=== ps2_scancode_rx ===
Fig. 1: ps2_scancode_rx, cell outlines without signal wires
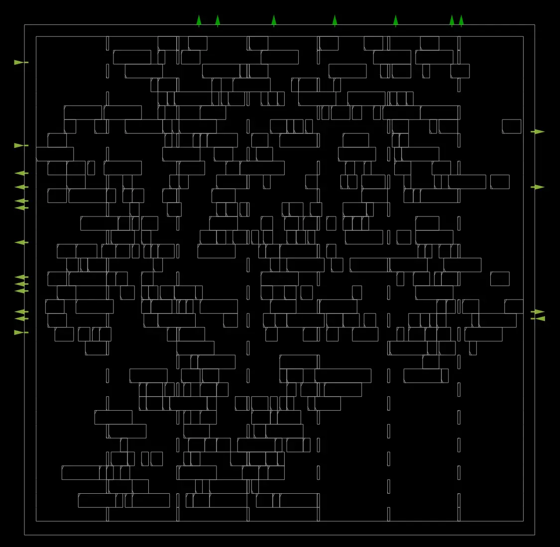

--- src/rtl/ps2_scancode_rx.sv ---
// PS/2 device-to-host receiver: synchronizes and deglitches the raw PS/2
// lines, frames 11-bit packets and delivers validated 8-bit scancodes.
//
// Ports:
//   clk_in     system clock
//   reset      synchronous, active-high reset
//   ps2_clock  raw PS/2 clock line (asynchronous)
//   ps2_data   raw PS/2 data line (asynchronous)
//   scancode   last correctly received byte
//   valid      one-cycle pulse, scancode just updated
//   parity_err one-cycle pulse, frame rejected for bad odd parity
//   frame_err  one-cycle pulse, frame rejected for stop bit = 0 or timeout
//   busy       high while a frame is in progress
//   err_count  saturating count of rejected frames
module ps2_scancode_rx #(
  parameter int unsigned FILTER_LEN     = 8,
  parameter int unsigned TIMEOUT_CYCLES = 50000
) (
  input  logic       clk_in,
  input  logic       reset,
  input  logic       ps2_clock,
  input  logic       ps2_data,
  output logic [7:0] scancode,
  output logic       valid,
  output logic       parity_err,
  output logic       frame_err,
  output logic       busy,
  output logic [7:0] err_count
);

  localparam int unsigned DATA_W = 8;
  localparam int unsigned FILT_W = 8;
  localparam int unsigned BIT_W  = 3;
  localparam int unsigned TO_W   = $clog2(TIMEOUT_CYCLES + 1);

  typedef enum logic [1:0] {IDLE, DATA, PARITY, STOP} state_t;

  state_t              state_q, state_d;
  logic                clk_s1, clk_s2, dat_s1, dat_s2;
  logic [FILT_W-1:0]   filt_cnt;
  logic                clk_filt, clk_filt_d;
  logic [BIT_W-1:0]    bit_cnt;
  logic [DATA_W-1:0]   shift_q;
  logic                par_q;
  logic [TO_W-1:0]     to_cnt;

  logic fall_c, timeout_c, stop_fall_c, parity_ok_c;
  logic valid_c, parity_err_c, frame_err_c;

  // Two-flop synchronizers; idle-high reset avoids a spurious edge.
  always_ff @(posedge clk_in) begin
    if (reset) begin
      clk_s1 <= 1'b1;
      clk_s2 <= 1'b1;
      dat_s1 <= 1'b1;
      dat_s2 <= 1'b1;
    end else begin
      clk_s1 <= ps2_clock;
      clk_s2 <= clk_s1;
      dat_s1 <= ps2_data;
      dat_s2 <= dat_s1;
    end
  end

  // Glitch filter: level flips after FILTER_LEN consecutive differing samples.
  always_ff @(posedge clk_in) begin
    if (reset) begin
      filt_cnt   <= '0;
      clk_filt   <= 1'b1;
      clk_filt_d <= 1'b1;
    end else begin
      clk_filt_d <= clk_filt;
      if (clk_s2 == clk_filt) begin
        filt_cnt <= '0;
      end else if (filt_cnt == FILT_W'(FILTER_LEN - 1)) begin
        clk_filt <= clk_s2;
        filt_cnt <= '0;
      end else begin
        filt_cnt <= filt_cnt + FILT_W'(1);
      end
    end
  end

  assign fall_c    = clk_filt_d & ~clk_filt;
  // A fall in the expiry cycle keeps the frame alive.
  assign timeout_c = (state_q != IDLE) && !fall_c &&
                     (to_cnt == TO_W'(TIMEOUT_CYCLES - 1));

  // State register.
  always_ff @(posedge clk_in) begin
    if (reset) state_q <= IDLE;
    else       state_q <= state_d;
  end

  // Next-state logic.
  always_comb begin
    state_d = state_q;
    if (timeout_c) begin
      state_d = IDLE;
    end else if (fall_c) begin
      unique case (state_q)
        IDLE:    if (!dat_s2) state_d = DATA;
        DATA:    if (bit_cnt == BIT_W'(DATA_W - 1)) state_d = PARITY;
        PARITY:  state_d = STOP;
        STOP:    state_d = IDLE;
      endcase
    end
  end

  // Frame result decode; parity error takes precedence over a bad stop bit.
  always_comb begin
    stop_fall_c  = fall_c && (state_q == STOP);
    parity_ok_c  = ^{shift_q, par_q};
    valid_c      = stop_fall_c && parity_ok_c && dat_s2;
    parity_err_c = stop_fall_c && !parity_ok_c;
    frame_err_c  = (stop_fall_c && parity_ok_c && !dat_s2) || timeout_c;
  end

  // Shift register, bit counter and inter-edge timeout counter.
  always_ff @(posedge clk_in) begin
    if (reset) begin
      bit_cnt <= '0;
      shift_q <= '0;
      par_q   <= 1'b0;
      to_cnt  <= '0;
    end else begin
      if (fall_c) begin
        unique case (state_q)
          IDLE:    bit_cnt <= '0;
          DATA: begin
            shift_q <= {dat_s2, shift_q[DATA_W-1:1]};
            bit_cnt <= bit_cnt + BIT_W'(1);
          end
          PARITY:  par_q <= dat_s2;
          STOP:    ;
        endcase
      end
      if ((state_q == IDLE) || fall_c || timeout_c) to_cnt <= '0;
      else                                          to_cnt <= to_cnt + TO_W'(1);
    end
  end

  // Registered outputs.
  always_ff @(posedge clk_in) begin
    if (reset) begin
      scancode   <= '0;
      valid      <= 1'b0;
      parity_err <= 1'b0;
      frame_err  <= 1'b0;
      busy       <= 1'b0;
      err_count  <= '0;
    end else begin
      valid      <= valid_c;
      parity_err <= parity_err_c;
      frame_err  <= frame_err_c;
      busy       <= (state_d != IDLE);
      if (valid_c) scancode <= shift_q;
      if ((parity_err_c || frame_err_c) && (err_count != 8'hFF))
        err_count <= err_count + 8'd1;
    end
  end

endmodule

--- config.mk ---
export PLATFORM = sky130hd
export DESIGN_NAME = ps2_scancode_rx
export DESIGN_NICKNAME = d
export VERILOG_FILES = /design/src/rtl/ps2_scancode_rx.sv
export SDC_FILE = /design/constraint.sdc
export NUM_CORES = 1
export LEC_CHECK = 0
export CAP_MARGIN = 40
export CORE_MARGIN = 2
export CORE_UTILIZATION = 30
export CTS_CLUSTER_SIZE = 20
export DETAILED_ROUTE_END_ITERATION = 10
export HOLD_SLACK_MARGIN = 0.02
export PLACE_DENSITY_LB_ADDON = 0.12
export SLEW_MARGIN = 20
export SYNTH_ARGS = -nofsm -noshare
export SYNTH_HDL_FRONTEND = slang
export SYNTH_SLANG_ARGS = --single-unit
--- constraint.sdc ---
create_clock -name clk_in -period 2.6 [get_ports clk_in]
set_input_delay 0.26 -clock clk_in [delete_from_list [all_inputs] [get_ports clk_in]]
set_output_delay 0.26 -clock clk_in [all_outputs]
set_load 0.01 [all_outputs]
=== imem_arb ===
<file path="config.mk">
export PLATFORM = sky130hd
export DESIGN_NAME = imem_arb
export DESIGN_NICKNAME = d
export VERILOG_FILES = /design/src/rtl/pipe_pkg.sv /design/src/rtl/arb_burst_ctr.sv /design/src/rtl/imem_arb.sv
export SDC_FILE = /design/constraint.sdc
export NUM_CORES = 1
export LEC_CHECK = 0
export ABC_AREA = 0
export CAP_MARGIN = 20
export CORE_ASPECT_RATIO = 0.6
export CORE_MARGIN = 2
export CORE_UTILIZATION = 19
export CTS_BUF_LIST = sky130_fd_sc_hd__clkbuf_2 sky130_fd_sc_hd__clkbuf_4 sky130_fd_sc_hd__clkbuf_8
export CTS_CLUSTER_SIZE = 8
export DETAILED_ROUTE_END_ITERATION = 6
export GPL_ROUTABILITY_DRIVEN = 0
export MAX_ROUTING_LAYER = met4
export PLACE_DENSITY = 0.9
export REMOVE_ABC_BUFFERS = 1
export SKIP_LAST_GASP = 1
export SLEW_MARGIN = 20
export SYNTH_ARGS = -nofsm -noshare
export SYNTH_HDL_FRONTEND = slang
export SYNTH_HIERARCHICAL = 1
export SYNTH_SLANG_ARGS = --single-unit
</file>
<file path="constraint.sdc">
create_clock -name clk -period 1.5 [get_ports clk]
set_clock_uncertainty 0.1 [all_clocks]
set_input_delay 0.375 -clock clk [delete_from_list [all_inputs] [get_ports clk]]
set_output_delay 0.375 -clock clk [all_outputs]
set_load 0.02 [all_outputs]
</file>
<file path="src/rtl/pipe_pkg.sv">
// Shared arbiter state encoding and burst default for the instruction-memory port.
package pipe_pkg;

  typedef enum logic [1:0] {
    FETCH   = 2'd0,
    LOAD    = 2'd1,
    RECOVER = 2'd2
  } arb_state_t;

  localparam int DEF_MAX_BURST = 4;

endpackage

</file>
<file path="src/rtl/arb_burst_ctr.sv">
// Counts consecutive loader grants; o_limit flags the grant that completes a full burst.
// Count saturates at MAX until cleared, so a stuck loader cannot wrap it.
module arb_burst_ctr #(
  parameter int MAX = 4
) (
  input  logic clk,
  input  logic rst,
  input  logic i_clr,
  input  logic i_inc,
  output logic o_limit
);

  localparam int CW = $clog2(MAX + 1);

  logic [CW-1:0] r_cnt;

  always_ff @(posedge clk) begin
    if (rst || i_clr) begin
      r_cnt <= '0;
    end else if (i_inc && (r_cnt != CW'(MAX))) begin
      r_cnt <= r_cnt + 1'b1;
    end
  end

  // Combinational so the arbiter can leave LOAD on the very grant that hits the limit.
  assign o_limit = i_inc && (r_cnt == CW'(MAX - 1));

endmodule

</file>
<file path="src/rtl/imem_arb.sv">
// Shares one synchronous-read instruction memory between the fetch port and a loader port.
// Fetch data arrives one cycle after its read; the loader is throttled to MAX_BURST grants, then fetch gets the memory back.
module imem_arb
  import pipe_pkg::*;
#(
  parameter int ADDR_WIDTH = 10,
  parameter int MAX_BURST  = DEF_MAX_BURST
) (
  input  logic                  clk,
  input  logic                  rst,
  input  logic [31:0]           fetch_addr,
  output logic [31:0]           fetch_instr,
  output logic                  fetch_valid,
  output logic                  pc_stall,
  input  logic                  ld_req,
  input  logic                  ld_we,
  input  logic [31:0]           ld_addr,
  input  logic [31:0]           ld_wdata,
  output logic                  ld_ready,
  output logic                  ld_rvalid,
  output logic [31:0]           ld_rdata,
  output logic                  ld_err,
  output logic                  mem_en,
  output logic                  mem_we,
  output logic [ADDR_WIDTH-1:0] mem_addr,
  output logic [31:0]           mem_wdata,
  input  logic [31:0]           mem_rdata
);

  arb_state_t r_state;
  arb_state_t w_next;
  logic       r_fetch_pend;
  logic       r_ld_rd_pend;
  logic       r_ld_err;
  logic       w_aligned;
  logic       w_limit;
  logic       w_unused;

  assign w_aligned = (ld_addr[1:0] == 2'b00);

  always_comb begin
    w_next   = r_state;
    mem_en   = 1'b0;
    mem_we   = 1'b0;
    mem_addr = fetch_addr[ADDR_WIDTH+1:2];
    pc_stall = 1'b0;
    ld_ready = 1'b0;
    case (r_state)
      FETCH: begin
        mem_en   = 1'b1;
        pc_stall = ld_req;
        if (ld_req) w_next = LOAD;
      end
      LOAD: begin
        mem_addr = ld_addr[ADDR_WIDTH+1:2];
        mem_en   = ld_req;
        mem_we   = ld_req & ld_we & w_aligned;
        ld_ready = ld_req;
        pc_stall = 1'b1;
        if (!ld_req || w_limit) w_next = RECOVER;
      end
      RECOVER: begin
        // Re-read the held PC so fetch sees valid data before the loader can win again.
        mem_en   = 1'b1;
        pc_stall = 1'b1;
        w_next   = FETCH;
      end
      default: w_next = FETCH;
    endcase
    // A cycle under reset must neither commit a loader write nor accept a request.
    if (rst) begin
      pc_stall = 1'b0;
      ld_ready = 1'b0;
      mem_we   = 1'b0;
    end
  end

  always_ff @(posedge clk) begin
    if (rst) begin
      r_state      <= FETCH;
      r_fetch_pend <= 1'b0;
      r_ld_rd_pend <= 1'b0;
      r_ld_err     <= 1'b0;
    end else begin
      r_state      <= w_next;
      r_fetch_pend <= (r_state != LOAD);
      r_ld_rd_pend <= ld_ready & ~ld_we & w_aligned;
      r_ld_err     <= ld_ready & ~w_aligned;
    end
  end

  arb_burst_ctr #(
    .MAX (MAX_BURST)
  ) u_burst_ctr (
    .clk     (clk),
    .rst     (rst),
    .i_clr   (r_state == RECOVER),
    .i_inc   (ld_ready),
    .o_limit (w_limit)
  );

  assign mem_wdata   = ld_wdata;
  assign fetch_valid = r_fetch_pend;
  assign fetch_instr = mem_rdata;
  assign ld_rvalid   = r_ld_rd_pend;
  assign ld_rdata    = mem_rdata;
  assign ld_err      = r_ld_err;

  assign w_unused = ^{fetch_addr[31:ADDR_WIDTH+2], fetch_addr[1:0], ld_addr[31:ADDR_WIDTH+2]};

endmodule

</file>
Fig. 2: ps2_scancode_rx, the metal 3 layer
Scale bar: 20 um.
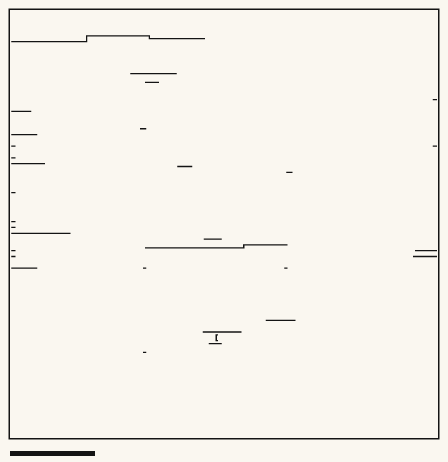
The layer carries 178 um of wire. The longest straight run is 23.0 um.

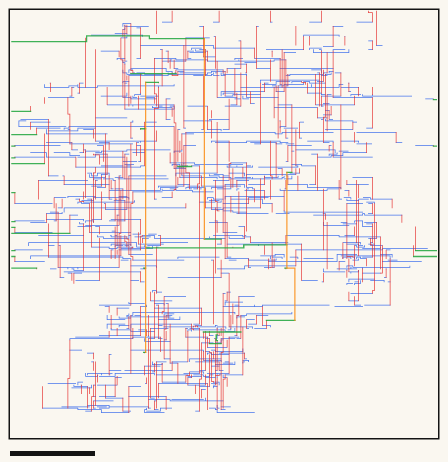
Fig. 3. Metal layers overlaid (ps2_scancode_rx).
Scale bar: 20 um.
Blue marks metal 1, wire length 3,010 um. Orange marks metal 4, wire length 147 um. Red marks metal 2, wire length 2,110 um. Green marks metal 3, wire length 178 um.

Notes on Fig. 1 above:
number of sequential storage elements: 64
Taps Inserted: 111
area of the placeable core: 0.00911 sq mm
sequential fraction of total cell area: 0.388

==> notes.md, ps2_scancode_rx <==
On the backend side, the flow ran end to end.

Per the final layout report, the fraction of cells sized above drive strength 1 comes to 0.106. The logs give a warning total of 26. Between clock sinks in the finished design, the worst skew comes to 0.00710 ns.

The run finished with clean final reports. The number of placement rows stands at 35. The met2 layer wire length in the routed design stands at 2110 um.

CTS placed an instance of sky130_fd_sc_hd__clkbuf_8 at the clock tree root. Across all layers, the routed design uses 2,091 vias. The worst setup path is captured at a register. The post-layout utilization of the core stands at 0.363. The port buffer count stands at 23. The report puts the hold buffer count at CTS at 0. Looking at the group totals, the largest power group turns out to be registers. Sorting the synthesized cells by area gives the leading types as sky130_fd_sc_hd__dfxtp_1 (46%), sky130_fd_sc_hd__nor2_1 (6.4%), sky130_fd_sc_hd__xor2_1 (5.4%). The number of standard cells reported by yosys stands at approximately 310. The routed metal-1 wirelength stands at 3010 um.
ps2_scancode_rx: routing by layer:
metal | vias to the layer above | global-route usage
met5 | - | 0
met4 | 0 | 0.0790
met3 | 11 | 0.0313
met2 | 37 | 0.158
met1 | 943 | 0.169
li1 | 1100 | -
ps2_scancode_rx: cell families after synthesis:
kind of cell | synth area share
adders and majority gates | 0.0225
DFF | 0.461
buffers and inverters | 0.0360
muxes | 0.0446
AOI/OAI and AO/OA | 0.0892
xor gates and xnor gates | 0.105
and+or+nand+nor | 0.241
ps2_scancode_rx: path summary, 6_finish.rpt:
check,startpoint,endpoint,slack [ns],cells after the start
setup reg to reg,shift_q[3],err_count[4],0.40,6
hold reg to reg,dat_s1,dat_s2,0.41,1
setup / recovery,shift_q[3],err_count[4],0.40,6
hold / removal,dat_s1,dat_s2,0.41,1
ps2_scancode_rx: flip-flops by register name, indices dropped and copies added, names as in the netlist:
register and flops:
clk_s1 1, dat_s2 1, state_q 2, dat_s1 1, clk_filt_d 1, busy 1, parity_err 1, filt_cnt 8
scancode 8, to_cnt 16, par_q 1, clk_filt 1, clk_s2 1, shift_q 8, bit_cnt 3, frame_err 1
valid 1, err_count 8
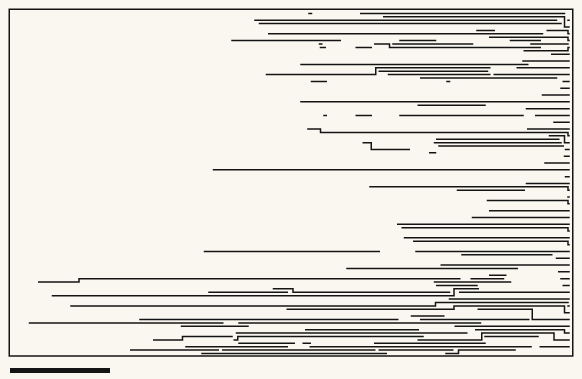
Fig. 4. The metal 3 layer (imem_arb).
Scale bar: 20 um.
The layer holds 27% of the routed length. 67 nets have wire on it. The wires run mostly horizontal. The layer carries 2,430 um of wire. The longest straight run is 80.3 um.

==> notes.md, imem_arb <==
On the backend side, the flow ran end to end.

The cell internal power dissipation stands at 1270 uW. From the final report, the count of setup violators was given as 19. The flip-flop and latch count after synthesis stands at 8. STA puts the critical path data arrival time at 1.40 ns. The checks that failed: negative setup slack. For met2 alone, demand over resource in global routing was 0.426. The clock network consumes a total of approximately 260 uW. The run finished, with violations left. The power report attributes to the combinational group a share of 0.736. The worst setup path is launched from a register. Routing resource usage on met3 recorded by global route was 0.292. The total global-route track usage stands at 0.229.

The met3 wire length stands at 2430 um. Wires add up to 9140 um. The final worst slack stands at -0.373 ns. Among all cell types in the netlist, the one instantiated most often is sky130_fd_sc_hd__buf_4.
-- imem_arb: area by class of cell --
type                       instances  area, sq um  area share
clock buffer                       3         41.3      0.0276
inverter                           6         25.0      0.0167
multi-input combinational         47          568       0.380
sequential                         8          163       0.109
tap                               87          109      0.0727
timing repair buffer              58          591       0.395
-- imem_arb: worst paths after layout --
kind	startpoint	endpoint	slack (ns)	depth (start not counted)
setup / recovery	r_state[1]	mem_addr[8]	-0.37	5
hold reg to reg	u_burst_ctr/r_cnt[1]	u_burst_ctr/r_cnt[1]	0.47	2
hold / removal	u_burst_ctr/r_cnt[1]	u_burst_ctr/r_cnt[1]	0.47	2
setup reg to reg	r_state[1]	u_burst_ctr/r_cnt[1]	-0.14	9
-- imem_arb: kinds of logic after synthesis --
logic type | Yosys count | share of synthesized area
buf+inv | 104 | 0.567
simple gates | 19 | 0.0794
mux | 13 | 0.107
fa+ha+maj | 9 | 0.0841
flops | 8 | 0.120
compound gates | 5 | 0.0364
xor+xnor | 1 | 0.00654
-- imem_arb: flip-flops by register name, indices dropped and copies added, names as in the netlist --
name / flops
ld_err: 1
fetch_valid: 1
u_burst_ctr/r_cnt: 3
ld_rvalid: 1
r_state: 2

==> gallery <==
Met4 routing.
Supply wires on this layer in gray.
panel A
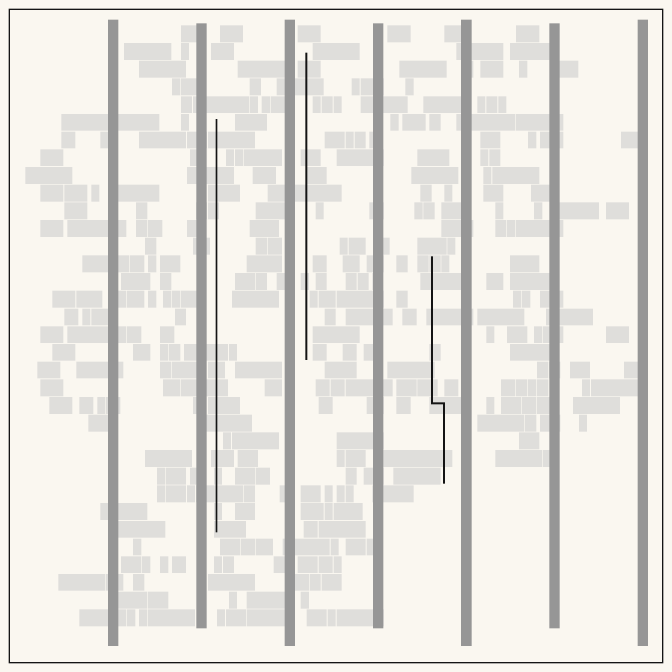
panel B
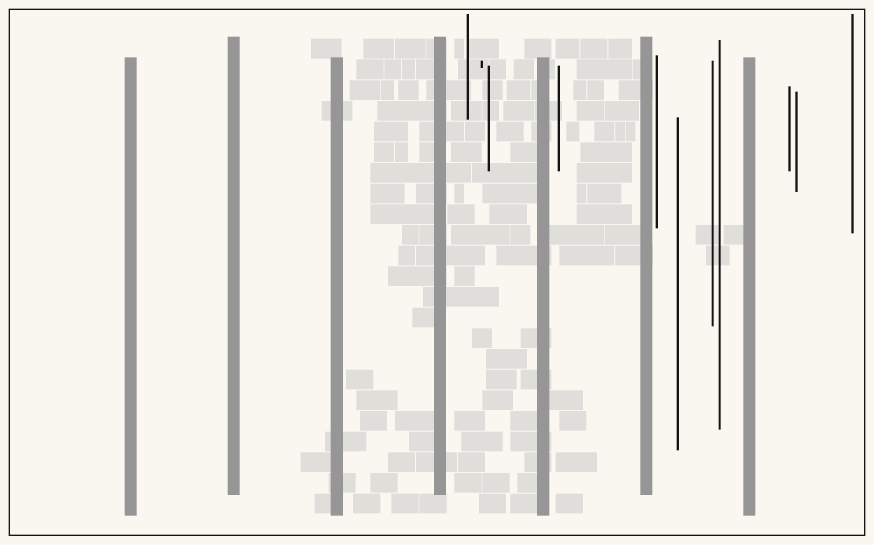
- panel A = ps2_scancode_rx
- panel B = imem_arb

Key to panel B:
The wires run mostly vertical. The longest straight run is 51.0 um.


=== display_scheduler ===
Fig. 5: display_scheduler, metal layers overlaid
Scale bar: 50 um.
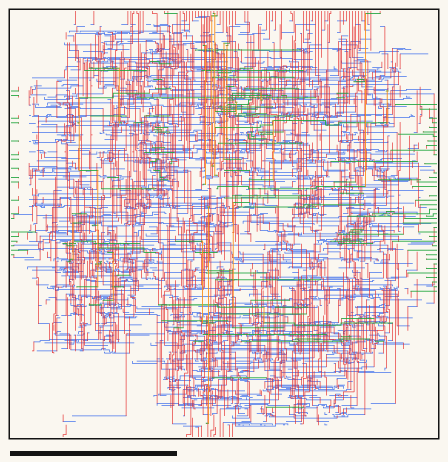

===== config.mk =====
export PLATFORM = sky130hd
export DESIGN_NAME = display_scheduler
export DESIGN_NICKNAME = d
export VERILOG_FILES = /design/src/rtl/display_pkg.sv /design/src/rtl/display_scheduler_refresh_tick_gen.sv /design/src/rtl/display_scheduler.sv
export SDC_FILE = /design/constraint.sdc
export NUM_CORES = 1
export LEC_CHECK = 0
export ABC_AREA = 1
export CAP_MARGIN = 20
export CORE_MARGIN = 1.5
export CORE_UTILIZATION = 54
export DETAILED_ROUTE_END_ITERATION = 8
export PLACE_DENSITY = 0.83
export SETUP_SLACK_MARGIN = 0.1
export SYNTH_ARGS = -nofsm -noshare
export SYNTH_HDL_FRONTEND = slang
export SYNTH_SLANG_ARGS = --single-unit
export TNS_END_PERCENT = 20

===== constraint.sdc =====
create_clock -name clk -period 1.95 [get_ports clk]
set_input_delay 0.39 -clock clk [delete_from_list [all_inputs] [get_ports clk]]
set_output_delay 0.39 -clock clk [all_outputs]
set_load 0.02 [all_outputs]

===== src/rtl/display_pkg.sv =====
// Shared types and constants for the seven-segment display scheduler.
package display_pkg;

    localparam logic [6:0] BLANK_CODE = 7'h7F;

    typedef enum logic [1:0] {
        SRC_BLANK = 2'd0,
        SRC_TEL   = 2'd1,
        SRC_ALERT = 2'd2
    } src_e;

    // Decimal nibbles pass through as digit codes; anything else is shown dark.
    function automatic logic [6:0] nib2code(input logic [3:0] nib);
        return (nib <= 4'd9) ? {3'b000, nib} : BLANK_CODE;
    endfunction

endpackage


===== src/rtl/display_scheduler_refresh_tick_gen.sv =====
// Free-running modulo-PERIOD counter; tick is high for the single wrap cycle.
module refresh_tick_gen #(
    parameter int PERIOD = 100_000
) (
    input  logic clk,
    input  logic rst_n,
    output logic tick
);

    localparam int CW = (PERIOD > 1) ? $clog2(PERIOD) : 1;
    localparam logic [CW-1:0] LAST = CW'(PERIOD - 1);

    logic [CW-1:0] cnt_q;

    always_ff @(posedge clk or negedge rst_n) begin
        if (!rst_n)
            cnt_q <= '0;
        else if (cnt_q == LAST)
            cnt_q <= '0;
        else
            cnt_q <= cnt_q + CW'(1);
    end

    assign tick = (cnt_q == LAST);

endmodule


===== src/rtl/display_scheduler.sv =====
// Arbitrates the 8-digit display between telemetry (tick-committed) and alerts (preempting).
// Build option LEAD_ZERO_BLANK_EN: blank leading zeros of telemetry frames.
module display_scheduler
    import display_pkg::*;
#(
    parameter int REFRESH_CYCLES    = 100_000,
    parameter int ALERT_HOLD_CYCLES = 200_000_000
) (
    input  logic        clk,
    input  logic        rst_n,
    input  logic        tel_valid,
    input  logic [31:0] tel_data,
    output logic        tel_ready,
    input  logic        alr_valid,
    input  logic [31:0] alr_data,
    output logic        alr_ready,
    input  logic        alr_ack,
    output logic [6:0]  dig0,
    output logic [6:0]  dig1,
    output logic [6:0]  dig2,
    output logic [6:0]  dig3,
    output logic [6:0]  dig4,
    output logic [6:0]  dig5,
    output logic [6:0]  dig6,
    output logic [6:0]  dig7,
    output logic [1:0]  src_sel,
    output logic        alert_active
);

    localparam int HW = (ALERT_HOLD_CYCLES > 1) ? $clog2(ALERT_HOLD_CYCLES) : 1;
    localparam logic [HW-1:0] HOLD_LOAD = HW'(ALERT_HOLD_CYCLES - 1);

    logic          tick;
    logic          rdy_q;
    logic          shadow_full_q;
    logic          tel_seen_q;
    logic [31:0]   shadow_q;
    logic [31:0]   tel_buf_q;
    logic [31:0]   alr_buf_q;
    logic [HW-1:0] hold_q;
    src_e          state_q;
    logic [6:0]    tel_code [8];
    logic [6:0]    dig_p1 [8];
    logic          tel_xfer;
    logic          alr_xfer;
    logic          commit;
    logic          alr_exit;

    refresh_tick_gen #(.PERIOD(REFRESH_CYCLES)) u_tick (
        .clk  (clk),
        .rst_n(rst_n),
        .tick (tick)
    );

    assign tel_ready = rdy_q & ~shadow_full_q;
    assign alr_ready = rdy_q;
    assign tel_xfer  = tel_valid & tel_ready;
    assign alr_xfer  = alr_valid & rdy_q;
    // A frame accepted in the tick cycle has an empty shadow here, so it waits a full period.
    assign commit    = tick & shadow_full_q;
    assign alr_exit  = (hold_q == '0) | alr_ack;

    always_ff @(posedge clk or negedge rst_n) begin
        if (!rst_n) begin
            rdy_q         <= 1'b0;
            shadow_full_q <= 1'b0;
            shadow_q      <= '0;
            tel_buf_q     <= '0;
            tel_seen_q    <= 1'b0;
        end else begin
            rdy_q <= 1'b1;
            if (commit) begin
                tel_buf_q     <= shadow_q;
                tel_seen_q    <= 1'b1;
                shadow_full_q <= 1'b0;
            end else if (tel_xfer) begin
                shadow_q      <= tel_data;
                shadow_full_q <= 1'b1;
            end
        end
    end

    // An alert transfer overrides everything, including a same-cycle acknowledge.
    always_ff @(posedge clk or negedge rst_n) begin
        if (!rst_n) begin
            state_q   <= SRC_BLANK;
            hold_q    <= '0;
            alr_buf_q <= '0;
        end else if (alr_xfer) begin
            alr_buf_q <= alr_data;
            hold_q    <= HOLD_LOAD;
            state_q   <= SRC_ALERT;
        end else begin
            case (state_q)
                SRC_BLANK: if (commit) state_q <= SRC_TEL;
                SRC_TEL:   state_q <= SRC_TEL;
                SRC_ALERT: begin
                    if (alr_exit)
                        state_q <= (tel_seen_q | commit) ? SRC_TEL : SRC_BLANK;
                    else
                        hold_q <= hold_q - HW'(1);
                end
                default:   state_q <= SRC_BLANK;
            endcase
        end
    end

    always_comb begin
`ifdef LEAD_ZERO_BLANK_EN
        logic lead;
        lead = 1'b1;
`endif
        for (int i = 7; i >= 0; i--) begin
            tel_code[i] = nib2code(tel_buf_q[4*i +: 4]);
`ifdef LEAD_ZERO_BLANK_EN
            if (i > 0 && lead && tel_buf_q[4*i +: 4] == 4'd0)
                tel_code[i] = BLANK_CODE;
            else
                lead = 1'b0;
`endif
        end
    end

    // Output stage: digits follow state/buffers with one cycle of latency.
    always_ff @(posedge clk or negedge rst_n) begin
        if (!rst_n) begin
            for (int i = 0; i < 8; i++) dig_p1[i] <= BLANK_CODE;
        end else begin
            for (int i = 0; i < 8; i++) begin
                case (state_q)
                    SRC_TEL:   dig_p1[i] <= tel_code[i];
                    SRC_ALERT: dig_p1[i] <= nib2code(alr_buf_q[4*i +: 4]);
                    default:   dig_p1[i] <= BLANK_CODE;
                endcase
            end
        end
    end

    assign dig0         = dig_p1[0];
    assign dig1         = dig_p1[1];
    assign dig2         = dig_p1[2];
    assign dig3         = dig_p1[3];
    assign dig4         = dig_p1[4];
    assign dig5         = dig_p1[5];
    assign dig6         = dig_p1[6];
    assign dig7         = dig_p1[7];
    assign src_sel      = state_q;
    assign alert_active = (state_q == SRC_ALERT);

endmodule

=== ppi_hs_core ===
`config.mk`:
```
export PLATFORM = sky130hd
export DESIGN_NAME = ppi_hs_core
export DESIGN_NICKNAME = d
export VERILOG_FILES = /design/src/rtl/ppi_pkg.sv /design/src/rtl/ppi_hs_port.sv /design/src/rtl/ppi_hs_core.sv
export SDC_FILE = /design/constraint.sdc
export NUM_CORES = 1
export LEC_CHECK = 0
export CORE_MARGIN = 2
export CORE_UTILIZATION = 50
export CTS_BUF_LIST = sky130_fd_sc_hd__clkbuf_8
export DETAILED_ROUTE_END_ITERATION = 8
export PLACE_DENSITY = 0.81
export REMOVE_ABC_BUFFERS = 1
export SKIP_CTS_REPAIR_TIMING = 1
export SLEW_MARGIN = 10
export SYNTH_ARGS = -nofsm -noshare
export SYNTH_HDL_FRONTEND = slang
export SYNTH_SLANG_ARGS = --single-unit
```
`constraint.sdc`:
```
create_clock -name clk -period 2.95 [get_ports clk]
set_clock_uncertainty 0.15 [all_clocks]
set_input_delay 0.885 -clock clk [delete_from_list [all_inputs] [get_ports clk]]
set_output_delay 0.885 -clock clk [all_outputs]
set_load 0.05 [all_outputs]
```
`src/rtl/ppi_pkg.sv`:
```
// ppi_pkg: shared constants for the PPI core (addresses, control-word fields, PC pin map)
package ppi_pkg;
  localparam logic [1:0] A_PA = 2'd0, A_PB = 2'd1, A_PC = 2'd2, A_CTL = 2'd3;
  localparam int CW_MSET = 7, CW_MODE_A_HI = 6, CW_MODE_A_LO = 5, CW_PA_DIR = 4;
  localparam int CW_PCU_DIR = 3, CW_MODE_B = 2, CW_PB_DIR = 1, CW_PCL_DIR = 0;
  localparam logic [1:0] MODE_A0 = 2'b00;
  localparam logic MODE_B0 = 1'b0;
  localparam int PC_OBF_A = 7, PC_ACK_A = 6, PC_IBF_A = 5, PC_STB_A = 4, PC_INTR_A = 3;
  localparam int PC_HS_B = 2, PC_BF_B = 1, PC_INTR_B = 0;
  localparam logic [7:0] CTRL_RST = 8'h9B;
  typedef enum logic {HS_IDLE, HS_FULL} hs_st_e;
endpackage

```
`src/rtl/ppi_hs_port.sv`:
```
// ppi_hs_port: one strobed-handshake port (data latch, buffer-full FSM, interrupt and enable flags)
module ppi_hs_port import ppi_pkg::*; #(
  parameter int DW = 8
) (
  input  logic          clk,
  input  logic          rst,
  input  logic          clr,
  input  logic          m1,
  input  logic          dir_in,
  input  logic          wr,
  input  logic          rd_start,
  input  logic          rd_end,
  input  logic [DW-1:0] d_in,
  input  logic [DW-1:0] pin,
  input  logic          hs_n,
  input  logic          hs_prev,
  input  logic          inte_we,
  input  logic          inte_val,
  output logic [DW-1:0] lat,
  output logic          ibf,
  output logic          obf,
  output logic          intr,
  output logic          inte
);
  hs_st_e st_q, st_d;
  logic intr_q, intr_d, inte_q, inte_d, arm_q, arm_d;
  logic [DW-1:0] lat_q, lat_d;
  logic in_m, out_m, fall, rise;
  assign in_m  = m1 & dir_in;
  assign out_m = m1 & ~dir_in;
  assign fall  = hs_prev & ~hs_n;
  assign rise  = ~hs_prev & hs_n;
  // buffer-full state register; a mode-set aborts like reset
  always_ff @(posedge clk)
    if (rst || clr) st_q <= HS_IDLE;
    else st_q <= st_d;
  // input fills on strobe fall and empties when the read that saw it ends; output fills on write, empties on ack fall
  always_comb
    st_d = in_m ? (fall ? HS_FULL : (rd_end && arm_q) ? HS_IDLE : st_q) :
           out_m ? (wr ? HS_FULL : fall ? HS_IDLE : st_q) : HS_IDLE;
  // buffer-full status towards the PC pins
  always_comb begin
    ibf = in_m && st_q == HS_FULL;
    obf = out_m && st_q == HS_FULL;
  end
  // interrupt, enable, latch; arm marks a read that started on already-latched data
  always_comb begin
    intr_d = in_m ? (rd_start ? 1'b0 : (rise && ibf && inte_q) ? 1'b1 : intr_q) :
             out_m ? (wr ? 1'b0 : (rise && inte_q) ? 1'b1 : intr_q) : 1'b0;
    inte_d = inte_we ? inte_val : inte_q;
    arm_d  = rd_start ? ~fall : (fall || rd_end) ? 1'b0 : arm_q;
    lat_d  = (in_m && fall) ? pin : (wr && !in_m) ? d_in : lat_q;
  end
  // flag and latch registers
  always_ff @(posedge clk)
    if (rst || clr) begin
      intr_q <= 1'b0;
      inte_q <= 1'b0;
      arm_q  <= 1'b0;
      lat_q  <= '0;
    end else begin
      intr_q <= intr_d;
      inte_q <= inte_d;
      arm_q  <= arm_d;
      lat_q  <= lat_d;
    end
  assign lat  = lat_q;
  assign intr = intr_q;
  assign inte = inte_q;
endmodule

```
`src/rtl/ppi_hs_core.sv`:
```
// ppi_hs_core: clocked 8255-style PPI with Mode 0 on all ports and Mode 1 handshake on A and B
module ppi_hs_core import ppi_pkg::*; #(
  parameter int DW = 8
) (
  input  logic          clk,
  input  logic          rst,
  input  logic [1:0]    a,
  input  logic          cs,
  input  logic          rd,
  input  logic          wr,
  input  logic [DW-1:0] d_in,
  output logic [DW-1:0] d_out,
  output logic          d_oe,
  input  logic [DW-1:0] pa_in,
  output logic [DW-1:0] pa_out,
  output logic          pa_oe,
  input  logic [DW-1:0] pb_in,
  output logic [DW-1:0] pb_out,
  output logic          pb_oe,
  input  logic [7:0]    pc_in,
  output logic [7:0]    pc_out,
  output logic [7:0]    pc_oe,
  output logic          intr_a,
  output logic          intr_b
);
  logic [7:0] ctrl_q, ctrl_d, pcl_q, pcl_d, pcs_q, own, hs_val, hs_oe, pc_dir, pc_rd;
  logic [DW-1:0] d_out_q, d_out_d, rd_mux, lat_a, lat_b;
  logic [1:0] ra_q;
  logic [2:0] bit_idx;
  logic rdl_q, wrl_q, d_oe_q, rd_lvl, wr_lvl, rd_st, wr_st, rd_end, mset, bsr;
  logic ma, mb, a_in, a_out, we_a, we_b, hs_a, hp_a;
  logic ibf_a, obf_a, int_a, inte_a, ibf_b, obf_b, int_b, inte_b;
  // bus edge detection, control decode and handshake pin selection
  always_comb begin
    rd_lvl  = cs & rd & ~wr;
    wr_lvl  = cs & wr & ~rd;
    rd_st   = rd_lvl & ~rdl_q;
    wr_st   = wr_lvl & ~wrl_q;
    rd_end  = rdl_q & ~rd_lvl;
    mset    = wr_st && a == A_CTL && d_in[CW_MSET];
    bsr     = wr_st && a == A_CTL && !d_in[CW_MSET];
    bit_idx = d_in[3:1];
    ma      = ctrl_q[CW_MODE_A_HI:CW_MODE_A_LO] != MODE_A0;
    mb      = ctrl_q[CW_MODE_B] != MODE_B0;
    a_in    = ma & ctrl_q[CW_PA_DIR];
    a_out   = ma & ~ctrl_q[CW_PA_DIR];
    we_a    = bsr && ((a_in && bit_idx == 3'(PC_STB_A)) || (a_out && bit_idx == 3'(PC_ACK_A)));
    we_b    = bsr && mb && bit_idx == 3'(PC_HS_B);
    hs_a    = a_out ? pc_in[PC_ACK_A] : pc_in[PC_STB_A];
    hp_a    = a_out ? pcs_q[PC_ACK_A] : pcs_q[PC_STB_A];
    ctrl_d  = mset ? d_in[7:0] : ctrl_q;
  end
  // PC pin map: handshake-owned pins carry status, the rest behave as Mode 0 bits
  always_comb begin
    own = '0;
    own[PC_OBF_A] = a_out;
    own[PC_ACK_A] = a_out;
    own[PC_IBF_A] = a_in;
    own[PC_STB_A] = a_in;
    own[PC_INTR_A] = ma;
    own[PC_HS_B] = mb;
    own[PC_BF_B] = mb;
    own[PC_INTR_B] = mb;
    hs_val = '0;
    hs_val[PC_OBF_A] = ~obf_a;
    hs_val[PC_ACK_A] = inte_a;
    hs_val[PC_IBF_A] = ibf_a;
    hs_val[PC_STB_A] = inte_a;
    hs_val[PC_INTR_A] = int_a;
    hs_val[PC_HS_B] = inte_b;
    hs_val[PC_BF_B] = ctrl_q[CW_PB_DIR] ? ibf_b : ~obf_b;
    hs_val[PC_INTR_B] = int_b;
    hs_oe = '1;
    hs_oe[PC_ACK_A] = 1'b0;
    hs_oe[PC_STB_A] = 1'b0;
    hs_oe[PC_HS_B] = 1'b0;
    pc_dir = {{4{ctrl_q[CW_PCU_DIR]}}, {4{ctrl_q[CW_PCL_DIR]}}};
    pc_out = (own & hs_val) | (~own & pcl_q);
    pc_oe  = (own & hs_oe) | (~own & ~pc_dir);
    pc_rd  = (own & hs_val) | (~own & ((pc_dir & pc_in) | (~pc_dir & pcl_q)));
  end
  // PC output latch: whole-byte writes, BSR on non-handshake pins, cleared by mode-set
  always_comb begin
    pcl_d = pcl_q;
    if (bsr && !own[bit_idx]) pcl_d[bit_idx] = d_in[0];
    if (wr_st && a == A_PC) pcl_d = d_in[7:0];
    if (mset) pcl_d = '0;
  end
  // read data captured at the start of an access
  always_comb begin
    rd_mux = a == A_PA ? ((ctrl_q[CW_PA_DIR] && !ma) ? pa_in : lat_a) :
             a == A_PB ? ((ctrl_q[CW_PB_DIR] && !mb) ? pb_in : lat_b) :
             a == A_PC ? DW'(pc_rd) : DW'(ctrl_q);
    d_out_d = rd_st ? rd_mux : d_out_q;
  end
  // control, PC latch, pin history and bus registers
  always_ff @(posedge clk)
    if (rst) begin
      ctrl_q  <= CTRL_RST;
      pcl_q   <= '0;
      pcs_q   <= '0;
      rdl_q   <= 1'b0;
      wrl_q   <= 1'b0;
      ra_q    <= A_PA;
      d_out_q <= '0;
      d_oe_q  <= 1'b0;
    end else begin
      ctrl_q  <= ctrl_d;
      pcl_q   <= pcl_d;
      pcs_q   <= pc_in;
      rdl_q   <= rd_lvl;
      wrl_q   <= wr_lvl;
      ra_q    <= rd_st ? a : ra_q;
      d_out_q <= d_out_d;
      d_oe_q  <= rd_lvl;
    end
  ppi_hs_port #(.DW(DW)) u_a (
    .clk, .rst, .clr(mset), .m1(ma), .dir_in(ctrl_q[CW_PA_DIR]),
    .wr(wr_st && a == A_PA), .rd_start(rd_st && a == A_PA), .rd_end(rd_end && ra_q == A_PA),
    .d_in, .pin(pa_in), .hs_n(hs_a), .hs_prev(hp_a), .inte_we(we_a), .inte_val(d_in[0]),
    .lat(lat_a), .ibf(ibf_a), .obf(obf_a), .intr(int_a), .inte(inte_a)
  );
  ppi_hs_port #(.DW(DW)) u_b (
    .clk, .rst, .clr(mset), .m1(mb), .dir_in(ctrl_q[CW_PB_DIR]),
    .wr(wr_st && a == A_PB), .rd_start(rd_st && a == A_PB), .rd_end(rd_end && ra_q == A_PB),
    .d_in, .pin(pb_in), .hs_n(pc_in[PC_HS_B]), .hs_prev(pcs_q[PC_HS_B]), .inte_we(we_b), .inte_val(d_in[0]),
    .lat(lat_b), .ibf(ibf_b), .obf(obf_b), .intr(int_b), .inte(inte_b)
  );
  assign d_out  = d_out_q;
  assign d_oe   = d_oe_q;
  assign pa_out = lat_a;
  assign pb_out = lat_b;
  assign pa_oe  = ~ctrl_q[CW_PA_DIR];
  assign pb_oe  = ~ctrl_q[CW_PB_DIR];
  assign intr_a = int_a;
  assign intr_b = int_b;
endmodule

```
=== pc_sequencer_flat ===
### src/rtl/pc_sequencer_pkg.sv
// pc_seq_pkg: shared types for the fetch-address sequencer.
//   pc_sel_e    - source selected for the next PC
//   seq_state_e - sequencer run state
package pc_seq_pkg;

  typedef enum logic [2:0] {
    SEL_INC,
    SEL_BRANCH,
    SEL_JUMP,
    SEL_CALL,
    SEL_RET,
    SEL_HOLD
  } pc_sel_e;

  typedef enum logic {
    RUN,
    HALTED
  } seq_state_e;

endpackage

### src/rtl/pc_sequencer_if.sv
// pc_seq_if: request/status bundle between the fetch front end and pc_sequencer.
//   master : drives stall/halt/restart and redirect requests, observes PC and stack status
//   slave  : the sequencer; consumes requests, drives pc, pc_next, halted and stack flags
interface pc_seq_if #(
  parameter int unsigned PC_WIDTH = 32
) ();

  logic                stall;
  logic                halt;
  logic                restart;
  logic                branch_taken;
  logic [PC_WIDTH-1:0] branch_target;
  logic                jump;
  logic                call;
  logic [PC_WIDTH-1:0] jump_target;
  logic                ret;
  logic [PC_WIDTH-1:0] pc;
  logic [PC_WIDTH-1:0] pc_next;
  logic                halted;
  logic                ras_empty;
  logic                ras_full;
  logic                ras_underflow;

  modport master (
    output stall, halt, restart, branch_taken, branch_target, jump, call, jump_target, ret,
    input  pc, pc_next, halted, ras_empty, ras_full, ras_underflow
  );

  modport slave (
    input  stall, halt, restart, branch_taken, branch_target, jump, call, jump_target, ret,
    output pc, pc_next, halted, ras_empty, ras_full, ras_underflow
  );

endinterface

### src/rtl/pc_sequencer_return_stack.sv
// return_stack: circular return-address stack.
//   clk, reset_n     - clock, async active-low reset (clears count/pointer only)
//   push, push_data  - write push_data at top+1 and advance top; overwrites oldest when full
//   pop              - retreat top; ignored when empty
//   clear            - drop all entries (takes precedence over push/pop)
//   top_data         - entry at top (valid when !empty)
//   empty, full      - count == 0 / count == DEPTH
module return_stack #(
  parameter int unsigned WIDTH = 32,
  parameter int unsigned DEPTH = 4
) (
  input  logic             clk,
  input  logic             reset_n,
  input  logic             push,
  input  logic             pop,
  input  logic             clear,
  input  logic [WIDTH-1:0] push_data,
  output logic [WIDTH-1:0] top_data,
  output logic             empty,
  output logic             full
);

  localparam int unsigned PTR_W = $clog2(DEPTH);
  localparam int unsigned CNT_W = PTR_W + 1;

  logic [WIDTH-1:0] r_mem [DEPTH];
  logic [PTR_W-1:0] r_top;
  logic [CNT_W-1:0] r_count;
  logic [PTR_W-1:0] w_top_inc;
  logic             w_push;
  logic             w_pop;

  // DEPTH is a power of two, so pointer arithmetic wraps naturally.
  assign w_top_inc = r_top + PTR_W'(1);
  assign w_push    = push && !clear;
  assign w_pop     = pop && !clear && !empty;

  assign top_data = r_mem[r_top];
  assign empty    = (r_count == '0);
  assign full     = (r_count == CNT_W'(DEPTH));

  always_ff @(posedge clk or negedge reset_n) begin
    if (!reset_n) begin
      r_top   <= '0;
      r_count <= '0;
    end else if (clear) begin
      r_top   <= '0;
      r_count <= '0;
    end else if (w_push) begin
      r_top <= w_top_inc;
      // Saturate: a push when full silently replaces the oldest entry.
      if (!full) r_count <= r_count + CNT_W'(1);
    end else if (w_pop) begin
      r_top   <= r_top - PTR_W'(1);
      r_count <= r_count - CNT_W'(1);
    end
  end

  // Entry contents need no reset; validity is tracked by r_count.
  always_ff @(posedge clk) begin
    if (w_push) r_mem[w_top_inc] <= push_data;
  end

endmodule

### src/rtl/pc_sequencer.sv
// pc_sequencer: architectural PC register with internal next-PC selection.
//   clk, reset_n - clock, async active-low reset
//   bus (slave)  - stall/halt/restart, branch/jump/call/ret requests in;
//                  pc (registered), pc_next (combinational), halted, ras_* status out
// Next-PC priority in RUN without stall: call > jump > ret > branch > increment.
// Lower-priority requests in the same cycle are dropped with no stack side effects.
module pc_sequencer
  import pc_seq_pkg::*;
#(
  parameter int unsigned         PC_WIDTH  = 32,
  parameter logic [PC_WIDTH-1:0] RESET_PC  = '0,
  parameter int unsigned         PC_INC    = 1,
  parameter int unsigned         RAS_DEPTH = 4
) (
  input logic   clk,
  input logic   reset_n,
  pc_seq_if.slave bus
);

  seq_state_e          r_state;
  logic [PC_WIDTH-1:0] r_pc;
  logic                r_halted;
  logic                r_underflow;

  pc_sel_e             w_sel;
  logic [PC_WIDTH-1:0] w_pc_inc;
  logic [PC_WIDTH-1:0] w_pc_next;
  logic [PC_WIDTH-1:0] w_top_data;
  logic                w_empty;
  logic                w_full;
  logic                w_push;
  logic                w_pop;
  logic                w_uf_set;
  logic                w_restart;

  assign w_pc_inc  = r_pc + PC_WIDTH'(PC_INC);
  assign w_restart = (r_state == HALTED) && bus.restart;

  always_comb begin
    w_sel = SEL_INC;
    if (r_state == HALTED || bus.stall) w_sel = SEL_HOLD;
    else if (bus.call)                  w_sel = SEL_CALL;
    else if (bus.jump)                  w_sel = SEL_JUMP;
    else if (bus.ret)                   w_sel = SEL_RET;
    else if (bus.branch_taken)          w_sel = SEL_BRANCH;
  end

  always_comb begin
    w_pc_next = r_pc;
    unique case (w_sel)
      SEL_CALL,
      SEL_JUMP:   w_pc_next = bus.jump_target;
      // Return with an empty stack falls through to sequential fetch.
      SEL_RET:    w_pc_next = w_empty ? w_pc_inc : w_top_data;
      SEL_BRANCH: w_pc_next = bus.branch_target;
      SEL_INC:    w_pc_next = w_pc_inc;
      SEL_HOLD:   w_pc_next = w_restart ? RESET_PC : r_pc;
      default:    w_pc_next = r_pc;
    endcase
  end

  assign w_push   = (w_sel == SEL_CALL);
  assign w_pop    = (w_sel == SEL_RET) && !w_empty;
  assign w_uf_set = (w_sel == SEL_RET) && w_empty;

  return_stack #(
    .WIDTH (PC_WIDTH),
    .DEPTH (RAS_DEPTH)
  ) u_ras (
    .clk       (clk),
    .reset_n   (reset_n),
    .push      (w_push),
    .pop       (w_pop),
    .clear     (w_restart),
    .push_data (w_pc_inc),
    .top_data  (w_top_data),
    .empty     (w_empty),
    .full      (w_full)
  );

  always_ff @(posedge clk or negedge reset_n) begin
    if (!reset_n) begin
      r_state     <= RUN;
      r_pc        <= RESET_PC;
      r_halted    <= 1'b0;
      r_underflow <= 1'b0;
    end else begin
      case (r_state)
        RUN: begin
          // w_pc_next already equals r_pc when stalled.
          r_pc <= w_pc_next;
          if (w_uf_set) r_underflow <= 1'b1;
          if (bus.halt && !bus.stall) begin
            r_state  <= HALTED;
            r_halted <= 1'b1;
          end
        end
        HALTED: begin
          if (bus.restart) begin
            r_state     <= RUN;
            r_halted    <= 1'b0;
            r_pc        <= RESET_PC;
            r_underflow <= 1'b0;
          end
        end
        default: begin
          r_state  <= RUN;
          r_halted <= 1'b0;
        end
      endcase
    end
  end

  assign bus.pc            = r_pc;
  assign bus.pc_next       = w_pc_next;
  assign bus.halted        = r_halted;
  assign bus.ras_empty     = w_empty;
  assign bus.ras_full      = w_full;
  assign bus.ras_underflow = r_underflow;

endmodule

### src/flat_wrapper.sv
// flat-port wrapper written by rule: the top's interface ports become plain ports
module pc_sequencer_flat import pc_seq_pkg::*;
#(
  parameter int unsigned         PC_WIDTH  = 32,
  parameter logic [PC_WIDTH-1:0] RESET_PC  = '0,
  parameter int unsigned         PC_INC    = 1,
  parameter int unsigned         RAS_DEPTH = 4
)
  (clk, reset_n, bus_stall, bus_halt, bus_restart, bus_branch_taken, bus_branch_target, bus_jump, bus_call, bus_jump_target, bus_ret, bus_pc, bus_pc_next, bus_halted, bus_ras_empty, bus_ras_full, bus_ras_underflow);
  pc_seq_if #(.PC_WIDTH(PC_WIDTH)) bus_i ();
  input logic clk;
  input logic reset_n;
  input wire logic [$bits(bus_i.stall)-1:0] bus_stall;
  input wire logic [$bits(bus_i.halt)-1:0] bus_halt;
  input wire logic [$bits(bus_i.restart)-1:0] bus_restart;
  input wire logic [$bits(bus_i.branch_taken)-1:0] bus_branch_taken;
  input wire logic [$bits(bus_i.branch_target)-1:0] bus_branch_target;
  input wire logic [$bits(bus_i.jump)-1:0] bus_jump;
  input wire logic [$bits(bus_i.call)-1:0] bus_call;
  input wire logic [$bits(bus_i.jump_target)-1:0] bus_jump_target;
  input wire logic [$bits(bus_i.ret)-1:0] bus_ret;
  output wire logic [$bits(bus_i.pc)-1:0] bus_pc;
  output wire logic [$bits(bus_i.pc_next)-1:0] bus_pc_next;
  output wire logic [$bits(bus_i.halted)-1:0] bus_halted;
  output wire logic [$bits(bus_i.ras_empty)-1:0] bus_ras_empty;
  output wire logic [$bits(bus_i.ras_full)-1:0] bus_ras_full;
  output wire logic [$bits(bus_i.ras_underflow)-1:0] bus_ras_underflow;
  assign bus_i.stall = bus_stall;
  assign bus_i.halt = bus_halt;
  assign bus_i.restart = bus_restart;
  assign bus_i.branch_taken = bus_branch_taken;
  assign bus_i.branch_target = bus_branch_target;
  assign bus_i.jump = bus_jump;
  assign bus_i.call = bus_call;
  assign bus_i.jump_target = bus_jump_target;
  assign bus_i.ret = bus_ret;
  assign bus_pc = bus_i.pc;
  assign bus_pc_next = bus_i.pc_next;
  assign bus_halted = bus_i.halted;
  assign bus_ras_empty = bus_i.ras_empty;
  assign bus_ras_full = bus_i.ras_full;
  assign bus_ras_underflow = bus_i.ras_underflow;
  pc_sequencer #(.PC_WIDTH(PC_WIDTH), .RESET_PC(RESET_PC), .PC_INC(PC_INC), .RAS_DEPTH(RAS_DEPTH)) u_core (.clk(clk), .reset_n(reset_n), .bus(bus_i));
endmodule
### config.mk
export PLATFORM = sky130hd
export DESIGN_NAME = pc_sequencer_flat
export DESIGN_NICKNAME = d
export VERILOG_FILES = /design/src/rtl/pc_sequencer_pkg.sv /design/src/rtl/pc_sequencer_if.sv /design/src/rtl/pc_sequencer_return_stack.sv /design/src/rtl/pc_sequencer.sv /design/src/flat_wrapper.sv
export SDC_FILE = /design/constraint.sdc
export NUM_CORES = 1
export LEC_CHECK = 0
export CAP_MARGIN = 15
export CORE_ASPECT_RATIO = 1.2
export CORE_MARGIN = 1
export CORE_UTILIZATION = 57
export CTS_CLUSTER_SIZE = 12
export DETAILED_ROUTE_END_ITERATION = 12
export DONT_BUFFER_PORTS = 1
export GPL_ROUTABILITY_DRIVEN = 0
export GPL_TIMING_DRIVEN = 0
export PLACE_DENSITY = 0.75
export SETUP_SLACK_MARGIN = 0.5
export SYNTH_ARGS = -nofsm -noshare
export SYNTH_HDL_FRONTEND = slang
export SYNTH_HIERARCHICAL = 1
export SYNTH_SLANG_ARGS = --single-unit
### constraint.sdc
create_clock -name clk -period 2.3 [get_ports clk]
set_input_delay 0.46 -clock clk [delete_from_list [all_inputs] [get_ports clk]]
set_output_delay 0.46 -clock clk [all_outputs]
set_load 0.1 [all_outputs]
Fig. 6: ppi_hs_core, drive-strength map
Scale bar: 20 um.
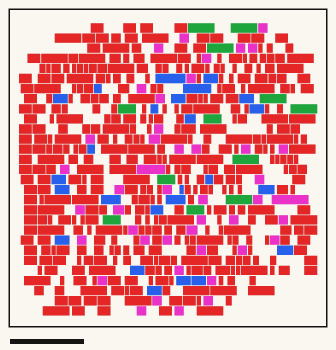
Blue marks _2 cells, cells 25, share 5.1%, most used mux2_2. Magenta marks _3 and _4 cells, cells 44, share 9.0%, most used buf_4. Green marks _6 and larger, cells 12, share 2.4%, most used buf_12. Red marks _0 and _1 cells, cells 410, share 84%, most used clkdlybuf4s50_1.

==> notes.md, ppi_hs_core <==
On the backend side, the flow ran end to end.

In this run the clock root is driven by a sky130_fd_sc_hd__clkbuf_8. The report lists the power per cell area as 348 mW/mm^2. The number of logged tool warnings stands at 25. The die is 85.1 um wide. The share of total power dissipated in sequential elements is 0.501.

The count of clock tree sinks stands at 55. The worst setup path is captured at a primary output. Per the slew report, the remaining headroom to the max-slew limit stands at 0.404. The power report attributes to the clock group a share of 0.284. The DRC violations left stands at 0. TritonCTS built the clock tree. STA classifies the critical path startpoint as a register. In the final report, the number of endpoints failing setup comes to 0. The total negative slack stands at 0 ns. The first detailed-routing pass took 5 iterations. From bottom edge to top edge, the die measures 85.1 um. The area of the chip stands at 0.00724 sq mm. The flow reports power dissipated in combinational cells as between 300 and 400 uW. Per the final layout report, the fraction of cells sized above drive strength 1 comes to 0.165.

The run finished with clean final reports. The CTS report gives the tree buffer count as 5. For this run, global-route usage on met3 was measured as 0.0681. The final clock period utilization by the worst path stands at 0.959. The fraction of synthesized cell area in xor and xnor cells stands at 0.00799. Per STA, the startpoint of the critical path is ctrl_q[1]. The number of maximum-capacitance violations stands at 0. The dominant power group in this design is registers.
ppi_hs_core: layout make-up:
type / instances / area (sq um) / area share
inverter: 7 / 26.3 / 0.00592
clock buffer: 5 / 68.8 / 0.0155
timing repair buffer: 115 / 1120 / 0.253
tap: 77 / 96.3 / 0.0217
multi-input combinational: 306 / 2000 / 0.451
clock inverter: 3 / 21.3 / 0.00479
sequential: 55 / 1100 / 0.248
ppi_hs_core: critical path: stages, from the launching register on:
cell                              delay, ns
sky130_fd_sc_hd__dfxtp_1               0.42
sky130_fd_sc_hd__inv_1                 0.22
sky130_fd_sc_hd__clkdlybuf4s50_1       0.84
ppi_hs_core: cell families (layout without fill, tap and decap cells):
family	Yosys count	in the layout
and+or+nand+nor	159	159
DFF	55	55
xor gates and xnor gates	3	3
buffers and inverters	42	130
AOI/OAI and AO/OA	104	104
muxes	40	40
ppi_hs_core: through the flow:
stage	instance area [sq um]	power [uW]	setup slack, ns	util
after global routing	4440	1590	0.0778	0.699
after global placement	4340	1110	0.118	0.684
final	4440	1540	0.120	0.699
after detailed placement	4340	1110	0.0255	0.684
after CTS	4430	1540	0.0803	0.698
after floorplan	3120	936	0.0294	-
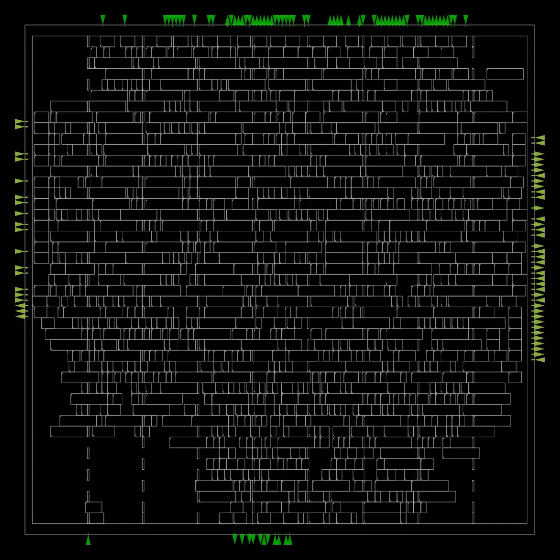
Fig. 7. Cell outlines without signal wires (display_scheduler).
Final Core Density: 0.703
sequential fraction of total cell area: 0.440
Layout fillers: 1,111

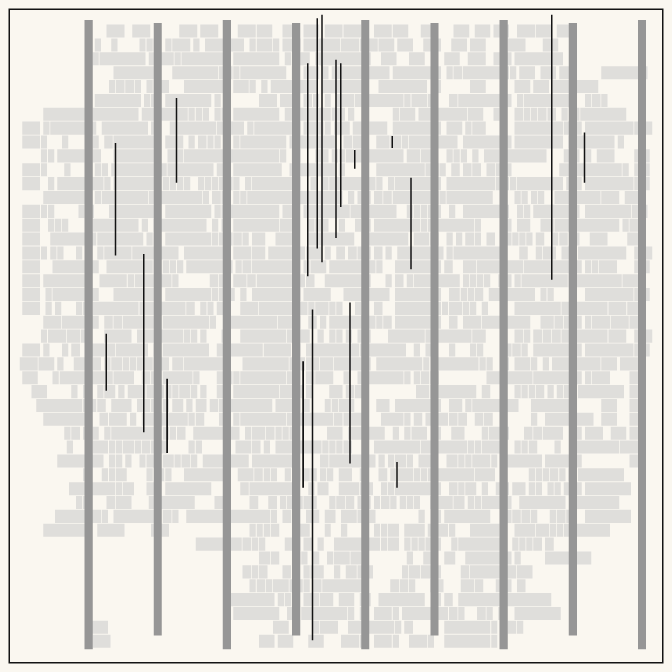
Fig. 8. Met4 routing (display_scheduler).
Supply wires on this layer in gray.
14 nets have wire on it. The wires run mostly vertical. The longest straight run is 64.6 um. The layer holds 2.3% of the routed length. The layer carries 505 um of wire.

About Fig. 5:
Blue marks metal 1, wire length 9,280 um. Green marks metal 3, wire length 1,480 um. Red marks metal 2, wire length 10,300 um. Orange marks metal 4, wire length 505 um.

==> notes.md, display_scheduler <==
On the backend side, the flow ran end to end.

The flow ran to the end, and the final reports show no timing, DRC or antenna violations. According to the Yosys statistics, the synthesized design has a chip area of 0.00842 sq mm. The final critical-path required period stands at around 1.8 ns. The clock slew seen by the registers of the worst setup and hold paths stands at 0.07 ns.

The report puts the hold buffer count at CTS at 1. TritonCTS built the clock tree. The clock tree synthesis step divided the H-tree into 4 levels. The synthesized design contains 0 enable-type register cells. The power report attributes to the clock group a share of 0.274.

Total global-route track usage over all layers is 0.268. In this run the full chip footprint comes out at 0.0164 sq mm. Leaving out fill and tap cells, the most frequent cells in the layout are sky130_fd_sc_hd__nand2_1 (269), sky130_fd_sc_hd__dfrtp_1 (146), sky130_fd_sc_hd__inv_1 (105). The highest fanout seen on the critical path stands at 27. Measured against the total synthesized area, the mux share comes to 0.0107. The post-synth net total stands at 1,043.

The fraction of synthesized cell area in xor and xnor cells stands at 0.00936. The met3 wire length stands at 1480 um. The highest metal layer carrying signal wires in the routed design is met4.

The number of standard cells reported by yosys stands at 967. Per the TritonCTS log, the buffer count is 17. Per the synthesis report, the simple-gate share of the synthesized area is 0.235.

The peak supply drop stands at roughly 0.92 mV. In the global route stage, met1 resource usage came out at 0.375. The total negative slack stands at 0 ns. The die is 128 um wide.

Timing analysis after detailed placement gives a worst setup slack of approximately 0.0018 ns. Post-route period utilization is reported as 0.949. For this run, the number of standard cells in the final layout without fillers is 1,303. The first detailed-routing pass took 5 iterations.

Per the synth stats, the flop cell with the highest instance count is sky130_fd_sc_hd__dfrtp_1. The share of the synthesized area in the top cell type stands at 0.434.
-- display_scheduler: power groups by stage --
stage	Sequential, uW	Combinational (uW)	Clock, uW
3_3_place_gp	5490	4120	0
4_1_cts	5420	3820	3530
3_5_place_dp	5510	4210	0
5_1_grt	5520	4180	3730
6_report	5440	3870	3510
2_1_floorplan	5970	1920	0
-- display_scheduler: path summary, 6_finish.rpt --
kind | start | to | depth (start not counted)
setup / recovery | src_sel[0] | dig1[2] | 8
hold / removal | u_tick.cnt_q[0] | u_tick.cnt_q[0] | 1
setup reg to reg | src_sel[0] | dig1[2] | 8
hold reg to reg | u_tick.cnt_q[0] | u_tick.cnt_q[0] | 1
max in group asynchronous | rst_n | dig6[3] | 3
min in group asynchronous | rst_n | alr_buf_q[3] | 2
-- display_scheduler: flip-flops by register name, indices dropped and copies added, names as in the netlist, 2 cells and up --
signal	count
dig0	5
dig5	5
dig6	5
dig2	5
alr_buf_q	32
dig1	5
src_sel	2
dig3	5
u_tick.cnt_q	17
dig7	5
dig4	5
tel_buf_q	32
hold_q	28
shadow_q	32
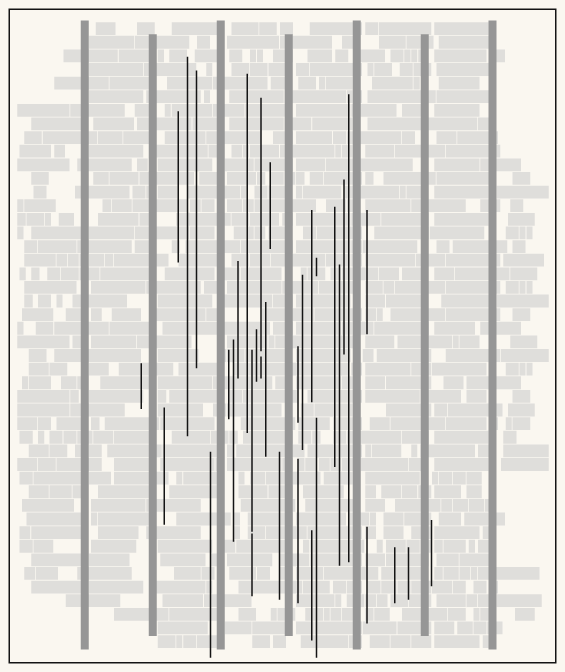
Fig. 9. Met4 routing (pc_sequencer_flat).
Supply wires on this layer in gray.
The layer holds 4.4% of the routed length. The wires run mostly vertical.

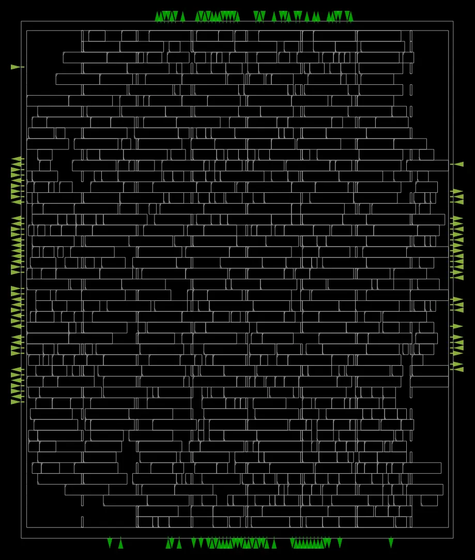
Fig. 10. Cell outlines without signal wires (pc_sequencer_flat).
Taps Inserted: 168
sequential fraction of total cell area: 0.469
Final Core Density: 0.793
Layout fillers: 688

==> notes.md, pc_sequencer_flat <==
On the backend side, the flow ran end to end.

The clock tree synthesis step divided the H-tree into 4 levels. The DRC violations left stands at 0. The number of maximum-capacitance violations stands at 0. The average wire per standard cell stands at 30.0 um. The final clock period utilization by the worst path stands at 1.62.

For this run, the final setup violation count is recorded as between 70 and 80. The count of clock tree sinks stands at ~170. The most common logic cells in the final layout are sky130_fd_sc_hd__edfxtp_1 (128), sky130_fd_sc_hd__buf_4 (51), sky130_fd_sc_hd__nand2_1 (46). No sink is reached through more buffers than the 2 on the longest clock path. The post-layout total power stands at around 12,000 uW.

The clock slew seen by the registers of the worst setup and hold paths stands at 0.06 ns. Clock tree synthesis selected as its root buffer the cell sky130_fd_sc_hd__clkbuf_16. Synthesis handed over a netlist of 529 instances.

In the power breakdown, the biggest contributor is registers. The cell internal power dissipation stands at between 6000 and 7000 uW. The clock network latency to the later pin of the worst-skew pair stands at 0.43 ns.

The final critical-path required period stands at 3.72 ns. The leakage component of the power was reported as 0.00410 uW. By count the netlist is led by sky130_fd_sc_hd__edfxtp_1 (128), sky130_fd_sc_hd__nand2_1 (62), sky130_fd_sc_hd__dfrtp_1 (40), sky130_fd_sc_hd__a222oi_1 (32), sky130_fd_sc_hd__mux4_2 (32). The combinational group power stands at 3830 uW. The number of nets handed over by synthesis was between 600 and 700. The checks that failed: negative setup slack.

The share of synthesized registers carrying an async set or reset stands at 0.238. The floorplan step records an initial core utilization of 0.587. The count of pins over their slew limit stands at 0. After layout, the worst setup slack is -1.42 ns. OpenSTA lists the critical path startpoint as u_core/u_ras/r_count[2]. The number of diodes stands at 0.

The run finished, with violations left.
pc_sequencer_flat: critical path: cells and delay by family, from the launching register on:
kind	cells	cell delay, ns
AND-OR/OR-AND	1	0.44
buffers and inverters	3	0.57
AND/OR/NAND/NOR	3	1.44
flip-flops	1	0.37
pc_sequencer_flat: per-stage QoR:
stage / area [sq um] / std cells / setup TNS [ns] / hold slack [ns] / setup WS, ns
2_1_floorplan: 8530 / 529 / -19.96 / 0.164 / -1.34
3_3_place_gp: 8740 / 697 / -39.61 / 0.166 / -1.49
3_5_place_dp: 8760 / 698 / -42.57 / 0.166 / -1.00
4_1_cts: 10100 / 793 / -50.42 / 0.115 / -1.33
5_1_grt: 10500 / 821 / -61.61 / 0.115 / -1.46
6_report: 10500 / 821 / -57.01 / 0.127 / -1.42
pc_sequencer_flat: sequential cells by signal, indices dropped and copies added, names as in the netlist:
signal and flops:
u_core/bus.halted 1, u_core/u_ras/r_mem 128, u_core/u_ras/r_count 3, u_core/bus.ras_underflow 1, u_core/r_state 1, u_core/bus.pc 32
u_core/u_ras/r_top 2
pc_sequencer_flat: per-layer routing:
layer	wire (um)	global-route usage
met2	12600	0.569
met4	1080	0.186
met1	8360	0.392
met5	0	0
met3	2620	0.101

=== forward_ctrl ===
Fig. 11: forward_ctrl, metal layers overlaid
Scale bar: 20 um.
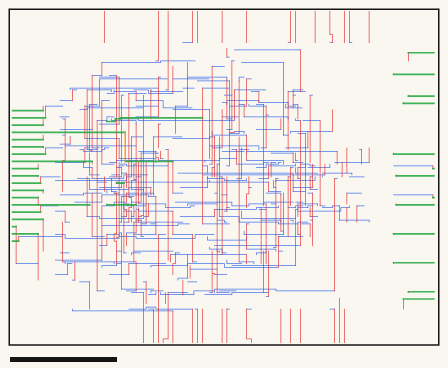

File: config.mk
export PLATFORM = sky130hd
export DESIGN_NAME = forward_ctrl
export DESIGN_NICKNAME = d
export VERILOG_FILES = /design/src/rtl/forward_ctrl.sv
export SDC_FILE = /design/constraint.sdc
export NUM_CORES = 1
export LEC_CHECK = 0
export CAP_MARGIN = 10
export CORE_ASPECT_RATIO = 0.75
export CORE_MARGIN = 5
export CORE_UTILIZATION = 43
export DETAILED_ROUTE_END_ITERATION = 7
export PLACE_DENSITY = 0.84
export SLEW_MARGIN = 20
export SYNTH_ARGS = -nofsm -noshare
export SYNTH_HDL_FRONTEND = slang
export SYNTH_SLANG_ARGS = --single-unit
File: constraint.sdc
create_clock -name clk -period 2.3 [get_ports clk]
set_clock_uncertainty 0.2 [all_clocks]
set_input_delay 0.23 -clock clk [delete_from_list [all_inputs] [get_ports clk]]
set_output_delay 0.23 -clock clk [all_outputs]
set_load 0.05 [all_outputs]
File: src/rtl/forward_ctrl.sv
// forward_ctrl -- hazard and forwarding controller for the EX-stage operand
// forwarder that serves both the 32-bit scalar and the 128-bit vector paths.
// It follows destination tags {vec, idx} through EX, M and WB. From those it
// produces per-operand forward enables and source modes (0 = M, 1 = WB). It
// also raises a one-cycle ID stall on a load-use hazard, and it accepts a
// flush from branch resolution.
// Optional feature: define HAZ_STATS_EN to build the saturating stall and
// forward statistics counters. Without it, stat_stalls and stat_fwds are 0.
module forward_ctrl #(
  parameter int REG_W = 5,
  parameter int CNT_W = 16
) (
  input  logic             clk,
  input  logic             rst,
  input  logic             id_valid,
  input  logic [REG_W:0]   id_src_a,
  input  logic [REG_W:0]   id_src_b,
  input  logic             id_rd_a,
  input  logic             id_rd_b,
  input  logic [REG_W:0]   id_dst,
  input  logic             id_wr,
  input  logic             id_load,
  input  logic             flush,
  output logic             stall,
  output logic             fwd_a_en,
  output logic             fwd_a_mode,
  output logic             fwd_b_en,
  output logic             fwd_b_mode,
  output logic [CNT_W-1:0] stat_stalls,
  output logic [CNT_W-1:0] stat_fwds
);

  localparam int TAG_W = REG_W + 1;
  // Scalar register 0 is hard-wired. Vector register 0 ({1, 0}) is not special.
  localparam logic [TAG_W-1:0] ZERO_TAG = '0;

  // A producer in a later stage supplies an operand that EX actually reads.
  // The zero tag never takes part in a match.
  function automatic logic f_match(input logic             prod_valid,
                                   input logic             prod_wr,
                                   input logic [TAG_W-1:0] prod_dst,
                                   input logic             cons_rd,
                                   input logic [TAG_W-1:0] cons_src);
    return prod_valid & prod_wr & cons_rd & (prod_dst == cons_src) &
           (cons_src != ZERO_TAG);
  endfunction

  // Saturating accumulate for the statistics counters.
  function automatic logic [CNT_W-1:0] f_sat_add(input logic [CNT_W-1:0] acc,
                                                 input logic [1:0]       inc);
    logic [CNT_W:0] sum;
    sum = {1'b0, acc} + {{(CNT_W-1){1'b0}}, inc};
    if (sum[CNT_W]) return {CNT_W{1'b1}};
    return sum[CNT_W-1:0];
  endfunction

  // Stage state. Only the valid bits are reset. The fields are qualified by
  // valid, so they simply follow their source.
  logic             r_ex_valid;
  logic [TAG_W-1:0] r_ex_src_a;
  logic [TAG_W-1:0] r_ex_src_b;
  logic             r_ex_rd_a;
  logic             r_ex_rd_b;
  logic [TAG_W-1:0] r_ex_dst;
  logic             r_ex_wr;
  logic             r_ex_load;

  logic             r_m_valid;
  logic [TAG_W-1:0] r_m_dst;
  logic             r_m_wr;

  logic             r_wb_valid;
  logic [TAG_W-1:0] r_wb_dst;
  logic             r_wb_wr;

  logic w_haz_a;
  logic w_haz_b;
  logic w_load_use;
  logic w_m_a;
  logic w_wb_a;
  logic w_m_b;
  logic w_wb_b;

  // ---- ID -> EX boundary: load-use hazard detection ----
  // A load in EX has no result until the end of M. A dependent instruction
  // in ID must therefore wait one cycle. After that it picks up the WB forward.
  always_comb begin
    w_haz_a    = id_rd_a & (id_src_a == r_ex_dst) & (id_src_a != ZERO_TAG);
    w_haz_b    = id_rd_b & (id_src_b == r_ex_dst) & (id_src_b != ZERO_TAG);
    w_load_use = r_ex_valid & r_ex_load & r_ex_wr & id_valid &
                 (w_haz_a | w_haz_b);
  end

  // Flush wins over a hazard. While reset is asserted, nothing is requested.
  always_comb begin
    stall = w_load_use & ~flush & ~rst;
  end

  // Stage valids: a stall or a flush turns the EX slot into a bubble.
  // M and WB always advance, so an instruction already in M still completes.
  always_ff @(posedge clk) begin
    if (rst) begin
      r_ex_valid <= 1'b0;
      r_m_valid  <= 1'b0;
      r_wb_valid <= 1'b0;
    end else begin
      r_ex_valid <= id_valid & ~stall & ~flush;
      r_m_valid  <= r_ex_valid;
      r_wb_valid <= r_m_valid;
    end
  end

  // Stage payload: the tags and flags move forward with their valid bit.
  always_ff @(posedge clk) begin
    r_ex_src_a <= id_src_a;
    r_ex_src_b <= id_src_b;
    r_ex_rd_a  <= id_rd_a;
    r_ex_rd_b  <= id_rd_b;
    r_ex_dst   <= id_dst;
    r_ex_wr    <= id_wr;
    r_ex_load  <= id_load;
    r_m_dst    <= r_ex_dst;
    r_m_wr     <= r_ex_wr;
    r_wb_dst   <= r_m_dst;
    r_wb_wr    <= r_m_wr;
  end

  // ---- EX operand selection from M / WB ----
  // An EX bubble still holds stale tags, so every match is qualified by
  // ex_valid.
  always_comb begin
    w_m_a  = r_ex_valid & f_match(r_m_valid,  r_m_wr,  r_m_dst,  r_ex_rd_a, r_ex_src_a);
    w_wb_a = r_ex_valid & f_match(r_wb_valid, r_wb_wr, r_wb_dst, r_ex_rd_a, r_ex_src_a);
    w_m_b  = r_ex_valid & f_match(r_m_valid,  r_m_wr,  r_m_dst,  r_ex_rd_b, r_ex_src_b);
    w_wb_b = r_ex_valid & f_match(r_wb_valid, r_wb_wr, r_wb_dst, r_ex_rd_b, r_ex_src_b);
  end

  // M is the newer result, so it takes priority over WB. The mode is 1 only
  // for a pure WB hit.
  always_comb begin
    fwd_a_en   = (w_m_a | w_wb_a) & ~rst;
    fwd_a_mode = ~w_m_a & w_wb_a & ~rst;
    fwd_b_en   = (w_m_b | w_wb_b) & ~rst;
    fwd_b_mode = ~w_m_b & w_wb_b & ~rst;
  end

`ifdef HAZ_STATS_EN
  logic [CNT_W-1:0] r_stat_stalls;
  logic [CNT_W-1:0] r_stat_fwds;
  logic [1:0]       w_fwd_inc;

  // Number of operands forwarded this cycle (0..2).
  always_comb begin
    w_fwd_inc = {1'b0, fwd_a_en} + {1'b0, fwd_b_en};
  end

  // Statistics: count stall cycles and forwarded operands. Both saturate.
  always_ff @(posedge clk) begin
    if (rst) begin
      r_stat_stalls <= '0;
      r_stat_fwds   <= '0;
    end else begin
      r_stat_stalls <= f_sat_add(r_stat_stalls, {1'b0, stall});
      r_stat_fwds   <= f_sat_add(r_stat_fwds, w_fwd_inc);
    end
  end

  assign stat_stalls = r_stat_stalls;
  assign stat_fwds   = r_stat_fwds;
`else
  assign stat_stalls = '0;
  assign stat_fwds   = '0;
`endif

endmodule
=== ariscv_run_sequencer_flat ===
`src/rtl/ariscv_run_sequencer_if.sv`:
```
// rtl/ariscv_run_sequencer_if.sv - run-control and stage-clock bundle between SoC and ariscv_run_sequencer
// ARISCV_SEQ_PERF_EN adds the per-stage edge counters and max-stall observation signals.
interface ariscv_run_sequencer_if #(
  parameter int CNT_W = 32
);
  logic             i_start;
  logic             i_stop;
  logic [5:0]       i_aclk;
  logic             o_ctrl_rst_n;
  logic             o_busy;
  logic             o_done;
  logic             o_timeout;
  logic [CNT_W-1:0] o_retired;
  logic [2:0]       o_state;
`ifdef ARISCV_SEQ_PERF_EN
  logic [95:0]      o_stage_cnt;
  logic [15:0]      o_max_stall;
`endif

  modport master (
    output i_start, i_stop, i_aclk,
`ifdef ARISCV_SEQ_PERF_EN
    input  o_stage_cnt, o_max_stall,
`endif
    input  o_ctrl_rst_n, o_busy, o_done, o_timeout, o_retired, o_state
  );

  modport slave (
    input  i_start, i_stop, i_aclk,
`ifdef ARISCV_SEQ_PERF_EN
    output o_stage_cnt, o_max_stall,
`endif
    output o_ctrl_rst_n, o_busy, o_done, o_timeout, o_retired, o_state
  );
endinterface

```
`src/rtl/ariscv_run_sequencer.sv`:
```
// rtl/ariscv_run_sequencer.sv - clocked run controller and deadlock watchdog for the async RISC-V control path
// Optional ARISCV_SEQ_PERF_EN: per-stage rising-edge counters and largest-stall tracking.
module ariscv_run_sequencer #(
  parameter int SYNC_STAGES     = 2,
  parameter int RST_HOLD_CYCLES = 8,
  parameter int WDOG_CYCLES     = 1024,
  parameter int DRAIN_QUIET     = 16,
  parameter int PC_BIT          = 0,
  parameter int MAX_INSTR       = 0,
  parameter int CNT_W           = 32
) (
  input logic                   clk,
  input logic                   rst_async,
  ariscv_run_sequencer_if.slave bus
);

  localparam int HOLD_W  = (RST_HOLD_CYCLES > 1) ? $clog2(RST_HOLD_CYCLES) : 1;
  localparam int WDOG_W  = (WDOG_CYCLES > 1) ? $clog2(WDOG_CYCLES) : 1;
  localparam int QUIET_W = (DRAIN_QUIET > 1) ? $clog2(DRAIN_QUIET) : 1;

  localparam logic [HOLD_W-1:0]  HOLD_LOAD  = HOLD_W'(RST_HOLD_CYCLES - 1);
  localparam logic [WDOG_W-1:0]  WDOG_LAST  = WDOG_W'(WDOG_CYCLES - 1);
  localparam logic [QUIET_W-1:0] QUIET_LAST = QUIET_W'(DRAIN_QUIET - 1);
  localparam logic [CNT_W-1:0]   LIMIT      = CNT_W'(MAX_INSTR);
  localparam bit                 LIMIT_EN   = (MAX_INSTR != 0);

  typedef enum logic [2:0] {
    ST_IDLE  = 3'd0,
    ST_HOLD  = 3'd1,
    ST_RUN   = 3'd2,
    ST_DRAIN = 3'd3,
    ST_DONE  = 3'd4,
    ST_FAULT = 3'd5
  } state_e;

  state_e                          state_q, state_d;
  logic [HOLD_W-1:0]               hold_q, hold_d;
  logic [WDOG_W-1:0]               wdog_q, wdog_d;
  logic [QUIET_W-1:0]              quiet_q, quiet_d;
  logic [CNT_W-1:0]                retired_q, retired_d;
  logic                            timeout_q, timeout_d;
  logic                            ctrl_rst_n_q, ctrl_rst_n_d;
  logic [SYNC_STAGES-1:0][5:0]     sync_q;
  logic [5:0]                      prev_q;

  logic [5:0] sync_out;
  logic [5:0] rise;
  logic       any_edge;
  logic       active;
  logic       start_req;
  logic       fault_hit;
  logic       limit_hit;

  // Stage clocks are fully asynchronous: plain flop chain, then one more flop to find edges.
  always_ff @(posedge clk or posedge rst_async) begin
    if (rst_async) begin
      sync_q <= '0;
      prev_q <= '0;
    end else begin
      sync_q <= {sync_q[SYNC_STAGES-2:0], bus.i_aclk};
      prev_q <= sync_q[SYNC_STAGES-1];
    end
  end

  assign sync_out  = sync_q[SYNC_STAGES-1];
  assign rise      = sync_out & ~prev_q;
  assign any_edge  = |(sync_out ^ prev_q);
  assign active    = (state_q == ST_RUN) || (state_q == ST_DRAIN);
  assign start_req = bus.i_start && ((state_q == ST_IDLE) || (state_q == ST_FAULT));
  assign fault_hit = !any_edge && (wdog_q == WDOG_LAST);
  assign limit_hit = LIMIT_EN && (retired_q >= LIMIT);

  always_ff @(posedge clk or posedge rst_async) begin
    if (rst_async) begin
      state_q      <= ST_IDLE;
      hold_q       <= '0;
      wdog_q       <= '0;
      quiet_q      <= '0;
      retired_q    <= '0;
      timeout_q    <= 1'b0;
      ctrl_rst_n_q <= 1'b0;
    end else begin
      state_q      <= state_d;
      hold_q       <= hold_d;
      wdog_q       <= wdog_d;
      quiet_q      <= quiet_d;
      retired_q    <= retired_d;
      timeout_q    <= timeout_d;
      ctrl_rst_n_q <= ctrl_rst_n_d;
    end
  end

  always_comb begin
    state_d      = state_q;
    hold_d       = hold_q;
    wdog_d       = wdog_q;
    quiet_d      = quiet_q;
    retired_d    = retired_q;
    timeout_d    = timeout_q;
    ctrl_rst_n_d = 1'b0;

    if (active) begin
      if (rise[PC_BIT] && (retired_q != '1)) retired_d = retired_q + 1'b1;
      wdog_d = any_edge ? '0 : wdog_q + 1'b1;
    end

    case (state_q)
      ST_IDLE, ST_FAULT: begin
        if (start_req) begin
          state_d   = ST_HOLD;
          hold_d    = HOLD_LOAD;
          retired_d = '0;
          timeout_d = 1'b0;
          wdog_d    = '0;
          quiet_d   = '0;
        end
      end
      ST_HOLD: begin
        if (hold_q == '0) begin
          state_d      = ST_RUN;
          ctrl_rst_n_d = 1'b1;
          wdog_d       = '0;
        end else begin
          hold_d = hold_q - 1'b1;
        end
      end
      ST_RUN: begin
        ctrl_rst_n_d = 1'b1;
        // Deadlock outranks a stop or limit landing on the same cycle.
        if (fault_hit) begin
          state_d      = ST_FAULT;
          timeout_d    = 1'b1;
          ctrl_rst_n_d = 1'b0;
        end else if (bus.i_stop || limit_hit) begin
          state_d = ST_DRAIN;
          quiet_d = '0;
        end
      end
      ST_DRAIN: begin
        ctrl_rst_n_d = 1'b1;
        quiet_d      = any_edge ? '0 : quiet_q + 1'b1;
        if (fault_hit) begin
          state_d      = ST_FAULT;
          timeout_d    = 1'b1;
          ctrl_rst_n_d = 1'b0;
        end else if (!any_edge && (quiet_q == QUIET_LAST)) begin
          state_d      = ST_DONE;
          ctrl_rst_n_d = 1'b0;
        end
      end
      ST_DONE: state_d = ST_IDLE;
      default: state_d = ST_IDLE;
    endcase
  end

  assign bus.o_ctrl_rst_n = ctrl_rst_n_q;
  assign bus.o_busy       = (state_q == ST_HOLD) || (state_q == ST_RUN) || (state_q == ST_DRAIN);
  assign bus.o_done       = (state_q == ST_DONE);
  assign bus.o_timeout    = timeout_q;
  assign bus.o_retired    = retired_q;
  assign bus.o_state      = state_q;

`ifdef ARISCV_SEQ_PERF_EN
  logic [5:0][15:0] stage_cnt_q, stage_cnt_d;
  logic [15:0]      max_stall_q, max_stall_d;
  logic [15:0]      stall_now;

  assign stall_now = (32'(wdog_q) > 32'hFFFF) ? 16'hFFFF : 16'(wdog_q);

  always_ff @(posedge clk or posedge rst_async) begin
    if (rst_async) begin
      stage_cnt_q <= '0;
      max_stall_q <= '0;
    end else begin
      stage_cnt_q <= stage_cnt_d;
      max_stall_q <= max_stall_d;
    end
  end

  always_comb begin
    stage_cnt_d = stage_cnt_q;
    max_stall_d = max_stall_q;
    if (start_req) begin
      stage_cnt_d = '0;
      max_stall_d = '0;
    end else if (active) begin
      for (int k = 0; k < 6; k++) begin
        if (rise[k] && (stage_cnt_q[k] != 16'hFFFF)) stage_cnt_d[k] = stage_cnt_q[k] + 16'd1;
      end
      if (stall_now > max_stall_q) max_stall_d = stall_now;
    end
  end

  assign bus.o_stage_cnt = stage_cnt_q;
  assign bus.o_max_stall = max_stall_q;
`endif

endmodule

```
`src/flat_wrapper.sv`:
```
// flat-port wrapper written by rule: the top's interface ports become plain ports
module ariscv_run_sequencer_flat 
#(
  parameter int SYNC_STAGES     = 2,
  parameter int RST_HOLD_CYCLES = 8,
  parameter int WDOG_CYCLES     = 1024,
  parameter int DRAIN_QUIET     = 16,
  parameter int PC_BIT          = 0,
  parameter int MAX_INSTR       = 0,
  parameter int CNT_W           = 32
)
  (clk, rst_async, bus_i_start, bus_i_stop, bus_i_aclk, bus_o_ctrl_rst_n, bus_o_busy, bus_o_done, bus_o_timeout, bus_o_retired, bus_o_state);
  ariscv_run_sequencer_if #(.CNT_W(CNT_W)) bus_i ();
  input logic clk;
  input logic rst_async;
  input wire logic [$bits(bus_i.i_start)-1:0] bus_i_start;
  input wire logic [$bits(bus_i.i_stop)-1:0] bus_i_stop;
  input wire logic [$bits(bus_i.i_aclk)-1:0] bus_i_aclk;
  output wire logic [$bits(bus_i.o_ctrl_rst_n)-1:0] bus_o_ctrl_rst_n;
  output wire logic [$bits(bus_i.o_busy)-1:0] bus_o_busy;
  output wire logic [$bits(bus_i.o_done)-1:0] bus_o_done;
  output wire logic [$bits(bus_i.o_timeout)-1:0] bus_o_timeout;
  output wire logic [$bits(bus_i.o_retired)-1:0] bus_o_retired;
  output wire logic [$bits(bus_i.o_state)-1:0] bus_o_state;
  assign bus_i.i_start = bus_i_start;
  assign bus_i.i_stop = bus_i_stop;
  assign bus_i.i_aclk = bus_i_aclk;
  assign bus_o_ctrl_rst_n = bus_i.o_ctrl_rst_n;
  assign bus_o_busy = bus_i.o_busy;
  assign bus_o_done = bus_i.o_done;
  assign bus_o_timeout = bus_i.o_timeout;
  assign bus_o_retired = bus_i.o_retired;
  assign bus_o_state = bus_i.o_state;
  ariscv_run_sequencer #(.SYNC_STAGES(SYNC_STAGES), .RST_HOLD_CYCLES(RST_HOLD_CYCLES), .WDOG_CYCLES(WDOG_CYCLES), .DRAIN_QUIET(DRAIN_QUIET), .PC_BIT(PC_BIT), .MAX_INSTR(MAX_INSTR), .CNT_W(CNT_W)) u_core (.clk(clk), .rst_async(rst_async), .bus(bus_i));
endmodule
```
`config.mk`:
```
export PLATFORM = sky130hd
export DESIGN_NAME = ariscv_run_sequencer_flat
export DESIGN_NICKNAME = d
export VERILOG_FILES = /design/src/rtl/ariscv_run_sequencer_if.sv /design/src/rtl/ariscv_run_sequencer.sv /design/src/flat_wrapper.sv
export SDC_FILE = /design/constraint.sdc
export NUM_CORES = 1
export LEC_CHECK = 0
export CAP_MARGIN = 20
export CORE_AREA = 2 2 80 82
export DETAILED_ROUTE_END_ITERATION = 7
export DIE_AREA = 0 0 82 84
export DONT_BUFFER_PORTS = 1
export MAX_ROUTING_LAYER = met4
export PLACE_DENSITY = 0.78
export SYNTH_ARGS = -nofsm -noshare
export SYNTH_HDL_FRONTEND = slang
export SYNTH_SLANG_ARGS = --single-unit
```
`constraint.sdc`:
```
create_clock -name clk -period 4.6 [get_ports clk]
set_clock_uncertainty 0.2 [all_clocks]
set_input_delay 1.15 -clock clk [delete_from_list [all_inputs] [get_ports clk]]
set_output_delay 1.15 -clock clk [all_outputs]
set_load 0.01 [all_outputs]
```
Fig. 12: forward_ctrl, cell outlines without signal wires
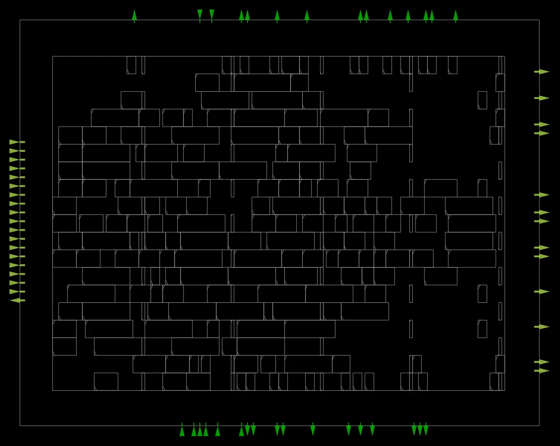
Cell Count, Final, Fillers Out: 241
sequential fraction of total cell area: 0.386
Placement Rows: 19
Taps Inserted: 52

## Picture notes: Fig. 11
Blue marks metal 1, wire length 1,340 um. Green marks metal 3, wire length 235 um. Red marks metal 2, wire length 1,400 um. Orange marks metal 4, wire length 5.40 um.

==> notes.md, forward_ctrl <==
On the backend side, the flow ran end to end.

The placement summary gives the final routability congestion estimate as between 0.8 and 0.9. Leaving out fill and tap cells, the most frequent cell in the layout is sky130_fd_sc_hd__dfxtp_1. The number of iterations in the first detailed-routing pass stands at 4. The flow ran to the end, but the final reports show violations. The highest fanout seen on the critical path stands at 3.

The net count of the finished layout stands at 214. Detailed placement reports a standard cell area of 0.00189 sq mm. Across every metal layer, demand over resource in global routing totals 0.118.

In the synthesized netlist the dominant register cell turns out to be sky130_fd_sc_hd__dfxtp_1. Setup slack on the critical path of the routed design comes to -0.0257 ns. The flow reports an fmax of 430 MHz. The checks that failed: negative setup slack. For this run, the share of the core covered by cells in the final layout is 0.564.

Detailed-route iteration 0 reported a violation count of 27. The power density over the cells stands at about 690 mW/mm^2. The setup violation total in the final timing report stands at 2. The data arrival at the endpoint of the critical path stands at 1.90 ns.
-- forward_ctrl: layer usage --
layer	up-vias	GRT usage
met5	-	0
met4	0	0.0380
met3	2	0.0490
met1	452	0.158
met2	38	0.170
li1	509	-
-- forward_ctrl: power by group --
| part | leakage (uW) | internal (uW) | total [uW] | switching [uW] |
|---|---|---|---|---|
| registers | 0.000329 | 711 | 743 | 32.3 |
| logic | 0.000486 | 75.5 | 234 | 159 |
| clock network | 0.0000422 | 212 | 423 | 210 |
| total | 0.000857 | 999 | 1400 | 402 |
-- forward_ctrl: area by class of cell --
class | count | area (sq um)
Fill cell | 317 | 1580
Tap cell | 52 | 65.1
Timing Repair Buffer | 34 | 380
Multi-Input combinational cell | 108 | 723
Clock buffer | 7 | 76.3
Sequential cell | 39 | 787
Clock inverter | 1 | 5.00
-- forward_ctrl: final timing paths --
check	startpoint	endpoint	slack, ns	cells past startpoint
setup / recovery	r_ex_src_b[1]	fwd_b_en	-0.03	5
hold / removal	r_m_wr	r_wb_wr	0.15	0
setup reg to reg	r_ex_dst[5]	r_ex_valid	0.85	4
hold reg to reg	r_m_wr	r_wb_wr	0.15	0
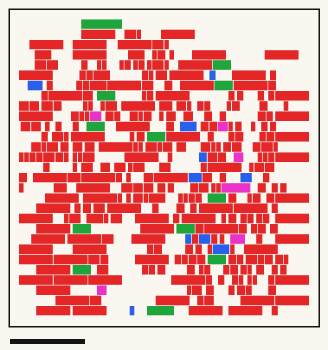
Fig. 13. Drive-strength map (ariscv_run_sequencer_flat).
Scale bar: 20 um.
Green marks _6 and larger, cells 12, share 3.3%, most used clkbuf_8. Red marks _0 and _1 cells, cells 333, share 92%, most used dfrtp_1. Blue marks _2 cells, cells 10, share 2.8%, most used clkinv_2. Magenta marks _3 and _4 cells, cells 6, share 1.7%, most used buf_4.

==> notes.md, ariscv_run_sequencer_flat <==
On the backend side, the flow ran end to end.

The flow ran to the end, and the final reports show no timing, DRC or antenna violations. The number of antenna violations at the first check in global routing was 0. The warning tally printed by Yosys for this design is 0.

The launch point of the critical path was reported as u_core.bus.o_retired[16]. The worst hold-check slack stands at 0.150 ns. On the critical path, the stage with the largest delay is an instance of sky130_fd_sc_hd__or4_4.

The count of clock tree sinks stands at between 70 and 80. In this run, the number of DRC markers left after iteration 0 of detailed routing was approximately 190. The via count of the first global-routing pass came to 2,528. The post-synthesis instance total stands at between 300 and 400. The deepest clock path buffer count stands at 2.

The overall die size recorded for this design is 0.00689 sq mm. Nets still carrying antenna violations after routing amount to 0. The most critical min-delay path falls under reg -> reg. The flip-flop and latch area stands at 0.00180 sq mm.

Data on the critical path is required at its endpoint by 4.57 ns. Setup violations remaining at the end of the flow were counted as 0. TritonCTS built the clock tree. The chip area line in the Yosys stat output reads 0.00350 sq mm. The skew report gives the latency at the later pin of the worst-skew pair as around 0.35 ns. The cts-stage hold buffer count stands at 0. Looking at hold timing, the worst path starts from u_core.sync_q[1].
==> ariscv_run_sequencer_flat: report_power, final <==
part           internal, uW  switching, uW  total [uW]
clock                   265            232         496
sequential              740            216         956
combinational           204            343         547
==> ariscv_run_sequencer_flat: area by class of cell <==
class                      instances  area share
clock inverter                     5      0.0150
clock buffer                      11      0.0377
inverter                           9     0.00900
timing repair buffer               3     0.00934
sequential                        72       0.480
tap                               77      0.0257
multi-input combinational        261       0.423
==> ariscv_run_sequencer_flat: layer usage <==
| metal | global-route usage | share of wire | vias to the layer above |
|---|---|---|---|
| met3 | 0.0649 | 0.058 | 6 |
| met5 | - | 0 | - |
| met1 | 0.275 | 0.42 | 1279 |
| met4 | 0.0652 | 0.0086 | 0 |
| met2 | 0.373 | 0.51 | 67 |
| li1 | - | - | 1301 |
==> ariscv_run_sequencer_flat: cells by family (layout without fill, tap and decap cells) <==
group	Yosys count	count (layout)
adders and majority gates	6	6
AOI/OAI and AO/OA	81	81
and+or+nand+nor	154	154
buffers and inverters	25	28
DFF	72	72
xor gates and xnor gates	18	18
muxes	2	2

==> gallery <==
Pin map.
Scale bar: 20 um. Pins as bars across the die edge, other pins in gray.
Plate I
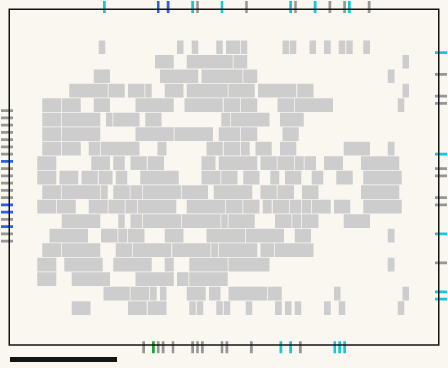
Plate II
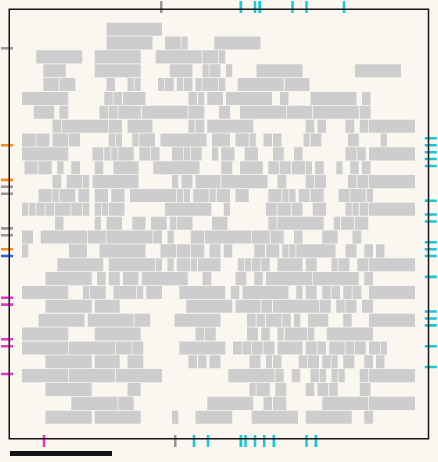
Of these, largest die: Plate II
- Plate I = forward_ctrl
- Plate II = ariscv_run_sequencer_flat


=== cpu_sequencer ===
Fig. 14: cpu_sequencer, met4 routing
Supply wires on this layer in gray.
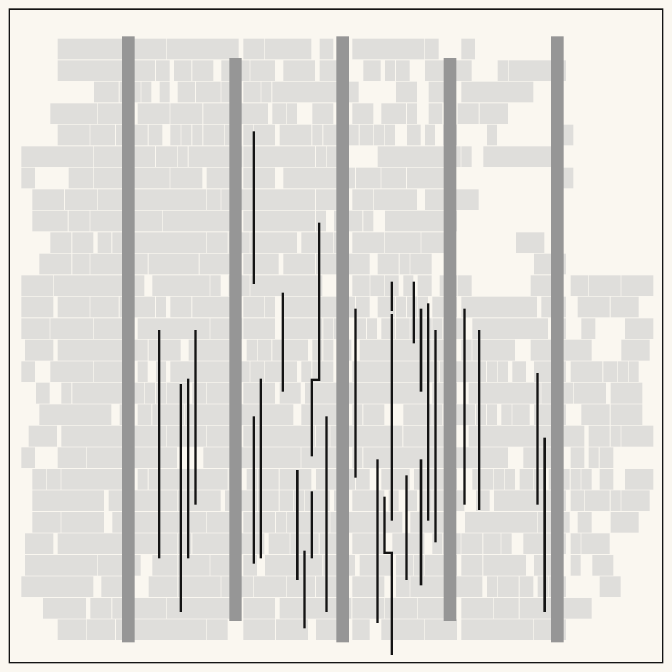

===== config.mk =====
export PLATFORM = sky130hd
export DESIGN_NAME = cpu_sequencer
export DESIGN_NICKNAME = d
export VERILOG_FILES = /design/src/rtl/cpu_sequencer.sv
export SDC_FILE = /design/constraint.sdc
export NUM_CORES = 1
export LEC_CHECK = 0
export ABC_AREA = 1
export ABC_CLOCK_PERIOD_IN_PS = 1540
export CORE_UTILIZATION = 39
export CTS_CLUSTER_DIAMETER = 120
export DETAILED_ROUTE_END_ITERATION = 16
export PLACE_DENSITY = 0.81
export REMOVE_ABC_BUFFERS = 1
export SETUP_SLACK_MARGIN = 0.3
export SLEW_MARGIN = 0
export SYNTH_ARGS = -nofsm -noshare
export SYNTH_HDL_FRONTEND = slang
export SYNTH_SLANG_ARGS = --single-unit

===== constraint.sdc =====
create_clock -name clk -period 1.54 [get_ports clk]
set_input_delay 0.308 -clock clk [delete_from_list [all_inputs] [get_ports clk]]
set_output_delay 0.308 -clock clk [all_outputs]
set_load 0.01 [all_outputs]

===== src/rtl/cpu_sequencer.sv =====
// cpu_sequencer: fetch/execute sequencer owning PC, instruction register and retired-instruction count
module cpu_sequencer #(
  parameter int PC_W = 8,
  parameter logic [6:0] HALT_OP = 7'h7F
) (
  input  logic            clk,
  input  logic            rst,
  input  logic            start,
  output logic            imem_req,
  output logic [PC_W-1:0] imem_addr,
  input  logic            imem_ready,
  input  logic [15:0]     imem_data,
  output logic [15:0]     instruction,
  input  logic [19:0]     control,
  input  logic [7:0]      addr_a,
  input  logic            N,
  input  logic            Z,
  output logic            exec_en,
  output logic [PC_W-1:0] PC,
  output logic [1:0]      state,
  output logic            halted,
  output logic [15:0]     instret
);
  typedef enum logic [1:0] {IDLE, FETCH, EXEC, HALT} state_t;
  state_t st;
  logic [PC_W-1:0] off;
  logic [PC_W-1:0] next_pc;
  logic taken;
  logic unused;
  assign off = {{(PC_W-6){instruction[8]}}, instruction[8:6], instruction[2:0]};
  assign taken = control[2] & (control[1] | (control[0] ? N : Z));
  assign next_pc = !taken ? PC + 1'b1 : control[1] ? PC_W'(addr_a) : PC + off;
  assign unused = ^control[19:3];
  assign state = st;
  assign imem_req = st == FETCH;
  assign exec_en = st == EXEC;
  assign halted = st == HALT;
  assign imem_addr = PC;
  always_ff @(posedge clk or posedge rst)
    if (rst) begin
      st <= IDLE;
      PC <= '0;
      instruction <= '0;
      instret <= '0;
    end else
      case (st)
        IDLE, HALT:
          if (start) begin
            PC <= '0;
            st <= FETCH;
          end
        FETCH:
          if (imem_ready) begin
            instruction <= imem_data;
            st <= EXEC;
          end
        EXEC: begin
          instret <= instret + 16'd1;
          if (instruction[15:9] == HALT_OP)
            st <= HALT;
          else begin
            PC <= next_pc;
            st <= FETCH;
          end
        end
        default: st <= IDLE;
      endcase
endmodule


=== regfile_onehot_wr ===
`config.mk`:
```
export PLATFORM = sky130hd
export DESIGN_NAME = regfile_onehot_wr
export DESIGN_NICKNAME = d
export VERILOG_FILES = /design/src/rtl/regfile_onehot_wr.sv
export SDC_FILE = /design/constraint.sdc
export NUM_CORES = 2
export LEC_CHECK = 0
export CAP_MARGIN = 20
export CORE_ASPECT_RATIO = 0.75
export CORE_MARGIN = 4
export CORE_UTILIZATION = 40
export CTS_BUF_LIST = sky130_fd_sc_hd__clkbuf_8 sky130_fd_sc_hd__clkbuf_16
export CTS_CLUSTER_DIAMETER = 50
export DETAILED_ROUTE_END_ITERATION = 10
export MAX_ROUTING_LAYER = met4
export SYNTH_ARGS = -nofsm -noshare
export SYNTH_HDL_FRONTEND = slang
export SYNTH_SLANG_ARGS = --single-unit
export TNS_END_PERCENT = 5
```
`constraint.sdc`:
```
create_clock -name clk -period 7.7 [get_ports clk]
set_clock_uncertainty 0.1 [all_clocks]
set_input_delay 1.155 -clock clk [delete_from_list [all_inputs] [get_ports clk]]
set_output_delay 1.155 -clock clk [all_outputs]
set_load 0.05 [all_outputs]
```
`src/rtl/regfile_onehot_wr.sv`:
```
// Architectural register file with a one-hot write select, two combinational read ports,
// optional same-cycle write bypass, a sticky illegal-select flag and a committed-write counter.
module regfile_onehot_wr #(
  parameter int NUM_REGS   = 32,
  parameter int DATA_WIDTH = 64,
  parameter int ZERO_REG   = 31,
  parameter int BYPASS     = 1
) (
  input  logic                        clk,
  input  logic                        reset,
  input  logic [NUM_REGS-1:0]         wr_sel,
  input  logic [DATA_WIDTH-1:0]       wr_data,
  input  logic [$clog2(NUM_REGS)-1:0] rd_addr_a,
  input  logic [$clog2(NUM_REGS)-1:0] rd_addr_b,
  output logic [DATA_WIDTH-1:0]       rd_data_a,
  output logic [DATA_WIDTH-1:0]       rd_data_b,
  output logic                        sel_err,
  output logic [15:0]                 wr_count
);

  localparam int AW = $clog2(NUM_REGS);
  localparam logic [AW-1:0] ZERO_IDX = AW'(ZERO_REG);

  logic [DATA_WIDTH-1:0] regs [NUM_REGS];
  logic                  sel_any;
  logic                  sel_multi;
  logic                  sel_onehot;
  logic                  commit;
  logic [AW-1:0]         wr_idx;
  logic                  sel_err_reg;
  logic [15:0]           wr_count_reg;

  // Single pass over wr_sel: a set bit seen after another set bit means more than one.
  always_comb begin
    sel_any   = 1'b0;
    sel_multi = 1'b0;
    wr_idx    = '0;
    for (int i = 0; i < NUM_REGS; i++) begin
      if (wr_sel[i]) begin
        if (sel_any) sel_multi = 1'b1;
        sel_any = 1'b1;
        wr_idx  = i[AW-1:0];
      end
    end
  end

  assign sel_onehot = sel_any & ~sel_multi;
  assign commit     = sel_onehot && (wr_idx != ZERO_IDX);

  always_ff @(posedge clk) begin
    if (reset) begin
      for (int i = 0; i < NUM_REGS; i++) regs[i] <= '0;
      sel_err_reg  <= 1'b0;
      wr_count_reg <= '0;
    end else begin
      if (sel_multi) sel_err_reg <= 1'b1;
      if (commit) begin
        regs[wr_idx] <= wr_data;
        wr_count_reg <= wr_count_reg + 16'd1;
      end
    end
  end

  assign sel_err  = sel_err_reg;
  assign wr_count = wr_count_reg;

  // Zero-register check takes priority over bypass so XZR always reads as zero.
  for (genvar gi = 0; gi < 2; gi++) begin : g_rd
    logic [AW-1:0]         addr;
    logic [DATA_WIDTH-1:0] data;
    assign addr = (gi == 0) ? rd_addr_a : rd_addr_b;
    always_comb begin
      if (addr == ZERO_IDX)
        data = '0;
      else if ((BYPASS != 0) && sel_onehot && (wr_idx == addr))
        data = wr_data;
      else
        data = regs[addr];
    end
  end

  assign rd_data_a = g_rd[0].data;
  assign rd_data_b = g_rd[1].data;

endmodule

```

==> notes/layouts.md <==
Pictures saved along the way, in no particular order.

Metal layers overlaid.
picture 1
Scale bar: 20 um.
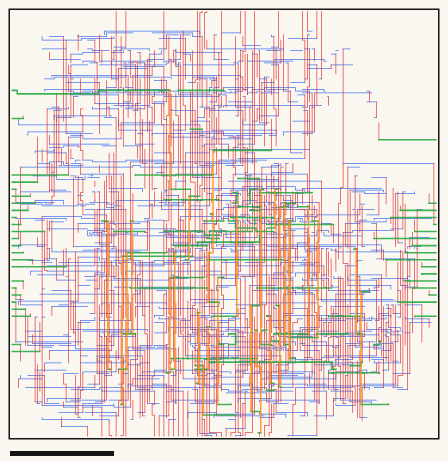
picture 2
Scale bar: 200 um.
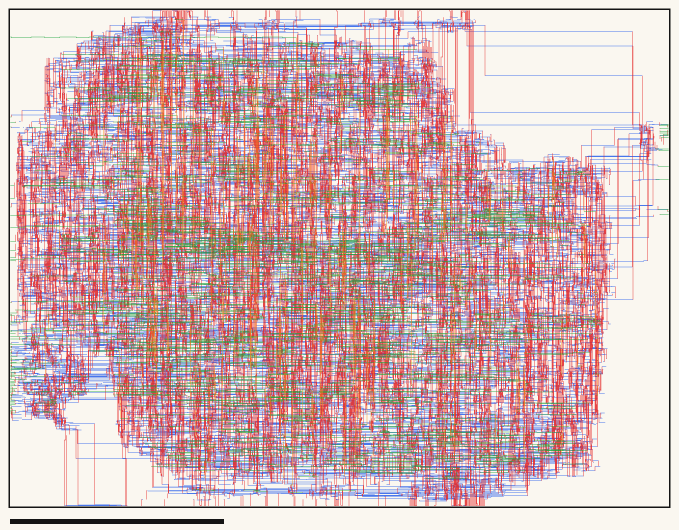
| from | picture |
|---|---|
| regfile_onehot_wr | picture 2 |
| cpu_sequencer | picture 1 |
- most wire: picture 2
- largest die: picture 2

Key to picture 1:
Blue marks metal 1, wire length 3,660 um. Green marks metal 3, wire length 587 um. Red marks metal 2, wire length 5,220 um. Orange marks metal 4, wire length 536 um.

Fig. 15: cpu_sequencer, drive-strength map
Scale bar: 20 um.
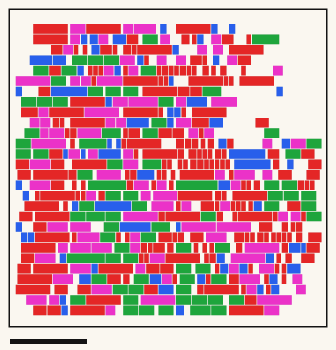
Magenta marks _3 and _4 cells, cells 94, share 20%, most used buf_4. Green marks _6 and larger, cells 79, share 17%, most used buf_6. Blue marks _2 cells, cells 67, share 14%, most used clkbuf_2. Red marks _0 and _1 cells, cells 233, share 49%, most used nand2_1.

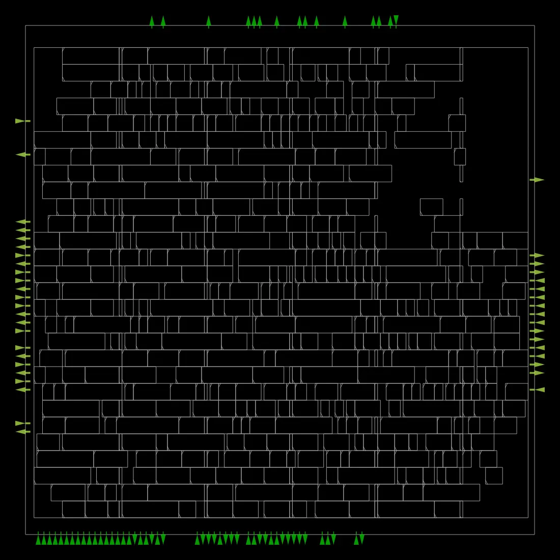
Fig. 16. Cell outlines without signal wires (cpu_sequencer).
sequential fraction of total cell area: 0.222
area of the placeable core: 0.00610 sq mm
number of sequential storage elements: 42

## Picture notes: Fig. 14
The layer carries 536 um of wire. The wires run mostly vertical. The layer holds 5.4% of the routed length. 27 nets have wire on it. The longest straight run is 28.6 um.

==> notes.md, cpu_sequencer <==
On the backend side, the flow ran end to end.

Clock tree synthesis found a total of 42 sinks. The highest fanout seen on the critical path stands at 4. The port buffer count stands at about 85. The post-CTS hold buffer count recorded in the log is 0.

Dividing the synthesized area by the synthesized cell count gives 8.44 sq um. The critical path ends at PC[6]. Counting cells, the worst reg-to-reg path comes to 9. The pin count of the biggest net entering global routing stands at 43. The startpoint identified for the worst register-to-register timing path is PC[0]. The via count stands at 2,908. The power density over the cells stands at ~1600 mW/mm^2. Setup slack on the critical path of the routed design comes to -0.320 ns.

The setup violation total in the final timing report stands at 11. The run finished, with violations left. For met3 alone, demand over resource in global routing was 0.0505. The checks that failed: negative setup slack.

The placement-stage cell area stands at 0.00367 sq mm. For this run the aggregate overflow at the end of global routing stands at 0. The number of antenna violations at the first check in global routing stands at 0. The global placement routability congestion stands at between 0.7 and 0.8. STA classifies the critical path startpoint as a register. Per the post-synthesis report, the number of cells in the design is between 200 and 300. After synthesis, the chip area reported by Yosys is between 0.002 and 0.003 sq mm.

In the layout the commonest cells are sky130_fd_sc_hd__buf_6 (68), sky130_fd_sc_hd__nand2_1 (61), sky130_fd_sc_hd__buf_4 (48). In the floorplan report the effective utilization is 0.414.
-- cpu_sequencer: layout make-up --
class / count / area [sq um]
clock buffers: 5 / 68.8
clock inverters: 3 / 40.0
fillers: 352 / 1330
inverters: 39 / 149
multi-input cells: 205 / 1670
flip-flops and latches: 42 / 1060
well taps: 75 / 93.8
repair buffers: 179 / 1690
-- cpu_sequencer: flip-flops by register name (all words and copies together), names as in the netlist --
name         count
instret         16
instruction     16
PC               8
state            2
-- cpu_sequencer: critical path: cells and delay by family, from the launching register on --
| kind | cells | cell delay [ns] |
|---|---|---|
| AOI/OAI and AO/OA | 2 | 0.45 |
| buffers and inverters | 2 | 0.23 |
| DFF | 1 | 0.44 |
| and+or+nand+nor | 4 | 0.44 |
| adders and majority gates | 1 | 0.25 |
-- cpu_sequencer: metrics by stage --
| stage | power [uW] | hold slack (ns) |
|---|---|---|
| 2_1_floorplan | 3110 | 0.459 |
| 3_3_place_gp | 4580 | 0.483 |
| 3_5_place_dp | 4690 | 0.490 |
| 4_1_cts | 6640 | 0.360 |
| 5_1_grt | 7870 | 0.400 |
| 6_report | 7520 | 0.342 |
-- cpu_sequencer: report_power, final --
part,switching (uW),internal (uW)
Clock,412,478
Combinational,2200,2650
Sequential,349,1440
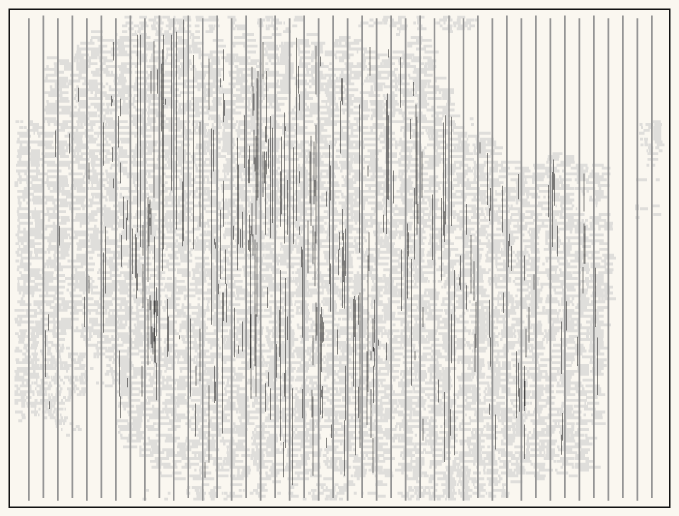
Fig. 17. Met4 routing (regfile_onehot_wr).
Supply wires on this layer in gray.
The longest straight run is 207 um. The wires run mostly vertical. The layer carries 14,000 um of wire. 156 nets have wire on it.

==> notes.md, regfile_onehot_wr <==
On the backend side, the flow ran end to end.

The number of antenna violations at the first check in global routing stands at 37. Of all cell types, the one taking the most synthesized area is sky130_fd_sc_hd__edfxtp_1. The post-synthesis instance total stands at 6,871. The run finished with clean final reports. The pin count of the biggest net entering global routing stands at 130. The non-clock inverter total of the final layout stands at 9.

The final layout report lists a clock buffer count of 235. The highest fanout seen on the critical path stands at 33. 20 antenna diodes ended up in the layout. The worst setup path is captured at a primary output.

In this run the VDD rail shows a maximum IR drop of 0.223 mV. The most common cell in the synthesized netlist is sky130_fd_sc_hd__edfxtp_1. The required arrival time at the worst endpoint stands at about 6.4 ns. The switching power stands at approximately 7400 uW. STA reports the tightest min-delay check as being of type reg -> reg. After synthesis, the share of flip-flops with an asynchronous set or reset is 0.

The number of cells after detailed placement stands at around 10,000.
[regfile_onehot_wr: metrics by stage]
step | hold WS [ns] | cell area, sq um
3_5_place_dp | 0.409 | 120000
2_1_floorplan | 0.635 | 112000
5_1_grt | 0.438 | 128000
4_1_cts | 0.422 | 128000
3_3_place_gp | 0.410 | 120000
6_report | 0.418 | 128000
[regfile_onehot_wr: kinds of logic (layout without fill, tap and decap cells)]
group / Yosys count / after routing / synth area share
AND/OR/NAND/NOR: 2330 / 2330 / 0.128
flip-flops: 2065 / 2065 / 0.555
multiplexers: 1421 / 1421 / 0.272
buffers and inverters: 794 / 939 / 0.0286
AND-OR/OR-AND: 250 / 250 / 0.0153
XOR/XNOR: 8 / 8 / 0.000629
adder cells (fa/ha/maj): 2 / 2 / 0.000202
other: 1 / 84 / 0.0000337
[regfile_onehot_wr: metal layers]
metal  up-vias  GRT usage  share of wire
met1     36446      0.392           0.39
met2      4788      0.426           0.46
li1      26819          -              -
met4         0     0.0893          0.035
met5         -          -              0
met3       705     0.0590           0.12

=== push_btn ===
===== src/rtl/push_btn_pkg.sv =====
// Shared definitions for the push-button peripheral: opcodes, FSM states,
// and instruction field layout.
package push_btn_pkg;

    localparam int unsigned INST_W  = 12;
    localparam int unsigned OPC_W   = 4;
    localparam int unsigned IMM_W   = 8;
    localparam int unsigned OPC_LSB = 8;

    localparam logic [OPC_W-1:0] PushBtn_NOP = 4'h0;
    localparam logic [OPC_W-1:0] PushBtn_RBS = 4'h1;

    typedef enum logic [1:0] {
        RESET = 2'd0,
        READY = 2'd1,
        ERROR = 2'd2
    } state_e;

    function automatic logic [OPC_W-1:0] inst_opcode(input logic [INST_W-1:0] inst);
        return inst[OPC_LSB +: OPC_W];
    endfunction

endpackage


===== src/rtl/push_btn_edge.sv =====
// Button sample register and rising-edge detector; the pulse is combinational
// so an RBS on the same edge as the press still observes it.
module push_btn_edge (
    input  logic clock,
    input  logic reset,
    input  logic button,
    output logic rise_c
);

    logic button_q;

    always_ff @(posedge clock or negedge reset) begin
        if (!reset) begin
            button_q <= 1'b0;
        end else begin
            button_q <= button;
        end
    end

    assign rise_c = button & ~button_q;

endmodule


===== src/rtl/push_btn.sv =====
// Instruction-driven push-button peripheral: sticky press flag read and
// cleared by RBS, terminal error state on any undefined opcode.
module push_btn
    import push_btn_pkg::*;
(
    input  logic              clock,
    input  logic              reset,
    input  logic [INST_W-1:0] inst,
    input  logic              inst_en,
    input  logic              button,
    output logic              button_status
);

    state_e           state_q;
    logic             flag_q;
    logic             press_c;
    logic [OPC_W-1:0] opcode_c;
    logic             unused_imm_c;

    push_btn_edge u_edge (
        .clock  (clock),
        .reset  (reset),
        .button (button),
        .rise_c (press_c)
    );

    assign opcode_c     = inst_opcode(inst);
    assign unused_imm_c = ^inst[IMM_W-1:0];

    // A press coinciding with RBS is reported by that read and not re-latched.
    always_ff @(posedge clock or negedge reset) begin
        if (!reset) begin
            state_q       <= RESET;
            flag_q        <= 1'b0;
            button_status <= 1'b0;
        end else begin
            case (state_q)
                RESET: begin
                    state_q <= READY;
                    flag_q  <= flag_q | press_c;
                end
                READY: begin
                    if (inst_en && (opcode_c == PushBtn_RBS)) begin
                        button_status <= flag_q | press_c;
                        flag_q        <= 1'b0;
                    end else begin
                        flag_q <= flag_q | press_c;
                        if (inst_en && (opcode_c != PushBtn_NOP)) begin
                            state_q       <= ERROR;
                            button_status <= 1'b0;
                        end
                    end
                end
                ERROR: begin
                    button_status <= 1'b0;
                end
                default: begin
                    state_q       <= ERROR;
                    button_status <= 1'b0;
                end
            endcase
        end
    end

endmodule


===== config.mk =====
export PLATFORM = sky130hd
export DESIGN_NAME = push_btn
export DESIGN_NICKNAME = d
export VERILOG_FILES = /design/src/rtl/push_btn_pkg.sv /design/src/rtl/push_btn_edge.sv /design/src/rtl/push_btn.sv
export SDC_FILE = /design/constraint.sdc
export NUM_CORES = 1
export LEC_CHECK = 0
export CAP_MARGIN = 20
export CORE_AREA = 2 2 39 41
export CTS_BUF_LIST = sky130_fd_sc_hd__clkbuf_4
export DETAILED_ROUTE_END_ITERATION = 16
export DIE_AREA = 0 0 41 43
export GPL_TIMING_DRIVEN = 0
export PLACE_DENSITY = 0.53
export RECOVER_POWER = 25
export SYNTH_ARGS = -nofsm -noshare
export SYNTH_HDL_FRONTEND = slang
export SYNTH_SLANG_ARGS = --single-unit

===== constraint.sdc =====
create_clock -name clock -period 1.95 [get_ports clock]
set_clock_uncertainty 0.05 [all_clocks]
set_input_delay 0.39 -clock clock [delete_from_list [all_inputs] [get_ports clock]]
set_output_delay 0.39 -clock clock [all_outputs]
set_load 0.01 [all_outputs]

=== ame_num_approx_pipe ===
<file path="config.mk">
export PLATFORM = sky130hd
export DESIGN_NAME = ame_num_approx_pipe
export DESIGN_NICKNAME = d
export VERILOG_FILES = /design/src/rtl/ame_num_approx_pipe.sv
export SDC_FILE = /design/constraint.sdc
export NUM_CORES = 1
export LEC_CHECK = 0
export CAP_MARGIN = 20
export CORE_UTILIZATION = 45
export DETAILED_ROUTE_END_ITERATION = 10
export PLACE_DENSITY = 0.71
export SYNTH_ARGS = -nofsm -noshare
export SYNTH_HDL_FRONTEND = slang
export SYNTH_SLANG_ARGS = --single-unit
</file>
<file path="constraint.sdc">
create_clock -name clk_i -period 14.6 [get_ports clk_i]
set_clock_uncertainty 0.15 [all_clocks]
set_input_delay 3.65 -clock clk_i [delete_from_list [all_inputs] [get_ports clk_i]]
set_output_delay 3.65 -clock clk_i [all_outputs]
set_load 0.005 [all_outputs]
</file>
<file path="src/rtl/ame_num_approx_pipe.sv">
// ame_num_approx_pipe: multi-lane leading-one exponent approximator with a
// per-frame block exponent. The pipeline has two stages with valid/ready and
// full backpressure. Stage 1 holds the lane magnitudes and flags. Stage 2
// holds the exponents and the frame maximum.
module ame_num_approx_pipe #(
  parameter  int DATA_BITS = 64,
  parameter  int LANES     = 4,
  localparam int EXP_BITS  = $clog2(DATA_BITS) + 1
) (
  input  logic                          clk_i,
  input  logic                          rst_i,
  input  logic                          in_valid_i,
  output logic                          in_ready_o,
  input  logic                          in_last_i,
  input  logic                          in_mode_i,
  input  logic [LANES*DATA_BITS-1:0]    in_data_i,
  output logic                          out_valid_o,
  input  logic                          out_ready_i,
  output logic                          out_last_o,
  output logic [LANES*EXP_BITS-1:0]     out_exp_o,
  output logic [LANES-1:0]              out_zero_o,
  output logic [LANES-1:0]              out_sign_o,
  output logic [EXP_BITS-1:0]           out_blk_exp_o
);

  localparam int NBYTES = DATA_BITS / 8;

  // Highest set bit of m. Each byte is OR-reduced, the highest non-empty
  // byte is selected, and then an 8-bit priority encode runs inside it.
  function automatic logic [EXP_BITS-1:0] floor_exp(input logic [DATA_BITS-1:0] m);
    logic [NBYTES-1:0]   grp;
    logic [7:0]          sel;
    logic [EXP_BITS-1:0] base;
    logic [2:0]          bidx;
    grp  = '0;
    sel  = m[7:0];
    base = '0;
    bidx = '0;
    for (int g = 0; g < NBYTES; g++) grp[g] = |m[g*8 +: 8];
    for (int g = 0; g < NBYTES; g++) begin
      if (grp[g]) begin
        base = EXP_BITS'(g * 8);
        sel  = m[g*8 +: 8];
      end
    end
    for (int b = 0; b < 8; b++) if (sel[b]) bidx = 3'(b);
    return base + EXP_BITS'(bidx);
  endfunction

  // In round-to-nearest mode, the exponent rounds up when the bit just below
  // the leading one is set, which means m >= 1.5 * 2^p.
  function automatic logic [EXP_BITS-1:0] round_exp(input logic [DATA_BITS-1:0] m,
                                                    input logic [EXP_BITS-1:0]  p,
                                                    input logic                 mode);
    logic [DATA_BITS-1:0] sh;
    sh = '0;
    if (mode && (p != '0)) begin
      sh = m >> (p - EXP_BITS'(1));
      if (sh[0]) return p + EXP_BITS'(1);
    end
    return p;
  endfunction

  logic                       vld_p1, vld_p2;
  logic                       adv1, adv2;
  logic [LANES*DATA_BITS-1:0] mag_c, mag_p1;
  logic [LANES-1:0]           sign_c, zero_c, sign_p1, zero_p1;
  logic                       mode_p1, last_p1;
  logic [LANES*EXP_BITS-1:0]  exp_c, exp_p2;
  logic [EXP_BITS-1:0]        beat_max, blk_c, run_max, blk_p2;
  logic [LANES-1:0]           sign_p2, zero_p2;
  logic                       last_p2;

  assign adv2       = !vld_p2 || out_ready_i;
  assign adv1       = !vld_p1 || adv2;
  assign in_ready_o = adv1;

  // Lane magnitudes and flags, taken from the input beat.
  always_comb begin
    logic [DATA_BITS-1:0] x;
    x      = '0;
    mag_c  = '0;
    sign_c = '0;
    zero_c = '0;
    for (int k = 0; k < LANES; k++) begin
      x = in_data_i[k*DATA_BITS +: DATA_BITS];
      mag_c[k*DATA_BITS +: DATA_BITS] = x[DATA_BITS-1] ? (~x + DATA_BITS'(1)) : x;
      sign_c[k] = x[DATA_BITS-1];
      zero_c[k] = (x == '0);
    end
  end

  // ---- stage 1 boundary ----
  // Stage 1 valid bit.
  always_ff @(posedge clk_i) begin
    if (rst_i)     vld_p1 <= 1'b0;
    else if (adv1) vld_p1 <= in_valid_i;
  end

  // Stage 1 data loads only when an input beat is accepted.
  always_ff @(posedge clk_i) begin
    if (adv1 && in_valid_i) begin
      mag_p1  <= mag_c;
      sign_p1 <= sign_c;
      zero_p1 <= zero_c;
      mode_p1 <= in_mode_i;
      last_p1 <= in_last_i;
    end
  end

  // Per-lane exponents, the beat maximum, and the running frame maximum.
  always_comb begin
    logic [EXP_BITS-1:0] e;
    e        = '0;
    exp_c    = '0;
    beat_max = '0;
    for (int k = 0; k < LANES; k++) begin
      e = round_exp(mag_p1[k*DATA_BITS +: DATA_BITS],
                    floor_exp(mag_p1[k*DATA_BITS +: DATA_BITS]), mode_p1);
      exp_c[k*EXP_BITS +: EXP_BITS] = e;
      if (e > beat_max) beat_max = e;
    end
    blk_c = (run_max > beat_max) ? run_max : beat_max;
  end

  // ---- stage 2 boundary ----
  // The running maximum accumulates across a frame and clears after the last beat.
  always_ff @(posedge clk_i) begin
    if (rst_i)                run_max <= '0;
    else if (adv2 && vld_p1)  run_max <= last_p1 ? '0 : blk_c;
  end

  // Stage 2 holds the result beat. It is cleared on reset so the outputs read 0.
  always_ff @(posedge clk_i) begin
    if (rst_i) begin
      vld_p2  <= 1'b0;
      exp_p2  <= '0;
      zero_p2 <= '0;
      sign_p2 <= '0;
      last_p2 <= 1'b0;
      blk_p2  <= '0;
    end else if (adv2) begin
      vld_p2 <= vld_p1;
      if (vld_p1) begin
        exp_p2  <= exp_c;
        zero_p2 <= zero_p1;
        sign_p2 <= sign_p1;
        last_p2 <= last_p1;
        blk_p2  <= last_p1 ? blk_c : '0;
      end
    end
  end

  assign out_valid_o   = vld_p2;
  assign out_last_o    = last_p2;
  assign out_exp_o     = exp_p2;
  assign out_zero_o    = zero_p2;
  assign out_sign_o    = sign_p2;
  assign out_blk_exp_o = (vld_p2 && last_p2) ? blk_p2 : '0;

endmodule

</file>
=== line_burst_adaptor ===
## src/rtl/mem_burst_pkg.sv

```systemverilog
// mem_burst_pkg: shared widths, state encoding and data types for the line/burst adaptor
package mem_burst_pkg;
  localparam int LINE_W = 256;
  localparam int BURST_W = 64;
  localparam int BEATS = LINE_W / BURST_W;
  localparam int OFFSET_BITS = 5;
  typedef enum logic [1:0] {IDLE, RD_BURST, WR_BURST, RESP} burst_state_e;
  typedef logic [LINE_W-1:0] line_t;
  typedef logic [BURST_W-1:0] beat_t;
endpackage

```

## src/rtl/line_beat_buffer.sv

```systemverilog
// line_beat_buffer: line register with whole-line load, per-beat write and per-beat read mux
module line_beat_buffer #(
  parameter int LINE_W = 256,
  parameter int BURST_W = 64,
  parameter int BEATS = LINE_W / BURST_W,
  parameter int CNT_W = (BEATS > 1) ? $clog2(BEATS) : 1
) (
  input  logic               clk,
  input  logic               rst_n,
  input  logic               i_load,
  input  logic [LINE_W-1:0]  i_line,
  input  logic               i_wr_beat,
  input  logic [CNT_W-1:0]   i_idx,
  input  logic [BURST_W-1:0] i_beat,
  output logic [LINE_W-1:0]  o_line,
  output logic [BURST_W-1:0] o_beat
);
  logic [LINE_W-1:0] r_line;
  // whole-line load for writes takes priority over beat assembly for reads
  always_ff @(posedge clk or negedge rst_n) begin
    if (!rst_n) r_line <= '0;
    else if (i_load) r_line <= i_line;
    else if (i_wr_beat) r_line[i_idx*BURST_W +: BURST_W] <= i_beat;
  end
  assign o_line = r_line;
  assign o_beat = r_line[i_idx*BURST_W +: BURST_W];
endmodule

```

## src/rtl/line_burst_adaptor.sv

```systemverilog
// line_burst_adaptor: converts cacheline requests into multi-beat memory bursts and back
module line_burst_adaptor #(
  parameter int LINE_W = 256,
  parameter int BURST_W = 64,
  parameter int ADDR_W = 32
) (
  input  logic               clk,
  input  logic               rst_n,
  input  logic [ADDR_W-1:0]  line_addr_i,
  input  logic               line_read_i,
  input  logic               line_write_i,
  input  logic [LINE_W-1:0]  line_wdata_i,
  output logic [LINE_W-1:0]  line_rdata_o,
  output logic               line_resp_o,
  output logic [ADDR_W-1:0]  mem_addr_o,
  output logic               mem_read_o,
  output logic               mem_write_o,
  output logic [BURST_W-1:0] mem_wdata_o,
  input  logic [BURST_W-1:0] mem_rdata_i,
  input  logic               mem_resp_i
);
  import mem_burst_pkg::*;
  localparam int BEATS = LINE_W / BURST_W;
  localparam int CNT_W = (BEATS > 1) ? $clog2(BEATS) : 1;
  if (LINE_W % BURST_W != 0) begin : g_bad_width
    $error("LINE_W must be an exact multiple of BURST_W");
  end
  burst_state_e r_state, w_state_nxt;
  logic [CNT_W-1:0] r_cnt, w_cnt_nxt;
  logic [ADDR_W-1:0] r_addr;
  logic w_accept, w_load, w_wr_beat, w_last;
  logic [BURST_W-1:0] w_beat;
  assign w_last = r_cnt == CNT_W'(BEATS - 1);
  // next-state, beat counter and buffer controls
  always_comb begin
    w_state_nxt = r_state;
    w_cnt_nxt = r_cnt;
    w_accept = 1'b0;
    w_load = 1'b0;
    w_wr_beat = 1'b0;
    case (r_state)
      IDLE: begin
        w_accept = line_read_i | line_write_i;
        w_load = !line_read_i && line_write_i;
        w_state_nxt = line_read_i ? RD_BURST : line_write_i ? WR_BURST : IDLE;
      end
      RD_BURST, WR_BURST: if (mem_resp_i) begin
        w_wr_beat = r_state == RD_BURST;
        w_cnt_nxt = w_last ? '0 : r_cnt + 1'b1;
        w_state_nxt = w_last ? RESP : r_state;
      end
      RESP: w_state_nxt = IDLE;
      default: w_state_nxt = IDLE;
    endcase
  end
  // state, counter and line-aligned address registers
  always_ff @(posedge clk or negedge rst_n) begin
    if (!rst_n) begin
      r_state <= IDLE;
      r_cnt <= '0;
      r_addr <= '0;
    end else begin
      r_state <= w_state_nxt;
      r_cnt <= w_cnt_nxt;
      if (w_accept) r_addr <= line_addr_i & ~ADDR_W'((1 << OFFSET_BITS) - 1);
    end
  end
  line_beat_buffer #(.LINE_W(LINE_W), .BURST_W(BURST_W)) u_buf (
    .clk(clk), .rst_n(rst_n), .i_load(w_load), .i_line(line_wdata_i),
    .i_wr_beat(w_wr_beat), .i_idx(r_cnt), .i_beat(mem_rdata_i),
    .o_line(line_rdata_o), .o_beat(w_beat)
  );
  assign mem_addr_o = r_addr;
  assign mem_read_o = r_state == RD_BURST;
  assign mem_write_o = r_state == WR_BURST;
  assign mem_wdata_o = mem_write_o ? w_beat : '0;
  assign line_resp_o = r_state == RESP;
  // the arbiter must never request a read and a write together; the read is served
  ap_one_request: assert property (@(posedge clk) disable iff (!rst_n)
    !(r_state == IDLE && line_read_i && line_write_i))
    else $warning("simultaneous line read and write; read takes priority");
endmodule

```

## config.mk

```make
export PLATFORM = sky130hd
export DESIGN_NAME = line_burst_adaptor
export DESIGN_NICKNAME = d
export VERILOG_FILES = /design/src/rtl/mem_burst_pkg.sv /design/src/rtl/line_beat_buffer.sv /design/src/rtl/line_burst_adaptor.sv
export SDC_FILE = /design/constraint.sdc
export NUM_CORES = 1
export LEC_CHECK = 0
export CAP_MARGIN = 30
export CELL_PAD_IN_SITES_DETAIL_PLACEMENT = 0
export CELL_PAD_IN_SITES_GLOBAL_PLACEMENT = 1
export CORE_AREA = 2 2 280 282
export DETAILED_ROUTE_END_ITERATION = 7
export DIE_AREA = 0 0 282 284
export PLACE_DENSITY = 0.55
export SLEW_MARGIN = 0
export SYNTH_ARGS = -nofsm -noshare
export SYNTH_HDL_FRONTEND = slang
export SYNTH_HIERARCHICAL = 1
export SYNTH_SLANG_ARGS = --single-unit
```

## constraint.sdc

```tcl
create_clock -name clk -period 7.9 [get_ports clk]
set_input_delay 1.185 -clock clk [delete_from_list [all_inputs] [get_ports clk]]
set_output_delay 1.185 -clock clk [all_outputs]
set_load 0.05 [all_outputs]
```

Fig. 18: ame_num_approx_pipe, the metal 3 layer
Scale bar: 50 um.
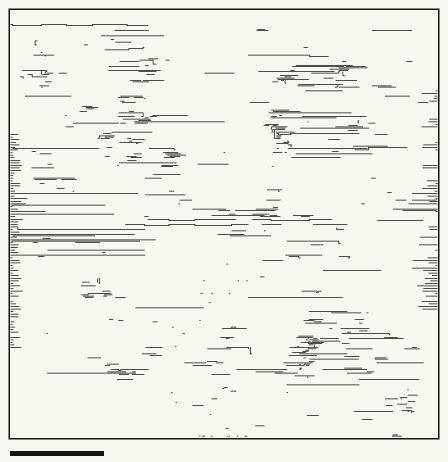
406 nets have wire on it. The layer carries 4,720 um of wire.

==> notes.md, ame_num_approx_pipe <==
On the backend side, the flow ran end to end.

The flow ran to the end, and the final reports show no timing, DRC or antenna violations. Counting only logic cells after layout, the most numerous master is sky130_fd_sc_hd__clkdlybuf4s50_1. The clock slew seen by the registers of the worst setup and hold paths stands at 0.06 ns. The area recorded from the Yosys report for this design is 0.0228 sq mm.

The cell count of the worst reg-to-reg path stands at 54. The number of antenna violations at the first check in global routing is 0. The normalized max-slew margin stands at 0.253. The port buffer count stands at 307. The area of the chip stands at between 0.05 and 0.06 sq mm. Following the worst setup path forward leads to its endpoint at run_max[2]. After global routing, the most crowded layer is met2. Of all power groups, the one with the highest power is registers. Per the timing report, the most critical flop-to-flop path originates at mag_p1[60]. The via count stands at 20,915.

RePlAce ended its routability-driven mode at a weighted congestion of roughly 0.95. For this run the top cell type by instance count after synthesis was sky130_fd_sc_hd__edfxtp_1. After clock tree synthesis, the setup repair step added 0 buffers. TritonCTS built the clock tree.

The pre-antenna-repair detailed-routing pass consisted of 6 iterations.
## ame_num_approx_pipe: critical path: cells and delay by family (launching register included)
family	cells	cell delay, ns
buf+inv	2	0.36
simple gates	23	4.76
compound gates	22	4.69
xor+xnor	2	1.07
flops	1	0.52
fa+ha+maj	5	1.63
## ame_num_approx_pipe: layout make-up
type	instances	area (sq um)	share of cell area
clock inverter	19	159	0.00572
multi-input combinational	1899	13300	0.478
tap	672	841	0.0303
timing repair buffer	333	3250	0.117
sequential	319	9050	0.326
inverter	60	225	0.00811
clock buffer	48	988	0.0356
## ame_num_approx_pipe: sequential cells by signal, summed over array words and instances, names as in the netlist
signal	cells
out_sign_o	4
out_valid_o	1
out_last_o	1
out_zero_o	4
mag_p1	256
run_max	7
sign_p1	4
zero_p1	4
vld_p1	1
blk_p2	7
last_p1	1
mode_p1	1
out_exp_o	28
## ame_num_approx_pipe: through the flow
step           power [uW]  cells
2_1_floorplan        1890   2358
3_3_place_gp         2230   3278
3_5_place_dp         2260   3278
4_1_cts              3170   3345
5_1_grt              3340   3350
6_report             3170   3350
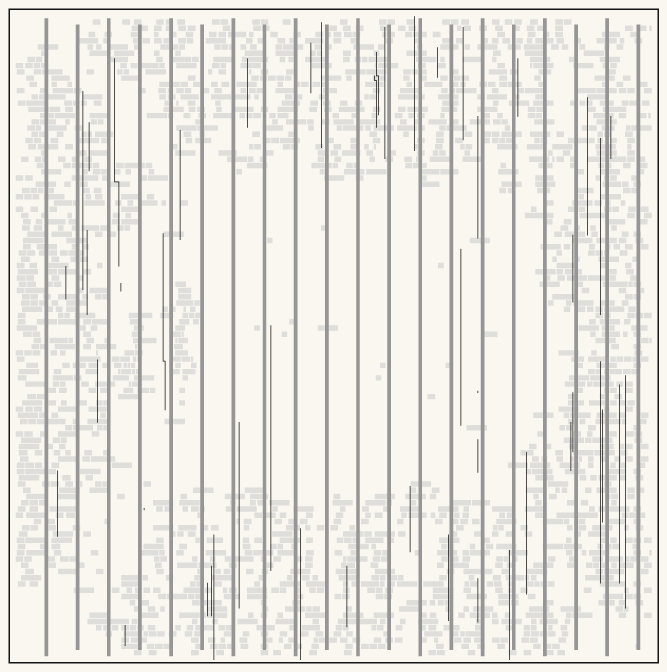
Fig. 19. Met4 routing (line_burst_adaptor).
Supply wires on this layer in gray.
The layer carries 2,070 um of wire. The longest straight run is 107 um. 33 nets have wire on it. The layer holds 2.8% of the routed length.

==> notes.md, line_burst_adaptor <==
On the backend side, the flow ran end to end.

The run finished with clean final reports. The cts-stage hold buffer count stands at 0. The buffer and inverter count on the worst path stands at 2. Of the total power, combinational logic draws 0.624. In this run the tool buffered the top-level ports with 701 buffer cells. The global-route track usage on met1 stands at 0.204. By instance count after routing, the leading logic cell types are sky130_fd_sc_hd__clkdlybuf4s50_1 (700), sky130_fd_sc_hd__dfrtp_1 (285), sky130_fd_sc_hd__a21o_1 (257). The filler cell count in the final layout stands at 7,935.

The area of the chip stands at 0.0801 sq mm. The final clock period utilization by the worst path stands at 0.612. By instance count after routing, the leading logic cell type is sky130_fd_sc_hd__clkdlybuf4s50_1. The total global-route track usage stands at 0.178. The number of logged tool warnings stands at ~42. The initial utilization of the core area, before any placement, comes to 0.187.

The count of clock-net buffers in the final layout stands at 54.
## line_burst_adaptor: through the flow
stage	cells	util	hold slack (ns)
final	2835	0.306	0.508
after global routing	2833	0.306	0.532
after CTS	2826	0.306	0.509
after detailed placement	2769	0.292	0.495
after global placement	2768	0.292	0.488
after floorplan	1110	-	0.544
## line_burst_adaptor: state kept, by name, summed over array words and instances, names as in the netlist
register / cells
r_cnt: 2
r_state: 2
u_buf/o_line: 256
mem_addr_o: 27
## line_burst_adaptor: power by group through the flow
stage | Clock (uW) | Combinational [uW] | Sequential, uW
4_1_cts | 1630 | 7390 | 2870
3_3_place_gp | 0 | 7320 | 2870
5_1_grt | 1680 | 7640 | 2960
2_1_floorplan | 0 | 2610 | 4900
3_5_place_dp | 0 | 7360 | 2880
6_report | 1550 | 7330 | 2870
## line_burst_adaptor: cell families (layout without fill, tap and decap cells)
kind of cell / Yosys count / in the layout / share of synthesized area
simple gates: 81 / 81 / 0.0366
flops: 287 / 287 / 0.499
other cells: 1 / 14 / 0.000260
compound gates: 522 / 522 / 0.295
fa+ha+maj: 11 / 11 / 0.00955
mux: 92 / 92 / 0.122
buf+inv: 112 / 788 / 0.0380
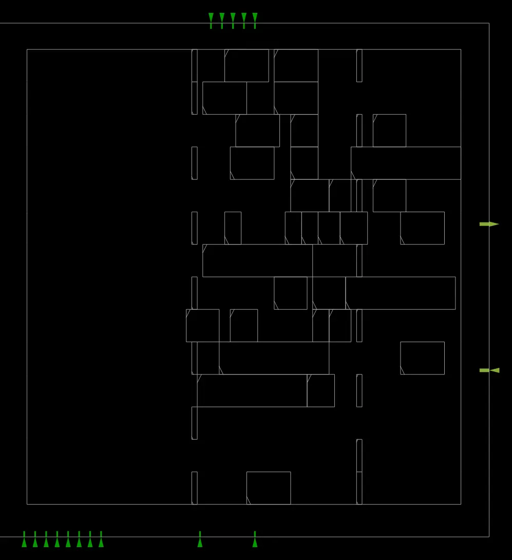
Fig. 20. Cell outlines without signal wires (push_btn).
Layout fillers: 157
area of the placeable core: 0.00138 sq mm
Cell Count, Final, Fillers Out: 48
sequential fraction of total cell area: 0.365
Taps Inserted: 16

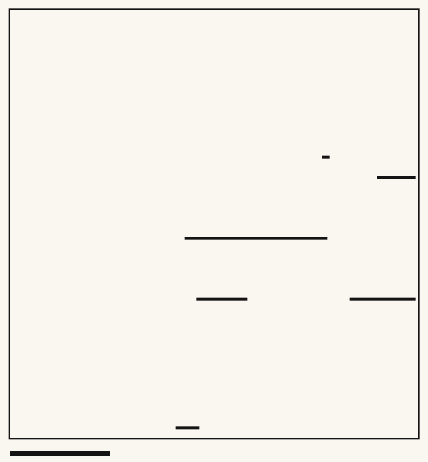
Fig. 21. The metal 3 layer (push_btn).
Scale bar: 10 um.
The wires run mostly horizontal. The longest straight run is 14.0 um. 4 nets have wire on it. The layer carries 31.1 um of wire. The layer holds 7.4% of the routed length.

==> notes.md, push_btn <==
On the backend side, the flow ran end to end.

Of the available clock period, the critical path in the final layout requires 0.791. The number of sequential storage elements stands at 5. Of all power groups, the one with the highest power is clock. The worst-case max-slew headroom was logged as 0.843.

The flow ran to the end, and the final reports show no timing, DRC or antenna violations. The capture point of the critical path was reported as button_status. Of the total synthesized cell area, the portion taken by AND-OR and OR-AND cells is 0.106.

Per the timing report, the biggest fanout along the worst path comes to 2. Registers take 125 sq um. The share of total power dissipated in the clock network is 0.441. The global-route track usage on met1 stands at 0.0452. The final layout reports a setup TNS of 0 ns. The final worst slack stands at 0.407 ns. In this run the number of H-tree levels came out at 1. Summing internal, switching and leakage power gives 300 uW.

The met3 global-route usage stands at 0.0471. Of the total power, registers draw 0.438.
==> push_btn: sequential cells by signal, indices dropped and copies added, names as in the netlist <==
name,count
button_status,1
u_edge.button_q,1
flag_q,1
state_q,2
==> push_btn: synthesized netlist by cell type <==
master / n / area [sq um]
sky130_fd_sc_hd__or2_1: 1 / 6.26
sky130_fd_sc_hd__nand2_1: 2 / 7.51
sky130_fd_sc_hd__nand4_1: 1 / 6.26
sky130_fd_sc_hd__nor2_1: 2 / 7.51
sky130_fd_sc_hd__o21bai_1: 1 / 7.51
sky130_fd_sc_hd__nor3_2: 1 / 10.0
sky130_fd_sc_hd__dfrtp_1: 5 / 125
sky130_fd_sc_hd__o21ai_1: 2 / 10.0
sky130_fd_sc_hd__nor4_1: 1 / 6.26
sky130_fd_sc_hd__and4_1: 1 / 8.76
sky130_fd_sc_hd__nor2b_1: 2 / 12.5
sky130_fd_sc_hd__o21ai_0: 1 / 5.00
==> push_btn: kinds of logic after synthesis <==
family and count (synthesis):
AND-OR/OR-AND 4, flip-flops 5, AND/OR/NAND/NOR 11

=== kernel_buffer_sequencer ===
Fig. 22: kernel_buffer_sequencer, metal layers overlaid
Scale bar: 100 um.
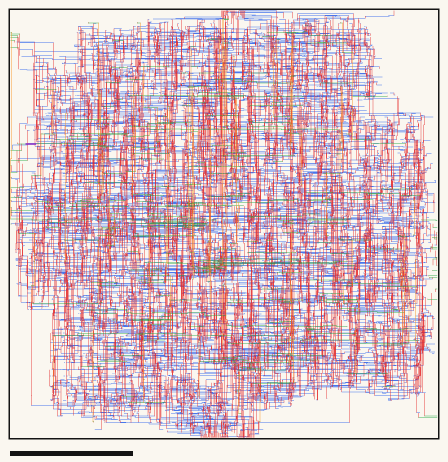

`src/rtl/kernel_buffer_sequencer.sv`:
```
// kernel_buffer_sequencer
//
// Upstream feeder for the kernel buffer distributor. Kernel words are loaded
// one at a time into D parallel banks of ROWS x W registers. On start, whole
// rows (one word per bank) are streamed onto ip_bus. Each row is offered with
// op_valid/op_ready. The matching controlSignal word {trc, bank} is driven
// alongside each row.
//
// Optional build macro: KBS_TRC_STEP_EN
//    defined   : trc advances by 1 (mod D) after every row handshake
//    undefined : trc holds the value latched at start for the whole stream
//
// Ports
//    CLK, RST           clock (rising edge), synchronous active-high reset
//    clr                IDLE-only pulse, rewinds the write pointer (data kept)
//    wr_valid/wr_ready  write handshake for wr_data (W bits)
//    start              begin streaming (IDLE only); latches num_rows,
//                       trc_cfg and bank_cfg
//    busy, done         busy outside IDLE; done is a one-cycle end pulse
//    op_valid/op_ready  row handshake for ip_bus (W*D bits) / controlSignal
//
// State table
//    state    | meaning
//    S_IDLE   | accepting writes / clr; waiting for start
//    S_STREAM | presenting rows, advancing on each handshake
//    S_FIN    | done pulse for one cycle, then back to IDLE

module kernel_buffer_sequencer #(
   parameter int depth  = 3,
   parameter int D      = 1 << depth,
   parameter int W      = D,
   parameter int ADDR_W = 4
) (
   input  logic                 CLK,
   input  logic                 RST,
   input  logic                 clr,
   input  logic                 wr_valid,
   output logic                 wr_ready,
   input  logic [W-1:0]         wr_data,
   input  logic                 start,
   input  logic [ADDR_W:0]      num_rows,
   input  logic [depth-1:0]     trc_cfg,
   input  logic [depth-1:0]     bank_cfg,
   output logic                 busy,
   output logic                 done,
   output logic                 op_valid,
   input  logic                 op_ready,
   output logic [W*D-1:0]       ip_bus,
   output logic [2*depth-1:0]   controlSignal
);

   localparam int ROWS  = 1 << ADDR_W;
   localparam int PTR_W = depth + ADDR_W + 1;
   localparam logic [PTR_W-1:0]  PTR_FULL = PTR_W'(D * ROWS);
   localparam logic [ADDR_W:0]   ROWS_CNT = (ADDR_W+1)'(ROWS);

   typedef enum logic [1:0] {
      S_IDLE   = 2'd0,
      S_STREAM = 2'd1,
      S_FIN    = 2'd2
   } state_t;

   state_t              state_q, state_d;
   logic [PTR_W-1:0]    wr_ptr_q, wr_ptr_d;
   logic [ADDR_W:0]     rd_row_q, rd_row_d;
   logic [ADDR_W:0]     rows_q, rows_d;
   logic [depth-1:0]    trc_q, trc_d;
   logic [depth-1:0]    bank_q, bank_d;
   logic [W*D-1:0]      ip_bus_q, ip_bus_d;
   logic                op_valid_q, op_valid_d;

   logic [W-1:0]        mem_q [D][ROWS];

   logic [ADDR_W:0]     rd_next;
   logic [ADDR_W-1:0]   rd_addr;
   logic [W*D-1:0]      rd_row_data;
   logic [ADDR_W:0]     rows_sat;
   logic                hs;
   logic                wr_fire;

   assign wr_ready = !RST && (state_q == S_IDLE) && !start && !clr
                     && (wr_ptr_q != PTR_FULL);
   assign wr_fire  = wr_valid && wr_ready;

   assign hs       = op_valid_q && op_ready;
   assign rd_next  = rd_row_q + (ADDR_W+1)'(1);
   assign rows_sat = (num_rows > ROWS_CNT) ? ROWS_CNT : num_rows;

   // The address always points at the row that will be loaded at the next
   // edge: row 0 when starting, rd_row+1 while streaming.
   assign rd_addr  = (state_q == S_STREAM) ? rd_next[ADDR_W-1:0] : '0;

   always_comb begin
      rd_row_data = '0;
      for (int j = 0; j < D; j++) begin
         rd_row_data[W*j +: W] = mem_q[j][rd_addr];
      end
   end

   // Memory is deliberately not reset so that contents survive RST.
   always_ff @(posedge CLK) begin
      if (wr_fire) begin
         mem_q[wr_ptr_q[depth-1:0]][wr_ptr_q[depth+ADDR_W-1:depth]] <= wr_data;
      end
   end

   always_comb begin
      state_d    = state_q;
      wr_ptr_d   = wr_ptr_q;
      rd_row_d   = rd_row_q;
      rows_d     = rows_q;
      trc_d      = trc_q;
      bank_d     = bank_q;
      ip_bus_d   = ip_bus_q;
      op_valid_d = op_valid_q;

      case (state_q)
         S_IDLE: begin
            if (clr) begin
               wr_ptr_d = '0;
            end else if (wr_fire) begin
               wr_ptr_d = wr_ptr_q + PTR_W'(1);
            end
            if (start) begin
               rows_d   = rows_sat;
               trc_d    = trc_cfg;
               bank_d   = bank_cfg;
               rd_row_d = '0;
               if (rows_sat == '0) begin
                  state_d = S_FIN;
               end else begin
                  state_d    = S_STREAM;
                  ip_bus_d   = rd_row_data;
                  op_valid_d = 1'b1;
               end
            end
         end

         S_STREAM: begin
            if (hs) begin
               rd_row_d = rd_next;
`ifdef KBS_TRC_STEP_EN
               trc_d    = trc_q + depth'(1);
`endif
               if (rd_next < rows_q) begin
                  ip_bus_d = rd_row_data;
               end else begin
                  op_valid_d = 1'b0;
                  state_d    = S_FIN;
               end
            end
         end

         S_FIN: begin
            state_d = S_IDLE;
         end

         default: begin
            state_d    = S_IDLE;
            op_valid_d = 1'b0;
         end
      endcase
   end

   always_ff @(posedge CLK) begin
      if (RST) begin
         state_q    <= S_IDLE;
         wr_ptr_q   <= '0;
         rd_row_q   <= '0;
         rows_q     <= '0;
         trc_q      <= '0;
         bank_q     <= '0;
         ip_bus_q   <= '0;
         op_valid_q <= 1'b0;
      end else begin
         state_q    <= state_d;
         wr_ptr_q   <= wr_ptr_d;
         rd_row_q   <= rd_row_d;
         rows_q     <= rows_d;
         trc_q      <= trc_d;
         bank_q     <= bank_d;
         ip_bus_q   <= ip_bus_d;
         op_valid_q <= op_valid_d;
      end
   end

   assign busy          = (state_q != S_IDLE);
   assign done          = (state_q == S_FIN);
   assign op_valid      = op_valid_q;
   assign ip_bus        = ip_bus_q;
   assign controlSignal = {trc_q, bank_q};

endmodule

```
`config.mk`:
```
export PLATFORM = sky130hd
export DESIGN_NAME = kernel_buffer_sequencer
export DESIGN_NICKNAME = d
export VERILOG_FILES = /design/src/rtl/kernel_buffer_sequencer.sv
export SDC_FILE = /design/constraint.sdc
export NUM_CORES = 1
export LEC_CHECK = 0
export ABC_AREA = 1
export CAP_MARGIN = 20
export CORE_MARGIN = 2
export CORE_UTILIZATION = 40
export CTS_CLUSTER_SIZE = 16
export DETAILED_ROUTE_END_ITERATION = 7
export PLACE_DENSITY = 0.51
export SLEW_MARGIN = 15
export SYNTH_ARGS = -nofsm -noshare
export SYNTH_HDL_FRONTEND = slang
export SYNTH_SLANG_ARGS = --single-unit
```
`constraint.sdc`:
```
create_clock -name CLK -period 3 [get_ports CLK]
set_input_delay 0.3 -clock CLK [delete_from_list [all_inputs] [get_ports CLK]]
set_output_delay 0.3 -clock CLK [all_outputs]
set_load 0.03 [all_outputs]
```
=== mem_port_arbiter ===
$ cat config.mk
export PLATFORM = sky130hd
export DESIGN_NAME = mem_port_arbiter
export DESIGN_NICKNAME = d
export VERILOG_FILES = /design/src/rtl/mem_port_arbiter_pkg.sv /design/src/rtl/arb_watchdog.sv /design/src/rtl/mem_port_arbiter.sv
export SDC_FILE = /design/constraint.sdc
export NUM_CORES = 1
export LEC_CHECK = 0
export CAP_MARGIN = 20
export CORE_ASPECT_RATIO = 1.75
export CORE_MARGIN = 1
export CORE_UTILIZATION = 44
export CTS_BUF_LIST = sky130_fd_sc_hd__clkbuf_8
export CTS_CLUSTER_SIZE = 40
export DETAILED_ROUTE_END_ITERATION = 6
export PLACE_DENSITY = 0.81
export RECOVER_POWER = 25
export SETUP_SLACK_MARGIN = 0.2
export SYNTH_ARGS = -nofsm -noshare
export SYNTH_HDL_FRONTEND = slang
export SYNTH_SLANG_ARGS = --single-unit
$ cat constraint.sdc
create_clock -name clk -period 1.9 [get_ports clk]
set_input_delay 0.19 -clock clk [delete_from_list [all_inputs] [get_ports clk]]
set_output_delay 0.19 -clock clk [all_outputs]
set_load 0.1 [all_outputs]
$ cat src/rtl/mem_port_arbiter_pkg.sv
// Shared types for the fetch/data memory port arbiter.
// FSM states, default timeout and downstream size codes.
package mem_port_arbiter_pkg;

  typedef enum logic [1:0] {
    ARB_IDLE,
    ARB_BUSY,
    ARB_RESP
  } arbstate_t;

  localparam int ARB_TIMEOUT_DEFAULT = 255;

  localparam logic [1:0] OPLEN_BYTE = 2'd0;
  localparam logic [1:0] OPLEN_HALF = 2'd1;
  localparam logic [1:0] OPLEN_WORD = 2'd2;

endpackage

$ cat src/rtl/arb_watchdog.sv
// Per-transaction cycle counter for the memory port arbiter.
// Cleared on grant, counts busy cycles, flags the last allowed one.
module arb_watchdog #(
  parameter int LIMIT = 255
) (
  input  logic clk,
  input  logic rst_n,
  input  logic clr,
  input  logic inc,
  output logic expire
);

  localparam logic [7:0] LAST = 8'(LIMIT - 1);

  logic [7:0] cnt;

  // Count busy cycles since the grant.
  always_ff @(posedge clk or negedge rst_n) begin
    if (!rst_n) begin
      cnt <= '0;
    end else if (clr) begin
      cnt <= '0;
    end else if (inc) begin
      cnt <= cnt + 8'd1;
    end
  end

  // Busy cycle LIMIT without completion ends the transaction.
  assign expire = inc && (cnt == LAST);

endmodule

$ cat src/rtl/mem_port_arbiter.sv
// Shares one memory-controller port between fetch and data.
// Round-robin on ties, one transaction in flight, timeout abort.
module mem_port_arbiter
  import mem_port_arbiter_pkg::*;
#(
  parameter int TIMEOUT = ARB_TIMEOUT_DEFAULT,
  parameter int ADDR_W  = 32
) (
  input  logic              clk,
  input  logic              rst_n,
  input  logic              i_enable,
  input  logic [ADDR_W-1:0] i_addr,
  output logic              i_valid,
  output logic [31:0]       i_rdata,
  input  logic              d_enable,
  input  logic [ADDR_W-1:0] d_addr,
  input  logic [31:0]       d_wdata,
  input  logic              d_we,
  input  logic              d_unsigned,
  input  logic [1:0]        d_oplen,
  output logic              d_valid,
  output logic [31:0]       d_rdata,
  output logic              m_enable,
  output logic [ADDR_W-1:0] m_addr,
  output logic              m_we,
  output logic [31:0]       m_wdata,
  output logic [1:0]        m_oplen,
  output logic              m_unsigned,
  input  logic              m_valid,
  input  logic [31:0]       m_rdata,
  output logic              err,
  output logic              grant_d
);

  arbstate_t state;
  logic      last_d;
  logic      req;
  logic      pick_d;
  logic      wd_clr;
  logic      wd_inc;
  logic      wd_expire;

  // Data wins when alone, or on a tie if instr went last.
  assign req    = i_enable || d_enable;
  assign pick_d = d_enable && (!i_enable || !last_d);
  assign wd_clr = (state == ARB_IDLE) && req;
  assign wd_inc = (state == ARB_BUSY) && !m_valid;

  arb_watchdog #(
    .LIMIT (TIMEOUT)
  ) u_wd (
    .clk    (clk),
    .rst_n  (rst_n),
    .clr    (wd_clr),
    .inc    (wd_inc),
    .expire (wd_expire)
  );

  // Arbitration FSM with registered downstream and response outputs.
  always_ff @(posedge clk or negedge rst_n) begin
    if (!rst_n) begin
      state      <= ARB_IDLE;
      last_d     <= 1'b1;
      grant_d    <= 1'b0;
      m_enable   <= 1'b0;
      m_addr     <= '0;
      m_we       <= 1'b0;
      m_wdata    <= '0;
      m_oplen    <= '0;
      m_unsigned <= 1'b0;
      i_valid    <= 1'b0;
      i_rdata    <= '0;
      d_valid    <= 1'b0;
      d_rdata    <= '0;
      err        <= 1'b0;
    end else begin
      i_valid <= 1'b0;
      d_valid <= 1'b0;
      err     <= 1'b0;
      unique case (state)
        ARB_IDLE: begin
          if (req) begin
            state    <= ARB_BUSY;
            m_enable <= 1'b1;
            grant_d  <= pick_d;
            last_d   <= pick_d;
            if (pick_d) begin
              m_addr     <= d_addr;
              m_we       <= d_we;
              m_wdata    <= d_wdata;
              m_oplen    <= d_oplen;
              m_unsigned <= d_unsigned;
            end else begin
              m_addr     <= i_addr;
              m_we       <= 1'b0;
              m_wdata    <= '0;
              m_oplen    <= OPLEN_WORD;
              m_unsigned <= 1'b0;
            end
          end
        end
        ARB_BUSY: begin
          if (m_valid) begin
            state    <= ARB_RESP;
            m_enable <= 1'b0;
            if (grant_d) begin
              d_valid <= 1'b1;
              d_rdata <= m_rdata;
            end else begin
              i_valid <= 1'b1;
              i_rdata <= m_rdata;
            end
          end else if (wd_expire) begin
            state    <= ARB_RESP;
            m_enable <= 1'b0;
            err      <= 1'b1;
            if (grant_d) begin
              d_valid <= 1'b1;
              d_rdata <= '0;
            end else begin
              i_valid <= 1'b1;
              i_rdata <= '0;
            end
          end
        end
        ARB_RESP: begin
          state <= ARB_IDLE;
        end
        default: begin
          state <= ARB_IDLE;
        end
      endcase
    end
  end

endmodule

Fig. 23: kernel_buffer_sequencer, cell outlines without signal wires
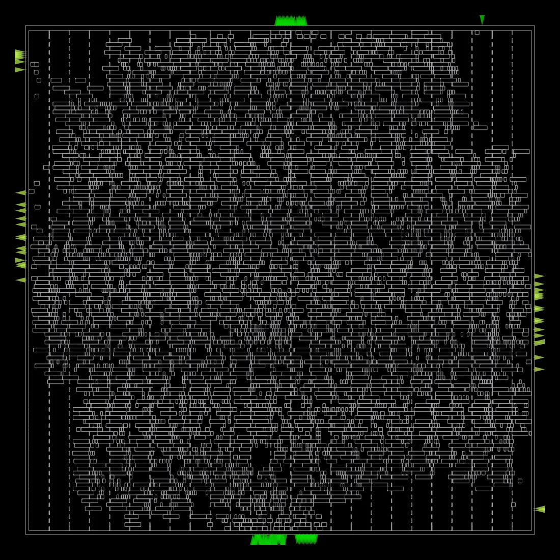
area of the placeable core: 0.118 sq mm
Taps Inserted: 1,536
Cell Count, Final, Fillers Out: 6,396

## Picture notes: Fig. 22
Purple marks metal 5, wire length 7.40 um. Blue marks metal 1, wire length 63.0 mm. Red marks metal 2, wire length 62.4 mm. Green marks metal 3, wire length 6,410 um. Orange marks metal 4, wire length 4,710 um.

==> notes.md, kernel_buffer_sequencer <==
On the backend side, the flow ran end to end.

The flow ran to the end, and the final reports show no timing, DRC or antenna violations. The distinct cell type count of the synthesized netlist stands at 23. Of the total synthesized cell area, the portion taken by full adders, half adders and majority gates is 0.00184. Looking at the clock tree report, the maximum root-to-sink buffer count equals 3. The post-layout utilization of the core stands at 0.473. The tool warning count for the run is 36. Once placement completed, the tool counted placed cells totaling 6,166. TritonCTS built the clock tree.

The net count of the finished layout stands at 4,786. For reference, the post-synthesis area per instance comes to 10.5 sq um. The required arrival time at the worst endpoint stands at 3.60 ns. The initial utilization of the core area, before any placement, comes to 0.403. After synthesis the cells add up to 0.0476 sq mm.

For reference, the critical path cell chain is ha_1 -> nand2_1 -> nor2_1 -> xor2_1 -> ha_1 -> nand2_1 -> inv_1 -> o21ai_0 -> nand3_1 -> nand2_1 -> nand3_4 -> inv_6 -> buf_8 -> nand3_1 -> nand2_1 -> inv_1. The remaining antenna violation count stands at 0.

The overflow left after global routing stands at 0. The share of layout cells above drive strength 1 stands at 0.135. According to the hold report, the worst path is of the in -> reg type.

The number of placement rows stands at 126. Summed over all instances, the cell type with the most area after synthesis is sky130_fd_sc_hd__edfxtp_1. The number of maximum-capacitance violations stands at 0. Once the clock tree was built, the setup fixing pass inserted 0 buffers.
-- kernel_buffer_sequencer: worst paths after layout --
path | slack [ns] | startpoint | endpoint | cells past startpoint
setup / recovery | 0.22 | rd_row_q[0] | ip_bus[43] | 16
hold / removal | 0.07 | wr_data[5] | mem_q[3][5] | 1
hold reg to reg | 0.48 | rows_q[1] | rows_q[1] | 2
setup reg to reg | 0.22 | rd_row_q[0] | ip_bus[43] | 16
-- kernel_buffer_sequencer: cell type report --
cell class / count / area [sq um] / share of cell area
clock buffer: 150 / 3110 / 0.0558
clock inverter: 77 / 830 / 0.0149
inverter: 423 / 1600 / 0.0287
multi-input combinational: 2736 / 12300 / 0.220
sequential: 1115 / 32600 / 0.584
tap: 1536 / 1920 / 0.0344
timing repair buffer: 359 / 3500 / 0.0628
-- kernel_buffer_sequencer: repair_timing --
item,CTS,global route
cloned,0,3
resized,2,5
setup endpoints to repair,1,30
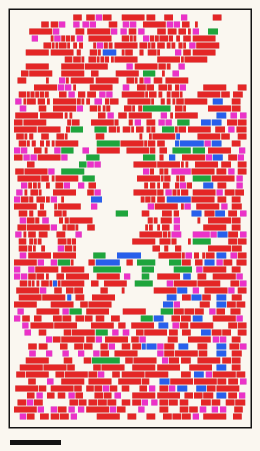
Fig. 24. Drive-strength map (mem_port_arbiter).
Scale bar: 20 um.
Blue marks _2 cells, cells 45, share 5.4%, most used mux2_2. Magenta marks _3 and _4 cells, cells 162, share 19%, most used buf_4. Red marks _0 and _1 cells, cells 597, share 71%, most used dfrtp_1. Green marks _6 and larger, cells 33, share 3.9%, most used clkbuf_8.

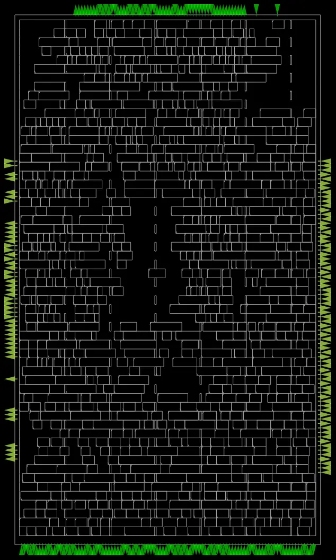
Fig. 25. Cell outlines without signal wires (mem_port_arbiter).
Taps Inserted: 180
Layout fillers: 1,099
sequential fraction of total cell area: 0.384
Final Core Density: 0.675
area of the placeable core: 0.0143 sq mm

==> notes.md, mem_port_arbiter <==
On the backend side, the flow ran end to end.

The run finished with clean final reports. The clock slew seen by the registers of the worst setup and hold paths stands at 0.09 ns. The H-tree depth stands at 4.

Yosys mapped a number of flops with a built-in enable equal to 0. The routed metal-1 wirelength stands at 7290 um. The delay of the slowest cell on the worst path stands at 0.39 ns. The signal on the critical path passes through inv_1 -> ha_1 -> and3_2 -> a31oi_4 -> buf_12 -> clkbuf_16 -> o2bb2ai_1. The remaining antenna violation count stands at 0. The depth of the worst hold-timing path stands at 4.

The non-clock inverter total of the final layout stands at 2. Counting only logic cells after layout, the most numerous master is sky130_fd_sc_hd__buf_4. The highest fanout seen on the critical path stands at 16.

The highest clock rate this design can be run at is 602 MHz. The height of the die stands at 162 um. The main area contributors are sky130_fd_sc_hd__dfrtp_1 (57%), sky130_fd_sc_hd__o2bb2ai_1 (8.7%), sky130_fd_sc_hd__mux2_1 (5.6%).
==> mem_port_arbiter: per-stage QoR <==
stage	worst slack, ns	hold WS [ns]
after floorplan	0.225	-0.106
after CTS	0.188	0.187
after global routing	0.171	0.206
final	0.239	0.209
after detailed placement	0.0250	0.154
after global placement	0.0812	0.152
==> mem_port_arbiter: registers in the layout, indices dropped and copies added (netlist names), 2 cells and up <==
name	flops
d_rdata	32
m_oplen	2
m_wdata	32
state	2
i_rdata	32
m_addr	32
u_wd.cnt	8
==> mem_port_arbiter: worst max path at each step <==
stage / from / endpoint / slack (ns) / depth (start not counted)
2_1_floorplan: state[1] / m_addr[10] / 0.23 / 5
3_3_place_gp: d_enable / m_addr[27] / 0.08 / 5
3_5_place_dp: d_enable / m_addr[8] / 0.03 / 5
4_1_cts: u_wd.cnt[0] / d_rdata[29] / 0.19 / 6
5_1_grt: u_wd.cnt[0] / i_rdata[16] / 0.17 / 7
6_report: u_wd.cnt[0] / d_rdata[29] / 0.24 / 7

=== fetch_unit_flat ===
===== src/rtl/fetch_unit_if.sv =====
// Instruction-memory read channel between the fetch unit (master) and imem (slave).
interface fetch_unit_if;
  logic        imem_req;
  logic [31:0] imem_addr;
  logic        imem_rdy;
  logic [31:0] imem_rdata;

  modport master (output imem_req, output imem_addr, input imem_rdy, input imem_rdata);
  modport slave  (input imem_req, input imem_addr, output imem_rdy, output imem_rdata);
endinterface


===== src/rtl/fetch_unit.sv =====
// Fetch stage: owns the PC, fetches over a req/rdy handshake, selects PC+4 or branch target.
// Optional FETCH_PERF_CNT_EN adds retire/taken performance counters.
module fetch_unit #(
  parameter logic [31:0] RESET_PC      = 32'h0000_0000,
  parameter int unsigned IMEM_WAIT_MAX = 15
) (
  input  logic              CLK,
  input  logic              RST,
  input  logic              en,
  fetch_unit_if.master      imem,
  input  logic              PCSrc,
  input  logic [31:0]       ImmExt,
  output logic [31:0]       Instr,
  output logic [6:0]        OPCODE,
  output logic [2:0]        funct3,
  output logic              funct7,
  output logic              instr_valid,
  output logic [31:0]       PC,
  output logic [31:0]       PCPlus4,
  output logic              fetch_err
`ifdef FETCH_PERF_CNT_EN
  ,
  output logic [31:0]       retire_cnt,
  output logic [31:0]       taken_cnt
`endif
);

  localparam int unsigned WAIT_W   = 8;
  localparam logic [31:0] NOP_INSN = 32'h0000_0013;
  localparam logic [WAIT_W-1:0] WAIT_LAST = WAIT_W'(IMEM_WAIT_MAX);

  typedef enum logic [1:0] {
    IDLE  = 2'd0,
    FETCH = 2'd1,
    EXEC  = 2'd2,
    HALT  = 2'd3
  } state_t;

  state_t            state;
  logic [WAIT_W-1:0] wait_cnt;
  logic [WAIT_W-1:0] wait_nxt;
  logic [31:0]       next_pc;

  assign PCPlus4  = PC + 32'd4;
  assign next_pc  = PCSrc ? (PC + ImmExt) : PCPlus4;
  assign wait_nxt = wait_cnt + WAIT_W'(1);

  // Handshake and valid decode straight from the state register so reset drops them at once.
  assign imem.imem_req  = (state == FETCH);
  assign imem.imem_addr = PC;
  assign instr_valid    = (state == EXEC);

  assign OPCODE = Instr[6:0];
  assign funct3 = Instr[14:12];
  assign funct7 = Instr[30];

  always_ff @(posedge CLK or negedge RST) begin
    if (!RST) begin
      state     <= IDLE;
      PC        <= RESET_PC;
      Instr     <= NOP_INSN;
      fetch_err <= 1'b0;
      wait_cnt  <= '0;
`ifdef FETCH_PERF_CNT_EN
      retire_cnt <= '0;
      taken_cnt  <= '0;
`endif
    end else begin
      case (state)
        IDLE: begin
          if (en) state <= FETCH;
        end
        FETCH: begin
          if (imem.imem_rdy) begin
            Instr    <= imem.imem_rdata;
            wait_cnt <= '0;
            state    <= EXEC;
          end else begin
            wait_cnt <= wait_nxt;
            if (wait_nxt == WAIT_LAST) begin
              state     <= HALT;
              fetch_err <= 1'b1;
            end
          end
        end
        EXEC: begin
          PC <= next_pc;
`ifdef FETCH_PERF_CNT_EN
          retire_cnt <= retire_cnt + 32'd1;
          if (PCSrc) taken_cnt <= taken_cnt + 32'd1;
`endif
          // A misaligned target still lands in PC so the faulting address is visible.
          if (next_pc[1:0] != 2'b00) begin
            state     <= HALT;
            fetch_err <= 1'b1;
          end else begin
            state <= en ? FETCH : IDLE;
          end
        end
        HALT: begin
          state <= HALT;
        end
        default: begin
          state <= HALT;
        end
      endcase
    end
  end

endmodule


===== src/flat_wrapper.sv =====
// flat-port wrapper written by rule: the top's interface ports become plain ports
module fetch_unit_flat 
#(
  parameter logic [31:0] RESET_PC      = 32'h0000_0000,
  parameter int unsigned IMEM_WAIT_MAX = 15
)
  (CLK, RST, en, PCSrc, ImmExt, Instr, OPCODE, funct3, funct7, instr_valid, PC, PCPlus4, fetch_err, imem_imem_req, imem_imem_addr, imem_imem_rdy, imem_imem_rdata);
  fetch_unit_if imem_i ();
  input  logic CLK;
  input  logic RST;
  input  logic en;
  input  logic PCSrc;
  input  logic [31:0] ImmExt;
  output logic [31:0] Instr;
  output logic [6:0] OPCODE;
  output logic [2:0] funct3;
  output logic funct7;
  output logic instr_valid;
  output logic [31:0] PC;
  output logic [31:0] PCPlus4;
  output logic fetch_err;
  output wire logic [$bits(imem_i.imem_req)-1:0] imem_imem_req;
  output wire logic [$bits(imem_i.imem_addr)-1:0] imem_imem_addr;
  input wire logic [$bits(imem_i.imem_rdy)-1:0] imem_imem_rdy;
  input wire logic [$bits(imem_i.imem_rdata)-1:0] imem_imem_rdata;
  assign imem_imem_req = imem_i.imem_req;
  assign imem_imem_addr = imem_i.imem_addr;
  assign imem_i.imem_rdy = imem_imem_rdy;
  assign imem_i.imem_rdata = imem_imem_rdata;
  fetch_unit #(.RESET_PC(RESET_PC), .IMEM_WAIT_MAX(IMEM_WAIT_MAX)) u_core (.CLK(CLK), .RST(RST), .en(en), .imem(imem_i), .PCSrc(PCSrc), .ImmExt(ImmExt), .Instr(Instr), .OPCODE(OPCODE), .funct3(funct3), .funct7(funct7), .instr_valid(instr_valid), .PC(PC), .PCPlus4(PCPlus4), .fetch_err(fetch_err));
endmodule

===== config.mk =====
export PLATFORM = sky130hd
export DESIGN_NAME = fetch_unit_flat
export DESIGN_NICKNAME = d
export VERILOG_FILES = /design/src/rtl/fetch_unit_if.sv /design/src/rtl/fetch_unit.sv /design/src/flat_wrapper.sv
export SDC_FILE = /design/constraint.sdc
export NUM_CORES = 1
export LEC_CHECK = 0
export CAP_MARGIN = 20
export CORE_MARGIN = 4
export CORE_UTILIZATION = 43
export CTS_BUF_LIST = sky130_fd_sc_hd__clkbuf_8
export DETAILED_ROUTE_END_ITERATION = 8
export PLACE_DENSITY_LB_ADDON = 0.15
export SYNTH_ARGS = -nofsm -noshare
export SYNTH_HDL_FRONTEND = slang
export SYNTH_SLANG_ARGS = --single-unit

===== constraint.sdc =====
create_clock -name CLK -period 3.1 [get_ports CLK]
set_clock_uncertainty 0.15 [all_clocks]
set_input_delay 0.62 -clock CLK [delete_from_list [all_inputs] [get_ports CLK]]
set_output_delay 0.62 -clock CLK [all_outputs]
set_load 0.1 [all_outputs]

=== exc_ctrl ===
$ cat src/rtl/exc_ctrl.sv
// exc_ctrl: CP0 exception/interrupt controller (STATUS, CAUSE, EPC).
// Define EXC_CTRL_TIMER_EN to add COUNT/COMPARE and the CAUSE.TI timer interrupt.
module exc_ctrl #(
  parameter int          NUM_INT    = 6,
  parameter logic [31:0] EBASE_BOOT = 32'hBFC00000,
  parameter logic [31:0] EBASE_NORM = 32'h80000000
) (
  input  logic               clk,
  input  logic               rst,
  input  logic               wb_valid,
  input  logic [31:0]        wb_pc,
  input  logic               wb_bd,
  input  logic [3:0]         wb_excvec,
  input  logic               eret,
  input  logic [NUM_INT-1:0] int_in,
  input  logic               mtc0_we,
  input  logic [4:0]         mtc0_addr,
  input  logic [31:0]        mtc0_wdata,
  input  logic [4:0]         mfc0_addr,
  output logic [31:0]        mfc0_rdata,
  output logic               exc,
  output logic [31:0]        exc_addr,
  output logic [31:0]        epc_out,
  output logic               status_exl
);

  localparam logic [4:0] REG_COUNT   = 5'd9;
  localparam logic [4:0] REG_COMPARE = 5'd11;
  localparam logic [4:0] REG_STATUS  = 5'd12;
  localparam logic [4:0] REG_CAUSE   = 5'd13;
  localparam logic [4:0] REG_EPC     = 5'd14;

  localparam logic [4:0] CODE_INT = 5'h00;
  localparam logic [4:0] CODE_SYS = 5'h08;
  localparam logic [4:0] CODE_BRK = 5'h09;
  localparam logic [4:0] CODE_RI  = 5'h0A;
  localparam logic [4:0] CODE_OV  = 5'h0C;

  typedef enum logic {
    NORMAL,
    HANDLER
  } state_t;

  state_t             state;
  logic               ie;
  logic               bev;
  logic [7:0]         im;
  logic               bd;
  logic               iv;
  logic [1:0]         ip_sw;
  logic [NUM_INT-1:0] ip_hw;
  logic [4:0]         exc_code;
  logic [31:0]        epc;

`ifdef EXC_CTRL_TIMER_EN
  logic               ti;
  logic [31:0]        count;
  logic [31:0]        compare;
`else
  logic               ti;
  assign ti = 1'b0;
`endif

  logic               exl;
  logic [5:0]         hw_ext;
  logic [7:0]         ip;
  logic               sync_exc;
  logic               int_pend;
  logic [4:0]         code_next;
  logic [31:0]        vec_base;
  logic [31:0]        status_rd;
  logic [31:0]        cause_rd;

  assign exl    = (state == HANDLER);
  assign hw_ext = 6'(ip_hw);
  assign ip     = {hw_ext[5] | ti, hw_ext[4:0], ip_sw};

  assign sync_exc = wb_valid & (|wb_excvec);
  assign int_pend = (|(ip & im)) & ie & ~exl
                  & wb_valid & ~(|wb_excvec);
  assign exc      = ~rst & (sync_exc | int_pend);

  // wb_excvec = {break, overflow, syscall, reserved-instr}
  always_comb begin
    code_next = CODE_INT;
    priority case (1'b1)
      wb_excvec[2]: code_next = CODE_OV;
      wb_excvec[1]: code_next = CODE_SYS;
      wb_excvec[3]: code_next = CODE_BRK;
      wb_excvec[0]: code_next = CODE_RI;
      default:      code_next = CODE_INT;
    endcase
  end

  // Boot vectors sit 0x200 above the boot ROM base.
  assign vec_base = bev ? (EBASE_BOOT + 32'h200) : EBASE_NORM;
  assign exc_addr = vec_base
                  + ((~sync_exc & iv) ? 32'h200 : 32'h180);

  assign status_rd = {9'b0, bev, 6'b0, im, 6'b0, exl, ie};
  assign cause_rd  = {bd, ti, 6'b0, iv, 7'b0, ip,
                      1'b0, exc_code, 2'b0};

  always_comb begin
    mfc0_rdata = 32'h0;
    unique case (mfc0_addr)
      REG_STATUS:  mfc0_rdata = status_rd;
      REG_CAUSE:   mfc0_rdata = cause_rd;
      REG_EPC:     mfc0_rdata = epc;
`ifdef EXC_CTRL_TIMER_EN
      REG_COUNT:   mfc0_rdata = count;
      REG_COMPARE: mfc0_rdata = compare;
`endif
      default:     mfc0_rdata = 32'h0;
    endcase
  end

  assign epc_out    = epc;
  assign status_exl = exl;

  always_ff @(posedge clk) begin
    if (rst) begin
      state    <= NORMAL;
      ie       <= 1'b0;
      bev      <= 1'b1;
      im       <= 8'h0;
      bd       <= 1'b0;
      iv       <= 1'b0;
      ip_sw    <= 2'b0;
      ip_hw    <= '0;
      exc_code <= 5'h0;
      epc      <= 32'h0;
`ifdef EXC_CTRL_TIMER_EN
      ti       <= 1'b0;
      count    <= 32'h0;
      compare  <= 32'h0;
`endif
    end else begin
      ip_hw <= int_in;
`ifdef EXC_CTRL_TIMER_EN
      if (mtc0_we && mtc0_addr == REG_COUNT)
        count <= mtc0_wdata;
      else
        count <= count + 32'd1;
      if (mtc0_we && mtc0_addr == REG_COMPARE) begin
        compare <= mtc0_wdata;
        ti      <= 1'b0;
      end else if (count == compare) begin
        ti <= 1'b1;
      end
`endif
      if (mtc0_we) begin
        unique case (mtc0_addr)
          REG_STATUS: begin
            ie    <= mtc0_wdata[0];
            state <= mtc0_wdata[1] ? HANDLER : NORMAL;
            im    <= mtc0_wdata[15:8];
            bev   <= mtc0_wdata[22];
          end
          REG_CAUSE: begin
            iv    <= mtc0_wdata[23];
            ip_sw <= mtc0_wdata[9:8];
          end
          REG_EPC: epc <= mtc0_wdata;
          default: ;
        endcase
      end
      if (eret && exl)
        state <= NORMAL;
      // Exception-owned fields override any same-cycle mtc0/eret.
      if (exc) begin
        state    <= HANDLER;
        exc_code <= code_next;
        if (!exl) begin
          epc <= wb_bd ? (wb_pc - 32'd4) : wb_pc;
          bd  <= wb_bd;
        end
      end
    end
  end

endmodule

$ cat config.mk
export PLATFORM = sky130hd
export DESIGN_NAME = exc_ctrl
export DESIGN_NICKNAME = d
export VERILOG_FILES = /design/src/rtl/exc_ctrl.sv
export SDC_FILE = /design/constraint.sdc
export NUM_CORES = 1
export LEC_CHECK = 0
export CAP_MARGIN = 20
export CORE_MARGIN = 2
export CORE_UTILIZATION = 26
export CTS_BUF_LIST = sky130_fd_sc_hd__clkbuf_8
export DETAILED_ROUTE_END_ITERATION = 8
export PLACE_DENSITY = 0.67
export SLEW_MARGIN = 25
export SYNTH_ARGS = -nofsm -noshare
export SYNTH_HDL_FRONTEND = slang
export SYNTH_SLANG_ARGS = --single-unit
$ cat constraint.sdc
create_clock -name clk -period 2.1 [get_ports clk]
set_input_delay 0.525 -clock clk [delete_from_list [all_inputs] [get_ports clk]]
set_output_delay 0.525 -clock clk [all_outputs]
set_load 0.05 [all_outputs]
=== uart_byte_tx_flat ===
## src/rtl/uart_byte_tx_if.sv

```systemverilog
// rtl/uart_byte_tx_if.sv - byte handshake and serial line bundle for uart_byte_tx
//
// Signals:
//   txData   [7:0] byte to send, sampled on an accepted txStart
//   txStart        single-cycle request strobe
//   txStatus       1 = frame in progress, 0 = idle and able to accept
//   txd            serial line, idle high
//   txDone         one-cycle pulse when a frame completes
// Modports:
//   master  upstream pixel buffer read side (drives txData/txStart)
//   slave   the transmitter (drives txStatus/txd/txDone)

interface uart_byte_tx_if;
  logic [7:0] txData;
  logic       txStart;
  logic       txStatus;
  logic       txd;
  logic       txDone;

  modport master (
    output txData,
    output txStart,
    input  txStatus,
    input  txd,
    input  txDone
  );

  modport slave (
    input  txData,
    input  txStart,
    output txStatus,
    output txd,
    output txDone
  );
endinterface

```

## src/rtl/uart_byte_tx.sv

```systemverilog
// rtl/uart_byte_tx.sv - UART byte serialiser for the camera pixel read path
//
// Ports:
//   clk      read-side clock
//   reset_n  asynchronous active-low reset
//   tx       uart_byte_tx_if.slave: txData/txStart in, txStatus/txd/txDone out
// Frame: start bit, 8 data bits LSB first, optional parity bit, 1 or 2 stop
// bits, each held for DIVISOR clocks. All outputs are registered.

module uart_byte_tx #(
  parameter logic [15:0] DIVISOR   = 16'd434,
  parameter logic [1:0]  PARITY    = 2'd0,
  parameter int          STOP_BITS = 1
) (
  input  logic           clk,
  input  logic           reset_n,
  uart_byte_tx_if.slave  tx
);

  typedef enum logic [2:0] {
    IDLE,
    START,
    DATA,
    PARITY_BIT,
    STOP
  } txState_e;

  // PARITY = 3 falls back to no parity; any STOP_BITS other than 2 means one.
  localparam logic       PAR_EN    = (PARITY == 2'd1) || (PARITY == 2'd2);
  localparam logic       PAR_ODD   = (PARITY == 2'd1);
  localparam logic [2:0] STOP_LAST = (STOP_BITS == 2) ? 3'd1 : 3'd0;
  localparam logic [15:0] BAUD_LAST = DIVISOR - 16'd1;

  txState_e    state, stateNext;
  logic [15:0] baudCnt, baudNext;
  logic [2:0]  bitIdx, bitNext;
  logic [7:0]  shiftReg, shiftNext;
  logic        parityAcc, parityNext;
  logic        txdReg, txdNext;
  logic        statusReg, statusNext;
  logic        doneReg, doneNext;
  logic        baudWrap;

  assign baudWrap = (baudCnt == BAUD_LAST);

  always_ff @(posedge clk or negedge reset_n) begin
    if (!reset_n) begin
      state     <= IDLE;
      baudCnt   <= 16'd0;
      bitIdx    <= 3'd0;
      shiftReg  <= 8'd0;
      parityAcc <= 1'b0;
      txdReg    <= 1'b1;
      statusReg <= 1'b0;
      doneReg   <= 1'b0;
    end else begin
      state     <= stateNext;
      baudCnt   <= baudNext;
      bitIdx    <= bitNext;
      shiftReg  <= shiftNext;
      parityAcc <= parityNext;
      txdReg    <= txdNext;
      statusReg <= statusNext;
      doneReg   <= doneNext;
    end
  end

  // Outputs are computed for the state being entered so that the registered
  // txd/txStatus/txDone line up with the state register.
  always_comb begin
    stateNext  = state;
    baudNext   = baudCnt;
    bitNext    = bitIdx;
    shiftNext  = shiftReg;
    parityNext = parityAcc;
    txdNext    = txdReg;
    statusNext = statusReg;
    doneNext   = 1'b0;

    if (state != IDLE) begin
      baudNext = baudWrap ? 16'd0 : baudCnt + 16'd1;
    end

    case (state)
      IDLE: begin
        txdNext    = 1'b1;
        statusNext = 1'b0;
        if (tx.txStart) begin
          stateNext  = START;
          shiftNext  = tx.txData;
          baudNext   = 16'd0;
          bitNext    = 3'd0;
          parityNext = 1'b0;
          txdNext    = 1'b0;
          statusNext = 1'b1;
        end
      end

      START: begin
        if (baudWrap) begin
          stateNext = DATA;
          bitNext   = 3'd0;
          txdNext   = shiftReg[0];
        end
      end

      DATA: begin
        if (baudWrap) begin
          parityNext = parityAcc ^ shiftReg[0];
          shiftNext  = {1'b0, shiftReg[7:1]};
          if (bitIdx == 3'd7) begin
            if (PAR_EN) begin
              stateNext = PARITY_BIT;
              // Accumulator already holds bits 0..6; fold in bit 7 here.
              txdNext   = parityAcc ^ shiftReg[0] ^ PAR_ODD;
            end else begin
              stateNext = STOP;
              bitNext   = 3'd0;
              txdNext   = 1'b1;
            end
          end else begin
            bitNext = bitIdx + 3'd1;
            txdNext = shiftReg[1];
          end
        end
      end

      PARITY_BIT: begin
        if (baudWrap) begin
          stateNext = STOP;
          bitNext   = 3'd0;
          txdNext   = 1'b1;
        end
      end

      STOP: begin
        if (baudWrap) begin
          if (bitIdx == STOP_LAST) begin
            stateNext  = IDLE;
            statusNext = 1'b0;
            doneNext   = 1'b1;
            txdNext    = 1'b1;
          end else begin
            bitNext = bitIdx + 3'd1;
          end
        end
      end

      default: begin
        stateNext  = IDLE;
        txdNext    = 1'b1;
        statusNext = 1'b0;
      end
    endcase
  end

  assign tx.txd      = txdReg;
  assign tx.txStatus = statusReg;
  assign tx.txDone   = doneReg;

endmodule

```

## src/flat_wrapper.sv

```systemverilog
// flat-port wrapper written by rule: the top's interface ports become plain ports
module uart_byte_tx_flat 
#(
  parameter logic [15:0] DIVISOR   = 16'd434,
  parameter logic [1:0]  PARITY    = 2'd0,
  parameter int          STOP_BITS = 1
)
  (clk, reset_n, tx_txData, tx_txStart, tx_txStatus, tx_txd, tx_txDone);
  uart_byte_tx_if tx_i ();
  input  logic clk;
  input  logic reset_n;
  input wire logic [$bits(tx_i.txData)-1:0] tx_txData;
  input wire logic [$bits(tx_i.txStart)-1:0] tx_txStart;
  output wire logic [$bits(tx_i.txStatus)-1:0] tx_txStatus;
  output wire logic [$bits(tx_i.txd)-1:0] tx_txd;
  output wire logic [$bits(tx_i.txDone)-1:0] tx_txDone;
  assign tx_i.txData = tx_txData;
  assign tx_i.txStart = tx_txStart;
  assign tx_txStatus = tx_i.txStatus;
  assign tx_txd = tx_i.txd;
  assign tx_txDone = tx_i.txDone;
  uart_byte_tx #(.DIVISOR(DIVISOR), .PARITY(PARITY), .STOP_BITS(STOP_BITS)) u_core (.clk(clk), .reset_n(reset_n), .tx(tx_i));
endmodule
```

## config.mk

```make
export PLATFORM = sky130hd
export DESIGN_NAME = uart_byte_tx_flat
export DESIGN_NICKNAME = d
export VERILOG_FILES = /design/src/rtl/uart_byte_tx_if.sv /design/src/rtl/uart_byte_tx.sv /design/src/flat_wrapper.sv
export SDC_FILE = /design/constraint.sdc
export NUM_CORES = 1
export LEC_CHECK = 0
export CAP_MARGIN = 5
export CORE_MARGIN = 2
export CORE_UTILIZATION = 40
export CTS_BUF_LIST = sky130_fd_sc_hd__clkbuf_2
export CTS_CLUSTER_DIAMETER = 200
export DETAILED_ROUTE_END_ITERATION = 8
export SLEW_MARGIN = 30
export SYNTH_ARGS = -nofsm -noshare
export SYNTH_HDL_FRONTEND = slang
export SYNTH_SLANG_ARGS = --single-unit
```

## constraint.sdc

```tcl
create_clock -name clk -period 3.22 [get_ports clk]
set_input_delay 0.322 -clock clk [delete_from_list [all_inputs] [get_ports clk]]
set_output_delay 0.322 -clock clk [all_outputs]
set_load 0.01 [all_outputs]
```

=== cordic_sched ===
===== src/rtl/cordic_sched.sv =====
// cordic_sched: round-robin scheduler that shares one iterative CORDIC core
// between NREQ requesters.
//
// Ports:
//   i_clk, i_rst          clock, synchronous active-high reset
//   i_req, i_req_angle    per-requester request level and flattened angles
//                         (requester k at bits [k*W +: W])
//   o_req_ack             one-hot, one-cycle grant pulse
//   o_core_start          one-cycle start pulse to the core
//   o_core_angle          angle to the core, held from start until done
//   o_core_rst            core reset: i_rst or the hung-core recovery pulse
//   i_core_done           core done (level or pulse), sampled only in WAIT
//   i_core_sin/cos        core results
//   o_rsp_valid/id/sin/cos/err, i_rsp_ready
//                         response port; err=1 for out-of-range or timeout
module cordic_sched #(
  parameter int unsigned   W         = 30,
  parameter int unsigned   NREQ      = 4,
  parameter int unsigned   IDW       = 2,
  parameter logic [W-1:0]  MAX_ANGLE = 30'h1921fc08,
  parameter int unsigned   TIMEOUT   = 64
) (
  input  logic              i_clk,
  input  logic              i_rst,
  input  logic [NREQ-1:0]   i_req,
  input  logic [NREQ*W-1:0] i_req_angle,
  output logic [NREQ-1:0]   o_req_ack,
  output logic              o_core_start,
  output logic [W-1:0]      o_core_angle,
  output logic              o_core_rst,
  input  logic              i_core_done,
  input  logic [W-1:0]      i_core_sin,
  input  logic [W-1:0]      i_core_cos,
  output logic              o_rsp_valid,
  output logic [IDW-1:0]    o_rsp_id,
  output logic [W-1:0]      o_rsp_sin,
  output logic [W-1:0]      o_rsp_cos,
  output logic              o_rsp_err,
  input  logic              i_rsp_ready
);

  localparam int unsigned CW = $clog2(TIMEOUT);

  typedef enum logic [2:0] {
    S_IDLE,
    S_ISSUE,
    S_WAIT,
    S_RECOVER,
    S_RESP
  } state_t;

  state_t          state_q, state_d;
  logic [IDW-1:0]  ptr_q, ptr_d;
  logic [CW-1:0]   cnt_q, cnt_d;
  logic            rec_q, rec_d;

  logic [NREQ-1:0] ack_d;
  logic            start_d;
  logic [W-1:0]    angle_d;
  logic            valid_d;
  logic [IDW-1:0]  rsp_id_d;
  logic [W-1:0]    sin_d, cos_d;
  logic            err_d;

  // Round-robin pick: lowest set request at or above the pointer, else the
  // lowest set request overall (the wrap-around case).
  logic            any_req, hi_hit;
  logic [IDW-1:0]  hi_id, lo_id, grant_id, ptr_next;
  logic [W-1:0]    grant_angle;

  always_comb begin
    any_req = 1'b0;
    hi_hit  = 1'b0;
    hi_id   = '0;
    lo_id   = '0;
    for (int k = int'(NREQ) - 1; k >= 0; k--) begin
      if (i_req[IDW'(k)]) begin
        any_req = 1'b1;
        lo_id   = IDW'(k);
        if (IDW'(k) >= ptr_q) begin
          hi_hit = 1'b1;
          hi_id  = IDW'(k);
        end
      end
    end
    grant_id = hi_hit ? hi_id : lo_id;
    ptr_next = (grant_id == IDW'(NREQ - 1)) ? '0 : grant_id + IDW'(1);
  end

  // Angle of the winning requester.
  always_comb begin
    grant_angle = '0;
    for (int k = 0; k < int'(NREQ); k++) begin
      if (grant_id == IDW'(k)) grant_angle = i_req_angle[k*W +: W];
    end
  end

  // State register.
  always_ff @(posedge i_clk) begin
    if (i_rst) state_q <= S_IDLE;
    else       state_q <= state_d;
  end

  // Next state and next register values; every register holds by default.
  always_comb begin
    state_d  = state_q;
    ptr_d    = ptr_q;
    cnt_d    = cnt_q;
    rec_d    = 1'b0;
    ack_d    = '0;
    start_d  = 1'b0;
    angle_d  = o_core_angle;
    valid_d  = o_rsp_valid;
    rsp_id_d = o_rsp_id;
    sin_d    = o_rsp_sin;
    cos_d    = o_rsp_cos;
    err_d    = o_rsp_err;

    unique case (state_q)
      S_IDLE: begin
        if (any_req) begin
          ptr_d    = ptr_next;
          ack_d    = NREQ'(1) << grant_id;
          rsp_id_d = grant_id;
          if (grant_angle <= MAX_ANGLE) begin
            state_d = S_ISSUE;
            start_d = 1'b1;
            angle_d = grant_angle;
          end else begin
            // Out of range: answer immediately, the core is never touched.
            state_d = S_RESP;
            valid_d = 1'b1;
            sin_d   = '0;
            cos_d   = '0;
            err_d   = 1'b1;
          end
        end
      end

      S_ISSUE: begin
        state_d = S_WAIT;
        cnt_d   = '0;
      end

      S_WAIT: begin
        if (i_core_done) begin
          state_d = S_RESP;
          valid_d = 1'b1;
          sin_d   = i_core_sin;
          cos_d   = i_core_cos;
          err_d   = 1'b0;
        end else if (cnt_q == CW'(TIMEOUT - 1)) begin
          state_d = S_RECOVER;
          cnt_d   = '0;
          rec_d   = 1'b1;
        end else begin
          cnt_d = cnt_q + CW'(1);
        end
      end

      // Two-cycle core reset, then report the timeout.
      S_RECOVER: begin
        if (cnt_q == CW'(1)) begin
          state_d = S_RESP;
          valid_d = 1'b1;
          sin_d   = '0;
          cos_d   = '0;
          err_d   = 1'b1;
        end else begin
          cnt_d = cnt_q + CW'(1);
          rec_d = 1'b1;
        end
      end

      S_RESP: begin
        if (i_rsp_ready) begin
          state_d = S_IDLE;
          valid_d = 1'b0;
        end
      end

      default: state_d = S_IDLE;
    endcase
  end

  // Datapath and output registers.
  always_ff @(posedge i_clk) begin
    if (i_rst) begin
      ptr_q        <= '0;
      cnt_q        <= '0;
      rec_q        <= 1'b0;
      o_req_ack    <= '0;
      o_core_start <= 1'b0;
      o_core_angle <= '0;
      o_rsp_valid  <= 1'b0;
      o_rsp_id     <= '0;
      o_rsp_sin    <= '0;
      o_rsp_cos    <= '0;
      o_rsp_err    <= 1'b0;
    end else begin
      ptr_q        <= ptr_d;
      cnt_q        <= cnt_d;
      rec_q        <= rec_d;
      o_req_ack    <= ack_d;
      o_core_start <= start_d;
      o_core_angle <= angle_d;
      o_rsp_valid  <= valid_d;
      o_rsp_id     <= rsp_id_d;
      o_rsp_sin    <= sin_d;
      o_rsp_cos    <= cos_d;
      o_rsp_err    <= err_d;
    end
  end

  // The core must also be held in reset while the scheduler itself is.
  assign o_core_rst = i_rst | rec_q;

endmodule


===== config.mk =====
export PLATFORM = sky130hd
export DESIGN_NAME = cordic_sched
export DESIGN_NICKNAME = d
export VERILOG_FILES = /design/src/rtl/cordic_sched.sv
export SDC_FILE = /design/constraint.sdc
export NUM_CORES = 1
export LEC_CHECK = 0
export CORE_MARGIN = 2
export CORE_UTILIZATION = 34
export DETAILED_ROUTE_END_ITERATION = 10
export GPL_ROUTABILITY_DRIVEN = 0
export GPL_TIMING_DRIVEN = 0
export PLACE_DENSITY_LB_ADDON = 0.15
export SYNTH_ARGS = -nofsm -noshare
export SYNTH_HDL_FRONTEND = slang
export SYNTH_SLANG_ARGS = --single-unit
export TNS_END_PERCENT = 100

===== constraint.sdc =====
create_clock -name i_clk -period 2.65 [get_ports i_clk]
set_clock_uncertainty 0.2 [all_clocks]
set_input_delay 0.53 -clock i_clk [delete_from_list [all_inputs] [get_ports i_clk]]
set_output_delay 0.53 -clock i_clk [all_outputs]
set_load 0.1 [all_outputs]


## Gallery

Metal layers overlaid.
shot_01.png
Scale bar: 50 um.
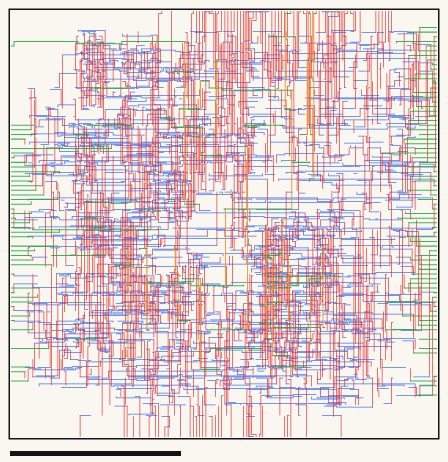
shot_02.png
Scale bar: 20 um.
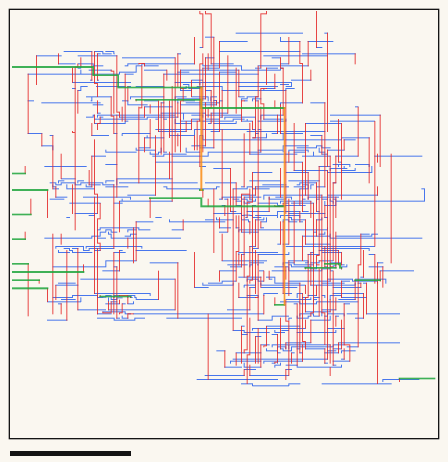
shot_03.png
Scale bar: 20 um.
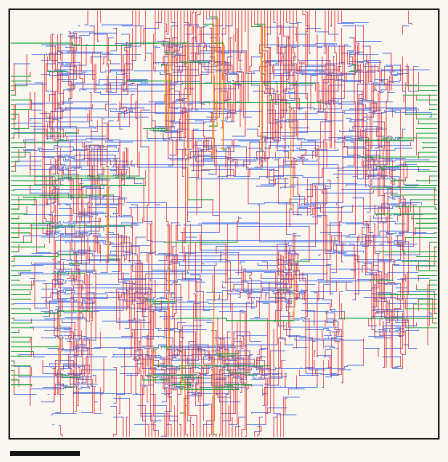
shot_04.png
Scale bar: 20 um.
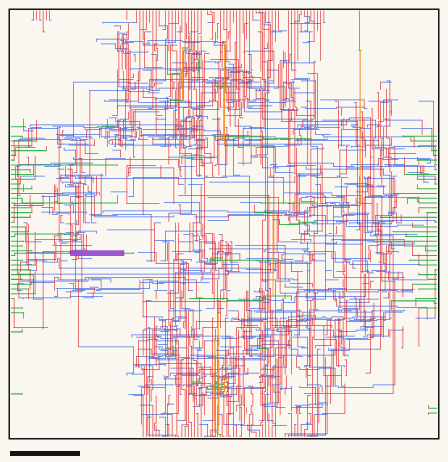
shot_04.png comes from exc_ctrl.
shot_02.png comes from uart_byte_tx_flat.
shot_01.png comes from fetch_unit_flat.
shot_03.png comes from cordic_sched.
The one with the smallest die is shot_02.png.
The one with the least wire is shot_02.png.

Key to shot_04.png:
Blue marks metal 1, wire length 5,580 um. Red marks metal 2, wire length 7,030 um. Green marks metal 3, wire length 715 um. Purple marks metal 5, wire length 13.8 um. Orange marks metal 4, wire length 209 um.

Fig. 26: cordic_sched, met4 routing
Supply wires on this layer in gray.
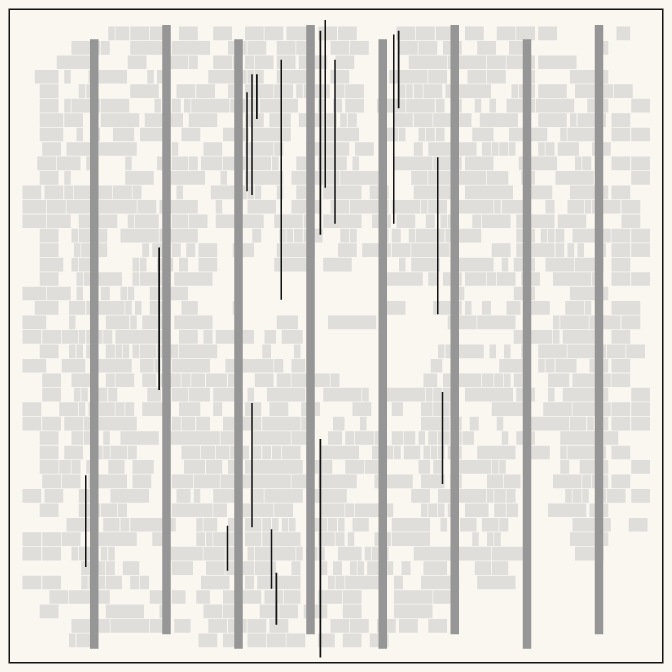
The layer carries 426 um of wire. The layer holds 2.3% of the routed length. 17 nets have wire on it.

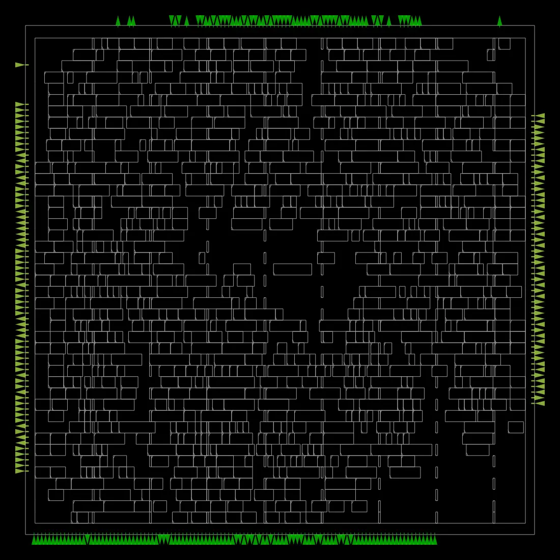
Fig. 27. Cell outlines without signal wires (cordic_sched).
Taps Inserted: 180
number of sequential storage elements: 107

==> notes.md, cordic_sched <==
On the backend side, the flow ran end to end.

The fraction of power consumed by the clock network stands at 0.164. For reference, the mux area share after synthesis is 0.00653. In this run the number of H-tree levels came out at 3. The flow ran to the end, but the final reports show violations. The post-CTS repair timing setup buffer count stands at 19. The number of logged tool warnings stands at 93. For this run, the final setup violation count is recorded as 95. The switching power as a share of total power stands at 0.509.

The count of flip-flops with a built-in enable after synthesis stands at 0. The simple-gate area share of the yosys netlist stands at 0.211. Leaving out the clock tree, the finished layout contains a buffer count of 313. The area used by multi-input combinational logic stands at between 0.002 and 0.003 sq mm. The slew at the pin closest to its max-slew limit stands at 1.04 ns.

The highest supply drop recorded on VDD is 0.892 mV. The main area contributors are sky130_fd_sc_hd__dfxtp_1 (45%), sky130_fd_sc_hd__a311oi_1 (16%), sky130_fd_sc_hd__nand2_1 (9.6%). The buffer and inverter count on the worst path stands at 4. Measured on the final layout, buffering overhead outside the clock network stands at 0.344. In this run, power in combinational logic comes to 5330 uW. The number of standard cells reported by yosys stands at ~580. The flip-flop and latch count after synthesis stands at 107.

The checks that failed: negative setup slack. The final timing report gives a worst setup slack of -0.383 ns. The final critical-path required period stands at 3.03 ns. The remaining antenna violation count stands at 0. The met2 capacity usage during global routing stands at 0.406. The clock buffers instantiated in the layout total 12.

The final tally of hold violations stands at 0.
## cordic_sched: worst paths after layout
path / to / depth (start not counted)
setup / recovery: o_rsp_cos[22] / 11
hold reg to reg: o_core_angle[29] / 1
hold / removal: o_core_angle[29] / 1
setup reg to reg: o_rsp_cos[22] / 10
## cordic_sched: worst reg2reg max path, stage by stage (launching register included)
cell	delay, ns
sky130_fd_sc_hd__dfxtp_4	0.36
sky130_fd_sc_hd__nor3b_4	0.40
sky130_fd_sc_hd__mux2_4	0.26
sky130_fd_sc_hd__o21ai_2	0.06
sky130_fd_sc_hd__or4_4	0.54
sky130_fd_sc_hd__a221oi_4	0.30
sky130_fd_sc_hd__buf_6	0.16
sky130_fd_sc_hd__buf_12	0.10
sky130_fd_sc_hd__nor2_4	0.06
sky130_fd_sc_hd__buf_6	0.15
sky130_fd_sc_hd__a311oi_2	0.30
## cordic_sched: registers in the layout, summed over array words and instances, names as in the netlist
signal	count
o_req_ack	2
o_rsp_cos	30
ptr_q	2
o_rsp_err	1
o_rsp_sin	30
cnt_q	6
o_core_start	1
state_q	3
rec_q	1
o_core_angle	30
o_rsp_valid	1
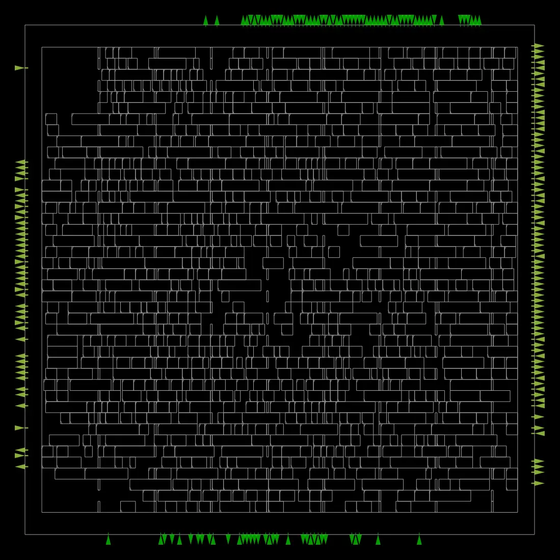
Fig. 28. Cell outlines without signal wires (fetch_unit_flat).
sequential fraction of total cell area: 0.200
Cell Count, Final, Fillers Out: 1,123
number of sequential storage elements: 75
Final Core Density: 0.729

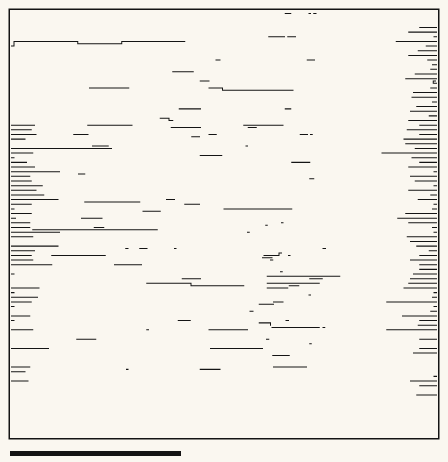
Fig. 29. The metal 3 layer (fetch_unit_flat).
Scale bar: 50 um.
The layer holds 5.7% of the routed length. The layer carries 1,180 um of wire. The wires run mostly horizontal. The longest straight run is 36.3 um. 164 nets have wire on it.

==> notes.md, fetch_unit_flat <==
On the backend side, the flow ran end to end.

The normalized max-slew margin stands at 0.520. In the power breakdown, the biggest contributor is combinational logic. After synthesis, the mean cell area works out to 8.75 sq um. Leaving out fill and tap cells, the most frequent cells in the layout are sky130_fd_sc_hd__buf_4 (236), sky130_fd_sc_hd__nand2_1 (61), sky130_fd_sc_hd__a21oi_1 (58). Counting the buffers created by CTS gives 9.

The cell leakage power stands at 0.00453 uW. In this run the worst setup path begins at u_core.PC[3]. Per the synth stats, the flop cell with the highest instance count is sky130_fd_sc_hd__dfrtp_1. The total negative slack stands at -1.99 ns. The deepest clock path buffer count stands at 2.

The number of iterations in the first detailed-routing pass stands at 5. The power consumed by sequential cells stands at between 1500 and 2000 uW. The final reports fail on negative setup slack.

The number of standard cells reported by yosys stands at ~670. The floorplan step set the die height to 125 um. The pin count of the biggest net entering global routing stands at 44. The distinct cell type count of the synthesized netlist stands at between 60 and 70.

The end-of-flow timing check tallies setup violations at 11. The run finished, with violations left. The final worst slack stands at -0.263 ns. The count of flip-flops with a built-in enable after synthesis stands at 0. The global placement routability congestion stands at 0.917. For this run, the script counts the antenna cells in the layout as 0. The top cell type in the final layout, fill and taps aside, is sky130_fd_sc_hd__buf_4.
==> fetch_unit_flat: state kept, by name (all words and copies together) (netlist names) <==
name / count
u_core.fetch_err: 1
u_core.PC: 32
u_core.wait_cnt: 8
u_core.state: 2
u_core.Instr: 32
==> fetch_unit_flat: logic make-up (layout without fill, tap and decap cells) <==
group	Yosys count	in the layout
and+or+nand+nor	192	192
AOI/OAI and AO/OA	176	176
buffers and inverters	95	368
DFF	75	75
xor gates and xnor gates	55	55
muxes	46	46
adders and majority gates	35	35
==> fetch_unit_flat: final cells by class <==
cell class / count / area (sq um)
clock buffers: 9 / 124
clock inverters: 7 / 67.6
fillers: 1003 / 3620
inverters: 16 / 60.1
multi-input cells: 504 / 4250
flip-flops and latches: 75 / 1940
well taps: 176 / 220
repair buffers: 336 / 3060
==> fetch_unit_flat: layer usage <==
layer / track usage / wire [um] / part of all wire / up-vias
li1: - / - / - / 2913
met2: 0.446 / 10500 / 0.50 / 233
met3: 0.0507 / 1180 / 0.057 / 45
met4: 0.0829 / 569 / 0.027 / 0
met5: 0 / 0 / 0 / -
met1: 0.317 / 8520 / 0.41 / 2950
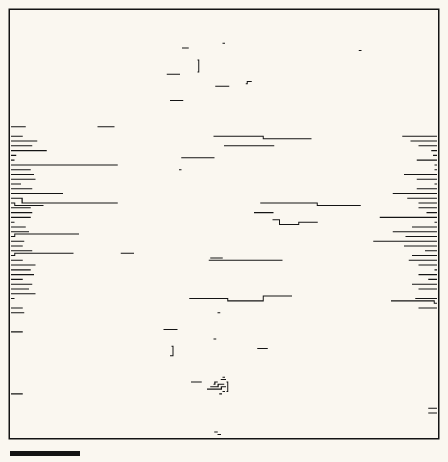
Fig. 30. The metal 3 layer (exc_ctrl).
Scale bar: 20 um.
The longest straight run is 30.1 um. 101 nets have wire on it. The wires run mostly horizontal.

==> notes.md, exc_ctrl <==
On the backend side, the flow ran end to end.

The run finished, with violations left. The checks that failed: negative setup slack. The distinct cell type count of the synthesized netlist stands at 44. After synthesis, the largest family of logic cells by area is simple AND/OR/NAND/NOR gates. sky130_fd_sc_hd__dfxtp_1 is the most common cell in the netlist. Setup repair after global routing could not meet its margin everywhere. Per Yosys stat, the portion of area used by sequential elements is 0.315.

The die is 122 um tall. On the worst path, the slowest cell contributes a delay of 0.39 ns. The number of diodes stands at 1. The global-route wire length before repair stands at between 20,000 and 25,000 um.

Per the layout report, the design carries 10 clock buffers. Adding up every negative setup slack in the final design gives -3.85 ns. The final timing report counts setup violations totalling 34.

The share of the core area taken by cells at floorplan is 0.264. The number of logic gates stands at 322. Hold timing on the final database bottoms out at a slack of roughly 0.47 ns.

By count the netlist is led by sky130_fd_sc_hd__dfxtp_1 (57), sky130_fd_sc_hd__a211oi_1 (48), sky130_fd_sc_hd__nor2_1 (42), sky130_fd_sc_hd__mux2i_1 (40), sky130_fd_sc_hd__buf_4 (29). The count of non-CTS buffers in the layout stands at approximately 250. The number of antenna violations at the first check in global routing was 2.

The slowest stage of the critical path is the sky130_fd_sc_hd__or3_4 cell. Among logic cells in the layout, the one with the most instances is sky130_fd_sc_hd__buf_4. Of the total synthesized cell area, the portion taken by full adders, half adders and majority gates is 0.00691.

Row generation in the floorplan step produced between 40 and 50 rows. Of the total synthesized cell area, the portion taken by XOR and XNOR cells is 0.0677. The horizontal die dimension reported for this design is ~120 um.

The post-CTS repair timing setup buffer count stands at 8. The final worst slack stands at -0.221 ns. The H-tree depth stands at 3.

The half-perimeter wire length of the detailed placement result stands at 9900 um. Per the final report, max-transition violations number 0. The cell leakage power stands at 0.00319 uW. Detailed-route iteration 0 reported a violation count of between 200 and 250. After technology mapping, the gate count stands at 422.
exc_ctrl: path summary, 6_finish.rpt:
path	startpoint	end	slack, ns	depth (start not counted)
worst min register to register	bd	bd	0.47	2
worst max register to register	hw_ext[4]	epc_out[0]	0.13	8
worst min-delay path	bd	bd	0.47	2
worst max-delay path	mfc0_addr[2]	mfc0_rdata[17]	-0.22	9
exc_ctrl: sequential cells by signal, summed over array words and instances (netlist names):
| signal | count |
|---|---|
| bev | 1 |
| bd | 1 |
| ip_sw | 2 |
| exc_code | 4 |
| status_exl | 1 |
| ie | 1 |
| im | 8 |
| hw_ext | 6 |
| epc_out | 32 |
| iv | 1 |
exc_ctrl: routing by layer:
layer	share of wire	wire (um)	track usage	vias up
li1	-	-	-	1922
met1	0.41	5580	0.218	1890
met2	0.52	7030	0.324	132
met3	0.053	715	0.0360	21
met4	0.015	208	0.0517	2
met5	0.00096	13	0	-
exc_ctrl: cells by family after synthesis:
family,Yosys count
simple gates,153
fa+ha+maj,2
flops,57
buf+inv,61
compound gates,79
mux,40
xor+xnor,28
other cells,2
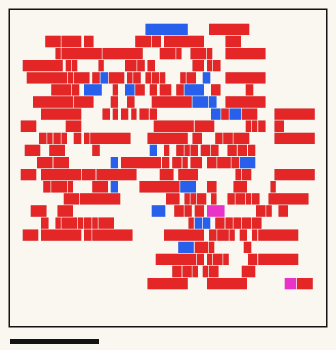
Fig. 31. Drive-strength map (uart_byte_tx_flat).
Scale bar: 20 um.
Blue marks _2 cells, cells 19, share 9.1%, most used clkbuf_2. Magenta marks _3 and _4 cells, cells 2, share 0.96%. Red marks _0 and _1 cells, cells 187, share 90%, most used dfrtp_1.

==> notes.md, uart_byte_tx_flat <==
On the backend side, the flow ran end to end.

Per the synth stats, the flop cell with the highest instance count is sky130_fd_sc_hd__dfrtp_1. The part of the total power dissipated in sequential elements stands at 0.577. The clock network latency to the later pin of the worst-skew pair stands at about 0.39 ns. The clock network power reported by the tool is roughly 200 uW. After detailed routing, the total wire length is 3700 um. The post-route cell area stands at 0.00201 sq mm. The endpoint identified for the worst register-to-register timing path is u_core.shiftReg[6].

Subtracting the final worst setup slack from the clock period gives around 2.2 ns. RePlAce ended its routability-driven mode at a weighted congestion of 0.820. For this run, global-route usage on met1 was measured as 0.227. The mean instance size in the synthesized netlist stands at 9.30 sq um. TritonCTS built the clock tree. The post-synthesis instance total stands at just under 200.

The number of cells on the critical path stands at 6. The die extent in x stands at 71.0 um. The largest single stage delay on the critical path is 0.68 ns. In this run the worst path has a maximum fanout of 15. The via count stands at roughly 1,400. The area taken by sequential standard cells is reported as 827 sq um. The non-clock inverter total of the final layout stands at 6. Per the synthesis report, the simple-gate share of the synthesized area is 0.229. met2 is the most crowded layer. The proportion of cell area occupied by registers stands at 0.412. After detailed routing, the number of remaining DRC violations is 0. The overflow left after global routing stands at 0. The height of the die stands at 71.0 um. The DRC marker count from the first detailed-route iteration stands at 136. The inserted tap cell count stands at 52. The routed metal-1 wirelength stands at 1860 um. Counting along the longest clock path gives a buffer depth of 2. The run finished with clean final reports. For this sky-water flow run, the detailed-routed wirelength per cell is reported as about 14 um.

In this run the critical register-to-register path is launched from u_core.baudCnt[1]. The net count of the finished layout stands at 223. The number of standard cells reported by yosys stands at slightly below 200.

The buffer and inverter count on the worst path stands at 1. The port buffer count stands at 13. The final tally of hold violations stands at 0.

The met3 wire length stands at 146 um. The slew check shows that the tightest pin keeps a relative margin of 0.436. Across all setup checks in the final design, the least slack found is 1.07 ns.
[uart_byte_tx_flat: cells in the final DEF (no fill, tap or decap), types with 5 or more instances in the layout]
master | Yosys | final
sky130_fd_sc_hd__a21oi_1 | 12 | 12
sky130_fd_sc_hd__a31oi_1 | 11 | 11
sky130_fd_sc_hd__clkbuf_2 | 0 | 7
sky130_fd_sc_hd__clkdlybuf4s50_1 | 0 | 13
sky130_fd_sc_hd__dfrtp_1 | 32 | 32
sky130_fd_sc_hd__ha_1 | 5 | 5
sky130_fd_sc_hd__inv_1 | 6 | 6
sky130_fd_sc_hd__mux2i_1 | 12 | 12
sky130_fd_sc_hd__nand2_1 | 26 | 26
sky130_fd_sc_hd__nand3_1 | 6 | 6
sky130_fd_sc_hd__nor2_1 | 10 | 10
sky130_fd_sc_hd__o21ai_0 | 19 | 19
[uart_byte_tx_flat: state kept, by name, indices dropped and copies added (netlist names)]
signal,flops
u_core.tx.txDone,1
u_core.state,3
u_core.tx.txd,1
u_core.baudCnt,16
u_core.tx.txStatus,1
u_core.bitIdx,3
u_core.shiftReg,8

=== nano_mon_uart_flat ===
Fig. 32: nano_mon_uart_flat, the metal 3 layer
Scale bar: 20 um.
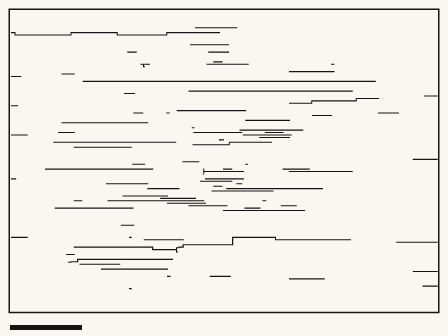

**config.mk**
```make
export PLATFORM = sky130hd
export DESIGN_NAME = nano_mon_uart_flat
export DESIGN_NICKNAME = d
export VERILOG_FILES = /design/src/rtl/nano_mon_uart_pkg.sv /design/src/rtl/nano_mon_uart_if.sv /design/src/rtl/nano_mon_uart_tx.sv /design/src/rtl/nano_mon_uart.sv /design/src/flat_wrapper.sv
export SDC_FILE = /design/constraint.sdc
export NUM_CORES = 1
export LEC_CHECK = 0
export ABC_CLOCK_PERIOD_IN_PS = 4600
export CORE_ASPECT_RATIO = 0.7
export CORE_MARGIN = 1
export CORE_UTILIZATION = 65
export CTS_CLUSTER_SIZE = 8
export DETAILED_ROUTE_END_ITERATION = 16
export PLACE_DENSITY = 0.83
export RECOVER_POWER = 50
export SYNTH_ARGS = -nofsm -noshare
export SYNTH_HDL_FRONTEND = slang
export SYNTH_SLANG_ARGS = --single-unit
```
**constraint.sdc**
```tcl
create_clock -name CLK -period 4.6 [get_ports CLK]
set_input_delay 0.69 -clock CLK [delete_from_list [all_inputs] [get_ports CLK]]
set_output_delay 0.69 -clock CLK [all_outputs]
set_load 0.05 [all_outputs]
```
**src/rtl/nano_mon_uart_pkg.sv**
```systemverilog
`default_nettype none
// ============================================================================
// Module   : nano_mon_pkg
// Purpose  : Shared definitions for the Nano status-monitor UART stage:
//            FSM state encoding, frame length and the layout of one captured
//            buffer entry ({OUT8B, OUT4B} packed into 12 bits).
// Config   : MON_CHECKSUM_EN adds a trailing XOR checksum byte to the frame.
// Revision : 1.0 - initial release
// ============================================================================
package nano_mon_pkg;

    typedef enum logic [1:0] {
        ST_IDLE = 2'd0,
        ST_SCAN = 2'd1,
        ST_SEND = 2'd2,
        ST_DONE = 2'd3
    } state_t;

    // Header + 8 x (OUT8B byte, tagged OUT4B byte)
    localparam int FRAME_LEN_BASE = 17;

`ifdef MON_CHECKSUM_EN
    localparam int FRAME_LEN = FRAME_LEN_BASE + 1;
`else
    localparam int FRAME_LEN = FRAME_LEN_BASE;
`endif

    // Buffer entry sub-fields
    localparam int B8_MSB = 11;
    localparam int B8_LSB = 4;
    localparam int B4_MSB = 3;
    localparam int B4_LSB = 0;

endpackage
`default_nettype wire

```
**src/rtl/nano_mon_uart_if.sv**
```systemverilog
`default_nettype none
// ============================================================================
// Module   : nano_mon_uart_if
// Purpose  : Bundle of the monitor's system-facing and host-facing signals.
//            master = the monitor itself (drives select and UART outputs),
//            slave  = the surrounding system / host side.
// Signals  : START, AUTO        launch control
//            OUT8B_I, OUT4B_I   observed CPU values for the current select
//            OUT_CTRL_O         select under scan
//            TX                 UART line, 8N1, idles high
//            BUSY, FRAME_DONE   frame status
// Revision : 1.0 - initial release
// ============================================================================
interface nano_mon_uart_if;
    logic       START;
    logic       AUTO;
    logic [7:0] OUT8B_I;
    logic [3:0] OUT4B_I;
    logic [2:0] OUT_CTRL_O;
    logic       TX;
    logic       BUSY;
    logic       FRAME_DONE;

    modport master (
        input  START, AUTO, OUT8B_I, OUT4B_I,
        output OUT_CTRL_O, TX, BUSY, FRAME_DONE
    );

    modport slave (
        output START, AUTO, OUT8B_I, OUT4B_I,
        input  OUT_CTRL_O, TX, BUSY, FRAME_DONE
    );
endinterface
`default_nettype wire

```
**src/rtl/nano_mon_uart_tx.sv**
```systemverilog
`default_nettype none
// ============================================================================
// Module   : mon_uart_tx
// Purpose  : Byte-level 8N1 serialiser, LSB first, line idles high.
// Ports    : CLK   in   clock
//            NRST  in   asynchronous active-low reset
//            ld    in   load data; honoured only while rdy=1
//            data  in   byte to send
//            TX    out  serial line
//            rdy   out  idle, or in the last cycle of the stop bit so the
//                       next byte follows with no gap
// Revision : 1.0 - initial release
// ============================================================================
module mon_uart_tx #(
    parameter int CLK_DIV = 27
) (
    input  logic       CLK,
    input  logic       NRST,
    input  logic       ld,
    input  logic [7:0] data,
    output logic       TX,
    output logic       rdy
);
    localparam int              c_baud_w    = $clog2(CLK_DIV);
    localparam logic [c_baud_w-1:0] c_baud_last = c_baud_w'(CLK_DIV - 1);

    logic                r_busy;
    logic [c_baud_w-1:0] r_baud;
    logic [3:0]          r_bit;   // 0 = start, 1..8 = data, 9 = stop
    logic [7:0]          r_shift;
    logic                r_tx;
    logic                w_bit_end;

    assign w_bit_end = (r_baud == c_baud_last);
    assign rdy       = !r_busy || (w_bit_end && (r_bit == 4'd9));
    assign TX        = r_tx;

    always_ff @(posedge CLK or negedge NRST) begin
        if (!NRST) begin
            r_busy  <= 1'b0;
            r_baud  <= '0;
            r_bit   <= 4'd0;
            r_shift <= 8'd0;
            r_tx    <= 1'b1;
        end else if (ld && rdy) begin
            r_busy  <= 1'b1;
            r_baud  <= '0;
            r_bit   <= 4'd0;
            r_shift <= data;
            r_tx    <= 1'b0;
        end else if (r_busy) begin
            if (w_bit_end) begin
                r_baud <= '0;
                if (r_bit == 4'd9) begin
                    r_busy <= 1'b0;
                end else begin
                    r_bit <= r_bit + 4'd1;
                    // Leaving slot r_bit: next slot carries data[r_bit] or the stop bit
                    r_tx  <= (r_bit == 4'd8) ? 1'b1 : r_shift[r_bit[2:0]];
                end
            end else begin
                r_baud <= r_baud + 1'b1;
            end
        end
    end
endmodule
`default_nettype wire

```
**src/rtl/nano_mon_uart.sv**
```systemverilog
`default_nettype none
// ============================================================================
// Module   : nano_mon_uart
// Purpose  : Sweeps the Nano OUT_CTRL select over all 8 codes, captures each
//            {OUT8B,OUT4B} pair and streams the snapshot as one UART frame:
//            header, then per select k: OUT8B byte, {0,k,OUT4B} byte.
// Ports    : CLK, NRST (async active-low), bus (nano_mon_uart_if.master)
// Params   : CLK_DIV  clock cycles per UART bit (>=2)
//            HDR_BYTE frame header byte
// Config   : MON_CHECKSUM_EN appends XOR of bytes 1..16 as an 18th byte.
// Revision : 1.0 - initial release
// ============================================================================
module nano_mon_uart
    import nano_mon_pkg::*;
#(
    parameter int       CLK_DIV  = 27,
    parameter bit [7:0] HDR_BYTE = 8'hA5
) (
    input  logic            CLK,
    input  logic            NRST,
    nano_mon_uart_if.master bus
);
    localparam logic [4:0] c_frame_len = 5'(FRAME_LEN);

    state_t      r_state;
    state_t      w_state_nxt;
    logic [2:0]  r_sel;
    logic        r_phase;      // 0 = select driven, 1 = capture
    logic [4:0]  r_idx;        // next byte to load
    logic [11:0] r_buf [8];
    logic        w_ld;
    logic        w_rdy;
    logic        w_tx;
    logic [2:0]  w_k;
    logic [11:0] w_entry;
    logic [7:0]  w_byte;

`ifdef MON_CHECKSUM_EN
    logic [7:0]  r_csum;
`endif

    assign bus.OUT_CTRL_O = (r_state == ST_SCAN) ? r_sel : 3'd0;
    assign bus.BUSY       = (r_state == ST_SCAN) || (r_state == ST_SEND);
    assign bus.FRAME_DONE = (r_state == ST_DONE);
    assign bus.TX         = w_tx;

    always_ff @(posedge CLK or negedge NRST) begin
        if (!NRST) r_state <= ST_IDLE;
        else       r_state <= w_state_nxt;
    end

    always_comb begin
        w_state_nxt = r_state;
        w_ld        = 1'b0;
        case (r_state)
            ST_IDLE: if (bus.START || bus.AUTO) w_state_nxt = ST_SCAN;
            ST_SCAN: if (r_phase && (r_sel == 3'd7)) w_state_nxt = ST_SEND;
            ST_SEND: begin
                // rdy with nothing left to load marks the end of the last stop bit
                if (w_rdy) begin
                    if (r_idx < c_frame_len) w_ld = 1'b1;
                    else                     w_state_nxt = ST_DONE;
                end
            end
            ST_DONE: w_state_nxt = ST_IDLE;
            default: w_state_nxt = ST_IDLE;
        endcase
    end

    always_ff @(posedge CLK or negedge NRST) begin
        if (!NRST) begin
            r_sel   <= 3'd0;
            r_phase <= 1'b0;
            r_idx   <= 5'd0;
        end else begin
            case (r_state)
                ST_IDLE: begin
                    if (w_state_nxt == ST_SCAN) begin
                        r_sel   <= 3'd0;
                        r_phase <= 1'b0;
                        r_idx   <= 5'd0;
                    end
                end
                ST_SCAN: begin
                    r_phase <= ~r_phase;
                    if (r_phase) r_sel <= r_sel + 3'd1;
                end
                ST_SEND: if (w_ld) r_idx <= r_idx + 5'd1;
                default: ;
            endcase
        end
    end

    always_ff @(posedge CLK or negedge NRST) begin
        if (!NRST) begin
            for (int i = 0; i < 8; i++) r_buf[i] <= 12'd0;
        end else if ((r_state == ST_SCAN) && r_phase) begin
            r_buf[r_sel] <= {bus.OUT8B_I, bus.OUT4B_I};
        end
    end

    // Byte idx 2k+1 and 2k+2 both belong to entry k
    always_comb begin
        w_k     = r_idx[0] ? r_idx[3:1] : (r_idx[3:1] - 3'd1);
        w_entry = r_buf[w_k];
        w_byte  = HDR_BYTE;
        if (r_idx == 5'd0) begin
            w_byte = HDR_BYTE;
        end else if (r_idx > 5'd16) begin
`ifdef MON_CHECKSUM_EN
            w_byte = r_csum;
`else
            w_byte = 8'h00;
`endif
        end else if (r_idx[0]) begin
            w_byte = w_entry[B8_MSB:B8_LSB];
        end else begin
            w_byte = {1'b0, w_k, w_entry[B4_MSB:B4_LSB]};
        end
    end

`ifdef MON_CHECKSUM_EN
    always_ff @(posedge CLK or negedge NRST) begin
        if (!NRST) begin
            r_csum <= 8'd0;
        end else if ((r_state == ST_IDLE) && (w_state_nxt == ST_SCAN)) begin
            r_csum <= 8'd0;
        end else if (w_ld && (r_idx != 5'd0) && (r_idx <= 5'd16)) begin
            r_csum <= r_csum ^ w_byte;
        end
    end
`endif

    mon_uart_tx #(
        .CLK_DIV (CLK_DIV)
    ) u_tx (
        .CLK  (CLK),
        .NRST (NRST),
        .ld   (w_ld),
        .data (w_byte),
        .TX   (w_tx),
        .rdy  (w_rdy)
    );
endmodule
`default_nettype wire

```
**src/flat_wrapper.sv**
```systemverilog
// flat-port wrapper written by rule: the top's interface ports become plain ports
module nano_mon_uart_flat import nano_mon_pkg::*;
#(
    parameter int       CLK_DIV  = 27,
    parameter bit [7:0] HDR_BYTE = 8'hA5
)
  (CLK, NRST, bus_START, bus_AUTO, bus_OUT8B_I, bus_OUT4B_I, bus_OUT_CTRL_O, bus_TX, bus_BUSY, bus_FRAME_DONE);
  nano_mon_uart_if bus_i ();
  input  logic CLK;
  input  logic NRST;
  input wire logic [$bits(bus_i.START)-1:0] bus_START;
  input wire logic [$bits(bus_i.AUTO)-1:0] bus_AUTO;
  input wire logic [$bits(bus_i.OUT8B_I)-1:0] bus_OUT8B_I;
  input wire logic [$bits(bus_i.OUT4B_I)-1:0] bus_OUT4B_I;
  output wire logic [$bits(bus_i.OUT_CTRL_O)-1:0] bus_OUT_CTRL_O;
  output wire logic [$bits(bus_i.TX)-1:0] bus_TX;
  output wire logic [$bits(bus_i.BUSY)-1:0] bus_BUSY;
  output wire logic [$bits(bus_i.FRAME_DONE)-1:0] bus_FRAME_DONE;
  assign bus_i.START = bus_START;
  assign bus_i.AUTO = bus_AUTO;
  assign bus_i.OUT8B_I = bus_OUT8B_I;
  assign bus_i.OUT4B_I = bus_OUT4B_I;
  assign bus_OUT_CTRL_O = bus_i.OUT_CTRL_O;
  assign bus_TX = bus_i.TX;
  assign bus_BUSY = bus_i.BUSY;
  assign bus_FRAME_DONE = bus_i.FRAME_DONE;
  nano_mon_uart #(.CLK_DIV(CLK_DIV), .HDR_BYTE(HDR_BYTE)) u_core (.CLK(CLK), .NRST(NRST), .bus(bus_i));
endmodule
```
=== catch_light_scheduler ===
==> src/rtl/catch_light_scheduler.sv <==
// Catch the Light round controller: paced LED events, catch-window judging,
// saturating score and game-over flag.
module catch_light_scheduler #(
  parameter int         NUM_LEDS = 8,
  parameter int         PERIOD0  = 268435455,
  parameter int         PERIOD1  = 134217727,
  parameter int         PERIOD2  = 67108863,
  parameter int         WINDOW   = 50000000,
  parameter int         ROUNDS   = 21,
  parameter logic [7:0] SEED     = 8'h01
) (
  input  logic                clk,
  input  logic                reset,
  input  logic                start,
  input  logic [NUM_LEDS-1:0] btn,
  output logic [NUM_LEDS-1:0] led,
  output logic                turn_on,
  output logic                hit,
  output logic                miss,
  output logic [5:0]          score,
  output logic [5:0]          round,
  output logic                busy,
  output logic                game_over
);

  localparam int IDX_W = $clog2(NUM_LEDS);

  localparam logic [1:0] IDLE = 2'd0;
  localparam logic [1:0] GAP  = 2'd1;
  localparam logic [1:0] LIT  = 2'd2;
  localparam logic [1:0] DONE = 2'd3;

  localparam logic [27:0] GAP0_LAST = 28'(PERIOD0 - 1);
  localparam logic [27:0] GAP1_LAST = 28'(PERIOD1 - 1);
  localparam logic [27:0] GAP2_LAST = 28'(PERIOD2 - 1);
  localparam logic [27:0] WIN_LAST  = 28'(WINDOW - 1);
  localparam logic [5:0]  LAST_RND  = 6'(ROUNDS);

  logic [1:0]          state;
  logic [27:0]         timer;
  logic [7:0]          lfsr;
  logic                lfsr_fb;
  logic [NUM_LEDS-1:0] btn_prev;
  logic [NUM_LEDS-1:0] rise;
  logic [NUM_LEDS-1:0] next_led;
  logic [27:0]         gap_last;
  logic                hit_now;
  logic                wrong_now;
  logic                timeout_now;
  logic                resolve;

  always_comb begin
    rise        = btn & ~btn_prev;
    hit_now     = |(rise & led);
    wrong_now   = |(rise & ~led);
    // a rise in the final window cycle still decides the outcome
    timeout_now = (timer == WIN_LAST) && !(|rise);
    resolve     = hit_now | wrong_now | timeout_now;
    lfsr_fb     = lfsr[7] ^ lfsr[5] ^ lfsr[4] ^ lfsr[3];
    next_led    = '0;
    next_led[lfsr[IDX_W-1:0]] = 1'b1;
    if (round < 6'd6)       gap_last = GAP0_LAST;
    else if (round < 6'd11) gap_last = GAP1_LAST;
    else                    gap_last = GAP2_LAST;
  end

  assign busy = (state == GAP) || (state == LIT);

  always_ff @(posedge clk) begin
    if (!reset) begin
      state     <= IDLE;
      timer     <= '0;
      lfsr      <= SEED;
      btn_prev  <= '0;
      led       <= '0;
      turn_on   <= 1'b0;
      hit       <= 1'b0;
      miss      <= 1'b0;
      score     <= '0;
      round     <= '0;
      game_over <= 1'b0;
    end else begin
      btn_prev <= btn;
      turn_on  <= 1'b0;
      hit      <= 1'b0;
      miss     <= 1'b0;
      case (state)
        IDLE, DONE: begin
          if (start) begin
            score     <= '0;
            round     <= '0;
            game_over <= 1'b0;
            timer     <= '0;
            state     <= GAP;
          end
        end
        GAP: begin
          if (timer == gap_last) begin
            led     <= next_led;
            lfsr    <= {lfsr[6:0], lfsr_fb};
            turn_on <= 1'b1;
            round   <= round + 6'd1;
            timer   <= '0;
            state   <= LIT;
          end else begin
            timer <= timer + 28'd1;
          end
        end
        LIT: begin
          if (resolve) begin
            hit   <= hit_now;
            miss  <= !hit_now;
            led   <= '0;
            timer <= '0;
            if (hit_now && score != 6'd63) score <= score + 6'd1;
            if (round == LAST_RND) begin
              game_over <= 1'b1;
              state     <= DONE;
            end else begin
              state <= GAP;
            end
          end else begin
            timer <= timer + 28'd1;
          end
        end
        default: state <= IDLE;
      endcase
    end
  end

endmodule
==> config.mk <==
export PLATFORM = sky130hd
export DESIGN_NAME = catch_light_scheduler
export DESIGN_NICKNAME = d
export VERILOG_FILES = /design/src/rtl/catch_light_scheduler.sv
export SDC_FILE = /design/constraint.sdc
export NUM_CORES = 1
export LEC_CHECK = 0
export CELL_PAD_IN_SITES_DETAIL_PLACEMENT = 0
export CELL_PAD_IN_SITES_GLOBAL_PLACEMENT = 1
export CORE_UTILIZATION = 40
export CTS_BUF_LIST = sky130_fd_sc_hd__clkbuf_16
export DETAILED_ROUTE_END_ITERATION = 6
export DONT_BUFFER_PORTS = 1
export PLACE_DENSITY = 0.75
export SYNTH_ARGS = -nofsm -noshare
export SYNTH_HDL_FRONTEND = slang
export SYNTH_SLANG_ARGS = --single-unit
==> constraint.sdc <==
create_clock -name clk -period 3.4 [get_ports clk]
set_input_delay 0.68 -clock clk [delete_from_list [all_inputs] [get_ports clk]]
set_output_delay 0.68 -clock clk [all_outputs]
set_load 0.005 [all_outputs]
Fig. 33: catch_light_scheduler, drive-strength map
Scale bar: 20 um.
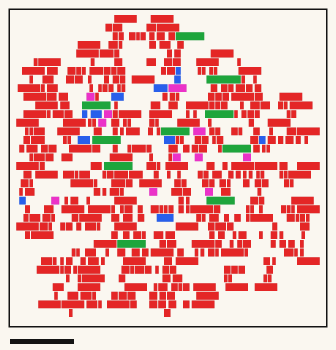
Blue marks _2 cells, cells 11, share 2.3%. Green marks _6 and larger, cells 10, share 2.1%, most used clkbuf_16. Magenta marks _3 and _4 cells, cells 11, share 2.3%, most used buf_4. Red marks _0 and _1 cells, cells 443, share 93%, most used nand2_1.

==> notes.md, catch_light_scheduler <==
On the backend side, the flow ran end to end.

The met2 capacity usage during global routing stands at 0.316. The area fraction in full adders, half adders and majority gates stands at 0.0264. The global routing report lists combined usage of all routing layers as 0.194. The routed design shows a via density per instance of 5.67. The final critical-path required period stands at 2.77 ns. For this block, the initial DRC count from the detailed router was 165. met2 is the most crowded layer. The cts-stage hold buffer count stands at 0.

The normalized max-slew margin stands at 0.453. The final tally of hold violations stands at 0. The flow ran to the end, and the final reports show no timing, DRC or antenna violations. The post-synth net total stands at 493. In this run the count of I/O pins placed on the die edge is 36. After synthesis, the mean cell area works out to 8.00 sq um. Leaving out fill and tap cells, the most frequent cells in the layout are sky130_fd_sc_hd__nand2_1 (77), sky130_fd_sc_hd__dfxtp_1 (70), sky130_fd_sc_hd__nor2_1 (34). In this run the worst path has a maximum fanout of 8.

The final worst slack stands at roughly 0.63 ns. OpenROAD emitted warnings numbering 30. The H-tree was split into 3 levels. The count of nets left with antenna violations once routing finished came out at 0. The pin count of the biggest net entering global routing stands at 32. The post-layout utilization of the core stands at 0.456.

By instance count after routing, the leading logic cell type is sky130_fd_sc_hd__nand2_1. The data required time reported for the critical path is 3.60 ns. The root buffer cell chosen for the clock tree is sky130_fd_sc_hd__clkbuf_16. The total overflow left after global routing is 0. Clock latency on the worst-skew pair, taken at its later pin, is 0.33 ns. Detailed routing placed a total of 312 um of wire on met3. RePlAce ended its routability-driven mode at a weighted congestion of about 0.8. TritonCTS built the clock tree. The number of cells after detailed placement stands at 574. The global-route track usage on met1 stands at 0.256. Following the worst setup path forward leads to its endpoint at led[0]. The power report attributes to the sequential group a share of 0.437.

Of the total power, combinational logic draws 0.111. The fraction of synthesized cell area in xor and xnor cells stands at 0.0254. The post-synthesis instance total stands at 474. Looking at the hold checks, the worst path lands on lfsr[0].
catch_light_scheduler: flip-flops by register name, indices dropped and copies added (netlist names):
| signal | cells |
|---|---|
| btn_prev | 8 |
| game_over | 1 |
| hit | 1 |
| led | 8 |
| lfsr | 8 |
| miss | 1 |
| round | 6 |
| score | 6 |
| state | 2 |
| timer | 28 |
| turn_on | 1 |
catch_light_scheduler: cell type report:
class                      count  area share
tap                          111      0.0331
timing repair buffer           9      0.0161
inverter                      18      0.0161
clock buffer                   9      0.0537
clock inverter                 3     0.00955
multi-input combinational    366       0.537
sequential                    70       0.334
catch_light_scheduler: logic make-up after synthesis:
group                    after synthesis
XOR/XNOR                              11
adder cells (fa/ha/maj)                8
flip-flops                            70
AND-OR/OR-AND                         84
multiplexers                          20
buffers and inverters                 38
AND/OR/NAND/NOR                      243
catch_light_scheduler: power by group through the flow:
stage	logic, uW	clock network [uW]	registers [uW]
floorplan	168	0	864
global placement	213	0	868
detailed placement	217	0	868
CTS	218	901	851
global route	244	938	852
finish	216	882	851
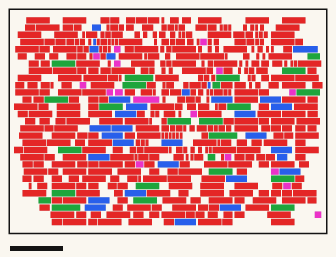
Fig. 34. Drive-strength map (nano_mon_uart_flat).
Scale bar: 20 um.
Green marks _6 and larger, cells 24, share 4.6%, most used clkbuf_16. Red marks _0 and _1 cells, cells 447, share 86%, most used dfrtp_1. Blue marks _2 cells, cells 31, share 6.0%, most used mux4_2. Magenta marks _3 and _4 cells, cells 16, share 3.1%, most used buf_4.

About Fig. 32:
The layer holds 6.9% of the routed length. The wires run mostly horizontal. 55 nets have wire on it. The longest straight run is 81.4 um.

==> notes.md, nano_mon_uart_flat <==
On the backend side, the flow ran end to end.

The proportion of cell area occupied by registers stands at 0.437. The number of diodes stands at 0. In this run the core area contains 29 standard-cell rows. The layout report lists the multi-input gate area as slightly below 0.003 sq mm.

The clock network latency to the later pin of the worst-skew pair stands at 0.42 ns. The cts-stage hold buffer count stands at 0. The via count stands at 4,130. The flow ran to the end, but the final reports show violations. The flow inserted 124 tap cells.

In this run the standard cell core region covers 0.00922 sq mm. The number of maximum-capacitance violations stands at 2. The met2 capacity usage during global routing stands at 0.512.

The count of pins over their slew limit stands at 62. Derived from the worst setup path, the maximum achievable clock frequency is 302 MHz. The final reports fail on max-capacitance violations, max-slew violations. Looking at the area split, the leading class of cells is sequential cells. Per the synthesis report, the simple-gate share of the synthesized area is 0.0611. The post-placement worst setup slack stands at ~1.3 ns. The number of clock buffers added by TritonCTS is 17. The buffer share of cell area stands at 0.0381. The yosys-reported design area after synthesis stands at 0.00627 sq mm. After global routing, the most crowded layer is met2. The most critical setup path has its endpoint at u_core.u_tx.r_shift[3].

The number of logged tool warnings stands at 36. Grouping non-sequential cells by family puts the most area in multiplexers. In this run the mean area of a mapped cell was 13.1 sq um. Per the placement log, port buffering inserted 21 buffers. Yosys mapped a number of flops with a built-in enable equal to 0. The final weighted congestion recorded by global placement is slightly below 0.9. The number of logic gates stands at between 300 and 400. The worst register-to-register path ends at u_core.u_tx.r_shift[3]. TritonCTS built the clock tree.

The worst register-to-register path depth is 9. The H-tree depth stands at 4. The post-CTS repair timing setup buffer count stands at 0. Counting only logic cells after layout, the most numerous master is sky130_fd_sc_hd__dfrtp_1. Hold is met by 0.396 ns. The layout report lists the clock-cell share of area as 0.0856.
-- nano_mon_uart_flat: flip-flops by register name, summed over array words and instances (netlist names) --
signal               count
u_core.r_phase           1
u_core.r_sel             3
u_core.u_tx.r_busy       1
u_core.r_state           2
u_core.u_tx.TX           1
u_core.u_tx.r_shift      8
u_core.u_tx.r_baud       5
u_core.r_buf            96
u_core.r_idx             5
u_core.u_tx.r_bit        4
-- nano_mon_uart_flat: power groups by stage --
| stage | clock [uW] | sequential, uW | combinational [uW] |
|---|---|---|---|
| after floorplan | 0 | 1530 | 925 |
| after CTS | 1400 | 1630 | 1190 |
| after detailed placement | 0 | 1630 | 1180 |
| final | 1390 | 1630 | 1190 |
| after global routing | 1450 | 1670 | 1310 |
| after global placement | 0 | 1610 | 1120 |
-- nano_mon_uart_flat: kinds of logic (layout without fill, tap and decap cells) --
| group | after synthesis | count (layout) |
|---|---|---|
| AND/OR/NAND/NOR | 82 | 82 |
| flip-flops | 126 | 126 |
| XOR/XNOR | 6 | 6 |
| AND-OR/OR-AND | 68 | 68 |
| multiplexers | 139 | 139 |
| adder cells (fa/ha/maj) | 18 | 18 |
| buffers and inverters | 40 | 79 |

==> layout pictures side by side <==
Cell outlines without signal wires.
image #1
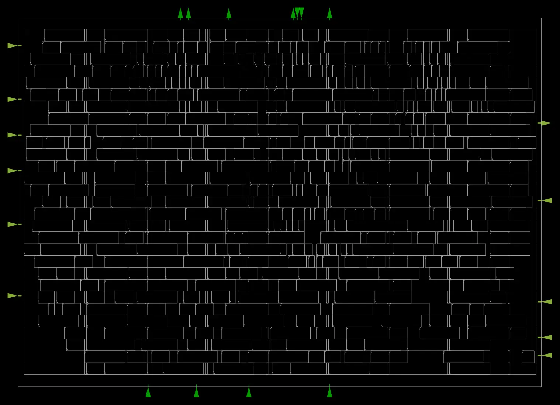
image #2
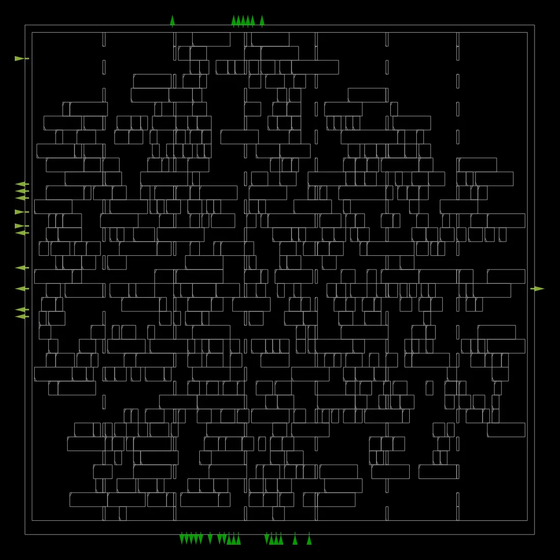
Of these, most sequential cells: image #1
| picture | from |
|---|---|
| image #2 | catch_light_scheduler |
| image #1 | nano_mon_uart_flat |


=== pe_array_ctrl_flat ===
## src/rtl/pe_array_ctrl_if.sv

```systemverilog
// Operand streams, job control and PE-column command bundle for pe_array_ctrl.
// The controller connects through the slave modport; the driving side uses master.
interface pe_array_ctrl_if #(
    parameter int WIDTH_DATA = 16,
    parameter int WIDTH_CNT  = 8
);
    logic                  start_i;
    logic [WIDTH_CNT-1:0]  k_len_i;
    logic                  busy_o;
    logic                  done_o;

    logic [WIDTH_DATA-1:0] a_data_i;
    logic                  a_valid_i;
    logic                  a_ready_o;
    logic [WIDTH_DATA-1:0] b_data_i;
    logic                  b_valid_i;
    logic                  b_ready_o;

    logic [WIDTH_DATA-1:0] v_bus_data_o;
    logic [WIDTH_DATA-1:0] h_bus_data_o;
    logic [1:0]            wire_connection_o;
    logic                  output_en_o;
    logic [WIDTH_DATA-1:0] bot_data_i;

    logic [WIDTH_DATA-1:0] res_data_o;
    logic                  res_valid_o;

    modport slave (
        input  start_i, k_len_i,
        input  a_data_i, a_valid_i, b_data_i, b_valid_i,
        input  bot_data_i,
        output busy_o, done_o,
        output a_ready_o, b_ready_o,
        output v_bus_data_o, h_bus_data_o, wire_connection_o, output_en_o,
        output res_data_o, res_valid_o
    );

    modport master (
        output start_i, k_len_i,
        output a_data_i, a_valid_i, b_data_i, b_valid_i,
        output bot_data_i,
        input  busy_o, done_o,
        input  a_ready_o, b_ready_o,
        input  v_bus_data_o, h_bus_data_o, wire_connection_o, output_en_o,
        input  res_data_o, res_valid_o
    );
endinterface

```

## src/rtl/pe_array_ctrl.sv

```systemverilog
// Column sequencer for a NUM_ROWS-deep PE column: load, K MAC steps, format,
// then drain NUM_ROWS results from the bottom tile; all command outputs registered.
module pe_array_ctrl #(
    parameter int WIDTH_DATA = 16,
    parameter int NUM_ROWS   = 4,
    parameter int WIDTH_CNT  = 8,
    parameter int FMT_CYCLES = 2,
    parameter int PIPE_LAT   = 2
) (
    input  logic            clk,
    input  logic            rst_n,
    pe_array_ctrl_if.slave  io
);
    localparam int DRN_W = $clog2(NUM_ROWS + PIPE_LAT) + 1;
    localparam int FMT_W = (FMT_CYCLES > 1) ? $clog2(FMT_CYCLES) : 1;

    localparam logic [DRN_W-1:0] DRN_LAST = DRN_W'(PIPE_LAT + NUM_ROWS);
    localparam logic [DRN_W-1:0] DRN_CAP0 = DRN_W'(PIPE_LAT + 1);
    localparam logic [FMT_W-1:0] FMT_LAST = FMT_W'(FMT_CYCLES - 1);

    localparam logic [1:0] WC_LOAD  = 2'd0;
    localparam logic [1:0] WC_ACC   = 2'd1;
    localparam logic [1:0] WC_SHIFT = 2'd2;
    localparam logic [1:0] WC_FMT   = 2'd3;

    typedef enum logic [2:0] {
        S_IDLE,
        S_LOAD,
        S_ACC,
        S_FORMAT,
        S_DRAIN,
        S_DONE
    } state_t;

    state_t                state_q, state_d;
    logic [WIDTH_CNT-1:0]  steps_q, steps_d;
    logic [FMT_W-1:0]      fmt_cnt_q, fmt_cnt_d;
    logic [DRN_W-1:0]      drn_cnt_q, drn_cnt_d;

    logic                  busy_q, busy_d;
    logic                  done_q, done_d;
    logic [1:0]            wc_q, wc_d;
    logic                  oe_q, oe_d;
    logic [WIDTH_DATA-1:0] v_bus_q, v_bus_d;
    logic [WIDTH_DATA-1:0] h_bus_q, h_bus_d;
    logic [WIDTH_DATA-1:0] res_data_q, res_data_d;
    logic                  res_valid_q, res_valid_d;

    logic                  operand_phase;
    logic                  fire;

    // A zero-length job still needs one load step to clear the accumulators.
    function automatic logic [WIDTH_CNT-1:0] clamp_k(input logic [WIDTH_CNT-1:0] k);
        return (k == '0) ? WIDTH_CNT'(1) : k;
    endfunction

    // Ready is gated by both valids so a and b are only ever consumed together.
    assign operand_phase = ((state_q == S_LOAD) || (state_q == S_ACC)) && (steps_q != '0);
    assign fire          = io.a_valid_i && io.b_valid_i && operand_phase;

    always_comb begin
        state_d     = state_q;
        steps_d     = steps_q;
        fmt_cnt_d   = fmt_cnt_q;
        drn_cnt_d   = drn_cnt_q;
        busy_d      = busy_q;
        done_d      = 1'b0;
        wc_d        = WC_FMT;
        oe_d        = 1'b0;
        v_bus_d     = '0;
        h_bus_d     = '0;
        res_valid_d = 1'b0;
        res_data_d  = res_data_q;

        case (state_q)
            S_IDLE: begin
                if (io.start_i) begin
                    state_d = S_LOAD;
                    busy_d  = 1'b1;
                    steps_d = clamp_k(io.k_len_i);
                end
            end

            S_LOAD: begin
                if (fire) begin
                    wc_d      = WC_LOAD;
                    v_bus_d   = io.a_data_i;
                    h_bus_d   = io.b_data_i;
                    steps_d   = steps_q - WIDTH_CNT'(1);
                    fmt_cnt_d = '0;
                    state_d   = (steps_q == WIDTH_CNT'(1)) ? S_FORMAT : S_ACC;
                end
            end

            // A bubble still issues an accumulate, with a zero operand on h_bus.
            S_ACC: begin
                wc_d = WC_ACC;
                if (fire) begin
                    h_bus_d = io.b_data_i;
                    steps_d = steps_q - WIDTH_CNT'(1);
                    if (steps_q == WIDTH_CNT'(1)) begin
                        state_d   = S_FORMAT;
                        fmt_cnt_d = '0;
                    end
                end
            end

            S_FORMAT: begin
                if (fmt_cnt_q == FMT_LAST) begin
                    state_d   = S_DRAIN;
                    drn_cnt_d = '0;
                end else begin
                    fmt_cnt_d = fmt_cnt_q + FMT_W'(1);
                end
            end

            // Commands lead the port by one cycle and bot_data_i trails them by
            // PIPE_LAT, so captures run one count later than the drain index.
            S_DRAIN: begin
                if (drn_cnt_q >= DRN_CAP0) begin
                    res_valid_d = 1'b1;
                    res_data_d  = io.bot_data_i;
                end
                if (drn_cnt_q == DRN_LAST) begin
                    state_d = S_DONE;
                    done_d  = 1'b1;
                end else begin
                    wc_d      = WC_SHIFT;
                    oe_d      = 1'b1;
                    drn_cnt_d = drn_cnt_q + DRN_W'(1);
                end
            end

            S_DONE: begin
                busy_d  = 1'b0;
                state_d = S_IDLE;
            end

            default: begin
                state_d = S_IDLE;
            end
        endcase
    end

    always_ff @(posedge clk or negedge rst_n) begin
        if (!rst_n) begin
            state_q     <= S_IDLE;
            steps_q     <= '0;
            fmt_cnt_q   <= '0;
            drn_cnt_q   <= '0;
            busy_q      <= 1'b0;
            done_q      <= 1'b0;
            wc_q        <= WC_FMT;
            oe_q        <= 1'b0;
            v_bus_q     <= '0;
            h_bus_q     <= '0;
            res_data_q  <= '0;
            res_valid_q <= 1'b0;
        end else begin
            state_q     <= state_d;
            steps_q     <= steps_d;
            fmt_cnt_q   <= fmt_cnt_d;
            drn_cnt_q   <= drn_cnt_d;
            busy_q      <= busy_d;
            done_q      <= done_d;
            wc_q        <= wc_d;
            oe_q        <= oe_d;
            v_bus_q     <= v_bus_d;
            h_bus_q     <= h_bus_d;
            res_data_q  <= res_data_d;
            res_valid_q <= res_valid_d;
        end
    end

    assign io.a_ready_o         = fire;
    assign io.b_ready_o         = fire;
    assign io.busy_o            = busy_q;
    assign io.done_o            = done_q;
    assign io.wire_connection_o = wc_q;
    assign io.output_en_o       = oe_q;
    assign io.v_bus_data_o      = v_bus_q;
    assign io.h_bus_data_o      = h_bus_q;
    assign io.res_data_o        = res_data_q;
    assign io.res_valid_o       = res_valid_q;
endmodule

```

## src/flat_wrapper.sv

```systemverilog
// flat-port wrapper written by rule: the top's interface ports become plain ports
module pe_array_ctrl_flat 
#(
    parameter int WIDTH_DATA = 16,
    parameter int NUM_ROWS   = 4,
    parameter int WIDTH_CNT  = 8,
    parameter int FMT_CYCLES = 2,
    parameter int PIPE_LAT   = 2
)
  (clk, rst_n, io_start_i, io_k_len_i, io_a_data_i, io_a_valid_i, io_b_data_i, io_b_valid_i, io_bot_data_i, io_busy_o, io_done_o, io_a_ready_o, io_b_ready_o, io_v_bus_data_o, io_h_bus_data_o, io_wire_connection_o, io_output_en_o, io_res_data_o, io_res_valid_o);
  pe_array_ctrl_if #(.WIDTH_DATA(WIDTH_DATA), .WIDTH_CNT(WIDTH_CNT)) io_i ();
  input  logic clk;
  input  logic rst_n;
  input wire logic [$bits(io_i.start_i)-1:0] io_start_i;
  input wire logic [$bits(io_i.k_len_i)-1:0] io_k_len_i;
  input wire logic [$bits(io_i.a_data_i)-1:0] io_a_data_i;
  input wire logic [$bits(io_i.a_valid_i)-1:0] io_a_valid_i;
  input wire logic [$bits(io_i.b_data_i)-1:0] io_b_data_i;
  input wire logic [$bits(io_i.b_valid_i)-1:0] io_b_valid_i;
  input wire logic [$bits(io_i.bot_data_i)-1:0] io_bot_data_i;
  output wire logic [$bits(io_i.busy_o)-1:0] io_busy_o;
  output wire logic [$bits(io_i.done_o)-1:0] io_done_o;
  output wire logic [$bits(io_i.a_ready_o)-1:0] io_a_ready_o;
  output wire logic [$bits(io_i.b_ready_o)-1:0] io_b_ready_o;
  output wire logic [$bits(io_i.v_bus_data_o)-1:0] io_v_bus_data_o;
  output wire logic [$bits(io_i.h_bus_data_o)-1:0] io_h_bus_data_o;
  output wire logic [$bits(io_i.wire_connection_o)-1:0] io_wire_connection_o;
  output wire logic [$bits(io_i.output_en_o)-1:0] io_output_en_o;
  output wire logic [$bits(io_i.res_data_o)-1:0] io_res_data_o;
  output wire logic [$bits(io_i.res_valid_o)-1:0] io_res_valid_o;
  assign io_i.start_i = io_start_i;
  assign io_i.k_len_i = io_k_len_i;
  assign io_i.a_data_i = io_a_data_i;
  assign io_i.a_valid_i = io_a_valid_i;
  assign io_i.b_data_i = io_b_data_i;
  assign io_i.b_valid_i = io_b_valid_i;
  assign io_i.bot_data_i = io_bot_data_i;
  assign io_busy_o = io_i.busy_o;
  assign io_done_o = io_i.done_o;
  assign io_a_ready_o = io_i.a_ready_o;
  assign io_b_ready_o = io_i.b_ready_o;
  assign io_v_bus_data_o = io_i.v_bus_data_o;
  assign io_h_bus_data_o = io_i.h_bus_data_o;
  assign io_wire_connection_o = io_i.wire_connection_o;
  assign io_output_en_o = io_i.output_en_o;
  assign io_res_data_o = io_i.res_data_o;
  assign io_res_valid_o = io_i.res_valid_o;
  pe_array_ctrl #(.WIDTH_DATA(WIDTH_DATA), .NUM_ROWS(NUM_ROWS), .WIDTH_CNT(WIDTH_CNT), .FMT_CYCLES(FMT_CYCLES), .PIPE_LAT(PIPE_LAT)) u_core (.clk(clk), .rst_n(rst_n), .io(io_i));
endmodule
```

## config.mk

```make
export PLATFORM = sky130hd
export DESIGN_NAME = pe_array_ctrl_flat
export DESIGN_NICKNAME = d
export VERILOG_FILES = /design/src/rtl/pe_array_ctrl_if.sv /design/src/rtl/pe_array_ctrl.sv /design/src/flat_wrapper.sv
export SDC_FILE = /design/constraint.sdc
export NUM_CORES = 1
export LEC_CHECK = 0
export ABC_AREA = 1
export CORE_MARGIN = 2
export CORE_UTILIZATION = 25
export CTS_CLUSTER_SIZE = 8
export DETAILED_ROUTE_END_ITERATION = 16
export PLACE_DENSITY = 0.59
export SLEW_MARGIN = 20
export SYNTH_ARGS = -nofsm -noshare
export SYNTH_HDL_FRONTEND = slang
export SYNTH_SLANG_ARGS = --single-unit
export TNS_END_PERCENT = 1
```

## constraint.sdc

```tcl
create_clock -name clk -period 1.3 [get_ports clk]
set_input_delay 0.26 -clock clk [delete_from_list [all_inputs] [get_ports clk]]
set_output_delay 0.26 -clock clk [all_outputs]
set_load 0.01 [all_outputs]
```

=== counter_access_arbiter ===
<file path="config.mk">
export PLATFORM = sky130hd
export DESIGN_NAME = counter_access_arbiter
export DESIGN_NICKNAME = d
export VERILOG_FILES = /design/src/rtl/counter_access_arbiter.sv
export SDC_FILE = /design/constraint.sdc
export NUM_CORES = 1
export LEC_CHECK = 0
export ABC_AREA = 1
export CORE_MARGIN = 5
export CORE_UTILIZATION = 44
export DETAILED_ROUTE_END_ITERATION = 7
export PLACE_DENSITY = 0.81
export SLEW_MARGIN = 20
export SYNTH_ARGS = -nofsm -noshare
export SYNTH_HDL_FRONTEND = slang
export SYNTH_SLANG_ARGS = --single-unit
export TNS_END_PERCENT = 50
</file>
<file path="constraint.sdc">
create_clock -name wb_clk_i -period 2.1 [get_ports wb_clk_i]
set_clock_uncertainty 0.05 [all_clocks]
set_input_delay 0.63 -clock wb_clk_i [delete_from_list [all_inputs] [get_ports wb_clk_i]]
set_output_delay 0.63 -clock wb_clk_i [all_outputs]
set_load 0.005 [all_outputs]
</file>
<file path="src/rtl/counter_access_arbiter.sv">
`default_nettype none
// +--------------------------------------------------------------------------+
// | counter_access_arbiter: shared count register, WB/LA round-robin access, |
// | compare-match IRQ. Optional prescaler: COUNTER_PRESCALER_EN. Rev 1.0     |
// +--------------------------------------------------------------------------+
module counter_access_arbiter #(
  parameter int BITS = 16
) (
  input  logic            wb_clk_i,
  input  logic            wb_rst_i,
  input  logic            wbs_stb_i,
  input  logic            wbs_cyc_i,
  input  logic            wbs_we_i,
  input  logic [3:0]      wbs_sel_i,
  input  logic [31:0]     wbs_adr_i,
  input  logic [31:0]     wbs_dat_i,
  output logic            wbs_ack_o,
  output logic [31:0]     wbs_dat_o,
  input  logic            la_req_i,
  input  logic [BITS-1:0] la_data_i,
  output logic            la_gnt_o,
  output logic [BITS-1:0] count_o,
  output logic            irq_o
);

  typedef enum logic [0:0] {ST_IDLE = 1'b0, ST_ACK = 1'b1} state_t;

  state_t          state_q, state_d;
  logic [BITS-1:0] count_q, count_d, compare_q, compare_d;
  logic            run_q, run_d, irq_en_q, irq_en_d;
  logic            match_q, match_d, upd_q, upd_d, last_la_q, last_la_d;
  logic [31:0]     dat_q, dat_d;
`ifdef COUNTER_PRESCALER_EN
  logic [7:0]      prescale_q, prescale_d, pre_q, pre_d;
`endif

  logic        wb_valid, wb_gnt, la_gnt, wb_wr, wr_count, inc;
  logic [2:0]  ra;
  logic [31:0] rdata, wmask, wmerged;
  logic        unused_bits;

  assign ra       = wbs_adr_i[4:2];
  assign wb_valid = wbs_cyc_i & wbs_stb_i;
  // Contention in IDLE goes to whoever was not granted last; ACK leaves the register free for LA.
  assign wb_gnt   = (state_q == ST_IDLE) && wb_valid && (!la_req_i || last_la_q);
  assign la_gnt   = la_req_i && ((state_q == ST_ACK) || !wb_valid || !last_la_q);
  assign wb_wr    = wb_gnt & wbs_we_i;
  assign wr_count = wb_wr && (ra == 3'd0);
  assign wmask    = {{8{wbs_sel_i[3]}}, {8{wbs_sel_i[2]}}, {8{wbs_sel_i[1]}}, {8{wbs_sel_i[0]}}};
  assign wmerged  = (wbs_dat_i & wmask) | (rdata & ~wmask);

`ifdef COUNTER_PRESCALER_EN
  assign inc = run_q && (pre_q == prescale_q);
`else
  assign inc = run_q;
`endif

  always_comb begin
    rdata = '0;
    case (ra)
      3'd0:    rdata = 32'(count_q);
      3'd1:    rdata = {30'd0, irq_en_q, run_q};
      3'd2:    rdata = 32'(compare_q);
      3'd3:    rdata = {31'd0, match_q};
`ifdef COUNTER_PRESCALER_EN
      3'd4:    rdata = {24'd0, prescale_q};
`endif
      default: rdata = '0;
    endcase
  end

  always_comb begin
    state_d   = state_q;
    count_d   = count_q;
    compare_d = compare_q;
    run_d     = run_q;
    irq_en_d  = irq_en_q;
    match_d   = match_q;
    upd_d     = 1'b0;
    last_la_d = last_la_q;
    dat_d     = dat_q;
`ifdef COUNTER_PRESCALER_EN
    prescale_d = prescale_q;
    pre_d      = (pre_q == prescale_q) ? 8'd0 : pre_q + 8'd1;
    if (!run_q || wr_count || la_gnt) pre_d = 8'd0;
`endif

    case (state_q)
      ST_IDLE: if (wb_gnt) state_d = ST_ACK;
      default: state_d = ST_IDLE;
    endcase

    if (wb_gnt) last_la_d = 1'b0;
    else if (la_gnt) last_la_d = 1'b1;
    if (wb_gnt && !wbs_we_i) dat_d = rdata;

    if (wb_wr) begin
      case (ra)
        3'd1: begin
          run_d    = wmerged[0];
          irq_en_d = wmerged[1];
        end
        3'd2: compare_d = wmerged[BITS-1:0];
`ifdef COUNTER_PRESCALER_EN
        3'd4: prescale_d = wmerged[7:0];
`endif
        default: ;
      endcase
    end

    if (wr_count) begin
      count_d = wmerged[BITS-1:0];
      upd_d   = 1'b1;
    end else if (la_gnt) begin
      count_d = la_data_i;
      upd_d   = 1'b1;
    end else if (inc) begin
      count_d = count_q + BITS'(1);
      upd_d   = 1'b1;
    end

    // Match is judged one edge after the update so the clear and a fresh hit can coexist.
    if (wb_wr && (ra == 3'd3) && wbs_sel_i[0] && wbs_dat_i[0]) match_d = 1'b0;
    if (upd_q && (count_q == compare_q)) match_d = 1'b1;
  end

  always_ff @(posedge wb_clk_i) begin
    if (wb_rst_i) begin
      state_q   <= ST_IDLE;
      count_q   <= '0;
      compare_q <= '1;
      run_q     <= 1'b0;
      irq_en_q  <= 1'b0;
      match_q   <= 1'b0;
      upd_q     <= 1'b0;
      last_la_q <= 1'b1;
      dat_q     <= '0;
`ifdef COUNTER_PRESCALER_EN
      prescale_q <= 8'd0;
      pre_q      <= 8'd0;
`endif
    end else begin
      state_q   <= state_d;
      count_q   <= count_d;
      compare_q <= compare_d;
      run_q     <= run_d;
      irq_en_q  <= irq_en_d;
      match_q   <= match_d;
      upd_q     <= upd_d;
      last_la_q <= last_la_d;
      dat_q     <= dat_d;
`ifdef COUNTER_PRESCALER_EN
      prescale_q <= prescale_d;
      pre_q      <= pre_d;
`endif
    end
  end

  assign wbs_ack_o   = (state_q == ST_ACK);
  assign wbs_dat_o   = dat_q;
  assign la_gnt_o    = la_gnt & ~wb_rst_i;
  assign count_o     = count_q;
  assign irq_o       = match_q & irq_en_q;
  assign unused_bits = ^{wbs_adr_i[31:5], wbs_adr_i[1:0], wmerged};

endmodule
`default_nettype wire

</file>
Fig. 35: pe_array_ctrl_flat, drive-strength map
Scale bar: 20 um.
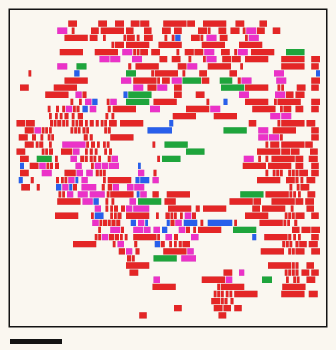
Red marks _0 and _1 cells, cells 407, share 76%, most used nand2_1. Green marks _6 and larger, cells 18, share 3.3%, most used clkbuf_16. Magenta marks _3 and _4 cells, cells 85, share 16%, most used buf_4. Blue marks _2 cells, cells 28, share 5.2%, most used inv_2.

==> notes.md, pe_array_ctrl_flat <==
On the backend side, the flow ran end to end.

The flow ran to the end, but the final reports show violations. CTS reports a maximum clock tree buffer depth of 2. By instance count after routing, the leading logic cell type is sky130_fd_sc_hd__nand2_1.

The first global-routing pass estimated about 14,000 um of wire. Synthesis produced a netlist with a net count of 434. Looking at the post-CTS report, the setup buffer insertion count equals 1. The endpoint identified for the worst register-to-register timing path is u_core.drn_cnt_q[1]. Per the OpenROAD floorplan log, the area of the core is 0.0133 sq mm. The die extent in x stands at about 120 um. From bottom edge to top edge, the die measures 121 um. The final reports fail on negative setup slack. For reference, the top cells by count after synthesis are sky130_fd_sc_hd__nand2_1 (135), sky130_fd_sc_hd__dfrtp_1 (68), sky130_fd_sc_hd__inv_1 (35), sky130_fd_sc_hd__nor2_4 (33), sky130_fd_sc_hd__nor2_1 (21).

Final hold analysis gives a worst-case slack of 0.466 ns. CTS placed an instance of sky130_fd_sc_hd__clkbuf_16 at the clock tree root. The delay of the slowest cell on the worst path stands at 0.39 ns. By startpoint and endpoint, the worst setup path is classified as reg -> out. The critical path in the final layout is reported with a setup slack of -0.273 ns. Setup violations remaining at the end of the flow were counted as 66.
==> pe_array_ctrl_flat: flip-flops by register name (all words and copies together) (netlist names) <==
register and cells:
u_core.drn_cnt_q 4, u_core.fmt_cnt_q 1, u_core.io.res_valid_o 1, u_core.io.busy_o 1
u_core.io.wire_connection_o 2, u_core.state_q 3, u_core.io.h_bus_data_o 16, u_core.io.output_en_o 1
u_core.io.done_o 1, u_core.steps_q 8, u_core.io.res_data_o 16, u_core.io.v_bus_data_o 16
==> pe_array_ctrl_flat: per-layer routing <==
layer	global-route usage	routed length, um
met2	0.198	3990
met4	0.0458	138
met5	0	0
met1	0.150	3690
met3	0.0236	444
==> pe_array_ctrl_flat: cell families after synthesis <==
kind of cell,after synthesis,synth area share
AND-OR/OR-AND,17,0.0356
XOR/XNOR,2,0.00514
adder cells (fa/ha/maj),5,0.0183
buffers and inverters,52,0.0844
flip-flops,70,0.514
AND/OR/NAND/NOR,222,0.342
==> pe_array_ctrl_flat: report_power, final <==
group	leakage (uW)	total (uW)	switching [uW]	internal, uW
combinational	0.00161	4740	2630	2110
clock	0.000132	2200	872	1330
sequential	0.000864	3000	283	2710
total	0.00260	9940	3790	6150
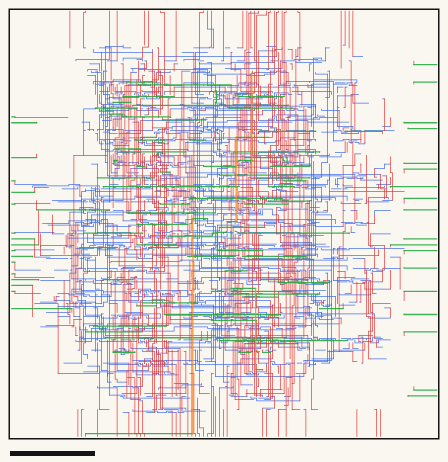
Fig. 36. Metal layers overlaid (counter_access_arbiter).
Scale bar: 20 um.
Red marks metal 2, wire length 5,330 um. Orange marks metal 4, wire length 113 um. Blue marks metal 1, wire length 4,960 um. Green marks metal 3, wire length 1,130 um.

==> notes.md, counter_access_arbiter <==
On the backend side, the flow ran end to end.

The run finished with clean final reports. The finished design was reported to have a net count of between 700 and 800. The share of synthesized registers carrying an async set or reset stands at 0. By startpoint and endpoint, the worst setup path is classified as in -> reg. The timing report gives the worst reg2reg path a setup slack of 0.39 ns. In the final report, the number of endpoints failing setup comes to 0. The switching power stands at between 700 and 800 uW. The switching power as a share of total power stands at 0.308.

Power attributed to the clock group is 631 uW. The combinational group power stands at 686 uW. The detailed router reports a met3 wire length of around 1100 um. The design has 54 sequential cells.

The share of total power dissipated in sequential elements is 0.461. The buffer share of cell area stands at 0.279. Per the final report, the share of cell area in clock cells is 0.0190. Hold-check failures listed in the final report amount to 0. In the synthesized netlist, the cells that appear most often are sky130_fd_sc_hd__nand2_1 (124), sky130_fd_sc_hd__nand3_1 (91), sky130_fd_sc_hd__dfxtp_1 (54), sky130_fd_sc_hd__nor2_1 (53), sky130_fd_sc_hd__inv_1 (48). The synthesized netlist was found by Yosys to have approximately 560 cells. Fill cells in the final layout number 736. The met2 layer wire length in the routed design stands at 5330 um.

The final weighted congestion recorded by global placement is 0.890. Per the layout area report, the sequential fraction of cell area is 0.217. For this run the top cell type by instance count after synthesis was sky130_fd_sc_hd__nand2_1. Looking at the hold checks, the worst path lands on wbs_dat_o[1]. The script extracted a total leakage power of 0.00224 uW.

The required arrival time at the worst endpoint stands at 2.27 ns. The placeable core area stands at between 0.007 and 0.008 sq mm. For this run, the register share of the synthesized area comes to 0.302.
counter_access_arbiter: critical path, cell delays in order:
cell and delay (ns):
sky130_fd_sc_hd__clkdlybuf4s50_1 0.62, sky130_fd_sc_hd__nor2_8 0.06, sky130_fd_sc_hd__nand2_2 0.12, sky130_fd_sc_hd__inv_4 0.09, sky130_fd_sc_hd__nand2_1 0.09, sky130_fd_sc_hd__nand2_1 0.08, sky130_fd_sc_hd__o21ai_1 0.22, sky130_fd_sc_hd__nand3_1 0.14
sky130_fd_sc_hd__nand2_1 0.09, sky130_fd_sc_hd__nand2_1 0.05
counter_access_arbiter: metrics by stage:
step | utilization | power [uW] | hold WS [ns] | setup slack [ns] | instances
2_1_floorplan | - | 1480 | 0.411 | 0.118 | 574
3_3_place_gp | 0.627 | 1810 | 0.419 | -0.472 | 785
3_5_place_dp | 0.627 | 1820 | 0.444 | -0.487 | 785
4_1_cts | 0.642 | 2440 | 0.459 | 0.000668 | 795
5_1_grt | 0.642 | 2560 | 0.480 | 0.00348 | 796
6_report | 0.642 | 2440 | 0.459 | 0.0735 | 796


==> screenshots <==
Met4 routing.
Supply wires on this layer in gray.
(a)
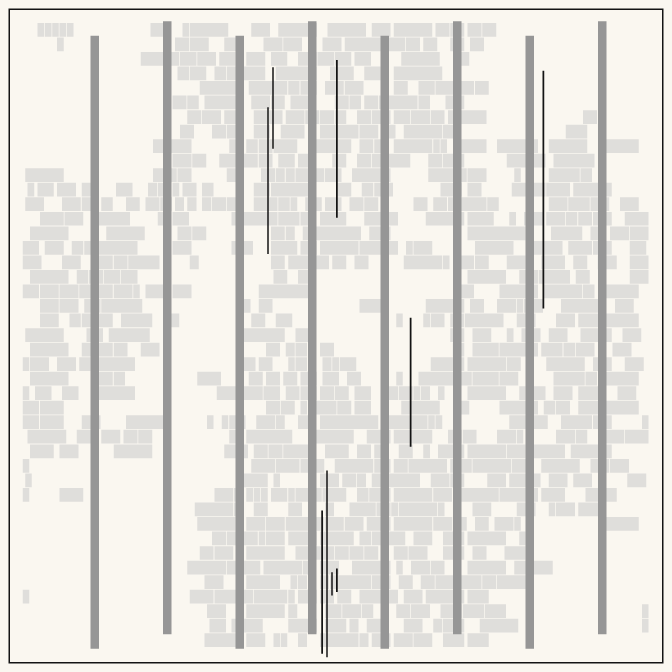
(b)
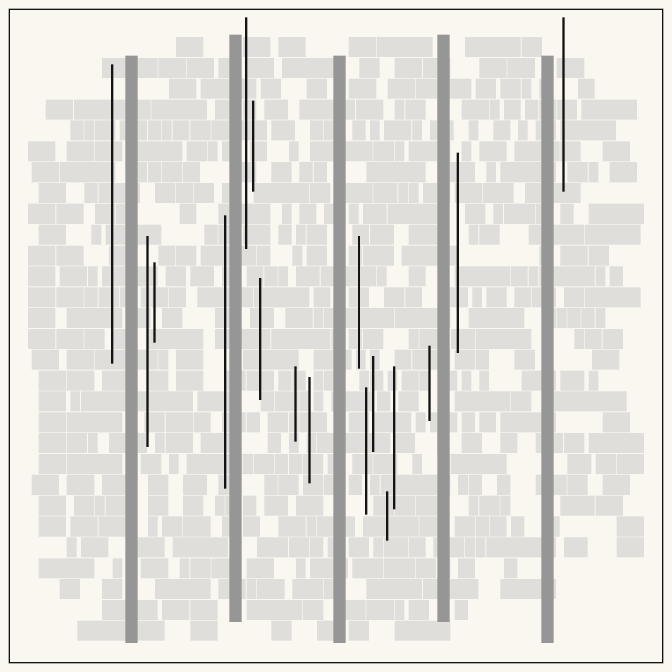
(c)
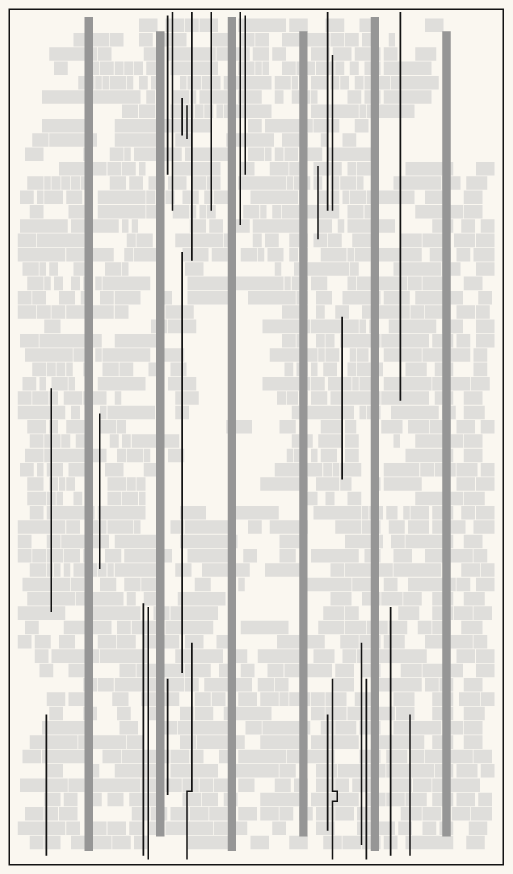
(d)
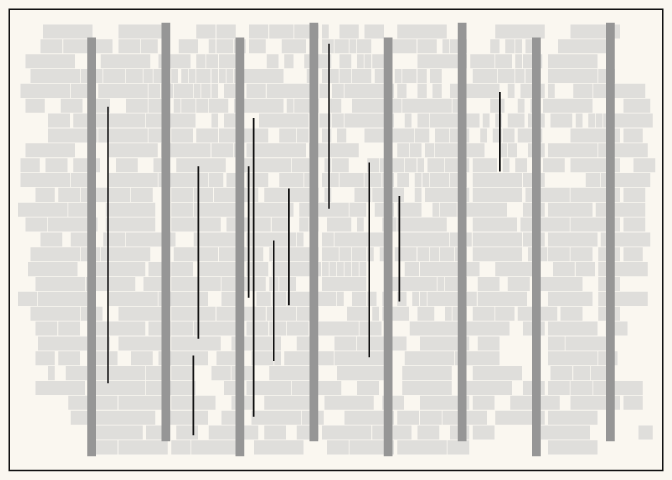
(e)
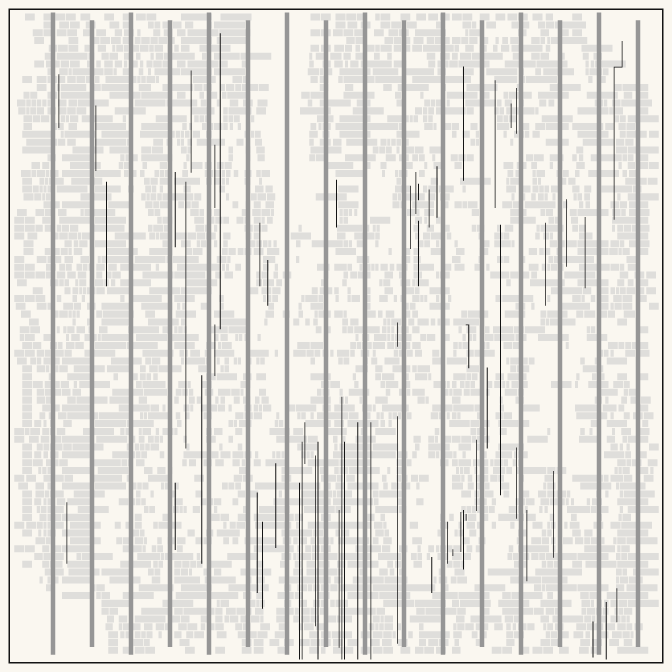
(f)
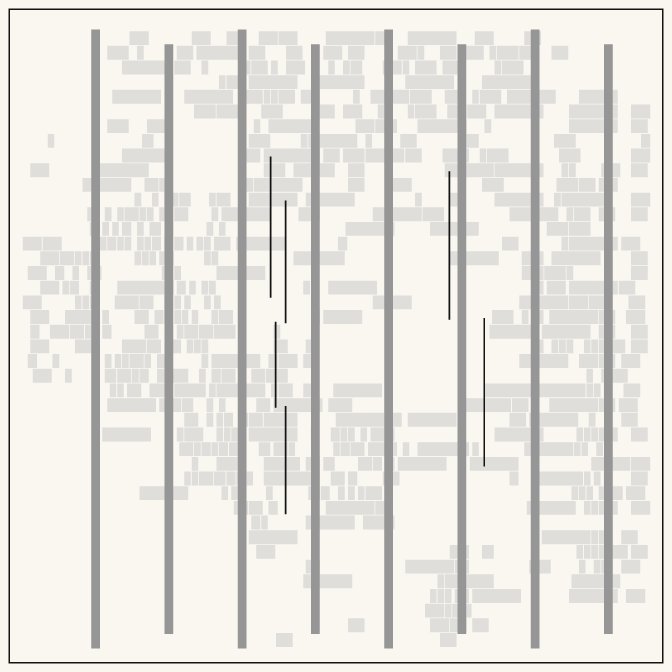
For mem_port_arbiter, see (c).
For ame_num_approx_pipe, see (e).
For nano_mon_uart_flat, see (d).
For pe_array_ctrl_flat, see (f).
For ppi_hs_core, see (b).
For exc_ctrl, see (a).


==> layout pictures side by side <==
Drive-strength map.
picture 1
Scale bar: 50 um.
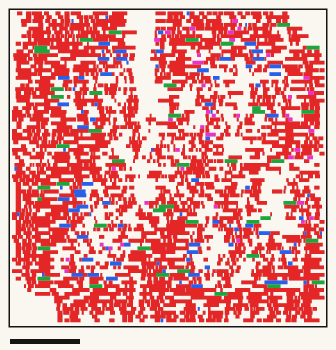
picture 2
Scale bar: 10 um.
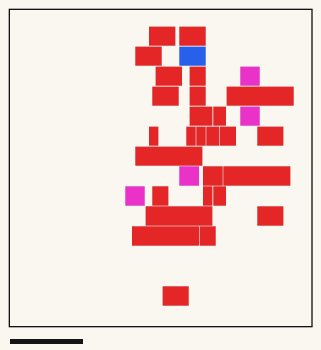
picture 3
Scale bar: 20 um.
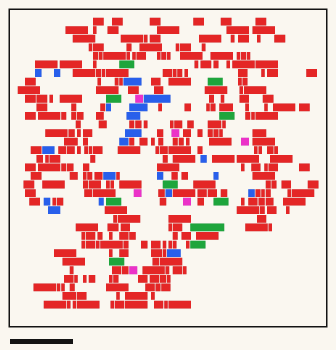
picture 4
Scale bar: 20 um.
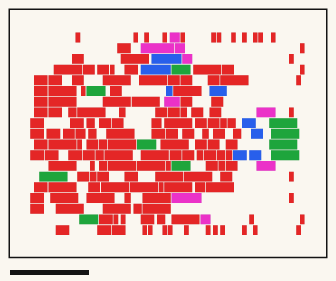
picture 5
Scale bar: 20 um.
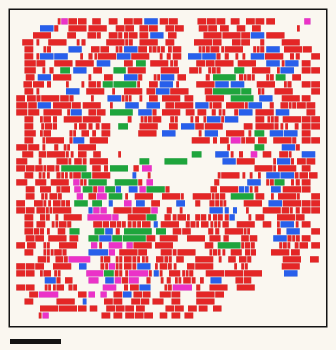
picture 6
Scale bar: 20 um.
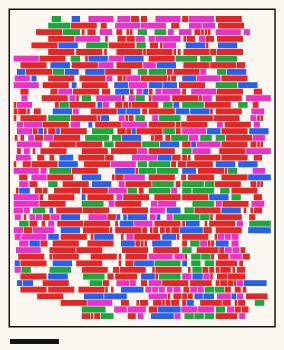
- smallest die: picture 2
- most cells: picture 1
ps2_scancode_rx: picture 3
cordic_sched: picture 5
pc_sequencer_flat: picture 6
ame_num_approx_pipe: picture 1
push_btn: picture 2
forward_ctrl: picture 4

Key to picture 1:
Red marks _0 and _1 cells, cells 2,505, share 94%, most used clkdlybuf4s50_1. Blue marks _2 cells, cells 90, share 3.4%, most used mux4_2. Green marks _6 and larger, cells 43, share 1.6%, most used clkbuf_16. Magenta marks _3 and _4 cells, cells 40, share 1.5%, most used buf_4.

Power and IR drop assume default switching activity.
